==================== block 1
Fig. 1: block 1, placed cells, one colour a class
Scale: 2 px per um.
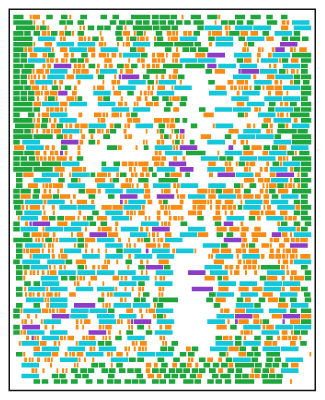

File: src/rtl/csr_trap_ctrl.sv
// Trap/interrupt sequencer: accepts exceptions, interrupts and mret from commit, performs the
// CSR update sequence on a single csrfile write channel, then issues a one-cycle fetch redirect.
module csr_trap_ctrl #(
  parameter int DATA_WIDTH     = 32,
  parameter int CSR_ADDR_WIDTH = 12
) (
  input  logic                      clk,
  input  logic                      rst,
  input  logic                      commit_trapctrl_exc_valid,
  input  logic [DATA_WIDTH-1:0]     commit_trapctrl_exc_cause,
  input  logic [DATA_WIDTH-1:0]     commit_trapctrl_exc_pc,
  input  logic [DATA_WIDTH-1:0]     commit_trapctrl_exc_tval,
  input  logic                      commit_trapctrl_mret_valid,
  input  logic                      commit_trapctrl_int_allow,
  input  logic [DATA_WIDTH-1:0]     commit_trapctrl_int_pc,
  output logic                      trapctrl_commit_ready,
  output logic                      trapctrl_commit_int_taken,
  input  logic [DATA_WIDTH-1:0]     csrf_all_mie_data,
  input  logic [DATA_WIDTH-1:0]     csrf_all_mip_data,
  input  logic [DATA_WIDTH-1:0]     csrf_all_mstatus_data,
  input  logic [DATA_WIDTH-1:0]     csrf_all_mepc_data,
  input  logic [DATA_WIDTH-1:0]     csrf_trapctrl_mtvec_data,
  output logic [CSR_ADDR_WIDTH-1:0] trapctrl_csrf_write_addr,
  output logic [DATA_WIDTH-1:0]     trapctrl_csrf_write_data,
  output logic                      trapctrl_csrf_we,
  output logic                      trapctrl_fetch_redirect_valid,
  output logic [DATA_WIDTH-1:0]     trapctrl_fetch_redirect_pc
);

  localparam int DW = DATA_WIDTH;
  localparam int AW = CSR_ADDR_WIDTH;

  localparam logic [AW-1:0] CSR_MSTATUS = AW'(12'h300);
  localparam logic [AW-1:0] CSR_MEPC    = AW'(12'h341);
  localparam logic [AW-1:0] CSR_MCAUSE  = AW'(12'h342);
  localparam logic [AW-1:0] CSR_MTVAL   = AW'(12'h343);

  typedef enum logic [2:0] {
    S_IDLE,
    S_W_MEPC,
    S_W_MCAUSE,
    S_W_MTVAL,
    S_W_MSTATUS,
    S_M_MSTATUS,
    S_REDIRECT
  } state_t;

  state_t state_q, state_d;

  logic [DW-1:0] cause_q, cause_d;
  logic [DW-1:0] epc_q, epc_d;
  logic [DW-1:0] tval_q, tval_d;
  logic [DW-1:0] mstatus_q, mstatus_d;
  logic [DW-1:0] mtvec_q, mtvec_d;
  logic [DW-1:0] mepc_q, mepc_d;
  logic          is_int_q, is_int_d;
  logic          int_taken_q, int_taken_d;
  logic [DW-1:0] redirect_pc_q, redirect_pc_d;

  logic [DW-1:0] int_pend;
  logic [3:0]    int_code;
  logic          idle;
  logic          accept_exc, accept_int, accept_mret;

  assign idle     = (state_q == S_IDLE);
  assign int_pend = csrf_all_mip_data & csrf_all_mie_data & {DW{csrf_all_mstatus_data[3]}};

  // Fixed priority: external > software > timer.
  always_comb begin
    int_code = 4'd0;
    if (int_pend[11])      int_code = 4'd11;
    else if (int_pend[3])  int_code = 4'd3;
    else if (int_pend[7])  int_code = 4'd7;
  end

  assign accept_exc  = idle && commit_trapctrl_exc_valid;
  assign accept_int  = idle && !commit_trapctrl_exc_valid && commit_trapctrl_int_allow &&
                       (int_pend != '0);
  assign accept_mret = idle && !commit_trapctrl_exc_valid && !accept_int &&
                       commit_trapctrl_mret_valid;

  // State register
  always_ff @(posedge clk or posedge rst) begin
    if (rst) state_q <= S_IDLE;
    else     state_q <= state_d;
  end

  // Next-state logic
  always_comb begin
    state_d = state_q;
    case (state_q)
      S_IDLE: begin
        if (accept_exc || accept_int) state_d = S_W_MEPC;
        else if (accept_mret)         state_d = S_M_MSTATUS;
      end
      S_W_MEPC:    state_d = S_W_MCAUSE;
      S_W_MCAUSE:  state_d = S_W_MTVAL;
      S_W_MTVAL:   state_d = S_W_MSTATUS;
      S_W_MSTATUS: state_d = S_REDIRECT;
      S_M_MSTATUS: state_d = S_REDIRECT;
      S_REDIRECT:  state_d = S_IDLE;
      default:     state_d = S_IDLE;
    endcase
  end

  logic [DW-1:0] trap_base;
  logic [DW-1:0] trap_target;

  assign trap_base   = mtvec_q & ~DW'(3);
  assign trap_target = (mtvec_q[1:0] == 2'b01 && is_int_q) ?
                       trap_base + ({{(DW-4){1'b0}}, cause_q[3:0]} << 2) : trap_base;

  // Request latches and redirect target
  always_comb begin
    cause_d       = cause_q;
    epc_d         = epc_q;
    tval_d        = tval_q;
    mstatus_d     = mstatus_q;
    mtvec_d       = mtvec_q;
    mepc_d        = mepc_q;
    is_int_d      = is_int_q;
    int_taken_d   = accept_int;
    redirect_pc_d = redirect_pc_q;
    if (accept_exc || accept_int || accept_mret) begin
      mstatus_d = csrf_all_mstatus_data;
      mtvec_d   = csrf_trapctrl_mtvec_data;
      mepc_d    = csrf_all_mepc_data;
      is_int_d  = accept_int;
    end
    if (accept_exc) begin
      cause_d = commit_trapctrl_exc_cause;
      epc_d   = commit_trapctrl_exc_pc;
      tval_d  = commit_trapctrl_exc_tval;
    end else if (accept_int) begin
      cause_d = {1'b1, {(DW-5){1'b0}}, int_code};
      epc_d   = commit_trapctrl_int_pc;
      tval_d  = '0;
    end
    if (state_q == S_W_MSTATUS)      redirect_pc_d = trap_target;
    else if (state_q == S_M_MSTATUS) redirect_pc_d = mepc_q;
  end

  always_ff @(posedge clk or posedge rst) begin
    if (rst) begin
      cause_q       <= '0;
      epc_q         <= '0;
      tval_q        <= '0;
      mstatus_q     <= '0;
      mtvec_q       <= '0;
      mepc_q        <= '0;
      is_int_q      <= 1'b0;
      int_taken_q   <= 1'b0;
      redirect_pc_q <= '0;
    end else begin
      cause_q       <= cause_d;
      epc_q         <= epc_d;
      tval_q        <= tval_d;
      mstatus_q     <= mstatus_d;
      mtvec_q       <= mtvec_d;
      mepc_q        <= mepc_d;
      is_int_q      <= is_int_d;
      int_taken_q   <= int_taken_d;
      redirect_pc_q <= redirect_pc_d;
    end
  end

  logic [DW-1:0] trap_mstatus;
  logic [DW-1:0] mret_mstatus;

  always_comb begin
    trap_mstatus        = mstatus_q;
    trap_mstatus[7]     = mstatus_q[3];
    trap_mstatus[3]     = 1'b0;
    trap_mstatus[12:11] = 2'b11;
    mret_mstatus        = mstatus_q;
    mret_mstatus[3]     = mstatus_q[7];
    mret_mstatus[7]     = 1'b1;
    mret_mstatus[12:11] = 2'b11;
  end

  // Output decode from registered state and latches only
  always_comb begin
    trapctrl_csrf_we         = 1'b0;
    trapctrl_csrf_write_addr = '0;
    trapctrl_csrf_write_data = '0;
    case (state_q)
      S_W_MEPC: begin
        trapctrl_csrf_we         = 1'b1;
        trapctrl_csrf_write_addr = CSR_MEPC;
        trapctrl_csrf_write_data = epc_q;
      end
      S_W_MCAUSE: begin
        trapctrl_csrf_we         = 1'b1;
        trapctrl_csrf_write_addr = CSR_MCAUSE;
        trapctrl_csrf_write_data = cause_q;
      end
      S_W_MTVAL: begin
        trapctrl_csrf_we         = 1'b1;
        trapctrl_csrf_write_addr = CSR_MTVAL;
        trapctrl_csrf_write_data = tval_q;
      end
      S_W_MSTATUS: begin
        trapctrl_csrf_we         = 1'b1;
        trapctrl_csrf_write_addr = CSR_MSTATUS;
        trapctrl_csrf_write_data = trap_mstatus;
      end
      S_M_MSTATUS: begin
        trapctrl_csrf_we         = 1'b1;
        trapctrl_csrf_write_addr = CSR_MSTATUS;
        trapctrl_csrf_write_data = mret_mstatus;
      end
      default: ;
    endcase
  end

  assign trapctrl_commit_ready         = idle;
  assign trapctrl_commit_int_taken     = int_taken_q;
  assign trapctrl_fetch_redirect_valid = (state_q == S_REDIRECT);
  assign trapctrl_fetch_redirect_pc    = redirect_pc_q;

endmodule

File: config.mk
export PLATFORM = sky130hd
export DESIGN_NAME = csr_trap_ctrl
export DESIGN_NICKNAME = d
export VERILOG_FILES = /design/src/rtl/csr_trap_ctrl.sv
export SDC_FILE = /design/constraint.sdc
export NUM_CORES = 1
export LEC_CHECK = 0
export CAP_MARGIN = 40
export CORE_ASPECT_RATIO = 1.25
export CORE_UTILIZATION = 43
export CTS_CLUSTER_SIZE = 14
export DETAILED_ROUTE_END_ITERATION = 6
export MAX_ROUTING_LAYER = met4
export PLACE_DENSITY_LB_ADDON = 0.15
export SLEW_MARGIN = 20
export SYNTH_ARGS = -nofsm -noshare
export SYNTH_HDL_FRONTEND = slang
export SYNTH_SLANG_ARGS = --single-unit
File: constraint.sdc
create_clock -name clk -period 8.4 [get_ports clk]
set_clock_uncertainty 0.1 [all_clocks]
set_input_delay 2.1 -clock clk [delete_from_list [all_inputs] [get_ports clk]]
set_output_delay 2.1 -clock clk [all_outputs]
set_load 0.1 [all_outputs]
==================== block 2
File: src/rtl/me_pkg.sv
// me_pkg: shared constants and FSM state type for the motion-estimator
// block loader.
//   ME_R_BYTES / ME_R_AW : reference block size and R memory address width
//   ME_S_BYTES / ME_S_AW : search window size and S memory address width
//   ME_PIX_W             : pixel / distortion width
//   ME_MV_W              : motion vector component width
package me_pkg;

  localparam int unsigned ME_R_BYTES = 256;
  localparam int unsigned ME_S_BYTES = 1024;
  localparam int unsigned ME_R_AW    = 8;
  localparam int unsigned ME_S_AW    = 10;
  localparam int unsigned ME_PIX_W   = 8;
  localparam int unsigned ME_MV_W    = 4;

  typedef enum logic [2:0] {
    IDLE,
    LOAD_R,
    LOAD_S,
    RUN,
    CAPTURE,
    REPORT
  } me_state_e;

endpackage

File: src/rtl/me_block_loader.sv
// me_block_loader: front-end sequencer for the motion estimator core.
// Streams 256 reference bytes into R memory and 1024 search-window bytes
// into S memory, holds the core start for RUN_CYCLES clocks, captures the
// core result and offers it on a valid/ready handshake.
//
// Ports:
//   clock, reset_n          system clock, asynchronous active-low reset
//   go                      one-cycle sequence request (IDLE only)
//   pix_valid/pix_data      input byte stream; pix_ready accepts
//   r_we/r_waddr            R memory write port
//   s_we/s_waddr            S memory write port
//   mem_wdata               write data shared by both memories
//   me_start                level start to the core
//   me_best_dist/me_motion_x/me_motion_y  core result inputs
//   res_valid/res_ready     result handshake; res_dist/res_mv_x/res_mv_y data
//   busy                    high whenever the sequencer is not IDLE
module me_block_loader
  import me_pkg::*;
#(
  parameter int unsigned RUN_CYCLES = 4120
) (
  input  logic                clock,
  input  logic                reset_n,
  input  logic                go,
  input  logic                pix_valid,
  input  logic [ME_PIX_W-1:0] pix_data,
  output logic                pix_ready,
  output logic                r_we,
  output logic [ME_R_AW-1:0]  r_waddr,
  output logic                s_we,
  output logic [ME_S_AW-1:0]  s_waddr,
  output logic [ME_PIX_W-1:0] mem_wdata,
  output logic                me_start,
  input  logic [ME_PIX_W-1:0] me_best_dist,
  input  logic [ME_MV_W-1:0]  me_motion_x,
  input  logic [ME_MV_W-1:0]  me_motion_y,
  output logic                res_valid,
  input  logic                res_ready,
  output logic [ME_PIX_W-1:0] res_dist,
  output logic [ME_MV_W-1:0]  res_mv_x,
  output logic [ME_MV_W-1:0]  res_mv_y,
  output logic                busy
);

  localparam int unsigned RUN_W = 13;

  localparam logic [ME_S_AW-1:0] R_LAST   = ME_S_AW'(ME_R_BYTES - 1);
  localparam logic [ME_S_AW-1:0] S_LAST   = ME_S_AW'(ME_S_BYTES - 1);
  localparam logic [RUN_W-1:0]   RUN_LAST = RUN_W'(RUN_CYCLES - 1);

  me_state_e             state_q;
  // Shared between LOAD_R and LOAD_S; R addressing uses the low bits.
  logic [ME_S_AW-1:0]    byte_cnt_q;
  logic [RUN_W-1:0]      run_cnt_q;

  logic                  pix_ready_q;
  logic                  r_we_q;
  logic [ME_R_AW-1:0]    r_waddr_q;
  logic                  s_we_q;
  logic [ME_S_AW-1:0]    s_waddr_q;
  logic [ME_PIX_W-1:0]   mem_wdata_q;
  logic                  me_start_q;
  logic                  res_valid_q;
  logic [ME_PIX_W-1:0]   res_dist_q;
  logic [ME_MV_W-1:0]    res_mv_x_q;
  logic [ME_MV_W-1:0]    res_mv_y_q;
  logic                  busy_q;

  logic                  xfer;

  assign xfer = pix_valid && pix_ready_q;

  always_ff @(posedge clock or negedge reset_n) begin
    if (!reset_n) begin
      state_q     <= IDLE;
      byte_cnt_q  <= '0;
      run_cnt_q   <= '0;
      pix_ready_q <= 1'b0;
      r_we_q      <= 1'b0;
      r_waddr_q   <= '0;
      s_we_q      <= 1'b0;
      s_waddr_q   <= '0;
      mem_wdata_q <= '0;
      me_start_q  <= 1'b0;
      res_valid_q <= 1'b0;
      res_dist_q  <= '0;
      res_mv_x_q  <= '0;
      res_mv_y_q  <= '0;
      busy_q      <= 1'b0;
    end else begin
      // Write strobes are single-cycle; address and data hold between writes.
      r_we_q <= 1'b0;
      s_we_q <= 1'b0;

      unique case (state_q)
        IDLE: begin
          if (go) begin
            state_q     <= LOAD_R;
            byte_cnt_q  <= '0;
            pix_ready_q <= 1'b1;
            busy_q      <= 1'b1;
          end
        end

        LOAD_R: begin
          if (xfer) begin
            r_we_q      <= 1'b1;
            r_waddr_q   <= byte_cnt_q[ME_R_AW-1:0];
            mem_wdata_q <= pix_data;
            if (byte_cnt_q == R_LAST) begin
              // pix_ready stays high so the stream continues into S without a bubble.
              state_q    <= LOAD_S;
              byte_cnt_q <= '0;
            end else begin
              byte_cnt_q <= byte_cnt_q + 1'b1;
            end
          end
        end

        LOAD_S: begin
          if (xfer) begin
            s_we_q      <= 1'b1;
            s_waddr_q   <= byte_cnt_q;
            mem_wdata_q <= pix_data;
            if (byte_cnt_q == S_LAST) begin
              // The final S write and the first start cycle coincide.
              state_q     <= RUN;
              byte_cnt_q  <= '0;
              pix_ready_q <= 1'b0;
              me_start_q  <= 1'b1;
              run_cnt_q   <= '0;
            end else begin
              byte_cnt_q <= byte_cnt_q + 1'b1;
            end
          end
        end

        RUN: begin
          if (run_cnt_q == RUN_LAST) begin
            state_q    <= CAPTURE;
            me_start_q <= 1'b0;
            run_cnt_q  <= '0;
          end else begin
            run_cnt_q <= run_cnt_q + 1'b1;
          end
        end

        CAPTURE: begin
          res_dist_q  <= me_best_dist;
          res_mv_x_q  <= me_motion_x;
          res_mv_y_q  <= me_motion_y;
          res_valid_q <= 1'b1;
          state_q     <= REPORT;
        end

        REPORT: begin
          if (res_ready) begin
            res_valid_q <= 1'b0;
            busy_q      <= 1'b0;
            state_q     <= IDLE;
          end
        end

        default: begin
          state_q     <= IDLE;
          pix_ready_q <= 1'b0;
          me_start_q  <= 1'b0;
          res_valid_q <= 1'b0;
          busy_q      <= 1'b0;
        end
      endcase
    end
  end

  assign pix_ready = pix_ready_q;
  assign r_we      = r_we_q;
  assign r_waddr   = r_waddr_q;
  assign s_we      = s_we_q;
  assign s_waddr   = s_waddr_q;
  assign mem_wdata = mem_wdata_q;
  assign me_start  = me_start_q;
  assign res_valid = res_valid_q;
  assign res_dist  = res_dist_q;
  assign res_mv_x  = res_mv_x_q;
  assign res_mv_y  = res_mv_y_q;
  assign busy      = busy_q;

endmodule

File: config.mk
export PLATFORM = sky130hd
export DESIGN_NAME = me_block_loader
export DESIGN_NICKNAME = d
export VERILOG_FILES = /design/src/rtl/me_pkg.sv /design/src/rtl/me_block_loader.sv
export SDC_FILE = /design/constraint.sdc
export NUM_CORES = 1
export LEC_CHECK = 0
export CAP_MARGIN = 20
export CORE_MARGIN = 2
export CORE_UTILIZATION = 50
export CTS_BUF_LIST = sky130_fd_sc_hd__clkbuf_16
export CTS_CLUSTER_DIAMETER = 120
export DETAILED_ROUTE_END_ITERATION = 6
export GPL_TIMING_DRIVEN = 0
export PLACE_DENSITY = 0.84
export RECOVER_POWER = 100
export SLEW_MARGIN = 20
export SYNTH_ARGS = -nofsm -noshare
export SYNTH_HDL_FRONTEND = slang
export SYNTH_SLANG_ARGS = --single-unit
File: constraint.sdc
create_clock -name clock -period 2.06 [get_ports clock]
set_clock_uncertainty 0.05 [all_clocks]
set_input_delay 0.515 -clock clock [delete_from_list [all_inputs] [get_ports clock]]
set_output_delay 0.515 -clock clock [all_outputs]
set_load 0.05 [all_outputs]
==================== block 3
--- config.mk ---
export PLATFORM = sky130hd
export DESIGN_NAME = n1_intc
export DESIGN_NICKNAME = d
export VERILOG_FILES = /design/src/rtl/n1_intc.sv
export SDC_FILE = /design/constraint.sdc
export NUM_CORES = 1
export LEC_CHECK = 0
export CORE_MARGIN = 1
export CORE_UTILIZATION = 49
export CTS_BUF_LIST = sky130_fd_sc_hd__clkbuf_4
export DETAILED_ROUTE_END_ITERATION = 10
export PLACE_DENSITY = 0.93
export SLEW_MARGIN = 20
export SYNTH_ARGS = -nofsm -noshare
export SYNTH_HDL_FRONTEND = slang
export SYNTH_SLANG_ARGS = --single-unit
--- constraint.sdc ---
create_clock -name clk_i -period 5.3 [get_ports clk_i]
set_input_delay 1.06 -clock clk_i [delete_from_list [all_inputs] [get_ports clk_i]]
set_output_delay 1.06 -clock clk_i [all_outputs]
set_load 0.02 [all_outputs]
--- src/rtl/n1_intc.sv ---
// n1_intc: edge-triggered interrupt controller feeding the N1 aggregator with a held ISR address.
// Define N1_INTC_RR_EN for round-robin arbitration; the default is fixed lowest-index priority.
module n1_intc #(
  parameter int          SRC_CNT    = 8,
  parameter logic [15:0] VEC_BASE   = 16'h0100,
  parameter int          VEC_STRIDE = 4
) (
  input  logic                       clk_i,
  input  logic                       async_rst_i,
  input  logic [SRC_CNT-1:0]         irq_src_i,
  input  logic                       cfg_mask_we_i,
  input  logic [SRC_CNT-1:0]         cfg_mask_dat_i,
  input  logic                       cfg_clr_we_i,
  input  logic [SRC_CNT-1:0]         cfg_clr_dat_i,
  input  logic                       irq_ack_i,
  output logic [15:0]                irq_req_adr_o,
  output logic [$clog2(SRC_CNT)-1:0] irq_idx_o,
  output logic [SRC_CNT-1:0]         prb_pend_o,
  output logic [SRC_CNT-1:0]         prb_mask_o,
  output logic [1:0]                 prb_state_o
);

  localparam int IW = $clog2(SRC_CNT);

  typedef enum logic [1:0] {
    ST_IDLE    = 2'd0,
    ST_PRESENT = 2'd1,
    ST_HOLDOFF = 2'd2
  } state_t;

  state_t             r_state;
  logic [SRC_CNT-1:0] r_src_prev;
  logic [SRC_CNT-1:0] r_pend;
  logic [SRC_CNT-1:0] r_mask;
  logic [15:0]        r_adr;
  logic [IW-1:0]      r_idx;

  logic [SRC_CNT-1:0] w_rise;
  logic [SRC_CNT-1:0] w_clr;
  logic [SRC_CNT-1:0] w_pend_next;
  logic [SRC_CNT-1:0] w_mask_next;
  logic [SRC_CNT-1:0] w_cand;
  logic               w_ack;
  logic               w_keep;
  logic               w_win_vld;
  logic [IW-1:0]      w_win_idx;
  logic [15:0]        w_win_adr;

  assign w_ack       = (r_state == ST_PRESENT) && irq_ack_i;
  assign w_rise      = irq_src_i & ~r_src_prev;
  assign w_mask_next = cfg_mask_we_i ? cfg_mask_dat_i : r_mask;
  assign w_cand      = r_pend & r_mask;

  // A new edge on a bit always beats any clear of that bit in the same cycle.
  for (genvar gi = 0; gi < SRC_CNT; gi++) begin : g_pend
    assign w_clr[gi]       = (w_ack && (r_idx == IW'(gi))) ||
                             (cfg_clr_we_i && cfg_clr_dat_i[gi]);
    assign w_pend_next[gi] = w_rise[gi] | (r_pend[gi] & ~w_clr[gi]);
  end

  // Presented source must still be pending and enabled after this edge's updates.
  assign w_keep = w_pend_next[r_idx] & w_mask_next[r_idx];

`ifdef N1_INTC_RR_EN
  logic [IW-1:0] r_ptr;

  always_comb begin
    int j;
    j         = 0;
    w_win_vld = 1'b0;
    w_win_idx = '0;
    // Scan from the farthest offset down so the one nearest the pointer wins.
    for (int off = SRC_CNT - 1; off >= 0; off--) begin
      j = int'(r_ptr) + off;
      if (j >= SRC_CNT) j = j - SRC_CNT;
      if (w_cand[j]) begin
        w_win_vld = 1'b1;
        w_win_idx = IW'(j);
      end
    end
  end

  always_ff @(posedge clk_i or negedge async_rst_i) begin
    if (!async_rst_i) begin
      r_ptr <= '0;
    end else if (w_ack) begin
      r_ptr <= (int'(r_idx) == SRC_CNT - 1) ? '0 : r_idx + 1'b1;
    end
  end
`else
  always_comb begin
    w_win_vld = 1'b0;
    w_win_idx = '0;
    for (int k = SRC_CNT - 1; k >= 0; k--) begin
      if (w_cand[k]) begin
        w_win_vld = 1'b1;
        w_win_idx = IW'(k);
      end
    end
  end
`endif

  assign w_win_adr = VEC_BASE + 16'(w_win_idx) * 16'(VEC_STRIDE);

  always_ff @(posedge clk_i or negedge async_rst_i) begin
    if (!async_rst_i) begin
      r_src_prev <= '0;
      r_pend     <= '0;
      r_mask     <= '0;
      r_state    <= ST_IDLE;
      r_adr      <= '0;
      r_idx      <= '0;
    end else begin
      r_src_prev <= irq_src_i;
      r_pend     <= w_pend_next;
      r_mask     <= w_mask_next;
      case (r_state)
        ST_IDLE: begin
          if (w_win_vld) begin
            r_state <= ST_PRESENT;
            r_idx   <= w_win_idx;
            r_adr   <= w_win_adr;
          end
        end
        ST_PRESENT: begin
          // Ack takes precedence over a simultaneous cfg clear of the same bit.
          if (irq_ack_i) begin
            r_state <= ST_HOLDOFF;
            r_adr   <= '0;
          end else if (!w_keep) begin
            r_state <= ST_IDLE;
            r_adr   <= '0;
          end
        end
        ST_HOLDOFF: begin
          if (w_win_vld) begin
            r_state <= ST_PRESENT;
            r_idx   <= w_win_idx;
            r_adr   <= w_win_adr;
          end else begin
            r_state <= ST_IDLE;
          end
        end
        default: begin
          r_state <= ST_IDLE;
          r_adr   <= '0;
        end
      endcase
    end
  end

  assign irq_req_adr_o = r_adr;
  assign irq_idx_o     = r_idx;
  assign prb_pend_o    = r_pend;
  assign prb_mask_o    = r_mask;
  assign prb_state_o   = r_state;

endmodule

==================== block 4
### src/rtl/dp_fp_pkg.sv
// IEEE-754 double-precision field constants, flag indices and a value classifier
// shared by the DP multiplier shell.
package dp_fp_pkg;

  localparam int unsigned DP_W     = 64;
  localparam int unsigned EXP_W    = 11;
  localparam int unsigned MAN_W    = 52;
  localparam int unsigned EXP_BIAS = 1023;

  localparam logic [DP_W-1:0]  DP_POS_INF = 64'h7FF0000000000000;
  localparam logic [EXP_W-1:0] EXP_MAX    = 11'h7FF;

  // Flag vector layout is {nan, inf, zero, subnormal}
  localparam int unsigned FLG_W    = 4;
  localparam int unsigned FLG_NAN  = 3;
  localparam int unsigned FLG_INF  = 2;
  localparam int unsigned FLG_ZERO = 1;
  localparam int unsigned FLG_SUB  = 0;

  function automatic logic [FLG_W-1:0] dp_classify(input logic [DP_W-1:0] v);
    logic [EXP_W-1:0] exp_f;
    logic [MAN_W-1:0] man_f;
    logic [FLG_W-1:0] flg;
    exp_f = v[DP_W-2 -: EXP_W];
    man_f = v[MAN_W-1:0];
    flg   = '0;
    if (exp_f == EXP_MAX) begin
      flg[FLG_NAN] = (man_f != '0);
      flg[FLG_INF] = (man_f == '0);
    end else if (exp_f == '0) begin
      flg[FLG_ZERO] = (man_f == '0);
      flg[FLG_SUB]  = (man_f != '0);
    end
    return flg;
  endfunction

endpackage

### src/rtl/dp_mul_fifo.sv
// Synchronous FIFO with occupancy count; push and pop may coincide at any occupancy.
// Storage is cleared on reset so the head reads zero while empty after reset.
module dp_mul_fifo #(
  parameter int unsigned WIDTH = 64,
  parameter int unsigned DEPTH = 4,
  parameter int unsigned AW    = 2
) (
  input  logic             clk,
  input  logic             nrst,
  input  logic             push_i,
  input  logic [WIDTH-1:0] push_data_i,
  input  logic             pop_i,
  output logic [WIDTH-1:0] head_o,
  output logic [AW:0]      count_o
);

  logic [WIDTH-1:0] mem_q [DEPTH];
  logic [WIDTH-1:0] mem_d [DEPTH];
  logic [AW-1:0]    wr_ptr_q, wr_ptr_d;
  logic [AW-1:0]    rd_ptr_q, rd_ptr_d;
  logic [AW:0]      count_q, count_d;

  function automatic logic [AW-1:0] ptr_inc(input logic [AW-1:0] p);
    return (p == AW'(DEPTH - 1)) ? '0 : p + 1'b1;
  endfunction

  always_comb begin
    mem_d    = mem_q;
    wr_ptr_d = wr_ptr_q;
    rd_ptr_d = rd_ptr_q;
    count_d  = count_q;
    if (push_i) begin
      mem_d[wr_ptr_q] = push_data_i;
      wr_ptr_d        = ptr_inc(wr_ptr_q);
    end
    if (pop_i) begin
      rd_ptr_d = ptr_inc(rd_ptr_q);
    end
    case ({push_i, pop_i})
      2'b10:   count_d = count_q + 1'b1;
      2'b01:   count_d = count_q - 1'b1;
      default: count_d = count_q;
    endcase
  end

  always_ff @(posedge clk or negedge nrst) begin
    if (!nrst) begin
      for (int i = 0; i < int'(DEPTH); i++) begin
        mem_q[i] <= '0;
      end
      wr_ptr_q <= '0;
      rd_ptr_q <= '0;
      count_q  <= '0;
    end else begin
      mem_q    <= mem_d;
      wr_ptr_q <= wr_ptr_d;
      rd_ptr_q <= rd_ptr_d;
      count_q  <= count_d;
    end
  end

  assign head_o  = mem_q[rd_ptr_q];
  assign count_o = count_q;

endmodule

### src/rtl/dp_mul_issue_buffer.sv
// Valid/ready shell around a free-running fixed-latency DP multiplier.
// Optional result classification is enabled with the DP_MUL_FLAGS_EN macro.
module dp_mul_issue_buffer
  import dp_fp_pkg::*;
#(
  parameter int unsigned PIPE_LAT = 4,
  parameter int unsigned DEPTH    = 4,
  parameter int unsigned AW       = 2
) (
  input  logic            clk,
  input  logic            nrst,
  input  logic            in_valid,
  output logic            in_ready,
  input  logic [DP_W-1:0] in_a,
  input  logic [DP_W-1:0] in_b,
  output logic [DP_W-1:0] mul_a,
  output logic [DP_W-1:0] mul_b,
  input  logic [DP_W-1:0] mul_pro,
  output logic            out_valid,
  input  logic            out_ready,
  output logic [DP_W-1:0] out_data,
  output logic [3:0]      out_flags
);

`ifdef DP_MUL_FLAGS_EN
  localparam int unsigned FIFO_W = DP_W + FLG_W;
`else
  localparam int unsigned FIFO_W = DP_W;
`endif

  logic                accept;
  logic                push;
  logic                pop;
  logic [PIPE_LAT-1:0] issue_sr_q, issue_sr_d;
  logic [AW:0]         credit_q, credit_d;
  logic [AW:0]         fifo_count;
  logic [DP_W-1:0]     mul_a_q, mul_a_d;
  logic [DP_W-1:0]     mul_b_q, mul_b_d;
  logic [FIFO_W-1:0]   push_data;
  logic [FIFO_W-1:0]   head;

  // Credits cover every op from accept until its result is popped, so a
  // product arriving from the multiplier always finds a free FIFO slot.
  assign in_ready  = (credit_q < (AW + 1)'(DEPTH));
  assign accept    = in_valid & in_ready;
  assign out_valid = (fifo_count != '0);
  assign pop       = out_valid & out_ready;
  assign push      = issue_sr_q[PIPE_LAT-1];

  always_comb begin
    mul_a_d    = mul_a_q;
    mul_b_d    = mul_b_q;
    issue_sr_d = {issue_sr_q[PIPE_LAT-2:0], accept};
    credit_d   = credit_q;
    if (accept) begin
      mul_a_d = in_a;
      mul_b_d = in_b;
    end
    case ({accept, pop})
      2'b10:   credit_d = credit_q + 1'b1;
      2'b01:   credit_d = credit_q - 1'b1;
      default: credit_d = credit_q;
    endcase
  end

  always_ff @(posedge clk or negedge nrst) begin
    if (!nrst) begin
      mul_a_q    <= '0;
      mul_b_q    <= '0;
      issue_sr_q <= '0;
      credit_q   <= '0;
    end else begin
      mul_a_q    <= mul_a_d;
      mul_b_q    <= mul_b_d;
      issue_sr_q <= issue_sr_d;
      credit_q   <= credit_d;
    end
  end

  assign mul_a = mul_a_q;
  assign mul_b = mul_b_q;

`ifdef DP_MUL_FLAGS_EN
  assign push_data = {dp_classify(mul_pro), mul_pro};
  assign out_flags = head[FIFO_W-1 -: FLG_W];
`else
  assign push_data = mul_pro;
  assign out_flags = 4'b0;
`endif

  assign out_data = head[DP_W-1:0];

  dp_mul_fifo #(
    .WIDTH (FIFO_W),
    .DEPTH (DEPTH),
    .AW    (AW)
  ) u_fifo (
    .clk         (clk),
    .nrst        (nrst),
    .push_i      (push),
    .push_data_i (push_data),
    .pop_i       (pop),
    .head_o      (head),
    .count_o     (fifo_count)
  );

endmodule

### config.mk
export PLATFORM = sky130hd
export DESIGN_NAME = dp_mul_issue_buffer
export DESIGN_NICKNAME = d
export VERILOG_FILES = /design/src/rtl/dp_fp_pkg.sv /design/src/rtl/dp_mul_fifo.sv /design/src/rtl/dp_mul_issue_buffer.sv
export SDC_FILE = /design/constraint.sdc
export NUM_CORES = 1
export LEC_CHECK = 0
export CORE_ASPECT_RATIO = 1.75
export CORE_MARGIN = 2
export CORE_UTILIZATION = 50
export DETAILED_ROUTE_END_ITERATION = 8
export PLACE_DENSITY = 0.8
export SLEW_MARGIN = 0
export SYNTH_ARGS = -nofsm -noshare
export SYNTH_HDL_FRONTEND = slang
export SYNTH_HIERARCHICAL = 1
export SYNTH_SLANG_ARGS = --single-unit
### constraint.sdc
create_clock -name clk -period 2.43 [get_ports clk]
set_clock_uncertainty 0.2 [all_clocks]
set_input_delay 0.729 -clock clk [delete_from_list [all_inputs] [get_ports clk]]
set_output_delay 0.729 -clock clk [all_outputs]
set_load 0.01 [all_outputs]

==> gallery <==
Signal metal coverage by tile.
image #1
Scale: 2 px per um. 30 x 38 tiles, from dark purple (low) to yellow (high), scaled to the fullest tile. Values are wire area over tile area, all layers added.
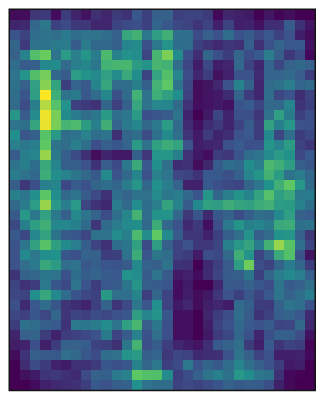
image #2
Scale: 4 px per um. 17 x 17 tiles, from dark purple (low) to yellow (high), scaled to the fullest tile. Values are wire area over tile area, all layers added.
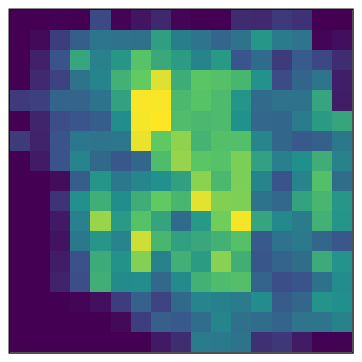
image #3
Scale: 2 px per um. 14 x 25 tiles, from dark purple (low) to yellow (high), scaled to the fullest tile. Values are wire area over tile area, all layers added.
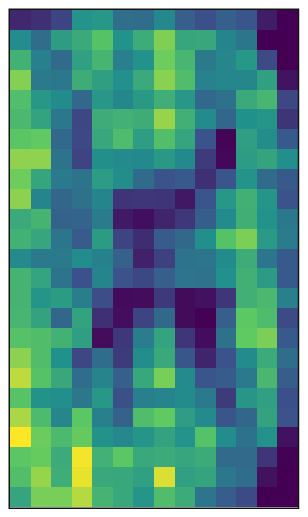
image #4
Scale: 6 px per um. 12 x 12 tiles, from dark purple (low) to yellow (high), scaled to the fullest tile. Values are wire area over tile area, all layers added.
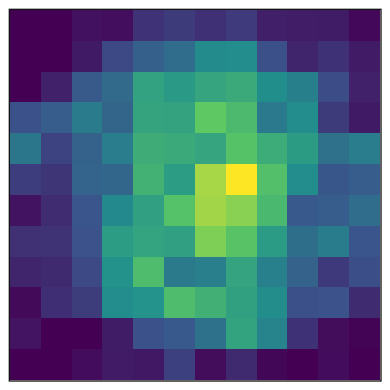
For block 1, see image #1.
For block 3, see image #4.
For block 2, see image #2.
For block 4, see image #3.
Of these, smallest die: image #4

Key to image #2:
fullest tile: 0.50
mean over tiles: 0.19
nearly empty tiles: 16%

Fig. 2: block 3, placed cells, one colour a class
Scale: 8 px per um.
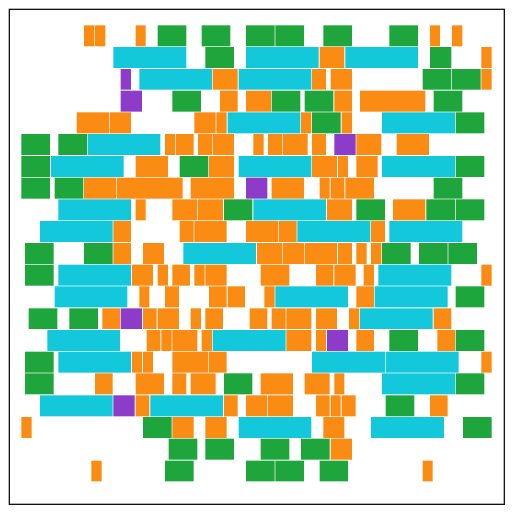
legend:
  green:
    class: remaining buffers and delay cells
    cells: 54
    share_of_their_area: 24%
  cyan:
    class: sequential cells
    cells: 33
    share_of_their_area: 37%
  orange:
    class: remaining logic cells
    cells: 124
    share_of_their_area: 37%
  purple:
    class: clock drivers and dummy loads
    cells: 7
    share_of_their_area: 2.2%

==> GITHUB_STEP_SUMMARY, block 3 <==
### Yosys + OpenROAD results

| Metric | Value |
|---|---|
| Final setup margin | `2.52 ns` |
| Worst min-delay path class | `flop to flop` |
| Layout area overhead | `32.1%` |
| Clk. pwr | `0.137 mW` |
| Cell breakdown of the critical path | `clkdlybuf4s50_1 -> mux4_2 -> o21ai_0 -> o2bb2ai_2 -> o21ai_2 -> nand2_1` |
| Fa+ha+maj area frac | `0` |
| Init Core Util | `0.519` |
| Min cycle time layout | `2.78 ns` |
| Non-clock buffer instance count of the final layout | `54` |
| Non-clock buffering overhead | `0.233` |
| Largest class | `flip-flops and latches` |
| Met1 global-route usage | `0.318` |
| Overall global routing resource usage | `0.254` |
| Die Y | `61.7 um` |
| Number of clock-tree buffers in the layout | `6` |
| Final cell count without fillers | `264` |
| DR WL/cell | `16.2 um` |
| Relative area of clock buffers and inverters in the final design | `0.0211` |
| Post-synth tally of flip-flops with integrated enable | `0` |
| Max-cap violations | `0` |
| Met2 wire length | `2.17 mm` |
| TritonCTS clock tree | `built` |
| Worst Path Arrival | `3.00 ns` |
| Static leakage power | `0.964 nW` |
| Power attributed to sequential cells | `0.373 mW` |
| Sequential Power Share | `0.400` |
| Sequential share of cell area | `0.358` |
| GRT Max-Usage Layer | `met2` |
| Log Warnings | `26` |
| Synth top area share | `0.473` |
| End of the worst hold path | `prb_pend_o[5]` |
| Routed met3 length | `328 um` |
| Clock network power share | `0.147` |
| Critical path's largest stage delay | `0.79 ns` |
| Status | `complete, no violations` |
| Async set or reset register ratio after synthesis | `1.00` |
| Total congestion overflow after global routing | `0` |
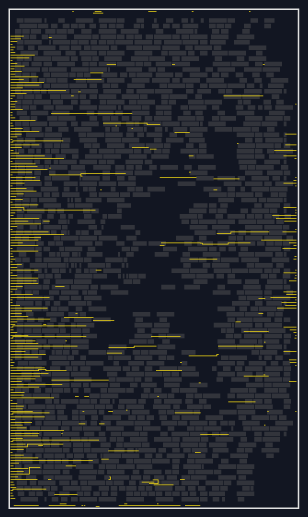
Fig. 3. Signal wires on met3 (block 4).
Scale: 2 px per um.
main direction: horizontal
longest straight run: 43.0 um
wire length on this layer: 2,470 um

==> GITHUB_STEP_SUMMARY, block 4 <==
### Yosys + OpenROAD results

| Metric | Value |
|---|---|
| PD cells | `1430 nW/um2` |
| Flops after synth | `398` |
| Final count of negative-setup-slack endpoints | `64` |
| Post-Place Cell Area | `21,600 um2` |
| Status | `finished with violations` |
| Routed met3 length | `2.47 mm` |
| Largest area contributor in the netlist | `dfrtp_1` |
| Sequential Power Share | `0.362` |
| Chip Footprint | `35,800 um2` |
| Path type of the worst setup path | `flop to primary output` |
| Number of buffers on the longest clock path | `3` |
| Number of cells on the critical path | `5` |
| Predominant post-synthesis flop cell | `dfrtp_1` |
| Placed Instances | `1,788` |
| Final setup margin | `-0.494 ns` |
| Violations in the final reports | `negative setup slack` |
| Post-layout net count | `1,591` |
| DR WL/cell | `21.9 um` |
| Endpoint of the worst-slack reg-to-reg timing path | `u_fifo/count_o[1]` |
| Clock sink count | `398` |
| Maximum number of pins on one net before global-route repair | `58` |
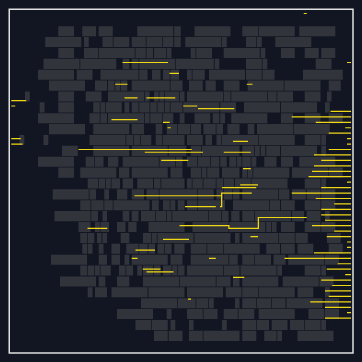
Fig. 4. Signal wires on met3 (block 2).
Scale: 4 px per um.
share of all routed wire: 5.6%
longest straight run: 28.1 um
main direction: horizontal
nets with wire on the layer: 65

==> GITHUB_STEP_SUMMARY, block 2 <==
### Yosys + OpenROAD results

| Metric | Value |
|---|---|
| Cell breakdown of the critical path | `clkdlybuf4s50_1` |
| Part of the power in combinational logic | `0.445` |
| Min cycle time layout | `2.05 ns` |
| Post-CTS clock slew at the launch and capture registers of the worst setup and hold paths | `0.06 ns` |
| Post-synth cell types | `50` |
| Synthesized area per cell | `11.6 um2` |
| GRT Max-Usage Layer | `met2` |
| Total clock buffers created by CTS | `9` |
| Number of hold buffers added after CTS | `0` |
| Post-route DRC | `0` |
| Number of well taps | `77` |
| Kind of end point of the critical path | `primary output` |
| Largest Register | `run_cnt_q` |
| Post-synthesis instance total | `286` |
| Share of the core filled with cells in the final layout | `0.701` |
| Worst min-delay path class | `input port to asynchronous set/reset pin` |
| Switching power share of the total | `0.429` |
| Fa+ha+maj area frac | `0.00753` |
| Status | `complete, no violations` |
| Number of cell rows | `29` |
| Antenna violations before repair | `0` |
| Non-clock buffering overhead | `0.169` |
| Path type of the worst setup path | `flop to primary output` |
| Synthesized-area fraction occupied by xor and xnor cells | `0.00527` |
| Sequential Power Share | `0.327` |
| Max-cap violations | `0` |
| Die Y | `85.5 um` |
| Placed Instances | `440` |
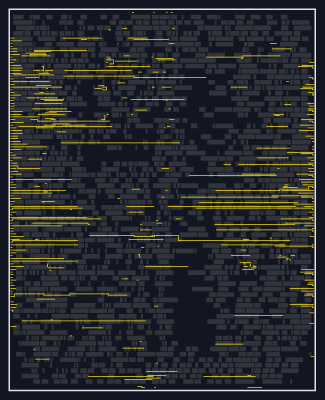
Fig. 5. Signal wires on met3 (block 1).
Scale: 2 px per um.
share of all routed wire: 7.1%
wire length on this layer: 3,000 um
longest straight run: 63.9 um
main direction: horizontal
met3 track demand over resource in global routing: 0.0531
final wirelength: 42.1 mm

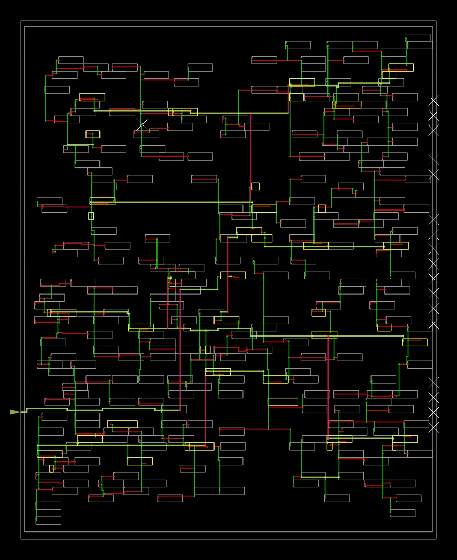
Fig. 6. Clock nets (block 1).
Clk. pwr: 1.12 mW
number of clock-tree buffers in the layout: 36
total number of sequential cells: 227
total clock buffers created by CTS: 25
clock sink count: 227

## Picture notes: Fig. 1
legend:
  cyan:
    class: sequential cells
    cells: 227
    share_of_their_area: 32%
  green:
    class: remaining buffers and delay cells
    cells: 463
    share_of_their_area: 30%
  purple:
    class: clock drivers and dummy loads
    cells: 45
    share_of_their_area: 4.7%
  orange:
    class: remaining logic cells
    cells: 908
    share_of_their_area: 33%
placeable core area: 27,700 um2
share of the core filled with cells in the final layout: 0.663
sequential share of cell area: 0.310

==> GITHUB_STEP_SUMMARY, block 1 <==
### Yosys + OpenROAD results

| Metric | Value |
|---|---|
| Status | `finished with violations` |
| Violations in the final reports | `design-rule violations` |
| Cell family with the largest share of critical-path delay | `buffers and inverters` |
| Setup repair after global routing missed its margin | `no` |
| Fin crit share | `0.690` |
| Routed met3 length | `3.00 mm` |
| Final cell count without fillers | `1,997` |
| Largest family of logic cells by area | `AND-OR/OR-AND gates` |
| Overall global routing resource usage | `0.300` |
| Number of hold buffers added after CTS | `0` |
| Log Warnings | `30` |
| Number of diodes | `4` |
| Kind of end point of the critical path | `primary output` |
| Post-route DRC | `19` |
| Share of cells above drive strength 1 | `0.172` |
| Maximum level of the CTS H-tree | `1` |
| Number of warnings reported in the yosys synthesis log | `0` |
| Worst-Margin Slew | `0.825 ns` |
| Wire length of the first global-routing pass | `65.3 mm` |
| Worst setup path startpoint | `state_q[1]` |
| Routed metal-1 wirelength | `15.5 mm` |
| Relative area of clock buffers and inverters in the final design | `0.0454` |
| Routed vias/inst | `5.60` |
| Static leakage power | `7.74 nW` |
| Cell breakdown of the critical path | `inv_1 -> ha_2 -> inv_1 -> a21oi_1 -> o32ai_1 -> clkdlybuf4s50_1 -> buf_16` |
| Count of buffer and inverter cells on the critical path | `4` |
| Leading post-synthesis cells by instance count | `dfrtp_1 (227), nand2_1 (184), o21ai_0 (119)` |
| Met2 capacity usage during global routing | `0.526` |
| Number of buffers inserted by port buffering | `363` |
| Via count of the first global-routing pass | `11,600` |
| Source of the worst hold timing path | `mepc_q[5]` |
| TritonCTS clock tree | `built` |
| Fin Setup TNS | `0 ns` |
| GRT Max-Usage Layer | `met2` |
| Share of the yosys chip area belonging to registers | `0.468` |
| Highest-count logic cell in the final layout | `clkdlybuf4s50_1` |
| # IOs | `373` |
| Min cycle time layout | `5.80 ns` |
| Flip-flop and latch area | `5680 um2` |
| Layout area overhead | `51.1%` |
| Maximum number of pins on one net before global-route repair | `69` |
| Chip Footprint | `28,900 um2` |
| Final setup margin | `2.60 ns` |
| Part of the power in combinational logic | `0.621` |
| Non-clock buffering overhead | `0.297` |

==================== block 5
Fig. 7: block 5, signal metal coverage by tile
Scale: 4 px per um. 15 x 15 tiles, from dark purple (low) to yellow (high), scaled to the fullest tile. Values are wire area over tile area, all layers added.
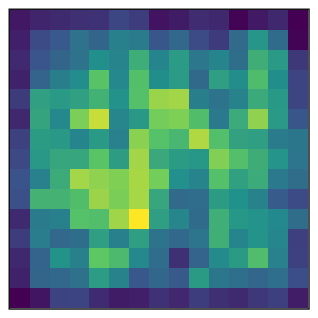

File: src/rtl/stage_seq_if.sv
//==== stage_seq_if | control/strobe bundle between the stage sequencer and the datapath
//==== rev 1.0
`default_nettype none

interface stage_seq_if #(
  parameter int CNT_W = 32
);
  logic             run;
  logic             step;
  logic             halt_req;
  logic             mem_access;
  logic             mem_ready;
  logic             fe_en;
  logic             dc_en;
  logic             ex_en;
  logic             wb_en;
  logic             mem_req;
  logic [2:0]       phase;
  logic             busy;
  logic             halted;
  logic             bus_err;
  logic [CNT_W-1:0] instr_count;

  modport master (
    input  run, step, halt_req, mem_access, mem_ready,
    output fe_en, dc_en, ex_en, wb_en, mem_req, phase, busy, halted, bus_err, instr_count
  );

  modport slave (
    output run, step, halt_req, mem_access, mem_ready,
    input  fe_en, dc_en, ex_en, wb_en, mem_req, phase, busy, halted, bus_err, instr_count
  );
endinterface

`default_nettype wire

File: src/rtl/stage_seq.sv
//==== stage_seq | FE/DC/EX/(MEM)/WB strobe sequencer with run/step/halt and RAM timeout
//==== rev 1.0
`default_nettype none

module stage_seq #(
  parameter int RAM_TIMEOUT = 15,
  parameter int CNT_W       = 32,
  parameter int TO_W        = 8
) (
  input  wire               clk,
  input  wire               rst_n,
  stage_seq_if.master       bus
);

  // State codes double as the phase output encoding.
  typedef enum logic [2:0] {
    S_IDLE = 3'd0,
    S_FE   = 3'd1,
    S_DC   = 3'd2,
    S_EX   = 3'd3,
    S_MEM  = 3'd4,
    S_WB   = 3'd5,
    S_HALT = 3'd6,
    S_ERR  = 3'd7
  } state_t;

  localparam logic [TO_W-1:0] TO_LAST = TO_W'(RAM_TIMEOUT - 1);

  state_t           state;
  state_t           state_nxt;
  logic             step_mode;
  logic             halt_flag;
  logic             mem_flag;
  logic [TO_W-1:0]  to_cnt;
  logic [CNT_W-1:0] count;

  always_ff @(posedge clk) begin
    if (!rst_n) begin
      state     <= S_IDLE;
      step_mode <= 1'b0;
      halt_flag <= 1'b0;
      mem_flag  <= 1'b0;
      to_cnt    <= '0;
      count     <= '0;
    end else begin
      state <= state_nxt;
      case (state)
        S_IDLE: begin
          if (bus.step)
            step_mode <= 1'b1;
          else if (bus.run)
            step_mode <= 1'b0;
        end
        S_DC: begin
          halt_flag <= bus.halt_req;
          mem_flag  <= bus.mem_access;
        end
        S_EX:  to_cnt <= '0;
        S_MEM: if (!bus.mem_ready) to_cnt <= to_cnt + 1'b1;
        S_WB:  count <= count + 1'b1;
        default: ;
      endcase
    end
  end

  always_comb begin
    state_nxt = state;
    case (state)
      S_IDLE: if (bus.step || bus.run) state_nxt = S_FE;
      S_FE:   state_nxt = S_DC;
      S_DC:   state_nxt = S_EX;
      S_EX:   state_nxt = mem_flag ? S_MEM : S_WB;
      S_MEM: begin
        if (bus.mem_ready)
          state_nxt = S_WB;
        else if ((RAM_TIMEOUT != 0) && (to_cnt == TO_LAST))
          state_nxt = S_ERR;
      end
      S_WB: begin
        if (halt_flag)
          state_nxt = S_HALT;
        else if (step_mode || !bus.run)
          state_nxt = S_IDLE;
        else
          state_nxt = S_FE;
      end
      S_HALT:  state_nxt = S_HALT;
      S_ERR:   state_nxt = S_ERR;
      default: state_nxt = S_IDLE;
    endcase
  end

  assign bus.fe_en       = (state == S_FE);
  assign bus.dc_en       = (state == S_DC);
  assign bus.ex_en       = (state == S_EX);
  assign bus.wb_en       = (state == S_WB);
  assign bus.mem_req     = (state == S_MEM);
  assign bus.phase       = state;
  assign bus.busy        = (state == S_FE) || (state == S_DC) || (state == S_EX) ||
                           (state == S_MEM) || (state == S_WB);
  assign bus.halted      = (state == S_HALT);
  assign bus.bus_err     = (state == S_ERR);
  assign bus.instr_count = count;

endmodule

`default_nettype wire

File: src/flat_wrapper.sv
// flat-port wrapper written by rule: the top's interface ports become plain ports
module stage_seq_flat 
#(
  parameter int RAM_TIMEOUT = 15,
  parameter int CNT_W       = 32,
  parameter int TO_W        = 8
)
  (clk, rst_n, bus_run, bus_step, bus_halt_req, bus_mem_access, bus_mem_ready, bus_fe_en, bus_dc_en, bus_ex_en, bus_wb_en, bus_mem_req, bus_phase, bus_busy, bus_halted, bus_bus_err, bus_instr_count);
  stage_seq_if #(.CNT_W(CNT_W)) bus_i ();
  input  wire clk;
  input  wire rst_n;
  input wire logic [$bits(bus_i.run)-1:0] bus_run;
  input wire logic [$bits(bus_i.step)-1:0] bus_step;
  input wire logic [$bits(bus_i.halt_req)-1:0] bus_halt_req;
  input wire logic [$bits(bus_i.mem_access)-1:0] bus_mem_access;
  input wire logic [$bits(bus_i.mem_ready)-1:0] bus_mem_ready;
  output wire logic [$bits(bus_i.fe_en)-1:0] bus_fe_en;
  output wire logic [$bits(bus_i.dc_en)-1:0] bus_dc_en;
  output wire logic [$bits(bus_i.ex_en)-1:0] bus_ex_en;
  output wire logic [$bits(bus_i.wb_en)-1:0] bus_wb_en;
  output wire logic [$bits(bus_i.mem_req)-1:0] bus_mem_req;
  output wire logic [$bits(bus_i.phase)-1:0] bus_phase;
  output wire logic [$bits(bus_i.busy)-1:0] bus_busy;
  output wire logic [$bits(bus_i.halted)-1:0] bus_halted;
  output wire logic [$bits(bus_i.bus_err)-1:0] bus_bus_err;
  output wire logic [$bits(bus_i.instr_count)-1:0] bus_instr_count;
  assign bus_i.run = bus_run;
  assign bus_i.step = bus_step;
  assign bus_i.halt_req = bus_halt_req;
  assign bus_i.mem_access = bus_mem_access;
  assign bus_i.mem_ready = bus_mem_ready;
  assign bus_fe_en = bus_i.fe_en;
  assign bus_dc_en = bus_i.dc_en;
  assign bus_ex_en = bus_i.ex_en;
  assign bus_wb_en = bus_i.wb_en;
  assign bus_mem_req = bus_i.mem_req;
  assign bus_phase = bus_i.phase;
  assign bus_busy = bus_i.busy;
  assign bus_halted = bus_i.halted;
  assign bus_bus_err = bus_i.bus_err;
  assign bus_instr_count = bus_i.instr_count;
  stage_seq #(.RAM_TIMEOUT(RAM_TIMEOUT), .CNT_W(CNT_W), .TO_W(TO_W)) u_core (.clk(clk), .rst_n(rst_n), .bus(bus_i));
endmodule
File: config.mk
export PLATFORM = sky130hd
export DESIGN_NAME = stage_seq_flat
export DESIGN_NICKNAME = d
export VERILOG_FILES = /design/src/rtl/stage_seq_if.sv /design/src/rtl/stage_seq.sv /design/src/flat_wrapper.sv
export SDC_FILE = /design/constraint.sdc
export NUM_CORES = 1
export LEC_CHECK = 0
export ABC_AREA = 1
export CAP_MARGIN = 20
export CORE_UTILIZATION = 48
export CTS_BUF_LIST = sky130_fd_sc_hd__clkbuf_8
export CTS_CLUSTER_SIZE = 10
export DETAILED_ROUTE_END_ITERATION = 6
export HOLD_SLACK_MARGIN = 0.1
export PLACE_DENSITY_LB_ADDON = 0.1
export SYNTH_ARGS = -nofsm -noshare
export SYNTH_HDL_FRONTEND = slang
export SYNTH_SLANG_ARGS = --single-unit
File: constraint.sdc
create_clock -name clk -period 1.2 [get_ports clk]
set_input_delay 0.24 -clock clk [delete_from_list [all_inputs] [get_ports clk]]
set_output_delay 0.24 -clock clk [all_outputs]
set_load 0.02 [all_outputs]
==================== block 6
### config.mk
export PLATFORM = sky130hd
export DESIGN_NAME = fc2_argmax_flat
export DESIGN_NICKNAME = d
export VERILOG_FILES = /design/src/rtl/mnist_pkg.sv /design/src/rtl/fc2_argmax_if.sv /design/src/rtl/fc2_argmax_tracker.sv /design/src/rtl/fc2_argmax.sv /design/src/flat_wrapper.sv
export SDC_FILE = /design/constraint.sdc
export NUM_CORES = 1
export LEC_CHECK = 0
export CORE_UTILIZATION = 64
export CTS_CLUSTER_SIZE = 28
export DETAILED_ROUTE_END_ITERATION = 7
export PLACE_DENSITY = 0.87
export SYNTH_ARGS = -nofsm -noshare
export SYNTH_HDL_FRONTEND = slang
export SYNTH_SLANG_ARGS = --single-unit
### constraint.sdc
create_clock -name clk -period 11.3 [get_ports clk]
set_input_delay 2.26 -clock clk [delete_from_list [all_inputs] [get_ports clk]]
set_output_delay 2.26 -clock clk [all_outputs]
set_load 0.005 [all_outputs]
### src/rtl/mnist_pkg.sv
// Shared types and widths for the MNIST datapath stages.
// Optional macro FC2_LOGIT_WR_EN widens the fc2 interface with a logit write port.
package mnist_pkg;

  localparam int IN_DIM_D  = 32;
  localparam int OUT_DIM_D = 10;
  localparam int ACC_W     = 32;
  localparam int DATA_W    = 8;
  localparam int PROD_W    = 2 * DATA_W;

  typedef enum logic [2:0] {
    S_IDLE,
    S_BIAS,
    S_MAC,
    S_CMP,
    S_DONE
  } fc2_state_t;

  function automatic logic signed [ACC_W-1:0] sext_prod(
    input logic signed [PROD_W-1:0] p
  );
    return {{(ACC_W-PROD_W){p[PROD_W-1]}}, p};
  endfunction

endpackage

### src/rtl/fc2_argmax_if.sv
// Control, memory-read and result bundle for fc2_argmax.
// FC2_LOGIT_WR_EN adds the per-neuron logit write port.
interface fc2_argmax_if
  import mnist_pkg::*;
#(
  parameter int IN_DIM  = IN_DIM_D,
  parameter int OUT_DIM = OUT_DIM_D
);
  localparam int HW = $clog2(IN_DIM);
  localparam int WW = $clog2(IN_DIM * OUT_DIM);
  localparam int BW = $clog2(OUT_DIM);

  logic                     start;
  logic                     busy;
  logic                     done;
  logic [HW-1:0]            h_addr;
  logic signed [DATA_W-1:0] h_data;
  logic [WW-1:0]            w_addr;
  logic signed [DATA_W-1:0] w_data;
  logic [BW-1:0]            b_addr;
  logic signed [ACC_W-1:0]  b_data;
  logic [BW-1:0]            class_out;
  logic signed [ACC_W-1:0]  max_logit;
`ifdef FC2_LOGIT_WR_EN
  logic                     logit_we;
  logic [BW-1:0]            logit_addr;
  logic signed [ACC_W-1:0]  logit_data;
`endif

  modport master (
    input  start, h_data, w_data, b_data,
    output busy, done, h_addr, w_addr, b_addr,
    output class_out, max_logit
`ifdef FC2_LOGIT_WR_EN
    , output logit_we, logit_addr, logit_data
`endif
  );

  modport slave (
    output start, h_data, w_data, b_data,
    input  busy, done, h_addr, w_addr, b_addr,
    input  class_out, max_logit
`ifdef FC2_LOGIT_WR_EN
    , input logit_we, logit_addr, logit_data
`endif
  );

endinterface

### src/rtl/fc2_argmax_tracker.sv
// Running signed maximum with index; ties keep the earlier index.
module argmax_tracker
  import mnist_pkg::*;
#(
  parameter int IDX_W = 4,
  parameter int VAL_W = ACC_W
) (
  input  logic                    clk,
  input  logic                    rst_n,
  input  logic                    clear,
  input  logic                    valid,
  input  logic [IDX_W-1:0]        idx,
  input  logic signed [VAL_W-1:0] value,
  output logic [IDX_W-1:0]        best_idx,
  output logic signed [VAL_W-1:0] best
);

  logic first;

  always_ff @(posedge clk or negedge rst_n) begin
    if (!rst_n) begin
      first    <= 1'b1;
      best_idx <= '0;
      best     <= '0;
    end else if (clear) begin
      first <= 1'b1;
    end else if (valid && (first || value > best)) begin
      first    <= 1'b0;
      best_idx <= idx;
      best     <= value;
    end
  end

endmodule

### src/rtl/fc2_argmax.sv
// Serial FC2 layer: bias + MAC per neuron, then argmax over the logits.
// FC2_LOGIT_WR_EN exports each finished logit during its compare cycle.
module fc2_argmax
  import mnist_pkg::*;
#(
  parameter int IN_DIM  = IN_DIM_D,
  parameter int OUT_DIM = OUT_DIM_D
) (
  input logic          clk,
  input logic          rst_n,
  fc2_argmax_if.master bus
);

  localparam int HW = $clog2(IN_DIM);
  localparam int WW = $clog2(IN_DIM * OUT_DIM);
  localparam int BW = $clog2(OUT_DIM);
  localparam logic [HW-1:0] K_LAST = HW'(IN_DIM - 1);
  localparam logic [BW-1:0] J_LAST = BW'(OUT_DIM - 1);

  fc2_state_t               state;
  logic signed [ACC_W-1:0]  acc;
  logic [HW-1:0]            k;
  logic [BW-1:0]            j;
  logic signed [PROD_W-1:0] prod;
  logic signed [ACC_W-1:0]  acc_nxt;
  logic [BW-1:0]            best_idx;
  logic signed [ACC_W-1:0]  best;
  logic                     trk_clear;
  logic                     trk_valid;

  assign prod      = bus.w_data * bus.h_data;
  assign acc_nxt   = acc + sext_prod(prod);
  assign trk_clear = (state == S_IDLE) && bus.start;
  assign trk_valid = (state == S_CMP);

  argmax_tracker #(
    .IDX_W (BW),
    .VAL_W (ACC_W)
  ) u_trk (
    .clk      (clk),
    .rst_n    (rst_n),
    .clear    (trk_clear),
    .valid    (trk_valid),
    .idx      (j),
    .value    (acc),
    .best_idx (best_idx),
    .best     (best)
  );

  // Row-major W2 makes the next weight always w_addr+1,
  // including the hop from one neuron's row to the next.
  always_ff @(posedge clk or negedge rst_n) begin
    if (!rst_n) begin
      state         <= S_IDLE;
      acc           <= '0;
      k             <= '0;
      j             <= '0;
      bus.busy      <= 1'b0;
      bus.done      <= 1'b0;
      bus.h_addr    <= '0;
      bus.w_addr    <= '0;
      bus.b_addr    <= '0;
      bus.class_out <= '0;
      bus.max_logit <= '0;
`ifdef FC2_LOGIT_WR_EN
      bus.logit_we   <= 1'b0;
      bus.logit_addr <= '0;
      bus.logit_data <= '0;
`endif
    end else begin
      bus.done <= 1'b0;
`ifdef FC2_LOGIT_WR_EN
      bus.logit_we <= 1'b0;
`endif
      unique case (state)
        S_IDLE: begin
          if (bus.start) begin
            j          <= '0;
            bus.b_addr <= '0;
            bus.h_addr <= '0;
            bus.w_addr <= '0;
            bus.busy   <= 1'b1;
            state      <= S_BIAS;
          end
        end
        S_BIAS: begin
          acc   <= bus.b_data;
          k     <= '0;
          state <= S_MAC;
        end
        S_MAC: begin
          acc <= acc_nxt;
          if (k == K_LAST) begin
            state <= S_CMP;
`ifdef FC2_LOGIT_WR_EN
            bus.logit_we   <= 1'b1;
            bus.logit_addr <= j;
            bus.logit_data <= acc_nxt;
`endif
          end else begin
            k          <= k + 1'b1;
            bus.h_addr <= k + 1'b1;
            bus.w_addr <= bus.w_addr + WW'(1);
          end
        end
        S_CMP: begin
          if (j == J_LAST) begin
            state <= S_DONE;
          end else begin
            j          <= j + 1'b1;
            bus.b_addr <= j + 1'b1;
            bus.h_addr <= '0;
            bus.w_addr <= bus.w_addr + WW'(1);
            state      <= S_BIAS;
          end
        end
        S_DONE: begin
          bus.class_out <= best_idx;
          bus.max_logit <= best;
          bus.done      <= 1'b1;
          bus.busy      <= 1'b0;
          state         <= S_IDLE;
        end
        default: state <= S_IDLE;
      endcase
    end
  end

endmodule

### src/flat_wrapper.sv
// flat-port wrapper written by rule: the top's interface ports become plain ports
module fc2_argmax_flat import mnist_pkg::*;
#(
  parameter int IN_DIM  = IN_DIM_D,
  parameter int OUT_DIM = OUT_DIM_D
)
  (clk, rst_n, bus_start, bus_h_data, bus_w_data, bus_b_data, bus_busy, bus_done, bus_h_addr, bus_w_addr, bus_b_addr, bus_class_out, bus_max_logit);
  fc2_argmax_if #(.IN_DIM(IN_DIM), .OUT_DIM(OUT_DIM)) bus_i ();
  input logic clk;
  input logic rst_n;
  input wire logic [$bits(bus_i.start)-1:0] bus_start;
  input wire logic [$bits(bus_i.h_data)-1:0] bus_h_data;
  input wire logic [$bits(bus_i.w_data)-1:0] bus_w_data;
  input wire logic [$bits(bus_i.b_data)-1:0] bus_b_data;
  output wire logic [$bits(bus_i.busy)-1:0] bus_busy;
  output wire logic [$bits(bus_i.done)-1:0] bus_done;
  output wire logic [$bits(bus_i.h_addr)-1:0] bus_h_addr;
  output wire logic [$bits(bus_i.w_addr)-1:0] bus_w_addr;
  output wire logic [$bits(bus_i.b_addr)-1:0] bus_b_addr;
  output wire logic [$bits(bus_i.class_out)-1:0] bus_class_out;
  output wire logic [$bits(bus_i.max_logit)-1:0] bus_max_logit;
  assign bus_i.start = bus_start;
  assign bus_i.h_data = bus_h_data;
  assign bus_i.w_data = bus_w_data;
  assign bus_i.b_data = bus_b_data;
  assign bus_busy = bus_i.busy;
  assign bus_done = bus_i.done;
  assign bus_h_addr = bus_i.h_addr;
  assign bus_w_addr = bus_i.w_addr;
  assign bus_b_addr = bus_i.b_addr;
  assign bus_class_out = bus_i.class_out;
  assign bus_max_logit = bus_i.max_logit;
  fc2_argmax #(.IN_DIM(IN_DIM), .OUT_DIM(OUT_DIM)) u_core (.clk(clk), .rst_n(rst_n), .bus(bus_i));
endmodule

==> gallery <==
Clock nets.
Plate I
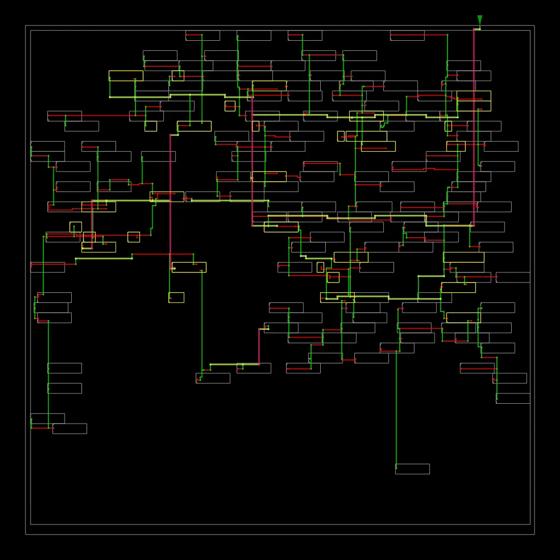
Plate II
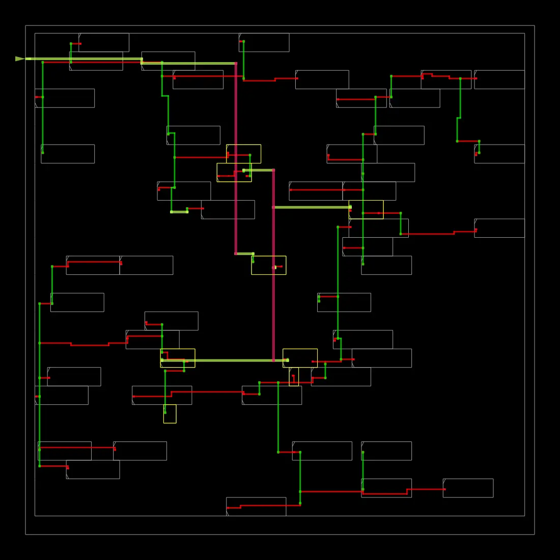
Of these, most sequential cells: Plate I
- Plate II = block 5
- Plate I = block 6

Fig. 8: block 5, placed cells, one colour a class
Scale: 6 px per um.
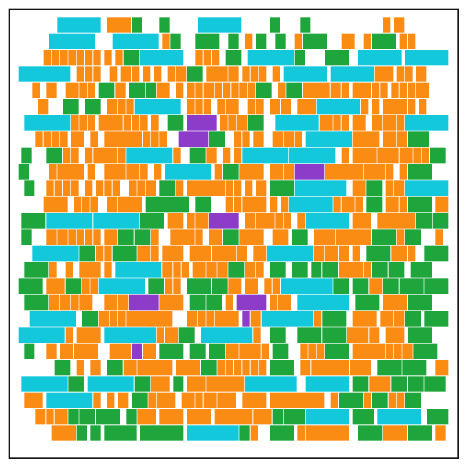
legend:
  cyan:
    class: sequential cells
    cells: 46
    share_of_their_area: 23%
  green:
    class: remaining buffers and delay cells
    cells: 130
    share_of_their_area: 26%
  purple:
    class: clock drivers and dummy loads
    cells: 8
    share_of_their_area: 2.2%
  orange:
    class: remaining logic cells
    cells: 354
    share_of_their_area: 49%
post-layout instance area: 4320 um2
placeable core area: 5070 um2
sequential share of cell area: 0.227

Notes on Fig. 7 above:
nearly empty tiles: 1.8%
fullest tile: 0.67
mean over tiles: 0.29
densest ninth of the die: centre
tiles over half the peak: 40%
overall via count from detail_route: 3,272
final wirelength: 9.71 mm
DR WL/cell: 16.0 um
overall global routing resource usage: 0.296

==> GITHUB_STEP_SUMMARY, block 5 <==
### Yosys + OpenROAD results

| Metric | Value |
|---|---|
| Status | `finished with violations` |
| Violations in the final reports | `negative setup slack` |
| Async set or reset register ratio after synthesis | `0` |
| Worst R2R Setup Slack | `-0.37 ns` |
| Leading post-synthesis cells by instance count | `nand2_1 (101), nor2_1 (78), inv_1 (60)` |
| Worst Path Arrival | `1.80 ns` |
| Worst-Margin Slew | `0.358 ns` |
| Worst Hold Depth | `1` |
| Final cell count without fillers | `608` |
| Worst-case headroom to the max-slew limit | `0.761` |
| Met2 capacity usage during global routing | `0.547` |
| Post-detailed-placement half-perimeter wirelength | `5.35 mm` |
| Commonest cells after routing, fill and taps aside | `nand2_1 (85), buf_4 (61), nor2_1 (53), inv_1 (50), buf_6 (28)` |
| Final worst clock skew | `0.00751 ns` |
| Crit path required time | `1.43 ns` |
| Number of cell rows | `26` |
| Share of the core filled with cells in the final layout | `0.851` |
| Final setup margin | `-0.369 ns` |
| Post-synth tally of flip-flops with integrated enable | `0` |
| TritonCTS clock tree | `built` |
| Max-cap violations | `0` |
| Root buf cell | `clkbuf_8` |
| Largest area contributor in the netlist | `dfxtp_1` |
| Most frequently used cell type in the post-synthesis netlist | `nand2_1` |
| Maximum level of the CTS H-tree | `2` |
| Final count of negative-setup-slack endpoints | `53` |
| Number of clock-tree buffers in the layout | `6` |
| Fin Setup TNS | `-11.05 ns` |
| Routed vias/inst | `5.38` |
| Synthesized netlist net count | `415` |
| Fin crit share | `1.31` |
| Cell breakdown of the critical path | `buf_6 -> nand3_4 -> buf_6 -> nor2_4 -> nand3_4 -> o21bai_1 -> nand2_1 -> nor2_1` |
| Worst min-delay path class | `flop to flop` |
| Flip-flop count of the largest register, all copies and words added | `32` |
| Buffer count from post-CTS setup fixing | `10` |
| Share of cells above drive strength 1 | `0.483` |
| Filler Cells Inserted | `301` |
| Maximum fanout count along the critical path | `5` |
| Number of well taps | `70` |
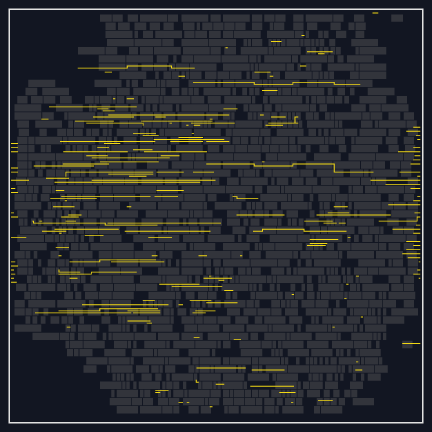
Fig. 9. Signal wires on met3 (block 6).
Scale: 3 px per um.
nets with wire on the layer: 145
share of all routed wire: 6.3%
longest straight run: 48.3 um
overall via count from detail_route: 8,495
met3 track demand over resource in global routing: 0.0614
final wirelength: 27.0 mm

==> GITHUB_STEP_SUMMARY, block 6 <==
### Yosys + OpenROAD results

| Metric | Value |
|---|---|
| Post-Place Cell Area | `12,900 um2` |
| Final setup margin | `2.73 ns` |
| Number of clock-tree buffers in the layout | `18` |
| Number of cell rows | `49` |
| Met1 global-route usage | `0.424` |
| Status | `complete, no violations` |
| Total congestion overflow after global routing | `0` |
| Synthesized-area fraction occupied by xor and xnor cells | `0.0291` |
| Compound-cell area share of the yosys netlist | `0.106` |
| Maximum level of the CTS H-tree | `4` |
| Number of hold buffers added after CTS | `0` |
| Met2 wire length | `13.4 mm` |
| Synthesized netlist net count | `1,393` |
| Total clock buffers created by CTS | `17` |
| DR WL/cell | `18.7 um` |
| Crit path required time | `11.60 ns` |
| Largest area contributor in the netlist | `dfrtp_1` |
| TritonCTS clock tree | `built` |

==================== block 7
File: src/rtl/exc_pkg.sv
// ---------------------------------------------------------------------------
// exc_pkg
// Shared constants for the exception/interrupt sequencer:
//   - cause codes written to the cause register
//   - FSM state encodings (plain localparams so legacy tools and waveform
//     viewers see stable 3-bit values)
//   - default handler vector address
//   - fault_cause(): fixed-priority selection among the synchronous faults
// No ports (package).
// ---------------------------------------------------------------------------
package exc_pkg;

  localparam int CAUSE_OVF      = 0;
  localparam int CAUSE_DIV0     = 1;
  localparam int CAUSE_OP404    = 2;
  localparam int CAUSE_IRQ_BASE = 4;   // IRQ k reports CAUSE_IRQ_BASE + k

  localparam logic [2:0] ST_IDLE    = 3'd0;
  localparam logic [2:0] ST_SAVE    = 3'd1;
  localparam logic [2:0] ST_VECTOR  = 3'd2;
  localparam logic [2:0] ST_HANDLER = 3'd3;
  localparam logic [2:0] ST_HALT    = 3'd4;

  localparam logic [31:0] DEFAULT_VEC_ADDR = 32'h0000_00FF;

  // Illegal opcode outranks overflow, which outranks divide-by-zero.
  // Only meaningful when at least one fault is present.
  function automatic int fault_cause(input logic op404, input logic ovf);
    if (op404)    return CAUSE_OP404;
    else if (ovf) return CAUSE_OVF;
    else          return CAUSE_DIV0;
  endfunction

endpackage

File: src/rtl/irq_prio_enc.sv
// ---------------------------------------------------------------------------
// irq_prio_enc
// Lowest-index-wins priority encoder for the pending interrupt vector.
// Ports:
//   i_vec   [N-1:0]      request vector
//   o_idx   [IDX_W-1:0]  index of the lowest set bit (0 when none set)
//   o_valid              at least one request set
// ---------------------------------------------------------------------------
module irq_prio_enc #(
  parameter int N     = 4,
  parameter int IDX_W = (N > 1) ? $clog2(N) : 1
) (
  input  logic [N-1:0]     i_vec,
  output logic [IDX_W-1:0] o_idx,
  output logic             o_valid
);

  // NOTE: every signal assigned in always_comb gets a default first so no
  // path leaves it unassigned (which would infer a latch).
  always_comb begin
    o_idx = '0;
    // Scan high to low so the last (lowest) set bit overwrites the rest.
    for (int i = N - 1; i >= 0; i--) begin
      if (i_vec[i]) o_idx = IDX_W'(i);
    end
  end

  assign o_valid = |i_vec;

endmodule

File: src/rtl/exc_irq_ctrl.sv
// ---------------------------------------------------------------------------
// exc_irq_ctrl
// Exception / interrupt sequencer sitting beside the multicycle control unit.
// A synchronous fault (any cycle in IDLE) or an enabled pending interrupt (at
// an instruction boundary) is accepted, the PC and cause are latched, then the
// sequence SAVE (epc_wr) -> VECTOR (exc_take) -> HANDLER runs until rfe.
//
// Build option: define EXC_DOUBLE_FAULT_EN to halt on a fault raised while
// already in the handler; otherwise such a fault is taken like any other.
//
// Ports:
//   i_clk, i_reset (async, active-low)
//   i_instr_boundary            fetch point, safe to take an interrupt
//   i_sync_ovf/div0/op404       synchronous fault pulses
//   i_irq[NUM_IRQ]              level interrupts
//   i_mask_wr, i_mask_din       interrupt enable register write
//   i_pc_in[DATA_W]             PC to save
//   i_rfe                       return from exception
//   o_stall                     hold the control unit
//   o_epc_wr, o_epc, o_cause    EPC/cause write strobe and registers
//   o_exc_take, o_pc_vec        redirect strobe and vector address
//   o_in_handler                handler active
//   o_irq_pend                  registered irq & mask
//   o_halt                      double fault halt
// ---------------------------------------------------------------------------
module exc_irq_ctrl
  import exc_pkg::*;
#(
  parameter int                DATA_W   = 32,
  parameter int                NUM_IRQ  = 4,
  parameter int                CAUSE_W  = 4,
  parameter logic [DATA_W-1:0] VEC_ADDR = DATA_W'(DEFAULT_VEC_ADDR)
) (
  input  logic               i_clk,
  input  logic               i_reset,
  input  logic               i_instr_boundary,
  input  logic               i_sync_ovf,
  input  logic               i_sync_div0,
  input  logic               i_sync_op404,
  input  logic [NUM_IRQ-1:0] i_irq,
  input  logic               i_mask_wr,
  input  logic [NUM_IRQ-1:0] i_mask_din,
  input  logic [DATA_W-1:0]  i_pc_in,
  input  logic               i_rfe,
  output logic               o_stall,
  output logic               o_epc_wr,
  output logic [DATA_W-1:0]  o_epc,
  output logic [CAUSE_W-1:0] o_cause,
  output logic               o_exc_take,
  output logic [DATA_W-1:0]  o_pc_vec,
  output logic               o_in_handler,
  output logic [NUM_IRQ-1:0] o_irq_pend,
  output logic               o_halt
);

  localparam int IDX_W = (NUM_IRQ > 1) ? $clog2(NUM_IRQ) : 1;

  if (NUM_IRQ < 1 || NUM_IRQ > 8 || (CAUSE_IRQ_BASE + NUM_IRQ) > (1 << CAUSE_W))
  begin : g_bad_cfg
    $error("exc_irq_ctrl: NUM_IRQ must be 1..8 and fit in the cause register");
  end

  logic [2:0]         r_state;
  logic [2:0]         w_state_nxt;
  logic [DATA_W-1:0]  r_epc;
  logic [CAUSE_W-1:0] r_cause;
  logic [NUM_IRQ-1:0] r_mask;
  logic [NUM_IRQ-1:0] r_irq_pend;

  logic               w_fault;
  logic               w_capture;
  logic [CAUSE_W-1:0] w_fault_cause;
  logic [CAUSE_W-1:0] w_irq_cause;
  logic [IDX_W-1:0]   w_irq_idx;
  logic               w_irq_valid;

  irq_prio_enc #(.N(NUM_IRQ), .IDX_W(IDX_W)) u_prio (
    .i_vec  (r_irq_pend),
    .o_idx  (w_irq_idx),
    .o_valid(w_irq_valid)
  );

  assign w_fault       = i_sync_op404 | i_sync_ovf | i_sync_div0;
  assign w_fault_cause = CAUSE_W'(fault_cause(i_sync_op404, i_sync_ovf));
  assign w_irq_cause   = CAUSE_W'(CAUSE_IRQ_BASE) + CAUSE_W'(w_irq_idx);

  // w_capture marks the edge at which PC and cause are latched; a fault
  // always beats an interrupt that is pending in the same cycle.
  always_comb begin
    w_state_nxt = r_state;
    w_capture   = 1'b0;
    case (r_state)
      ST_IDLE: begin
        if (w_fault || (i_instr_boundary && w_irq_valid)) begin
          w_state_nxt = ST_SAVE;
          w_capture   = 1'b1;
        end
      end
      ST_SAVE:   w_state_nxt = ST_VECTOR;
      ST_VECTOR: w_state_nxt = ST_HANDLER;
      ST_HANDLER: begin
        // Interrupts are not nested; only a fault can leave early.
        if (w_fault) begin
`ifdef EXC_DOUBLE_FAULT_EN
          w_state_nxt = ST_HALT;
`else
          w_state_nxt = ST_SAVE;
          w_capture   = 1'b1;
`endif
        end else if (i_rfe) begin
          w_state_nxt = ST_IDLE;
        end
      end
`ifdef EXC_DOUBLE_FAULT_EN
      ST_HALT:   w_state_nxt = ST_HALT;
`endif
      default:   w_state_nxt = ST_IDLE;
    endcase
  end

  // NOTE: sequential state uses non-blocking assignments so every register
  // samples the pre-edge values regardless of statement order.
  always_ff @(posedge i_clk or negedge i_reset) begin
    if (!i_reset) begin
      r_state    <= ST_IDLE;
      r_epc      <= '0;
      r_cause    <= '0;
      r_mask     <= '0;
      r_irq_pend <= '0;
    end else begin
      r_state    <= w_state_nxt;
      // Uses the mask already in force; a new mask shows up one cycle later.
      r_irq_pend <= i_irq & r_mask;
      if (i_mask_wr) r_mask <= i_mask_din;
      if (w_capture) begin
        r_epc   <= i_pc_in;
        r_cause <= w_fault ? w_fault_cause : w_irq_cause;
      end
    end
  end

  assign o_epc_wr     = (r_state == ST_SAVE);
  assign o_exc_take   = (r_state == ST_VECTOR);
  assign o_in_handler = (r_state == ST_HANDLER);
  assign o_stall      = (r_state == ST_SAVE) || (r_state == ST_VECTOR) ||
                        (r_state == ST_HALT);
`ifdef EXC_DOUBLE_FAULT_EN
  assign o_halt       = (r_state == ST_HALT);
`else
  assign o_halt       = 1'b0;
`endif
  assign o_epc        = r_epc;
  assign o_cause      = r_cause;
  assign o_irq_pend   = r_irq_pend;
  assign o_pc_vec     = VEC_ADDR;

endmodule
File: config.mk
export PLATFORM = sky130hd
export DESIGN_NAME = exc_irq_ctrl
export DESIGN_NICKNAME = d
export VERILOG_FILES = /design/src/rtl/exc_pkg.sv /design/src/rtl/irq_prio_enc.sv /design/src/rtl/exc_irq_ctrl.sv
export SDC_FILE = /design/constraint.sdc
export NUM_CORES = 1
export LEC_CHECK = 0
export ABC_AREA = 1
export CAP_MARGIN = 0
export CORE_ASPECT_RATIO = 1.4
export CORE_UTILIZATION = 40
export CTS_BUF_LIST = sky130_fd_sc_hd__clkbuf_4 sky130_fd_sc_hd__clkbuf_8
export CTS_CLUSTER_SIZE = 10
export DETAILED_ROUTE_END_ITERATION = 10
export GPL_ROUTABILITY_DRIVEN = 0
export PLACE_DENSITY_LB_ADDON = 0.3
export REMOVE_ABC_BUFFERS = 1
export SLEW_MARGIN = 30
export SYNTH_ARGS = -nofsm -noshare
export SYNTH_HDL_FRONTEND = slang
export SYNTH_HIERARCHICAL = 1
export SYNTH_SLANG_ARGS = --single-unit
File: constraint.sdc
create_clock -name i_clk -period 1.8 [get_ports i_clk]
set_input_delay 0.36 -clock i_clk [delete_from_list [all_inputs] [get_ports i_clk]]
set_output_delay 0.36 -clock i_clk [all_outputs]
set_load 0.02 [all_outputs]
==================== block 8
`config.mk`:
```
export PLATFORM = sky130hd
export DESIGN_NAME = seq_counter_param
export DESIGN_NICKNAME = d
export VERILOG_FILES = /design/src/rtl/seq_counter_param.sv
export SDC_FILE = /design/constraint.sdc
export NUM_CORES = 1
export LEC_CHECK = 0
export ABC_AREA = 0
export ABC_CLOCK_PERIOD_IN_PS = 2610
export CORE_MARGIN = 10
export CORE_UTILIZATION = 48
export CTS_BUF_LIST = sky130_fd_sc_hd__clkbuf_8
export DETAILED_ROUTE_END_ITERATION = 12
export PLACE_DENSITY = 0.8
export REMOVE_ABC_BUFFERS = 1
export SLEW_MARGIN = 20
export SYNTH_ARGS = -nofsm -noshare
export SYNTH_HDL_FRONTEND = slang
export SYNTH_SLANG_ARGS = --single-unit
```
`constraint.sdc`:
```
create_clock -name clk -period 2.61 [get_ports clk]
set_clock_uncertainty 0.1 [all_clocks]
set_input_delay 0.522 -clock clk [delete_from_list [all_inputs] [get_ports clk]]
set_output_delay 0.522 -clock clk [all_outputs]
set_load 0.005 [all_outputs]
```
`src/rtl/seq_counter_param.sv`:
```
// seq_counter_param
//   Parametrised sequence-position counter for the Genius game core. Tracks
//   the current step of the generated colour sequence against a target length
//   supplied by the game FSM, with IDLE/RUN/DONE start/ack handshaking.
//
// Parameters
//   WIDTH : bit width of count, target and load value
//   MAX   : highest count value before wrap (<= 2^WIDTH-1)
//
// Ports
//   clk    in   system clock, rising edge
//   R      in   synchronous active-high reset
//   start  in   pulse: clear count, enter RUN
//   E      in   step enable (RUN only)
//   dir    in   0 = up, 1 = down
//   data   in   target value; terminal when the stepped count equals it
//   ack    in   pulse: acknowledge DONE, return to IDLE
//   ld     in   (SEQCNT_LOAD_EN only) load ld_val in RUN
//   ld_val in   (SEQCNT_LOAD_EN only) value to load
//   SEQ    out  current count (registered)
//   tc     out  one-cycle terminal-count pulse
//   done   out  high in DONE
//   busy   out  high in RUN
//   ovf    out  sticky wrap flag, cleared by start or R
//
// Optional feature macro: SEQCNT_LOAD_EN (adds ld / ld_val).

module seq_counter_param #(
   parameter int WIDTH = 4,
   parameter int MAX   = 15
) (
   input  logic             clk,
   input  logic             R,
   input  logic             start,
   input  logic             E,
   input  logic             dir,
   input  logic [WIDTH-1:0] data,
   input  logic             ack,
`ifdef SEQCNT_LOAD_EN
   input  logic             ld,
   input  logic [WIDTH-1:0] ld_val,
`endif
   output logic [WIDTH-1:0] SEQ,
   output logic             tc,
   output logic             done,
   output logic             busy,
   output logic             ovf
);

   typedef enum logic [1:0] {S_IDLE, S_RUN, S_DONE} state_t;

   localparam logic [WIDTH-1:0] MAX_V = WIDTH'(MAX);

   state_t           state, state_n;
   logic [WIDTH-1:0] seq_n, step;
   logic             tc_n, ovf_n, wrap;

   // Candidate next count for an E step. Up-count uses >= so a value above
   // MAX (only reachable by a load) still folds back to 0.
   always_comb begin
      wrap = 1'b0;
      step = SEQ;
      if (!dir) begin
         wrap = (SEQ >= MAX_V);
         step = wrap ? '0 : SEQ + WIDTH'(1);
      end else begin
         wrap = (SEQ == '0);
         step = wrap ? MAX_V : SEQ - WIDTH'(1);
      end
   end

   always_comb begin
      state_n = state;
      seq_n   = SEQ;
      ovf_n   = ovf;
      tc_n    = 1'b0;
      if (start) begin
         // restart from any state; no step taken this cycle
         state_n = S_RUN;
         seq_n   = '0;
         ovf_n   = 1'b0;
      end else begin
         unique case (state)
            S_IDLE: ;
            S_RUN: begin
`ifdef SEQCNT_LOAD_EN
               if (ld) seq_n = ld_val;
               else
`endif
               if (E) begin
                  seq_n = step;
                  if (wrap) ovf_n = 1'b1;
                  // terminal compare uses the stepped value, so DONE and tc
                  // appear on the same edge as the final count
                  if (step == data) begin
                     tc_n    = 1'b1;
                     state_n = S_DONE;
                  end
               end
            end
            S_DONE: begin
               if (ack) begin
                  state_n = S_IDLE;
                  seq_n   = '0;
               end
            end
            default: state_n = S_IDLE;
         endcase
      end
   end

   always_ff @(posedge clk) begin
      if (R) begin
         state <= S_IDLE;
         SEQ   <= '0;
         tc    <= 1'b0;
         ovf   <= 1'b0;
      end else begin
         state <= state_n;
         SEQ   <= seq_n;
         tc    <= tc_n;
         ovf   <= ovf_n;
      end
   end

   // decoded straight from the state register, so these stay registered
   assign done = (state == S_DONE);
   assign busy = (state == S_RUN);

endmodule

```
Fig. 10: block 7, placed cells, one colour a class
Scale: 4 px per um.
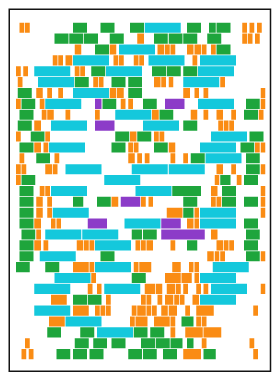
legend:
  orange:
    class: remaining logic cells
    cells: 194
    share_of_their_area: 29%
  cyan:
    class: sequential cells
    cells: 45
    share_of_their_area: 37%
  purple:
    class: clock drivers and dummy loads
    cells: 7
    share_of_their_area: 3.4%
  green:
    class: remaining buffers and delay cells
    cells: 96
    share_of_their_area: 31%

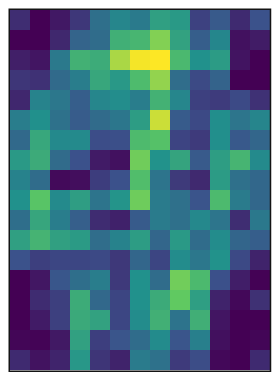
Fig. 11. Signal metal coverage by tile (block 7).
Scale: 4 px per um. 13 x 18 tiles, from dark purple (low) to yellow (high), scaled to the fullest tile. Values are wire area over tile area, all layers added.
fullest tile: 0.37
densest ninth of the die: north
mean over tiles: 0.13
final wirelength: 4.74 mm
DR WL/cell: 11.6 um
overall global routing resource usage: 0.175
overall via count from detail_route: 1,784

==> GITHUB_STEP_SUMMARY, block 7 <==
### Yosys + OpenROAD results

| Metric | Value |
|---|---|
| Status | `complete, no violations` |
| Post-route DRC | `0` |
| Number of clock-tree buffers in the layout | `5` |
| Cell breakdown of the critical path | `inv_1 -> ha_1 -> dlygate4sd2_1` |
| Share of cells above drive strength 1 | `0.0848` |
| Wire length of the first global-routing pass | `7.99 mm` |
| Flip-flop count of the largest register, all copies and words added | `32` |
| Post-synth cell types | `19` |
| Multi-input logic cell count | `176` |
| Post-synth tally of flip-flops with integrated enable | `0` |
| Non-clock inverter count | `18` |
| Share of the yosys chip area belonging to registers | `0.508` |
| Horizontal extent of the die | `64.9 um` |
| Startpoint of the worst register-to-register path | `r_state[0]` |
| Setup repair after global routing missed its margin | `no` |
| Met2 capacity usage during global routing | `0.313` |
| Min cycle time layout | `1.68 ns` |
| Final setup margin | `0.117 ns` |
| Internal portion of total power | `3.19 mW` |
| Predominant post-synthesis flop cell | `dfrtp_1` |
| Number of hold buffers added after CTS | `0` |
| Antenna violations before repair | `0` |
| Final worst clock skew | `0.00589 ns` |
| Placeable core area | `5280 um2` |
| Total congestion overflow after global routing | `0` |
| Count of endpoints failing hold in the final timing report | `0` |
| Compound-cell area share of the yosys netlist | `0.0135` |
| Clock network power share | `0.128` |
| Largest family of logic cells by area | `simple AND/OR/NAND/NOR gates` |
| Top pwr grp | `combinational cells` |
| Fa+ha+maj area frac | `0.0226` |
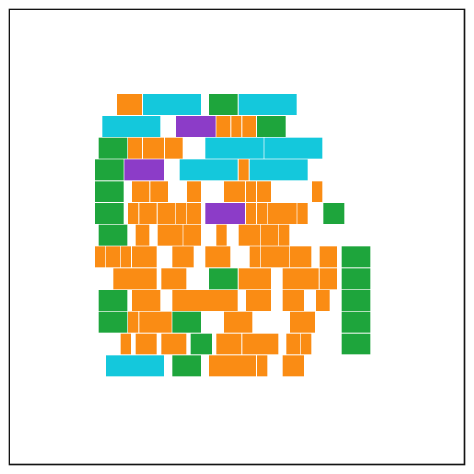
Fig. 12. Placed cells, one colour a class (block 8).
Scale: 8 px per um.
legend:
  cyan:
    class: sequential cells
    cells: 8
    share_of_their_area: 19%
  green:
    class: remaining buffers and delay cells
    cells: 19
    share_of_their_area: 22%
  purple:
    class: clock-net drivers
    cells: 3
    share_of_their_area: 4.9%
  orange:
    class: remaining logic cells
    cells: 65
    share_of_their_area: 54%
sequential share of cell area: 0.186
post-layout instance area: 860 um2
placeable core area: 1280 um2
number of cell rows: 13
share of the core filled with cells in the final layout: 0.669

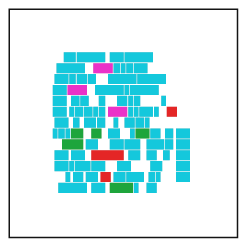
Fig. 13. Cell sizes after repair (block 8).
Scale: 4 px per um.
legend:
  red:
    size: x3 and x4
    cells: 3
    share: 3.2%
  cyan:
    size: x1 and smaller
    cells: 84
    share: 88%
  magenta:
    size: x6 and larger
    cells: 3
    share: 3.2%
  green:
    size: x2
    cells: 5
    share: 5.3%

==> GITHUB_STEP_SUMMARY, block 8 <==
### Yosys + OpenROAD results

| Metric | Value |
|---|---|
| Cell family with the largest share of critical-path delay | `buffers and inverters` |
| Highest-count logic cell in the final layout | `clkdlybuf4s50_1` |
| Final total power | `0.349 mW` |
| PD cells | `406 nW/um2` |
| Routed metal-1 wirelength | `647 um` |
| Sequential Power Share | `0.370` |
| Die Y | `56.7 um` |
| Maximum level of the CTS H-tree | `1` |
| Max-cap violations | `0` |
| Final setup margin | `0.418 ns` |
| TritonCTS clock tree | `built` |
| Synthesized cell area | `647 um2` |
| Iteration tally of the first detailed-router pass | `3` |
| Post-synth tally of flip-flops with integrated enable | `0` |
| Count of endpoints failing hold in the final timing report | `0` |
| Status | `complete, no violations` |
| DR WL/cell | `14.3 um` |
| Routed vias/inst | `5.69` |
| Worst R2R Setup Slack | `0.42 ns` |
| Overall global routing resource usage | `0.102` |

==> notes/layouts.md <==
Pictures saved along the way, in no particular order.

Signal wires on met3.
panel A
Scale: 6 px per um.
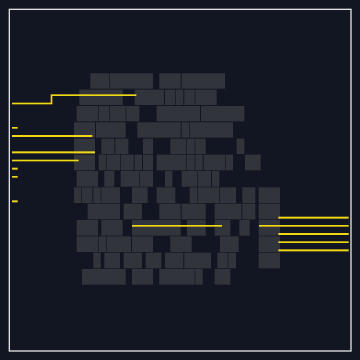
panel B
Scale: 4 px per um.
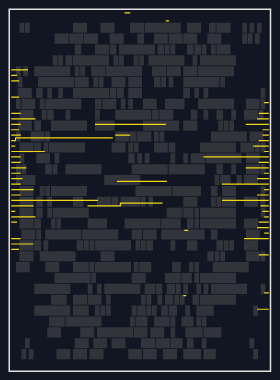
Panel A comes from block 8.
Panel B comes from block 7.
Of these, largest die: panel B


==================== block 9
Fig. 14: block 9, placed cells, one colour a class
Scale: 3 px per um.
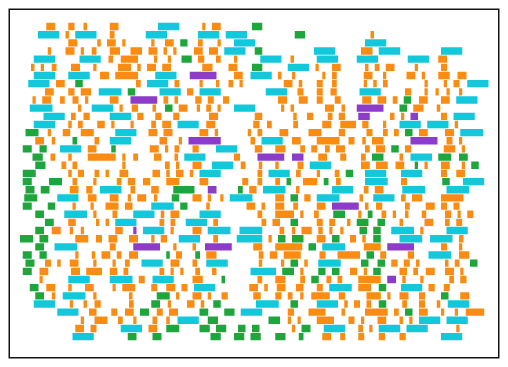

**src/rtl/event_indicator_bank.sv**
```systemverilog
// Multi-channel event-to-LED stretcher: each channel holds its LED for a programmable window
// after an event, with optional retrigger and blink, plus a saturating event counter.
module event_indicator_bank #(
    parameter int CH          = 3,
    parameter int HOLD_W      = 26,
    parameter int HOLD_CYCLES = 33554432,
    parameter int BLINK_BIT   = 22,
    parameter int CNT_W       = 8
) (
    input  logic                clk,
    input  logic                rst,
    input  logic [CH-1:0]       evt,
    input  logic [CH-1:0]       retrig_en,
    input  logic [CH-1:0]       blink_en,
    input  logic                clear,
    output logic [CH-1:0]       active,
    output logic [CH-1:0]       led,
    output logic [CH*CNT_W-1:0] event_cnt,
    output logic [CH-1:0]       cnt_sat
);

    localparam logic [HOLD_W-1:0] TIMER_LAST = HOLD_W'(HOLD_CYCLES - 1);

    typedef enum logic {
        IDLE,
        HOLD
    } state_t;

    for (genvar g = 0; g < CH; g++) begin : g_ch
        state_t            state, state_nx;
        logic [HOLD_W-1:0] timer, timer_nx;
        logic              act_q, led_q, sat_q;
        logic [CNT_W-1:0]  cnt_q, cnt_inc;

        assign cnt_inc = cnt_q + CNT_W'(1);

        // An event in the last hold cycle always reloads so the window stays gapless.
        always_comb begin
            state_nx = state;
            timer_nx = timer;
            case (state)
                IDLE: begin
                    if (evt[g]) begin
                        state_nx = HOLD;
                        timer_nx = '0;
                    end
                end
                HOLD: begin
                    if (timer == TIMER_LAST) begin
                        timer_nx = '0;
                        if (!evt[g]) state_nx = IDLE;
                    end else if (evt[g] && retrig_en[g]) begin
                        timer_nx = '0;
                    end else begin
                        timer_nx = timer + HOLD_W'(1);
                    end
                end
                default: begin
                    state_nx = IDLE;
                    timer_nx = '0;
                end
            endcase
        end

        always_ff @(posedge clk) begin
            if (rst) begin
                state <= IDLE;
                timer <= '0;
                act_q <= 1'b0;
                led_q <= 1'b0;
                cnt_q <= '0;
                sat_q <= 1'b0;
            end else begin
                state <= state_nx;
                timer <= timer_nx;
                act_q <= (state_nx == HOLD);
                led_q <= (state_nx == HOLD) && !(blink_en[g] && timer_nx[BLINK_BIT]);
                if (clear) begin
                    cnt_q <= '0;
                    sat_q <= 1'b0;
                end else if (evt[g] && (cnt_q != '1)) begin
                    cnt_q <= cnt_inc;
                    if (cnt_inc == '1) sat_q <= 1'b1;
                end
            end
        end

        assign active[g]                     = act_q;
        assign led[g]                        = led_q;
        assign cnt_sat[g]                    = sat_q;
        assign event_cnt[g*CNT_W +: CNT_W]   = cnt_q;
    end

endmodule

```
**config.mk**
```make
export PLATFORM = sky130hd
export DESIGN_NAME = event_indicator_bank
export DESIGN_NICKNAME = d
export VERILOG_FILES = /design/src/rtl/event_indicator_bank.sv
export SDC_FILE = /design/constraint.sdc
export NUM_CORES = 1
export LEC_CHECK = 0
export ABC_CLOCK_PERIOD_IN_PS = 2000
export CELL_PAD_IN_SITES_DETAIL_PLACEMENT = 2
export CELL_PAD_IN_SITES_GLOBAL_PLACEMENT = 2
export CORE_ASPECT_RATIO = 0.7
export CORE_MARGIN = 3
export CORE_UTILIZATION = 32
export CTS_BUF_LIST = sky130_fd_sc_hd__clkbuf_16
export CTS_CLUSTER_SIZE = 8
export DETAILED_ROUTE_END_ITERATION = 10
export GPL_TIMING_DRIVEN = 0
export PLACE_DENSITY_LB_ADDON = 0.1
export SETUP_SLACK_MARGIN = 0.05
export SYNTH_ARGS = -nofsm -noshare
export SYNTH_HDL_FRONTEND = slang
export SYNTH_SLANG_ARGS = --single-unit
```
**constraint.sdc**
```tcl
create_clock -name clk -period 2 [get_ports clk]
set_input_delay 0.5 -clock clk [delete_from_list [all_inputs] [get_ports clk]]
set_output_delay 0.5 -clock clk [all_outputs]
set_load 0.02 [all_outputs]
```
==================== block 10
<file path="config.mk">
export PLATFORM = sky130hd
export DESIGN_NAME = fifo_tx_feeder
export DESIGN_NICKNAME = d
export VERILOG_FILES = /design/src/rtl/fifo_tx_feeder.sv
export SDC_FILE = /design/constraint.sdc
export NUM_CORES = 1
export LEC_CHECK = 0
export CORE_ASPECT_RATIO = 0.75
export CORE_MARGIN = 2
export CORE_UTILIZATION = 47
export DETAILED_ROUTE_END_ITERATION = 12
export PLACE_DENSITY_LB_ADDON = 0.25
export REMOVE_ABC_BUFFERS = 1
export SLEW_MARGIN = 15
export SYNTH_ARGS = -nofsm -noshare
export SYNTH_HDL_FRONTEND = slang
export SYNTH_SLANG_ARGS = --single-unit
</file>
<file path="constraint.sdc">
create_clock -name CLK -period 2.11 [get_ports CLK]
set_input_delay 0.211 -clock CLK [delete_from_list [all_inputs] [get_ports CLK]]
set_output_delay 0.211 -clock CLK [all_outputs]
set_load 0.01 [all_outputs]
</file>
<file path="src/rtl/fifo_tx_feeder.sv">
// Read-side consumer of the async FIFO in the TX clock domain: pops one byte
// when the transmitter is idle, strobes it out and follows busy high then low.
module fifo_tx_feeder #(
  parameter int DATA_WIDTH   = 8,
  parameter int CNT_WIDTH    = 16,
  parameter int BUSY_TIMEOUT = 32
) (
  input  logic                  CLK,
  input  logic                  RST,
  input  logic                  en,
  input  logic                  empty,
  input  logic [DATA_WIDTH-1:0] R_data,
  output logic                  R_inc,
  input  logic                  busy,
  output logic [DATA_WIDTH-1:0] tx_data,
  output logic                  tx_valid,
  output logic [CNT_WIDTH-1:0]  tx_count,
  output logic                  timeout_err,
  input  logic                  clr_err
);

  localparam int TO_W = (BUSY_TIMEOUT > 2) ? $clog2(BUSY_TIMEOUT) : 1;
  localparam logic [TO_W-1:0] TO_LAST = TO_W'(BUSY_TIMEOUT - 1);

  typedef enum logic [1:0] {
    S_IDLE,
    S_SEND,
    S_WAIT_HI,
    S_WAIT_LO
  } state_t;

  state_t                r_state;
  state_t                w_state_next;
  logic                  r_rinc;
  logic                  w_rinc_next;
  logic                  r_valid;
  logic                  w_valid_next;
  logic [DATA_WIDTH-1:0] r_data;
  logic [DATA_WIDTH-1:0] w_data_next;
  logic [CNT_WIDTH-1:0]  r_count;
  logic [CNT_WIDTH-1:0]  w_count_next;
  logic [TO_W-1:0]       r_to_cnt;
  logic [TO_W-1:0]       w_to_cnt_next;
  logic                  r_err;
  logic                  w_err_next;

  always_ff @(posedge CLK or posedge RST) begin
    if (RST) begin
      r_state  <= S_IDLE;
      r_rinc   <= 1'b0;
      r_valid  <= 1'b0;
      r_data   <= '0;
      r_count  <= '0;
      r_to_cnt <= '0;
      r_err    <= 1'b0;
    end else begin
      r_state  <= w_state_next;
      r_rinc   <= w_rinc_next;
      r_valid  <= w_valid_next;
      r_data   <= w_data_next;
      r_count  <= w_count_next;
      r_to_cnt <= w_to_cnt_next;
      r_err    <= w_err_next;
    end
  end

  always_comb begin
    w_state_next  = r_state;
    w_rinc_next   = 1'b0;
    w_valid_next  = 1'b0;
    w_data_next   = r_data;
    w_count_next  = r_count;
    w_to_cnt_next = r_to_cnt;
    // Clear first so that a timeout raised in the same cycle overrides it.
    w_err_next    = r_err & ~clr_err;
    case (r_state)
      S_IDLE: begin
        if (en && !empty && !busy) begin
          w_data_next  = R_data;
          w_rinc_next  = 1'b1;
          w_valid_next = 1'b1;
          w_state_next = S_SEND;
        end
      end
      S_SEND: begin
        w_to_cnt_next = '0;
        w_state_next  = S_WAIT_HI;
      end
      S_WAIT_HI: begin
        if (busy) begin
          w_state_next = S_WAIT_LO;
        end else if (r_to_cnt == TO_LAST) begin
          w_err_next   = 1'b1;
          w_state_next = S_IDLE;
        end else begin
          w_to_cnt_next = r_to_cnt + 1'b1;
        end
      end
      S_WAIT_LO: begin
        if (!busy) begin
          w_count_next = r_count + 1'b1;
          w_state_next = S_IDLE;
        end
      end
      default: w_state_next = S_IDLE;
    endcase
  end

  assign R_inc       = r_rinc;
  assign tx_valid    = r_valid;
  assign tx_data     = r_data;
  assign tx_count    = r_count;
  assign timeout_err = r_err;

endmodule

</file>
==================== block 11
### src/rtl/data_memory.sv
// -----------------------------------------------------------------------------
// data_memory
//   Block-wide backing memory behind the cache controller: 64 blocks x 32 bits.
//   Each accepted read or write spends LATENCY cycles in BUSY, performs the
//   access on the last BUSY edge, then spends one cycle in DONE with busywait
//   low before returning to IDLE.
//
// Parameters
//   LATENCY    number of BUSY cycles per access (1..15)
//
// Ports
//   clock      system clock, rising edge
//   reset      synchronous, active-high; aborts any access in flight
//   read       block read request
//   write      block write request (wins over read when both are high)
//   address    block address {tag, index}
//   writedata  block to write, byte k in bits [8k+7:8k]
//   readdata   registered result of the most recent completed read
//   busywait   high while a request has not yet completed
//
// Configuration
//   DMEM_INIT_PATTERN_EN  defined: reset loads block i with bytes
//                         {4i+3, 4i+2, 4i+1, 4i}; undefined: reset loads zeros
// -----------------------------------------------------------------------------
module data_memory #(
   parameter int unsigned LATENCY = 4
) (
   input  logic        clock,
   input  logic        reset,
   input  logic        read,
   input  logic        write,
   input  logic [5:0]  address,
   input  logic [31:0] writedata,
   output logic [31:0] readdata,
   output logic        busywait
);

   typedef enum logic [1:0] {
      IDLE = 2'd0,
      BUSY = 2'd1,
      DONE = 2'd2
   } state_t;

   localparam logic [3:0] CNT_LOAD = 4'(LATENCY - 1);

   state_t      state;
   state_t      next_state;
   logic [3:0]  cnt;
   logic [5:0]  addr_q;
   logic [31:0] data_q;
   logic        write_q;
   logic [31:0] mem [0:63];

   // State register
   always_ff @(posedge clock) begin
      if (reset) begin
         state <= IDLE;
      end else begin
         state <= next_state;
      end
   end

   // Next-state logic; busywait has a combinational request term so the
   // requester sees it in its very first request cycle.
   always_comb begin
      next_state = state;
      busywait   = 1'b0;
      unique case (state)
         IDLE: begin
            if (read || write) begin
               next_state = BUSY;
               busywait   = 1'b1;
            end
         end
         BUSY: begin
            busywait = 1'b1;
            if (cnt == 4'd0) begin
               next_state = DONE;
            end
         end
         DONE: begin
            next_state = IDLE;
         end
         default: begin
            next_state = IDLE;
         end
      endcase
      if (reset) begin
         busywait = 1'b0;
      end
   end

   // Request capture, latency counter, storage and read register
   always_ff @(posedge clock) begin
      if (reset) begin
         cnt      <= '0;
         readdata <= '0;
         for (int unsigned i = 0; i < 64; i++) begin
`ifdef DMEM_INIT_PATTERN_EN
            mem[i] <= {8'(4 * i + 3), 8'(4 * i + 2), 8'(4 * i + 1), 8'(4 * i)};
`else
            mem[i] <= '0;
`endif
         end
      end else begin
         case (state)
            IDLE: begin
               if (read || write) begin
                  addr_q  <= address;
                  data_q  <= writedata;
                  write_q <= write;
                  cnt     <= CNT_LOAD;
               end
            end
            BUSY: begin
               if (cnt != 4'd0) begin
                  cnt <= cnt - 4'd1;
               end else if (write_q) begin
                  mem[addr_q] <= data_q;
               end else begin
                  readdata <= mem[addr_q];
               end
            end
            default: begin
            end
         endcase
      end
   end

endmodule

### config.mk
export PLATFORM = sky130hd
export DESIGN_NAME = data_memory
export DESIGN_NICKNAME = d
export VERILOG_FILES = /design/src/rtl/data_memory.sv
export SDC_FILE = /design/constraint.sdc
export NUM_CORES = 2
export LEC_CHECK = 0
export CAP_MARGIN = 10
export CELL_PAD_IN_SITES_DETAIL_PLACEMENT = 1
export CELL_PAD_IN_SITES_GLOBAL_PLACEMENT = 1
export CORE_ASPECT_RATIO = 0.6
export CORE_UTILIZATION = 55
export CTS_BUF_LIST = sky130_fd_sc_hd__clkbuf_16
export DETAILED_ROUTE_END_ITERATION = 16
export PLACE_DENSITY_LB_ADDON = 0.08
export SLEW_MARGIN = 10
export SYNTH_ARGS = -nofsm -noshare
export SYNTH_HDL_FRONTEND = slang
export SYNTH_SLANG_ARGS = --single-unit
### constraint.sdc
create_clock -name clock -period 14.7 [get_ports clock]
set_input_delay 2.94 -clock clock [delete_from_list [all_inputs] [get_ports clock]]
set_output_delay 2.94 -clock clock [all_outputs]
set_load 0.05 [all_outputs]
Fig. 15: block 10, placed cells, one colour a class
Scale: 6 px per um.
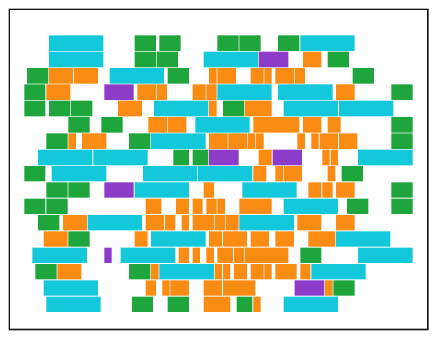
legend:
  cyan:
    class: sequential cells
    cells: 33
    share_of_their_area: 41%
  green:
    class: remaining buffers and delay cells
    cells: 43
    share_of_their_area: 21%
  purple:
    class: clock drivers and dummy loads
    cells: 7
    share_of_their_area: 4.3%
  orange:
    class: remaining logic cells
    cells: 89
    share_of_their_area: 33%

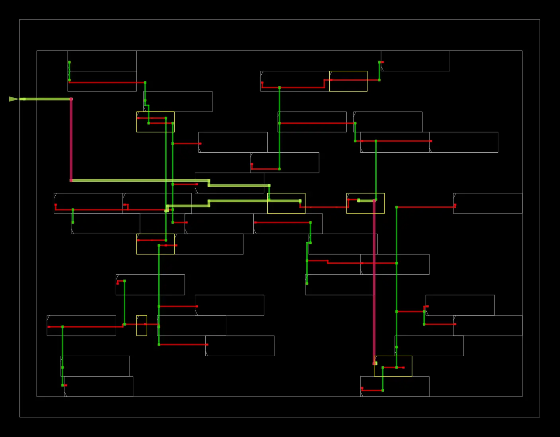
Fig. 16. Clock nets (block 10).
Clk. pwr: 0.460 mW
latest clock arrival within the worst-skew pair: 0.27 ns
clock sink count: 33
final worst clock skew: 0.00369 ns
total number of sequential cells: 33

==> GITHUB_STEP_SUMMARY, block 10 <==
### Yosys + OpenROAD results

| Metric | Value |
|---|---|
| Flops after synth | `33` |
| Setup repair after global routing missed its margin | `no` |
| Clock network power share | `0.217` |
| Number of DRC markers in iteration 0 | `48` |
| Post-layout net count | `189` |
| TritonCTS clock tree | `built` |
| Achievable frequency | `0.502 GHz` |
| Met2 wire length | `1.38 mm` |
| Highest-count logic cell in the final layout | `clkdlybuf4s50_1` |
| Part of the power in combinational logic | `0.308` |
| Fa+ha+maj area frac | `0.0248` |
| Non-clock buffering overhead | `0.207` |
| Fin Setup TNS | `0 ns` |
| Largest family of logic cells by area | `simple AND/OR/NAND/NOR gates` |
| Path type of the worst setup path | `flop to flop` |
| Number of cell rows | `17` |
| Number of diodes | `0` |
| Status | `complete, no violations` |
| Switching power share of the total | `0.312` |
| Synth top area share | `0.546` |
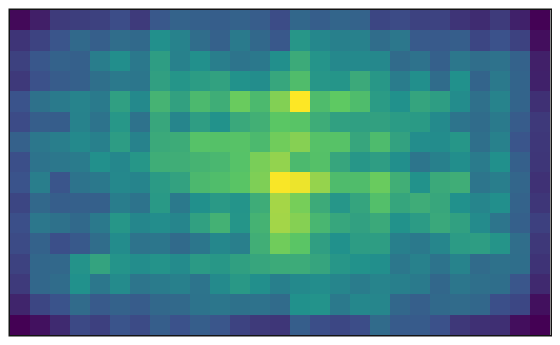
Fig. 17. Signal metal coverage by tile (block 11).
Scale: 1 px per um. 27 x 16 tiles, from dark purple (low) to yellow (high), scaled to the fullest tile. Values are wire area over tile area, all layers added.
mean over tiles: 0.34
densest ninth of the die: centre
tiles over half the peak: 33%
fullest tile: 0.79

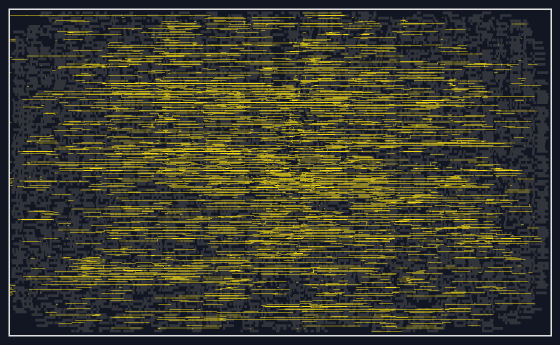
Fig. 18. Signal wires on met3 (block 11).
Scale: 1 px per um.
share of all routed wire: 14%
longest straight run: 282 um
wire length on this layer: 47.3 mm

==> GITHUB_STEP_SUMMARY, block 11 <==
### Yosys + OpenROAD results

| Metric | Value |
|---|---|
| Startpoint of the worst register-to-register path | `addr_q[0]` |
| Synth top area share | `0.655` |
| Worst Path Arrival | `4.52 ns` |
| Die Y | `325 um` |
| # IOs | `75` |
| Final worst clock skew | `0.0388 ns` |
| Worst-case vdd ir drop | `0.000116 V` |
| Flops after synth | `2,125` |
| Chip Footprint | `176,000 um2` |
| Synthesized cell area | `95,700 um2` |
| Maximum number of pins on one net before global-route repair | `97` |
| Antenna viol nets, final | `0` |
| Combinational share of cell area | `0.283` |
| Source of the worst hold timing path | `readdata[5]` |
| Final cell count without fillers | `9,006` |
| Kind of end point of the critical path | `primary output` |
| Status | `complete, no violations` |
| Final total power | `13.4 mW` |
| Buffer count from post-CTS setup fixing | `0` |
| Worst-case hold slack | `0.529 ns` |
| Relative area of clock buffers and inverters in the final design | `0.0598` |
| Worst R2R Setup Slack | `8.80 ns` |
| Maximum fanout count along the critical path | `3` |
| Routed met3 length | `47.3 mm` |
| Flip-flop and latch area | `63,400 um2` |
| Path type of the worst setup path | `input port to primary output` |
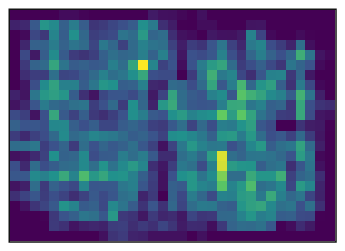
Fig. 19. Signal metal coverage by tile (block 9).
Scale: 2 px per um. 33 x 23 tiles, from dark purple (low) to yellow (high), scaled to the fullest tile. Values are wire area over tile area, all layers added.
densest ninth of the die: centre
emptiest ninth of the die: north-east
tiles over half the peak: 11%
mean over tiles: 0.14
nearly empty tiles: 14%
fullest tile: 0.54

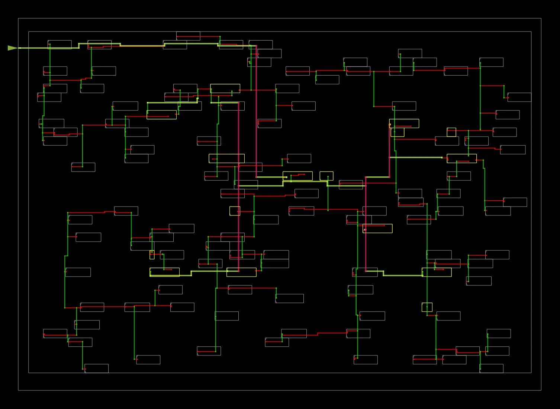
Fig. 20. Clock nets (block 9).
total clock buffers created by CTS: 9
final worst clock skew: 0.00761 ns
Clk. pwr: 1.91 mW

About Fig. 14:
legend:
  orange:
    class: remaining logic cells
    cells: 515
    share_of_their_area: 49%
  purple:
    class: clock drivers and dummy loads
    cells: 16
    share_of_their_area: 4.5%
  cyan:
    class: sequential cells
    cells: 111
    share_of_their_area: 33%
  green:
    class: remaining buffers and delay cells
    cells: 105
    share_of_their_area: 13%
share of the core filled with cells in the final layout: 0.427
placeable core area: 16,600 um2
number of cell rows: 39

==> GITHUB_STEP_SUMMARY, block 9 <==
### Yosys + OpenROAD results

| Metric | Value |
|---|---|
| Number of well taps | `225` |
| Largest class | `multi-input combinational cells` |
| Multi-input logic cell count | `502` |
| Non-clock buffer instance count of the final layout | `105` |
| Routed vias/inst | `5.28` |
| Post-route DRC | `0` |
| Overall via count from detail_route | `5,136` |
| Predominant post-synthesis flop cell | `dfxtp_1` |
| Post-CTS clock slew at the launch and capture registers of the worst setup and hold paths | `0.08 ns` |
| Yosys stat area | `5500 um2` |
| Latest clock arrival within the worst-skew pair | `0.36 ns` |
| Part of the power in combinational logic | `0.078` |
| Placed Instances | `929` |
| Top pwr grp | `sequential cells` |
| Maximum number of pins on one net before global-route repair | `20` |
| Synth top area share | `0.404` |
| Count of buffer and inverter cells on the critical path | `1` |
| Final setup margin | `0.0806 ns` |
| Critical Path End | `g_ch[0].timer[25]` |
| Share of the yosys chip area belonging to registers | `0.404` |
| Number of buffers inserted by port buffering | `44` |
| Worst Path Arrival | `2.21 ns` |
| Met1 global-route usage | `0.263` |
| Largest area contributor in the netlist | `dfxtp_1` |
| Achievable frequency | `0.521 GHz` |
| Die Y | `116 um` |
| Critical-path top delay cell | `or4b_4` |
| DR WL/cell | `18.4 um` |
| Non-clock inverter count | `13` |
| Switching power share of the total | `0.256` |
| Status | `complete, no violations` |
| Routed met3 length | `407 um` |
| Simple Share, Synth | `0.289` |

==================== block 12
Fig. 21: block 12, cell sizes after repair
Scale: 4 px per um.
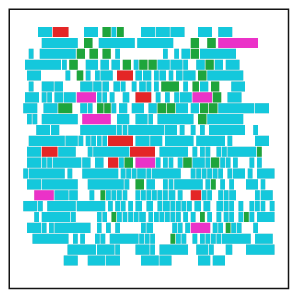

File: src/rtl/hazard_scoreboard.sv
// RAW hazard detector for the decode stage: a shift-register tracker of in-flight
// destination registers, a combinational stall request and a saturating stall counter.
module hazard_scoreboard #(
  parameter int REG_ADDR_LEN = 5,
  parameter int TRACK_DEPTH  = 3,
  parameter int FORWARD_EN   = 0,
  parameter int CNT_WIDTH    = 16
) (
  input  logic                    CLK,
  input  logic                    RST,
  input  logic                    ID_VALID,
  input  logic [REG_ADDR_LEN-1:0] ID_SRC1,
  input  logic [REG_ADDR_LEN-1:0] ID_SRC2,
  input  logic                    ID_TWO_SRC,
  input  logic [REG_ADDR_LEN-1:0] ID_DEST,
  input  logic                    ID_WB_EN,
  input  logic                    ID_MEM_READ,
  input  logic                    FLUSH,
  output logic                    HAZARD_DETECTED,
  output logic [CNT_WIDTH-1:0]    STALL_COUNT,
  output logic                    PIPE_BUSY
);

  localparam logic [CNT_WIDTH-1:0] CNT_ONE = {{(CNT_WIDTH-1){1'b0}}, 1'b1};

  logic [TRACK_DEPTH-1:0]  vld_q, vld_d;
  logic [TRACK_DEPTH-1:0]  wb_q, wb_d;
  logic [REG_ADDR_LEN-1:0] dest_q [TRACK_DEPTH];
  logic [REG_ADDR_LEN-1:0] dest_d [TRACK_DEPTH];
  // Load status only matters while the producer sits in EX, so only entry 0 keeps it.
  logic                    mr0_q, mr0_d;
  logic [CNT_WIDTH-1:0]    cnt_q, cnt_d;
  logic                    hit_all, hit_fwd, hit, accept;

  function automatic logic src_match(input logic                    v,
                                     input logic                    w,
                                     input logic [REG_ADDR_LEN-1:0] d,
                                     input logic [REG_ADDR_LEN-1:0] s);
    return v & w & (d == s) & (s != '0);
  endfunction

  always_comb begin
    hit_all = 1'b0;
    for (int k = 0; k < TRACK_DEPTH; k++) begin
      hit_all = hit_all
              | src_match(vld_q[k], wb_q[k], dest_q[k], ID_SRC1)
              | (ID_TWO_SRC & src_match(vld_q[k], wb_q[k], dest_q[k], ID_SRC2));
    end
    hit_fwd = mr0_q & (src_match(vld_q[0], wb_q[0], dest_q[0], ID_SRC1)
                     | (ID_TWO_SRC & src_match(vld_q[0], wb_q[0], dest_q[0], ID_SRC2)));
    hit     = (FORWARD_EN != 0) ? hit_fwd : hit_all;
  end

  assign HAZARD_DETECTED = ID_VALID & ~FLUSH & hit;
  assign accept          = ID_VALID & ~FLUSH & ~hit;
  assign PIPE_BUSY       = |vld_q;
  assign STALL_COUNT     = cnt_q;

  // Stalled or flushed instructions enter the tracker as an all-zero bubble.
  always_comb begin
    vld_d     = '0;
    wb_d      = '0;
    vld_d[0]  = accept;
    wb_d[0]   = accept & ID_WB_EN;
    mr0_d     = accept & ID_MEM_READ;
    dest_d[0] = accept ? ID_DEST : '0;
    for (int k = 1; k < TRACK_DEPTH; k++) begin
      vld_d[k]  = vld_q[k-1];
      wb_d[k]   = wb_q[k-1];
      dest_d[k] = dest_q[k-1];
    end
    cnt_d = cnt_q;
    if (HAZARD_DETECTED && (cnt_q != '1)) begin
      cnt_d = cnt_q + CNT_ONE;
    end
  end

  always_ff @(posedge CLK or negedge RST) begin
    if (!RST) begin
      vld_q <= '0;
      wb_q  <= '0;
      mr0_q <= 1'b0;
      cnt_q <= '0;
    end else begin
      vld_q <= vld_d;
      wb_q  <= wb_d;
      mr0_q <= mr0_d;
      cnt_q <= cnt_d;
    end
  end

  // Destination fields are qualified by valid, so they need no reset.
  always_ff @(posedge CLK) begin
    dest_q <= dest_d;
  end

endmodule
File: config.mk
export PLATFORM = sky130hd
export DESIGN_NAME = hazard_scoreboard
export DESIGN_NICKNAME = d
export VERILOG_FILES = /design/src/rtl/hazard_scoreboard.sv
export SDC_FILE = /design/constraint.sdc
export NUM_CORES = 1
export LEC_CHECK = 0
export ABC_AREA = 1
export CAP_MARGIN = 20
export CORE_MARGIN = 3
export CORE_UTILIZATION = 55
export DETAILED_ROUTE_END_ITERATION = 12
export GPL_TIMING_DRIVEN = 0
export PLACE_DENSITY_LB_ADDON = 0.3
export SYNTH_ARGS = -nofsm -noshare
export SYNTH_HDL_FRONTEND = slang
export SYNTH_SLANG_ARGS = --single-unit
export TNS_END_PERCENT = 20
File: constraint.sdc
create_clock -name CLK -period 3.9 [get_ports CLK]
set_input_delay 1.17 -clock CLK [delete_from_list [all_inputs] [get_ports CLK]]
set_output_delay 1.17 -clock CLK [all_outputs]
set_load 0.02 [all_outputs]
==================== block 13
[src/rtl/gpu_pkg.sv]
// gpu_pkg: shared core pipeline encodings and width helper
package gpu_pkg;
  typedef enum logic [2:0] {
    S_IDLE    = 3'b000,
    S_FETCH   = 3'b001,
    S_DECODE  = 3'b010,
    S_REQUEST = 3'b011,
    S_WAIT    = 3'b100,
    S_EXECUTE = 3'b101,
    S_UPDATE  = 3'b110
  } core_state_t;
  localparam logic [2:0] FETCHER_FETCHED = 3'b010;
  localparam logic [1:0] LSU_WAITING = 2'b01;
  function automatic int clog2_safe(input int n);
    return n > 1 ? $clog2(n) : 1;
  endfunction
endpackage

[src/rtl/warp_issue_select.sv]
// warp_issue_select: picks the minimum live PC of one warp and the threads sitting at it
module warp_issue_select
  import gpu_pkg::*;
#(
  parameter int THREADS_PER_WARP = 4,
  parameter int PC_BITS = 8
) (
  input  logic [PC_BITS*THREADS_PER_WARP-1:0] pcs,
  input  logic [THREADS_PER_WARP-1:0]         live,
  output logic [PC_BITS-1:0]                  current_pc,
  output logic [THREADS_PER_WARP-1:0]         thread_enable
);
  logic [PC_BITS-1:0] min_pc;
  // lowest PC among live threads issues first; threads sharing it run together
  always_comb begin
    min_pc = '1;
    thread_enable = '0;
    for (int i = 0; i < THREADS_PER_WARP; i++)
      if (live[i] && pcs[i*PC_BITS +: PC_BITS] < min_pc) min_pc = pcs[i*PC_BITS +: PC_BITS];
    current_pc = |live ? min_pc : '0;
    for (int i = 0; i < THREADS_PER_WARP; i++)
      thread_enable[i] = live[i] && pcs[i*PC_BITS +: PC_BITS] == current_pc;
  end
endmodule

[src/rtl/warp_scheduler.sv]
// warp_scheduler: per-thread-PC warp scheduler sequencing the core pipeline round-robin
module warp_scheduler
  import gpu_pkg::*;
#(
  parameter int MAX_WARPS = 4,
  parameter int THREADS_PER_WARP = 4,
  parameter int PC_BITS = 8,
  parameter int TC_BITS = 8,
  localparam int WARP_ID_BITS = clog2_safe(MAX_WARPS)
) (
  input  logic                                clk,
  input  logic                                reset,
  input  logic                                start,
  input  logic [TC_BITS-1:0]                  thread_count,
  input  logic [2:0]                          fetcher_state,
  input  logic                                decoded_ret,
  input  logic [2*THREADS_PER_WARP-1:0]       lsu_state,
  input  logic [PC_BITS*THREADS_PER_WARP-1:0] next_pc,
  output logic [2:0]                          core_state,
  output logic [WARP_ID_BITS-1:0]             current_warp_id,
  output logic [PC_BITS-1:0]                  current_pc,
  output logic [THREADS_PER_WARP-1:0]         thread_enable,
  output logic                                done
);
  core_state_t state_q, state_d;
  logic [WARP_ID_BITS-1:0] warp_q, warp_d, nxt, cand;
  logic done_q, done_d, found;
  logic [TC_BITS-1:0] tc_q, tc_d;
  logic [PC_BITS-1:0] pc_q [MAX_WARPS][THREADS_PER_WARP];
  logic [PC_BITS-1:0] pc_d [MAX_WARPS][THREADS_PER_WARP];
  logic [THREADS_PER_WARP-1:0] tdone_q [MAX_WARPS];
  logic [THREADS_PER_WARP-1:0] tdone_d [MAX_WARPS];
  logic [THREADS_PER_WARP-1:0] valid [MAX_WARPS];
  logic [PC_BITS*THREADS_PER_WARP-1:0] cur_pcs;
  logic [THREADS_PER_WARP-1:0] cur_live, lsu_wait;
  // a thread slot exists only if its global index is below the latched count
  always_comb
    for (int w = 0; w < MAX_WARPS; w++)
      for (int i = 0; i < THREADS_PER_WARP; i++)
        valid[w][i] = (w*THREADS_PER_WARP + i) < int'(tc_q);
  // slice out the current warp for issue selection and LSU stall detection
  always_comb begin
    cur_pcs = '0;
    for (int i = 0; i < THREADS_PER_WARP; i++) begin
      cur_pcs[i*PC_BITS +: PC_BITS] = pc_q[warp_q][i];
      lsu_wait[i] = lsu_state[2*i +: 2] == LSU_WAITING;
    end
    cur_live = valid[warp_q] & ~tdone_q[warp_q];
  end
  warp_issue_select #(
    .THREADS_PER_WARP(THREADS_PER_WARP),
    .PC_BITS(PC_BITS)
  ) u_sel (
    .pcs(cur_pcs),
    .live(cur_live),
    .current_pc(current_pc),
    .thread_enable(thread_enable)
  );
  // pipeline sequencing, per-thread retirement and round-robin warp choice
  always_comb begin
    state_d = state_q;
    warp_d = warp_q;
    done_d = done_q;
    tc_d = tc_q;
    pc_d = pc_q;
    tdone_d = tdone_q;
    found = 1'b0;
    nxt = warp_q;
    cand = warp_q;
    case (state_q)
      S_IDLE: if (start && !done_q) begin
        tc_d = thread_count;
        done_d = thread_count == '0;
        state_d = thread_count == '0 ? S_IDLE : S_FETCH;
        warp_d = '0;
      end
      S_FETCH:   state_d = fetcher_state == FETCHER_FETCHED ? S_DECODE : S_FETCH;
      S_DECODE:  state_d = S_REQUEST;
      S_REQUEST: state_d = S_WAIT;
      S_WAIT:    state_d = |(thread_enable & lsu_wait) ? S_WAIT : S_EXECUTE;
      S_EXECUTE: state_d = S_UPDATE;
      S_UPDATE: begin
        for (int i = 0; i < THREADS_PER_WARP; i++)
          if (thread_enable[i]) begin
            if (decoded_ret) tdone_d[warp_q][i] = 1'b1;
            else pc_d[warp_q][i] = next_pc[i*PC_BITS +: PC_BITS];
          end
        for (int k = 1; k <= MAX_WARPS; k++) begin
          cand = WARP_ID_BITS'((int'(warp_q) + k) % MAX_WARPS);
          if (!found && |(valid[cand] & ~tdone_d[cand])) begin
            found = 1'b1;
            nxt = cand;
          end
        end
        state_d = found ? S_FETCH : S_IDLE;
        done_d = !found;
        warp_d = nxt;
      end
      default: state_d = S_IDLE;
    endcase
  end
  // state registers; reset aborts any running kernel
  always_ff @(posedge clk) begin
    if (reset) begin
      state_q <= S_IDLE;
      warp_q <= '0;
      done_q <= 1'b0;
      tc_q <= '0;
      for (int w = 0; w < MAX_WARPS; w++) begin
        tdone_q[w] <= '0;
        for (int i = 0; i < THREADS_PER_WARP; i++) pc_q[w][i] <= '0;
      end
    end else begin
      state_q <= state_d;
      warp_q <= warp_d;
      done_q <= done_d;
      tc_q <= tc_d;
      pc_q <= pc_d;
      tdone_q <= tdone_d;
    end
  end
  assign core_state = state_q;
  assign current_warp_id = warp_q;
  assign done = done_q;
endmodule

[config.mk]
export PLATFORM = sky130hd
export DESIGN_NAME = warp_scheduler
export DESIGN_NICKNAME = d
export VERILOG_FILES = /design/src/rtl/gpu_pkg.sv /design/src/rtl/warp_issue_select.sv /design/src/rtl/warp_scheduler.sv
export SDC_FILE = /design/constraint.sdc
export NUM_CORES = 1
export LEC_CHECK = 0
export CORE_AREA = 2 2 198 200
export DETAILED_ROUTE_END_ITERATION = 10
export DIE_AREA = 0 0 200 202
export PLACE_DENSITY = 0.42
export SLEW_MARGIN = 15
export SYNTH_ARGS = -nofsm -noshare
export SYNTH_HDL_FRONTEND = slang
export SYNTH_SLANG_ARGS = --single-unit
[constraint.sdc]
create_clock -name clk -period 26.7 [get_ports clk]
set_clock_uncertainty 0.05 [all_clocks]
set_input_delay 5.34 -clock clk [delete_from_list [all_inputs] [get_ports clk]]
set_output_delay 5.34 -clock clk [all_outputs]
set_load 0.01 [all_outputs]
Fig. 22: block 12, signal wires on met3
Scale: 6 px per um.
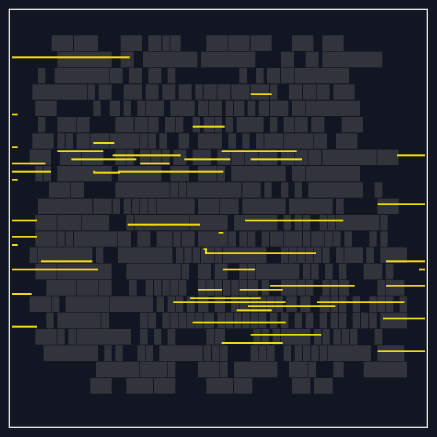
wire length on this layer: 382 um
nets with wire on the layer: 40

Notes on Fig. 21 above:
legend:
  green:
    size: x2
    cells: 40
    share: 11%
  red:
    size: x3 and x4
    cells: 8
    share: 2.2%
  cyan:
    size: x1 and smaller
    cells: 304
    share: 85%
  magenta:
    size: x6 and larger
    cells: 7
    share: 1.9%
post-layout instance area: 2780 um2
final setup margin: 0.226 ns
non-clock buffer instance count of the final layout: 43

==> GITHUB_STEP_SUMMARY, block 12 <==
### Yosys + OpenROAD results

| Metric | Value |
|---|---|
| Status | `complete, no violations` |
| Number of warnings reported in the yosys synthesis log | `0` |
| Overall global routing resource usage | `0.221` |
| Flops after synth | `37` |
| Layout area overhead | `25.6%` |
| Final wirelength | `5.05 mm` |
| Static leakage power | `1.43 nW` |
| Leading post-synthesis cells by instance count | `nand2_1 (99), nor2_1 (37), inv_1 (35)` |
| Fin Setup TNS | `0 ns` |
| Achievable frequency | `0.272 GHz` |
| Share of the core filled with cells in the final layout | `0.737` |
| Chip Footprint | `4820 um2` |
| Cell total in the yosys stat output | `312` |
| Horizontal extent of the die | `69.4 um` |
| Wire length of the first global-routing pass | `8.57 mm` |
| Worst-case vdd ir drop | `0.000298 V` |
| Switching power share of the total | `0.269` |
| Post-layout net count | `381` |
| GRT Max-Usage Layer | `met2` |
| Maximum level of the CTS H-tree | `2` |
| Worst setup timing slack at the placement stage | `-0.654 ns` |
| Number of cells on the critical path | `12` |
| Predominant post-synthesis flop cell | `dfrtp_1` |
| Simple Share, Synth | `0.433` |
| Critical Path End | `HAZARD_DETECTED` |
| Share of the yosys chip area belonging to registers | `0.384` |
| Kind of end point of the critical path | `primary output` |
| Clock sink count | `37` |
| Worst min-delay path class | `flop to flop` |
| Sequential share of cell area | `0.306` |
| Routed metal-1 wirelength | `2.30 mm` |
| Number of slew-limit violations in the final report | `0` |
| Root buf cell | `clkbuf_8` |
| Highest-count logic cell in the final layout | `nand2_1` |
| Overall via count from detail_route | `2,078` |
| Post-Place Cell Area | `2650 um2` |
| Cell family with the largest share of critical-path delay | `buffers and inverters` |
| Count of buffer and inverter cells on the critical path | `4` |
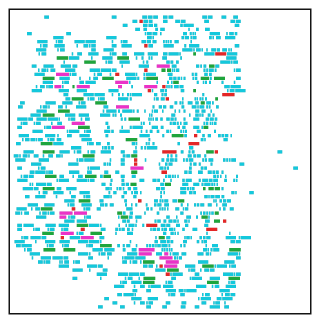
Fig. 23. Cell sizes after repair (block 13).
Scale: 1.5 px per um.
legend:
  cyan:
    size: x1 and smaller
    cells: 1,027
    share: 90%
  magenta:
    size: x6 and larger
    cells: 22
    share: 1.9%
  red:
    size: x3 and x4
    cells: 25
    share: 2.2%
  green:
    size: x2
    cells: 64
    share: 5.6%
Layout area overhead: 17.5%
final setup margin: 10.16 ns
non-clock buffer instance count of the final layout: 82

==> GITHUB_STEP_SUMMARY, block 13 <==
### Yosys + OpenROAD results

| Metric | Value |
|---|---|
| Status | `complete, no violations` |
| Number of buffers on the longest clock path | `2` |
| Worst Hold Depth | `2` |
| Root buf cell | `clkbuf_16` |
| Endpoint of the worst-slack reg-to-reg timing path | `done` |
| Kind of end point of the critical path | `primary output` |
| Biggest area contributors in the synthesized netlist | `dfxtp_1 (32%), mux2i_1 (15%), mux4_2 (8.2%)` |
| Critical path's largest stage delay | `0.86 ns` |
| Static leakage power | `4.42 nW` |
| Number of diodes | `0` |
| Maximum number of pins on one net before global-route repair | `81` |
| Clock sink count | `158` |
| Post-layout net count | `1,203` |
| Synthesized area per cell | `8.97 um2` |
| Total congestion overflow after global routing | `0` |
| Synth top area share | `0.322` |
| Min cycle time layout | `16.54 ns` |
| Maximum level of the CTS H-tree | `4` |
| Non-clock buffering overhead | `0.0687` |
| Clock network power share | `0.288` |
| Wire length of the first global-routing pass | `50.8 mm` |
| Iteration tally of the first detailed-router pass | `7` |
| Sequential Power Share | `0.290` |
| Post-synth tally of flip-flops with integrated enable | `0` |
| Met2 capacity usage during global routing | `0.256` |
| Final wirelength | `32.8 mm` |
| Largest area contributor in the netlist | `dfxtp_1` |
| Post-detailed-placement half-perimeter wirelength | `23.7 mm` |
| DR WL/cell | `19.8 um` |
| Maximum fanout count along the critical path | `43` |
| Worst setup path startpoint | `current_warp_id[0]` |
| Internal portion of total power | `0.499 mW` |
| Predominant post-synthesis flop cell | `dfxtp_1` |
| Achievable frequency | `0.0605 GHz` |
| Gates resized, CTS repair | `0` |
| Worst min-delay path class | `flop to flop` |
| Async set or reset register ratio after synthesis | `0` |

==================== block 14
**config.mk**
```make
export PLATFORM = sky130hd
export DESIGN_NAME = btb_line_table
export DESIGN_NICKNAME = d
export VERILOG_FILES = /design/src/rtl/btb_line_table.sv
export SDC_FILE = /design/constraint.sdc
export NUM_CORES = 1
export LEC_CHECK = 0
export CORE_MARGIN = 2
export CORE_UTILIZATION = 25
export CTS_CLUSTER_DIAMETER = 30
export DETAILED_ROUTE_END_ITERATION = 7
export GPL_TIMING_DRIVEN = 0
export PLACE_DENSITY = 0.45
export REMOVE_ABC_BUFFERS = 1
export SLEW_MARGIN = 5
export SYNTH_ARGS = -nofsm -noshare
export SYNTH_HDL_FRONTEND = slang
export SYNTH_SLANG_ARGS = --single-unit
export TNS_END_PERCENT = 10
```
**constraint.sdc**
```tcl
create_clock -name clk -period 6.3 [get_ports clk]
set_clock_uncertainty 0.2 [all_clocks]
set_input_delay 1.26 -clock clk [delete_from_list [all_inputs] [get_ports clk]]
set_output_delay 1.26 -clock clk [all_outputs]
set_load 0.05 [all_outputs]
```
**src/rtl/btb_line_table.sv**
```systemverilog
// Fully-associative branch target buffer: lookups finish in one cycle, updates allocate on a taken miss,
// and registered touch pulses go to the LRU block. Define BTB_BYPASS_EN to forward a same-cycle update to a lookup.
`ifndef BTB_LINE_NUM
  `define BTB_LINE_NUM 8
`endif
`ifndef BTB_LINE_SIZE
  `define BTB_LINE_SIZE 3
`endif

module btb_line_table #(
  parameter int DATA_WIDTH = 32,
  parameter int LINE_NUM   = `BTB_LINE_NUM,
  parameter int LINE_SIZE  = `BTB_LINE_SIZE
) (
  input  logic                  clk,
  input  logic                  rst,
  input  logic                  lookup_valid,
  input  logic [DATA_WIDTH-1:0] lookup_pc,
  output logic                  pred_valid,
  output logic                  pred_hit,
  output logic [DATA_WIDTH-1:0] pred_target,
  input  logic                  update_valid,
  input  logic [DATA_WIDTH-1:0] update_pc,
  input  logic [DATA_WIDTH-1:0] update_target,
  input  logic                  update_taken,
  input  logic [LINE_SIZE-1:0]  lru_line,
  output logic                  lru_en,
  output logic                  lru_hit,
  output logic [LINE_SIZE-1:0]  lru_hit_line
);

  typedef logic [DATA_WIDTH-1:0] word_t;
  typedef logic [LINE_SIZE-1:0]  line_t;

  logic [LINE_NUM-1:0] valid_q, valid_d;
  word_t               tag_q    [LINE_NUM];
  word_t               tag_d    [LINE_NUM];
  word_t               target_q [LINE_NUM];
  word_t               target_d [LINE_NUM];

  logic  pred_valid_q, pred_valid_d;
  logic  pred_hit_q, pred_hit_d;
  word_t pred_target_q, pred_target_d;
  logic  lru_en_q, lru_en_d;
  logic  lru_hit_q, lru_hit_d;
  line_t lru_hit_line_q, lru_hit_line_d;

  // Match and free-line search. Loops run high to low so the lowest index wins.
  logic  lk_hit, up_hit, free_any;
  line_t lk_line, up_line, free_line;
  word_t lk_target;

  always_comb begin
    lk_hit    = 1'b0;
    lk_line   = '0;
    lk_target = '0;
    up_hit    = 1'b0;
    up_line   = '0;
    free_any  = 1'b0;
    free_line = '0;
    for (int i = LINE_NUM - 1; i >= 0; i--) begin
      if (valid_q[i] && (tag_q[i] == lookup_pc)) begin
        lk_hit    = 1'b1;
        lk_line   = line_t'(i);
        lk_target = target_q[i];
      end
      if (valid_q[i] && (tag_q[i] == update_pc)) begin
        up_hit  = 1'b1;
        up_line = line_t'(i);
      end
      if (!valid_q[i]) begin
        free_any  = 1'b1;
        free_line = line_t'(i);
      end
    end
  end

`ifdef BTB_BYPASS_EN
  logic same_pc;
  assign same_pc = lookup_valid && update_valid && (lookup_pc == update_pc);
`endif

  // NOTE: every signal written here gets a default first, so no path leaves a value held (no latch).
  always_comb begin
    valid_d        = valid_q;
    tag_d          = tag_q;
    target_d       = target_q;
    lru_en_d       = 1'b0;
    lru_hit_d      = 1'b0;
    lru_hit_line_d = '0;

    if (update_valid) begin
      if (up_hit) begin
        if (update_taken) begin
          target_d[up_line] = update_target;
          lru_en_d          = 1'b1;
          lru_hit_d         = 1'b1;
          lru_hit_line_d    = up_line;
        end else begin
          valid_d[up_line] = 1'b0;
        end
      end else if (update_taken) begin
        // Allocation prefers an empty line; only a full table evicts the LRU victim.
        if (free_any) begin
          valid_d[free_line]  = 1'b1;
          tag_d[free_line]    = update_pc;
          target_d[free_line] = update_target;
          lru_en_d            = 1'b1;
          lru_hit_d           = 1'b1;
          lru_hit_line_d      = free_line;
        end else begin
          valid_d[lru_line]  = 1'b1;
          tag_d[lru_line]    = update_pc;
          target_d[lru_line] = update_target;
          lru_en_d           = 1'b1;
        end
      end
    end

    // A lookup touch is dropped whenever the update already produced one.
    if (!lru_en_d && lookup_valid && lk_hit
`ifdef BTB_BYPASS_EN
        && !same_pc
`endif
        ) begin
      lru_en_d       = 1'b1;
      lru_hit_d      = 1'b1;
      lru_hit_line_d = lk_line;
    end

    pred_valid_d  = lookup_valid;
    pred_hit_d    = lookup_valid && lk_hit;
    pred_target_d = pred_hit_d ? lk_target : '0;
`ifdef BTB_BYPASS_EN
    if (same_pc) begin
      pred_hit_d    = update_taken;
      pred_target_d = update_taken ? update_target : '0;
    end
`endif
  end

  // NOTE: sequential state uses non-blocking assignments so every flop samples pre-edge values.
  always_ff @(posedge clk or negedge rst) begin
    if (!rst) begin
      valid_q        <= '0;
      pred_valid_q   <= 1'b0;
      pred_hit_q     <= 1'b0;
      pred_target_q  <= '0;
      lru_en_q       <= 1'b0;
      lru_hit_q      <= 1'b0;
      lru_hit_line_q <= '0;
    end else begin
      valid_q        <= valid_d;
      pred_valid_q   <= pred_valid_d;
      pred_hit_q     <= pred_hit_d;
      pred_target_q  <= pred_target_d;
      lru_en_q       <= lru_en_d;
      lru_hit_q      <= lru_hit_d;
      lru_hit_line_q <= lru_hit_line_d;
    end
  end

  // NOTE: tag/target storage is deliberately not reset; the valid bits alone qualify its contents.
  always_ff @(posedge clk) begin
    tag_q    <= tag_d;
    target_q <= target_d;
  end

  assign pred_valid   = pred_valid_q;
  assign pred_hit     = pred_hit_q;
  assign pred_target  = pred_target_q;
  assign lru_en       = lru_en_q;
  assign lru_hit      = lru_hit_q;
  assign lru_hit_line = lru_hit_line_q;

endmodule

```
==================== block 15
<file path="src/rtl/integer_array_loader.sv">
// Assembles a raster-ordered stream of 8-bit pixels into an N x N window (N = num_pixel+7)
// and holds it until the consumer acknowledges it.
module integer_array_loader #(
    parameter int num_pixel = 8
) (
    input  logic                                               clock,
    input  logic                                               reset,
    input  logic [7:0]                                         pix_in,
    input  logic                                               pix_valid,
    input  logic                                               pix_sof,
    output logic                                               pix_ready,
    output logic [(num_pixel+7)*(num_pixel+7)*8-1:0]           integer_array,
    output logic                                               array_valid,
    input  logic                                               array_ack,
    output logic [7:0]                                         pix_count,
    output logic                                               sof_err,
    output logic [1:0]                                         fsm_state
);

    localparam int N = num_pixel + 7;

    typedef enum logic [1:0] {
        IDLE = 2'd0,
        LOAD = 2'd1,
        FULL = 2'd2
    } state_t;

    // Handshake: a pixel transfers on a rising edge where pix_valid and pix_ready are both 1;
    // pix_ready is 1 whenever the FSM is in IDLE or LOAD, so pix_in/pix_sof need no holding.

    state_t      state;
    logic [3:0]  row_cnt;
    logic [3:0]  col_cnt;
    logic [10:0] byte_idx;

    assign byte_idx  = 11'(row_cnt) * 11'(N) + 11'(col_cnt);
    assign fsm_state = state;

    always_ff @(posedge clock) begin
        if (reset) begin
            state         <= IDLE;
            integer_array <= '0;
            array_valid   <= 1'b0;
            pix_ready     <= 1'b1;
            pix_count     <= 8'd0;
            row_cnt       <= 4'd0;
            col_cnt       <= 4'd0;
            sof_err       <= 1'b0;
        end else begin
            sof_err <= 1'b0;
            case (state)
                IDLE: begin
                    if (pix_valid) begin
                        if (pix_sof) begin
                            integer_array[7:0] <= pix_in;
                            row_cnt            <= 4'd0;
                            col_cnt            <= 4'd1;
                            pix_count          <= 8'd1;
                            state              <= LOAD;
                        end else begin
                            sof_err <= 1'b1;
                        end
                    end
                end
                LOAD: begin
                    if (pix_valid) begin
                        if (pix_sof) begin
                            // Restart: only (0,0) is rewritten, older bytes linger until reached.
                            integer_array[7:0] <= pix_in;
                            row_cnt            <= 4'd0;
                            col_cnt            <= 4'd1;
                            pix_count          <= 8'd1;
                            sof_err            <= 1'b1;
                        end else begin
                            integer_array[{byte_idx, 3'b000} +: 8] <= pix_in;
                            pix_count <= pix_count + 8'd1;
                            if (col_cnt == 4'(N - 1)) begin
                                col_cnt <= 4'd0;
                                if (row_cnt == 4'(N - 1)) begin
                                    row_cnt     <= 4'd0;
                                    state       <= FULL;
                                    array_valid <= 1'b1;
                                    pix_ready   <= 1'b0;
                                end else begin
                                    row_cnt <= row_cnt + 4'd1;
                                end
                            end else begin
                                col_cnt <= col_cnt + 4'd1;
                            end
                        end
                    end
                end
                FULL: begin
                    if (array_ack) begin
                        state       <= IDLE;
                        array_valid <= 1'b0;
                        pix_ready   <= 1'b1;
                        pix_count   <= 8'd0;
                        row_cnt     <= 4'd0;
                        col_cnt     <= 4'd0;
                    end
                end
                default: begin
                    state     <= IDLE;
                    pix_ready <= 1'b1;
                end
            endcase
        end
    end

endmodule

</file>
<file path="config.mk">
export PLATFORM = sky130hd
export DESIGN_NAME = integer_array_loader
export DESIGN_NICKNAME = d
export VERILOG_FILES = /design/src/rtl/integer_array_loader.sv
export SDC_FILE = /design/constraint.sdc
export NUM_CORES = 2
export LEC_CHECK = 0
export CAP_MARGIN = 20
export CORE_AREA = 2 2 707 709
export CTS_CLUSTER_DIAMETER = 120
export DETAILED_ROUTE_END_ITERATION = 12
export DIE_AREA = 0 0 709 711
export GPL_ROUTABILITY_DRIVEN = 0
export MAX_ROUTING_LAYER = met4
export PLACE_DENSITY_LB_ADDON = 0.1
export SLEW_MARGIN = 15
export SYNTH_ARGS = -nofsm -noshare
export SYNTH_HDL_FRONTEND = slang
export SYNTH_SLANG_ARGS = --single-unit
export TNS_END_PERCENT = 30
</file>
<file path="constraint.sdc">
create_clock -name clock -period 5 [get_ports clock]
set_input_delay 0.5 -clock clock [delete_from_list [all_inputs] [get_ports clock]]
set_output_delay 0.5 -clock clock [all_outputs]
set_load 0.02 [all_outputs]
</file>
==================== block 16
$ cat config.mk
export PLATFORM = sky130hd
export DESIGN_NAME = trng_harvester
export DESIGN_NICKNAME = d
export VERILOG_FILES = /design/src/rtl/trng_harvester.sv
export SDC_FILE = /design/constraint.sdc
export NUM_CORES = 1
export LEC_CHECK = 0
export CAP_MARGIN = 10
export CELL_PAD_IN_SITES_DETAIL_PLACEMENT = 2
export CELL_PAD_IN_SITES_GLOBAL_PLACEMENT = 2
export CORE_AREA = 2 2 66 94
export CTS_CLUSTER_DIAMETER = 60
export DETAILED_ROUTE_END_ITERATION = 10
export DIE_AREA = 0 0 68 96
export PLACE_DENSITY = 0.79
export SKIP_CTS_REPAIR_TIMING = 1
export SYNTH_ARGS = -nofsm -noshare
export SYNTH_HDL_FRONTEND = slang
export SYNTH_SLANG_ARGS = --single-unit
$ cat constraint.sdc
create_clock -name clk -period 4.35 [get_ports clk]
set_input_delay 0.6525 -clock clk [delete_from_list [all_inputs] [get_ports clk]]
set_output_delay 0.6525 -clock clk [all_outputs]
set_load 0.05 [all_outputs]
$ cat src/rtl/trng_harvester.sv
// Multi-channel entropy harvester: synchronise, sample on a divider tick, XOR-combine,
// optional von Neumann debias, pack into words and gate output with a repetition-count health test.
module trng_harvester #(
    parameter int unsigned CHANNELS   = 4,
    parameter int unsigned WIDTH      = 8,
    parameter int unsigned SAMPLE_DIV = 16,
    parameter int unsigned REP_LIMIT  = 32
) (
    input  logic                clk,
    input  logic                rst,
    input  logic                en,
    input  logic                vn_en,
    input  logic [CHANNELS-1:0] osc_in,
    input  logic [CHANNELS-1:0] chan_mask,
    output logic [WIDTH-1:0]    rnd_data,
    output logic                rnd_valid,
    input  logic                rnd_ready,
    output logic                health_fail
);

    localparam int unsigned DIV_W = (SAMPLE_DIV > 1) ? $clog2(SAMPLE_DIV) : 1;
    localparam int unsigned CNT_W = $clog2(WIDTH + 1);
    localparam int unsigned REP_W = $clog2(REP_LIMIT + 1);

    logic [CHANNELS-1:0] r_sync1, r_sync2;
    logic [DIV_W-1:0]    r_div_cnt;
    logic [REP_W-1:0]    r_rep_cnt;
    logic                r_prev_c;
    logic                r_health_fail;
    logic                r_half, r_b0;
    logic [WIDTH-1:0]    r_sr;
    logic [CNT_W-1:0]    r_bit_cnt;
    logic [WIDTH-1:0]    r_data;
    logic                r_valid;

    logic                w_tick, w_c, w_bit, w_accept, w_fail_set;
    logic                w_word_full, w_word_completing, w_xfer, w_load;
    logic [WIDTH-1:0]    w_shifted, w_word;
    logic [REP_W-1:0]    w_rep_next;

    assign w_tick     = en & (r_div_cnt == DIV_W'(SAMPLE_DIV - 1));
    assign w_c        = ^(r_sync2 & chan_mask);
    assign w_fail_set = w_tick & ~r_health_fail & (r_rep_cnt == REP_W'(REP_LIMIT));

    // VN mode emits the first bit of an unequal pair; raw mode emits every sample
    assign w_accept = w_tick & ~r_health_fail & (vn_en ? (r_half & (r_b0 != w_c)) : 1'b1);
    assign w_bit    = vn_en ? r_b0 : w_c;

    assign w_shifted         = {r_sr[WIDTH-2:0], w_bit};
    assign w_word_full       = (r_bit_cnt == CNT_W'(WIDTH));
    assign w_word_completing = w_accept & (r_bit_cnt == CNT_W'(WIDTH - 1));
    assign w_word            = w_word_full ? r_sr : w_shifted;
    assign w_xfer            = r_valid & rnd_ready;
    assign w_load            = (w_word_full | w_word_completing) & (~r_valid | w_xfer);

    always_comb begin
        w_rep_next = REP_W'(1);
        if (w_c == r_prev_c) begin
            w_rep_next = (r_rep_cnt == REP_W'(REP_LIMIT)) ? r_rep_cnt : r_rep_cnt + REP_W'(1);
        end
    end

    always_ff @(posedge clk) begin
        if (rst) begin
            r_sync1 <= '0;
            r_sync2 <= '0;
        end else begin
            r_sync1 <= osc_in;
            r_sync2 <= r_sync1;
        end
    end

    always_ff @(posedge clk) begin
        if (rst) begin
            r_div_cnt <= '0;
        end else if (en) begin
            r_div_cnt <= w_tick ? '0 : r_div_cnt + DIV_W'(1);
        end
    end

    // Health test runs on raw combined samples regardless of debiasing
    always_ff @(posedge clk) begin
        if (rst) begin
            r_rep_cnt     <= REP_W'(1);
            r_prev_c      <= 1'b0;
            r_health_fail <= 1'b0;
        end else if (w_tick) begin
            r_rep_cnt <= w_rep_next;
            r_prev_c  <= w_c;
            if (w_fail_set) begin
                r_health_fail <= 1'b1;
            end
        end
    end

    always_ff @(posedge clk) begin
        if (rst) begin
            r_half <= 1'b0;
            r_b0   <= 1'b0;
        end else if (!vn_en || w_fail_set) begin
            r_half <= 1'b0;
        end else if (w_tick && !r_health_fail) begin
            if (!r_half) begin
                r_b0   <= w_c;
                r_half <= 1'b1;
            end else begin
                r_half <= 1'b0;
            end
        end
    end

    // Accumulator holds a complete word until the buffer can take it; bits arriving meanwhile drop
    always_ff @(posedge clk) begin
        if (rst || w_fail_set) begin
            r_sr      <= '0;
            r_bit_cnt <= '0;
        end else if (w_load) begin
            r_bit_cnt <= '0;
        end else if (w_accept && !w_word_full) begin
            r_sr      <= w_shifted;
            r_bit_cnt <= r_bit_cnt + CNT_W'(1);
        end
    end

    always_ff @(posedge clk) begin
        if (rst || w_fail_set) begin
            r_data  <= '0;
            r_valid <= 1'b0;
        end else if (w_load) begin
            r_data  <= w_word;
            r_valid <= 1'b1;
        end else if (w_xfer) begin
            r_valid <= 1'b0;
        end
    end

    assign rnd_data    = r_data;
    assign rnd_valid   = r_valid;
    assign health_fail = r_health_fail;

endmodule
==================== block 17
$ cat config.mk
export PLATFORM = sky130hd
export DESIGN_NAME = alu_share_arb
export DESIGN_NICKNAME = d
export VERILOG_FILES = /design/src/rtl/alu_share_arb_pkg.sv /design/src/rtl/alu_share_arb_rr_arb2.sv /design/src/rtl/alu_share_arb.sv
export SDC_FILE = /design/constraint.sdc
export NUM_CORES = 1
export LEC_CHECK = 0
export CAP_MARGIN = 0
export CORE_MARGIN = 4
export CORE_UTILIZATION = 40
export DETAILED_ROUTE_END_ITERATION = 10
export GPL_TIMING_DRIVEN = 0
export HOLD_SLACK_MARGIN = 0.06
export PLACE_DENSITY = 0.82
export SLEW_MARGIN = 10
export SYNTH_ARGS = -nofsm -noshare
export SYNTH_HDL_FRONTEND = slang
export SYNTH_SLANG_ARGS = --single-unit
$ cat constraint.sdc
create_clock -name clk -period 4.6 [get_ports clk]
set_input_delay 0.92 -clock clk [delete_from_list [all_inputs] [get_ports clk]]
set_output_delay 0.92 -clock clk [all_outputs]
set_load 0.05 [all_outputs]
$ cat src/rtl/alu_share_arb_pkg.sv
`default_nettype none
// ============================================================================
// Module   : alu_share_arb_pkg
// Purpose  : Shared constants for the shared-ALU arbiter: sequencer state
//            encodings, ALU opcode values and the undefined-opcode lookup.
// Revision : 1.0 - initial release
// ============================================================================
package alu_share_arb_pkg;

    // Sequencer states
    localparam logic [1:0] ST_IDLE = 2'd0;
    localparam logic [1:0] ST_EXEC = 2'd1;
    localparam logic [1:0] ST_RESP = 2'd2;

    // ALU opcodes (3, 4, 13, 14 and 15 are unassigned)
    localparam logic [3:0] OP_SLL  = 4'd0;
    localparam logic [3:0] OP_SRA  = 4'd1;
    localparam logic [3:0] OP_SRL  = 4'd2;
    localparam logic [3:0] OP_ADD  = 4'd5;
    localparam logic [3:0] OP_SUB  = 4'd6;
    localparam logic [3:0] OP_AND  = 4'd7;
    localparam logic [3:0] OP_OR   = 4'd8;
    localparam logic [3:0] OP_XOR  = 4'd9;
    localparam logic [3:0] OP_NOR  = 4'd10;
    localparam logic [3:0] OP_SLT  = 4'd11;
    localparam logic [3:0] OP_SLTU = 4'd12;

    // Bit n set means opcode n is undefined: bits 3, 4, 13, 14, 15
    localparam logic [15:0] UNDEF_OP_MASK = 16'hE018;

    function automatic logic is_undef_op(input logic [3:0] op);
        return UNDEF_OP_MASK[op];
    endfunction

endpackage
`default_nettype wire

$ cat src/rtl/alu_share_arb_rr_arb2.sv
`default_nettype none
// ============================================================================
// Module   : alu_share_arb_rr_arb2
// Purpose  : Combinational two-way round-robin grant.
//   en         in   grant permitted this cycle
//   req_valid  in   [1:0] request per requester
//   rr_ptr     in   requester favoured when both request
//   grant      out  [1:0] one-hot or zero grant
//   grant_idx  out  index of the granted requester (valid when |grant)
// Revision : 1.0 - initial release
// ============================================================================
module alu_share_arb_rr_arb2 (
    input  logic       en,
    input  logic [1:0] req_valid,
    input  logic       rr_ptr,
    output logic [1:0] grant,
    output logic       grant_idx
);

    always_comb begin
        grant = 2'b00;
        if (en) begin
            if (&req_valid) begin
                grant = rr_ptr ? 2'b10 : 2'b01;
            end else begin
                grant = req_valid;
            end
        end
    end

    assign grant_idx = grant[1];

endmodule
`default_nettype wire

$ cat src/rtl/alu_share_arb.sv
`default_nettype none
// ============================================================================
// Module   : alu_share_arb
// Purpose  : Time-shares one external combinational ALU between two
//            requesters. One operation in flight at a time:
//            IDLE (grant) -> EXEC (ALU evaluates) -> RESP (hold response).
//   req_valid/req_ready   [1:0] per-requester issue handshake
//   req{0,1}_a/_b/_op     requester operands and opcode
//   rsp_valid/rsp_ready   [1:0] per-requester response handshake
//   rsp_result/e/ge/err   captured ALU outputs, err = undefined opcode
//   alu_a/alu_b/alu_op    registered ALU inputs
//   alu_result/e/ge       ALU outputs
//   busy                  sequencer not idle
//   op_count              completed operations (wraps)
// Revision : 1.0 - initial release
// ============================================================================
module alu_share_arb
    import alu_share_arb_pkg::*;
#(
    parameter int DATA_W  = 32,
    parameter int OP_W    = 4,
    parameter int RR_INIT = 0
) (
    input  logic              clk,
    input  logic              rst,
    input  logic [1:0]        req_valid,
    output logic [1:0]        req_ready,
    input  logic [DATA_W-1:0] req0_a,
    input  logic [DATA_W-1:0] req0_b,
    input  logic [OP_W-1:0]   req0_op,
    input  logic [DATA_W-1:0] req1_a,
    input  logic [DATA_W-1:0] req1_b,
    input  logic [OP_W-1:0]   req1_op,
    output logic [1:0]        rsp_valid,
    input  logic [1:0]        rsp_ready,
    output logic [DATA_W-1:0] rsp_result,
    output logic              rsp_e,
    output logic              rsp_ge,
    output logic              rsp_err,
    output logic [DATA_W-1:0] alu_a,
    output logic [DATA_W-1:0] alu_b,
    output logic [OP_W-1:0]   alu_op,
    input  logic [DATA_W-1:0] alu_result,
    input  logic              alu_e,
    input  logic              alu_ge,
    output logic              busy,
    output logic [15:0]       op_count
);

    logic [1:0]        r_state;
    logic [1:0]        w_state_nxt;
    logic              r_rr_ptr;
    logic              r_owner;
    logic [DATA_W-1:0] r_alu_a;
    logic [DATA_W-1:0] r_alu_b;
    logic [OP_W-1:0]   r_alu_op;
    logic [1:0]        r_rsp_valid;
    logic [DATA_W-1:0] r_rsp_result;
    logic              r_rsp_e;
    logic              r_rsp_ge;
    logic              r_rsp_err;
    logic [15:0]       r_op_count;

    logic [1:0]        w_grant;
    logic              w_grant_idx;
    logic              w_rsp_fire;

    // Grants are only offered in IDLE, and never while reset is asserted.
    alu_share_arb_rr_arb2 u_rr_arb2 (
        .en        ((r_state == ST_IDLE) && !rst),
        .req_valid (req_valid),
        .rr_ptr    (r_rr_ptr),
        .grant     (w_grant),
        .grant_idx (w_grant_idx)
    );

    // Only the owner's rsp_ready can complete the response.
    assign w_rsp_fire = (r_state == ST_RESP) && r_rsp_valid[r_owner] && rsp_ready[r_owner];

    always_ff @(posedge clk) begin
        if (rst) begin
            r_state <= ST_IDLE;
        end else begin
            r_state <= w_state_nxt;
        end
    end

    always_comb begin
        w_state_nxt = r_state;
        case (r_state)
            ST_IDLE: if (|w_grant) w_state_nxt = ST_EXEC;
            ST_EXEC: w_state_nxt = ST_RESP;
            ST_RESP: if (w_rsp_fire) w_state_nxt = ST_IDLE;
            default: w_state_nxt = ST_IDLE;
        endcase
    end

    always_ff @(posedge clk) begin
        if (rst) begin
            r_rr_ptr     <= 1'(RR_INIT);
            r_owner      <= 1'b0;
            r_alu_a      <= '0;
            r_alu_b      <= '0;
            r_alu_op     <= '0;
            r_rsp_valid  <= 2'b00;
            r_rsp_result <= '0;
            r_rsp_e      <= 1'b0;
            r_rsp_ge     <= 1'b0;
            r_rsp_err    <= 1'b0;
            r_op_count   <= '0;
        end else begin
            case (r_state)
                ST_IDLE: begin
                    // ALU inputs only change on a grant so the ALU stays quiet.
                    if (|w_grant) begin
                        r_alu_a  <= w_grant_idx ? req1_a  : req0_a;
                        r_alu_b  <= w_grant_idx ? req1_b  : req0_b;
                        r_alu_op <= w_grant_idx ? req1_op : req0_op;
                        r_owner  <= w_grant_idx;
                        r_rr_ptr <= ~w_grant_idx;
                    end
                end
                ST_EXEC: begin
                    r_rsp_result <= alu_result;
                    r_rsp_e      <= alu_e;
                    r_rsp_ge     <= alu_ge;
                    r_rsp_err    <= is_undef_op(4'(r_alu_op));
                    r_rsp_valid  <= r_owner ? 2'b10 : 2'b01;
                end
                ST_RESP: begin
                    if (w_rsp_fire) begin
                        r_rsp_valid <= 2'b00;
                        r_op_count  <= r_op_count + 16'd1;
                    end
                end
                default: ;
            endcase
        end
    end

    assign req_ready  = w_grant;
    assign rsp_valid  = r_rsp_valid;
    assign rsp_result = r_rsp_result;
    assign rsp_e      = r_rsp_e;
    assign rsp_ge     = r_rsp_ge;
    assign rsp_err    = r_rsp_err;
    assign alu_a      = r_alu_a;
    assign alu_b      = r_alu_b;
    assign alu_op     = r_alu_op;
    assign busy       = (r_state != ST_IDLE);
    assign op_count   = r_op_count;

endmodule
`default_nettype wire

Fig. 24: block 14, placed cells, one colour a class
Scale: 1.5 px per um.
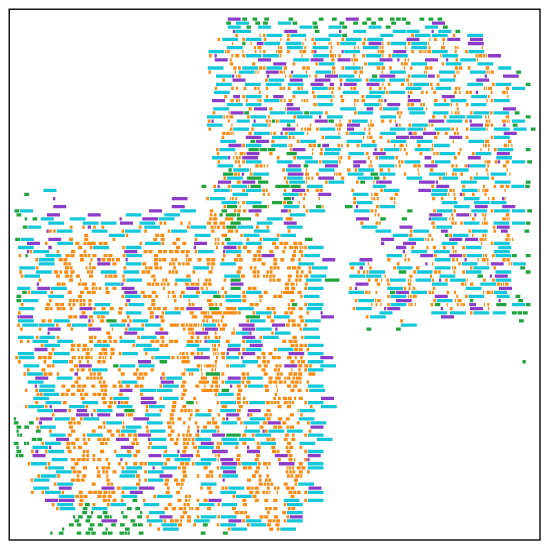
legend:
  green:
    class: remaining buffers and delay cells
    cells: 202
    share_of_their_area: 6.1%
  orange:
    class: remaining logic cells
    cells: 1,943
    share_of_their_area: 35%
  purple:
    class: clock drivers and dummy loads
    cells: 300
    share_of_their_area: 15%
  cyan:
    class: sequential cells
    cells: 559
    share_of_their_area: 44%
sequential share of cell area: 0.419
placeable core area: 120,000 um2
post-layout instance area: 39,500 um2
share of the core filled with cells in the final layout: 0.328

==> GITHUB_STEP_SUMMARY, block 14 <==
### Yosys + OpenROAD results

| Metric | Value |
|---|---|
| Die Y | `353 um` |
| Final cell count without fillers | `4,617` |
| Status | `complete, no violations` |
| Log Warnings | `25` |
| Init Core Util | `0.253` |
| Share of the yosys chip area belonging to registers | `0.544` |
| Worst min-delay path class | `input port to asynchronous set/reset pin` |
| Number of buffers inserted by port buffering | `142` |
| Total congestion overflow after global routing | `0` |
| PD cells | `381 nW/um2` |
| Number of warnings reported in the yosys synthesis log | `0` |
| Endpoint of the worst-slack reg-to-reg timing path | `target_q[198]` |
| Non-clock buffering overhead | `0.0577` |
| Predominant post-synthesis flop cell | `edfxtp_1` |
| Iteration tally of the first detailed-router pass | `5` |
| Flip-flop and latch area | `16,600 um2` |
| Overall via count from detail_route | `21,700` |
| Worst Path Arrival | `6.32 ns` |
| Fin Setup TNS | `0 ns` |
| Clk. pwr | `8.14 mW` |
| Total net switching power | `4.13 mW` |
| Post-synthesis instance total | `2,705` |
| Overall global routing resource usage | `0.184` |
| Compound-cell area share of the yosys netlist | `0.0706` |
| Number of diodes | `1` |
| Final GP Congestion | `0.876` |
| Synthesized area per cell | `11.2 um2` |
| Combinational share of cell area | `0.329` |
| Gates resized, CTS repair | `0` |
| Buffer count from post-CTS setup fixing | `0` |
| Multi-input logic cell count | `1,902` |
| Sequential Power Share | `0.312` |
| Synth top area share | `0.505` |
| Max-cap violations | `0` |
| Internal portion of total power | `10.9 mW` |
| Routed metal-1 wirelength | `51.5 mm` |
| Worst setup timing slack at the placement stage | `-0.592 ns` |
| Filler Cells Inserted | `12,000` |
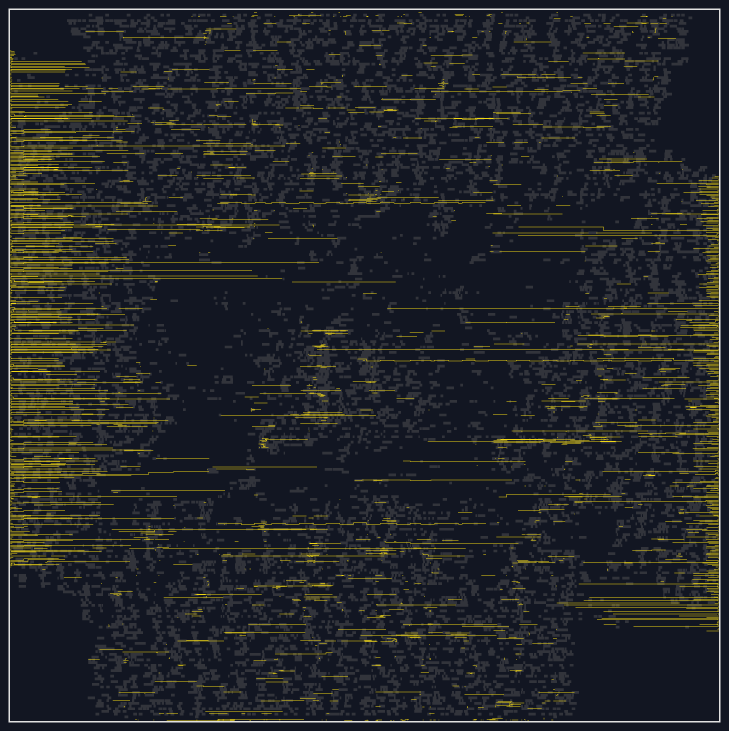
Fig. 25. Signal wires on met3 (block 15).
Scale: 1 px per um.
main direction: horizontal
nets with wire on the layer: 1,297
overall via count from detail_route: 74,200
final wirelength: 623 mm
met3 track demand over resource in global routing: 0.0577

==> GITHUB_STEP_SUMMARY, block 15 <==
### Yosys + OpenROAD results

| Metric | Value |
|---|---|
| Yosys stat area | `76,800 um2` |
| Final total power | `49.5 mW` |
| Number of buffers inserted by port buffering | `1,825` |
| Endpoint of the worst-slack reg-to-reg timing path | `integer_array[41]` |
| Met2 capacity usage during global routing | `0.409` |
| Simple Share, Synth | `0.237` |
| Number of diodes | `39` |
| GRT Max-Usage Layer | `met2` |
| Post-synth tally of flip-flops with integrated enable | `0` |
| Predominant post-synthesis flop cell | `dfxtp_1` |
| Critical-path top delay cell | `fa_1` |
| Power attributed to sequential cells | `14.6 mW` |
| Met2 wire length | `304 mm` |
| Combinational-cell power consumption | `16.2 mW` |
| Startpoint of the worst register-to-register path | `row_cnt[1]` |
| Share of cells above drive strength 1 | `0.192` |
| Maximum level of the CTS H-tree | `4` |
| Placed Instances | `17,000` |
| Cell family with the largest share of critical-path delay | `adder cells` |
| Compound-cell area share of the yosys netlist | `0.0860` |
| Iteration tally of the first detailed-router pass | `6` |
| Placeable core area | `496,000 um2` |
| Static leakage power | `49.5 nW` |
| Switching power share of the total | `0.381` |
| Non-clock inverter count | `33` |
| Flops after synth | `1,821` |
| Worst-case headroom to the max-slew limit | `0.217` |
| Count of buffer and inverter cells on the critical path | `8` |
| Status | `complete, no violations` |
| Filler Cells Inserted | `52,600` |
| Sequential share of cell area | `0.287` |
| Total number of sequential cells | `1,821` |
| Overall global routing resource usage | `0.241` |
| Worst R2R Setup Slack | `0.08 ns` |
| Number of well taps | `6,655` |
| Number of hold buffers added after CTS | `2` |
| Maximum number of pins on one net before global-route repair | `207` |
| Post-route DRC | `0` |
| Routed met3 length | `40.5 mm` |
| # IOs | `1,826` |
| Total congestion overflow after global routing | `0` |
| Crit path launch type | `flop` |
| Combinational share of cell area | `0.316` |
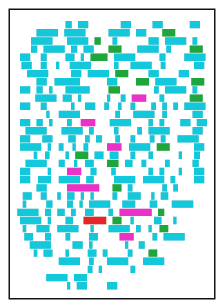
Fig. 26. Cell sizes after repair (block 16).
Scale: 3 px per um.
legend:
  red:
    size: x3 and x4
    cells: 1
    share: 0.42%
  cyan:
    size: x1 and smaller
    cells: 211
    share: 89%
  green:
    size: x2
    cells: 18
    share: 7.6%
  magenta:
    size: x6 and larger
    cells: 7
    share: 3.0%

==> GITHUB_STEP_SUMMARY, block 16 <==
### Yosys + OpenROAD results

| Metric | Value |
|---|---|
| Status | `complete, no violations` |
| Number of cells on the critical path | `7` |
| Worst-case headroom to the max-slew limit | `0.444` |
| Met2 wire length | `2.81 mm` |
| Number of buffers on the longest clock path | `2` |
| Total clock buffers created by CTS | `5` |
| Number of diodes | `0` |
| DR WL/cell | `16.5 um` |
| Max-cap violations | `0` |
| Routed vias/inst | `5.38` |
| Post-CTS clock slew at the launch and capture registers of the worst setup and hold paths | `0.09 ns` |
| Share of the yosys chip area belonging to registers | `0.420` |
| Critical Path End | `rnd_data[2]` |
| Fin Setup TNS | `0 ns` |
| Cell family with the largest share of critical-path delay | `simple AND/OR/NAND/NOR gates` |
| Worst-Margin Slew | `0.831 ns` |
| Min cycle time layout | `2.97 ns` |
| Placeable core area | `5700 um2` |
| Largest area contributor in the netlist | `dfxtp_1` |
| Async set or reset register ratio after synthesis | `0` |
| Setup repair after global routing missed its margin | `no` |
| Cell breakdown of the critical path | `clkdlybuf4s50_1 -> nand4_4 -> or3_1 -> o21ai_0 -> a31o_1 -> and2_1 -> a211oi_2` |
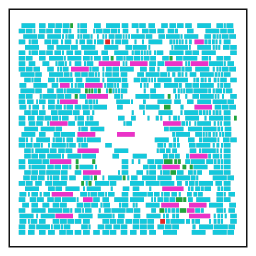
Fig. 27. Cell sizes after repair (block 17).
Scale: 2 px per um.
legend:
  magenta:
    size: x6 and larger
    cells: 28
    share: 3.2%
  cyan:
    size: x1 and smaller
    cells: 825
    share: 93%
  red:
    size: x3 and x4
    cells: 2
    share: 0.23%
  green:
    size: x2
    cells: 29
    share: 3.3%

==> GITHUB_STEP_SUMMARY, block 17 <==
### Yosys + OpenROAD results

| Metric | Value |
|---|---|
| Crit path required time | `3.68 ns` |
| Number of warnings reported in the yosys synthesis log | `0` |
| Maximum level of the CTS H-tree | `4` |
| Flip-flop and latch area | `2500 um2` |
| Final worst clock skew | `0.00526 ns` |
| Cell family with the largest share of critical-path delay | `buffers and inverters` |
| Total clock buffers created by CTS | `17` |
| Iteration tally of the first detailed-router pass | `6` |
| Status | `complete, no violations` |
| Count of buffer and inverter cells on the critical path | `5` |
| Share of the yosys chip area belonging to registers | `0.517` |
| Source of the worst hold timing path | `rsp_result[31]` |
| Number of buffers on the longest clock path | `2` |
| End of the worst hold path | `rsp_result[31]` |
| Min cycle time layout | `4.02 ns` |
| Kind of end point of the critical path | `primary output` |
| Root buf cell | `clkbuf_16` |
| Init Core Util | `0.416` |

==> notes/layouts.md <==
Pictures saved along the way, in no particular order.

Clock nets.
(a)
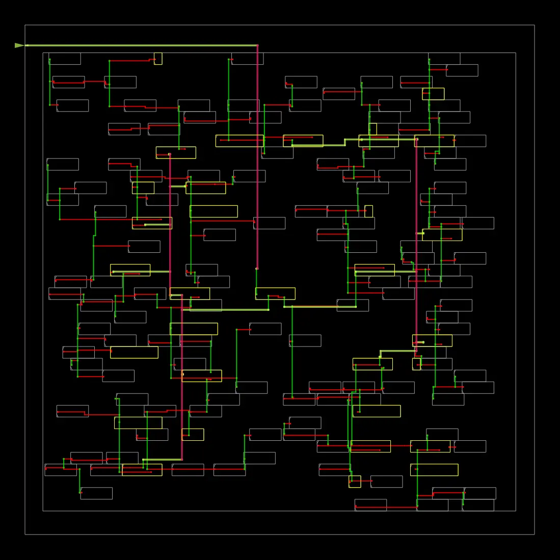
(b)
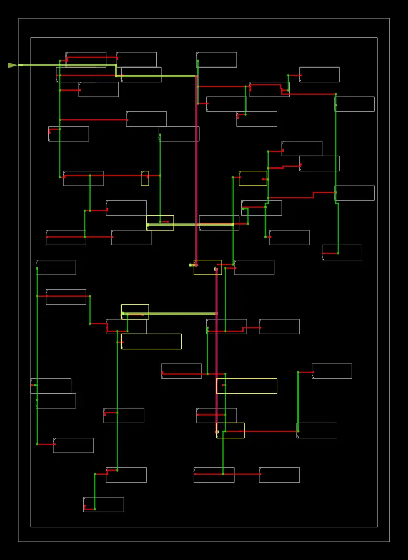
(c)
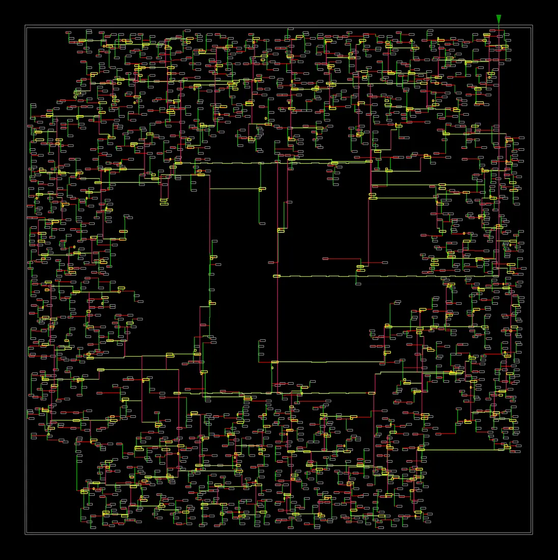
(d)
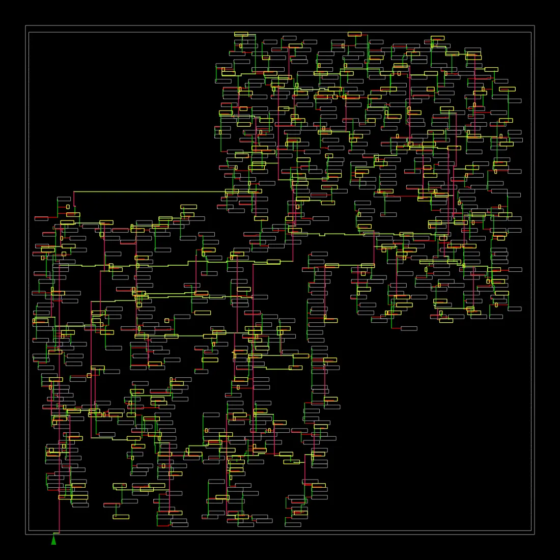
block 17 -> (a)
block 16 -> (b)
block 15 -> (c)
block 14 -> (d)
- most clock buffers: (c)
- most sequential cells: (c)



==> notes/layouts.md <==
Pictures saved along the way, in no particular order.

Signal metal coverage by tile.
picture 1
Scale: 3 px per um. 24 x 24 tiles, from dark purple (low) to yellow (high), scaled to the fullest tile. Values are wire area over tile area, all layers added.
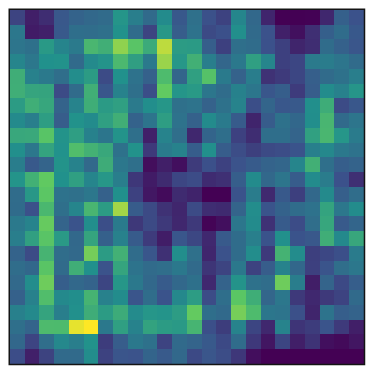
picture 2
Scale: 1 px per um. 35 x 35 tiles, from dark purple (low) to yellow (high), scaled to the fullest tile. Values are wire area over tile area, all layers added.
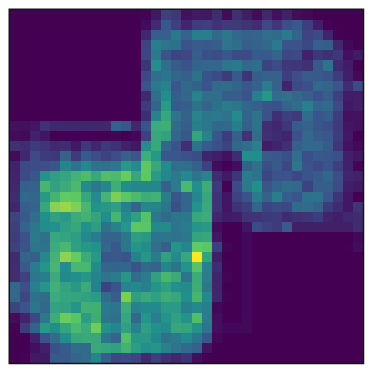
picture 3
Scale: 0.5 px per um. 35 x 36 tiles, from dark purple (low) to yellow (high), scaled to the fullest tile. Values are wire area over tile area, all layers added.
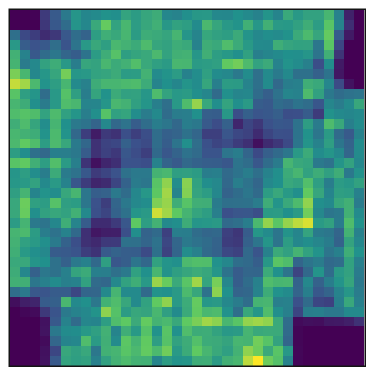
picture 4
Scale: 6 px per um. 11 x 11 tiles, from dark purple (low) to yellow (high), scaled to the fullest tile. Values are wire area over tile area, all layers added.
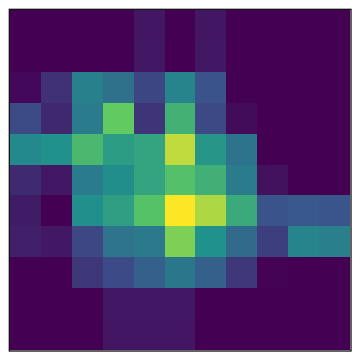
picture 5
Scale: 6 px per um. 14 x 11 tiles, from dark purple (low) to yellow (high), scaled to the fullest tile. Values are wire area over tile area, all layers added.
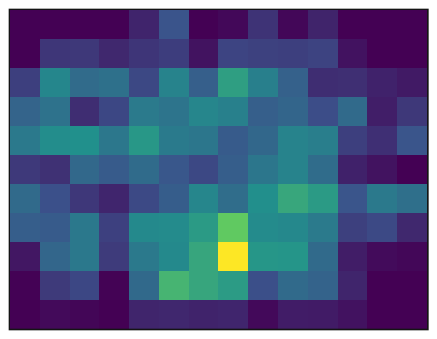
picture 6
Scale: 2 px per um. 20 x 20 tiles, from dark purple (low) to yellow (high), scaled to the fullest tile. Values are wire area over tile area, all layers added.
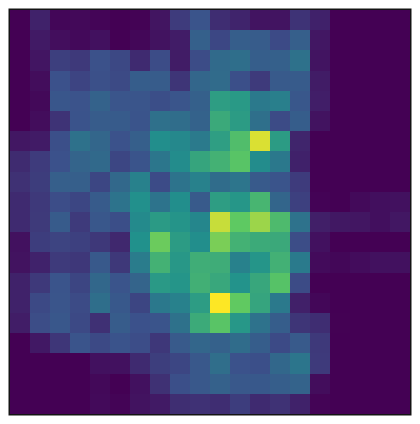
Picture 4 is block 8.
Picture 6 is block 13.
Picture 2 is block 14.
Picture 5 is block 10.
Picture 3 is block 15.
Picture 1 is block 17.


==> notes/layouts.md <==
Pictures saved along the way, in no particular order.

Cell sizes after repair.
shot_01.png
Scale: 3 px per um.
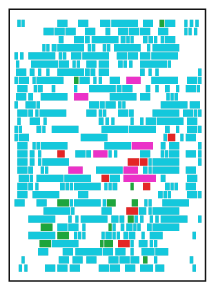
shot_02.png
Scale: 1.5 px per um.
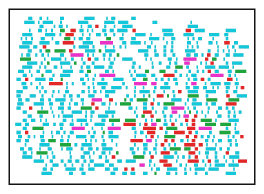
shot_03.png
Scale: 4 px per um.
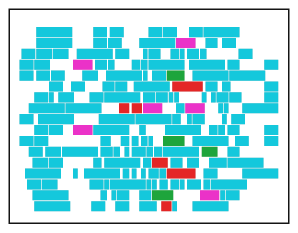
shot_04.png
Scale: 1.5 px per um.
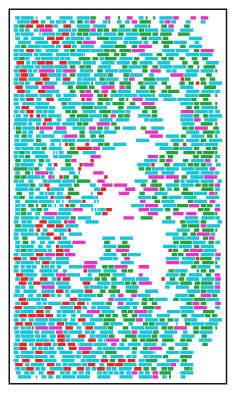
shot_05.png
Scale: 2 px per um.
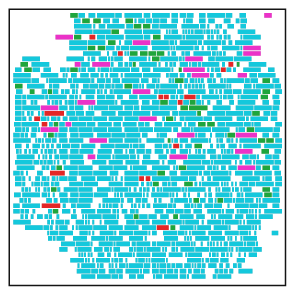
shot_06.png
Scale: 1.5 px per um.
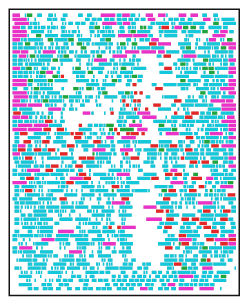
The one with the largest die is shot_04.png.
block 7 -> shot_01.png
block 10 -> shot_03.png
block 9 -> shot_02.png
block 6 -> shot_05.png
block 4 -> shot_04.png
block 1 -> shot_06.png

Key to shot_02.png:
legend:
  cyan:
    size: x1 and smaller
    cells: 607
    share: 81%
  green:
    size: x2
    cells: 51
    share: 6.8%
  red:
    size: x3 and x4
    cells: 70
    share: 9.4%
  magenta:
    size: x6 and larger
    cells: 19
    share: 2.5%

Power is estimated from default activity; no workload was simulated.
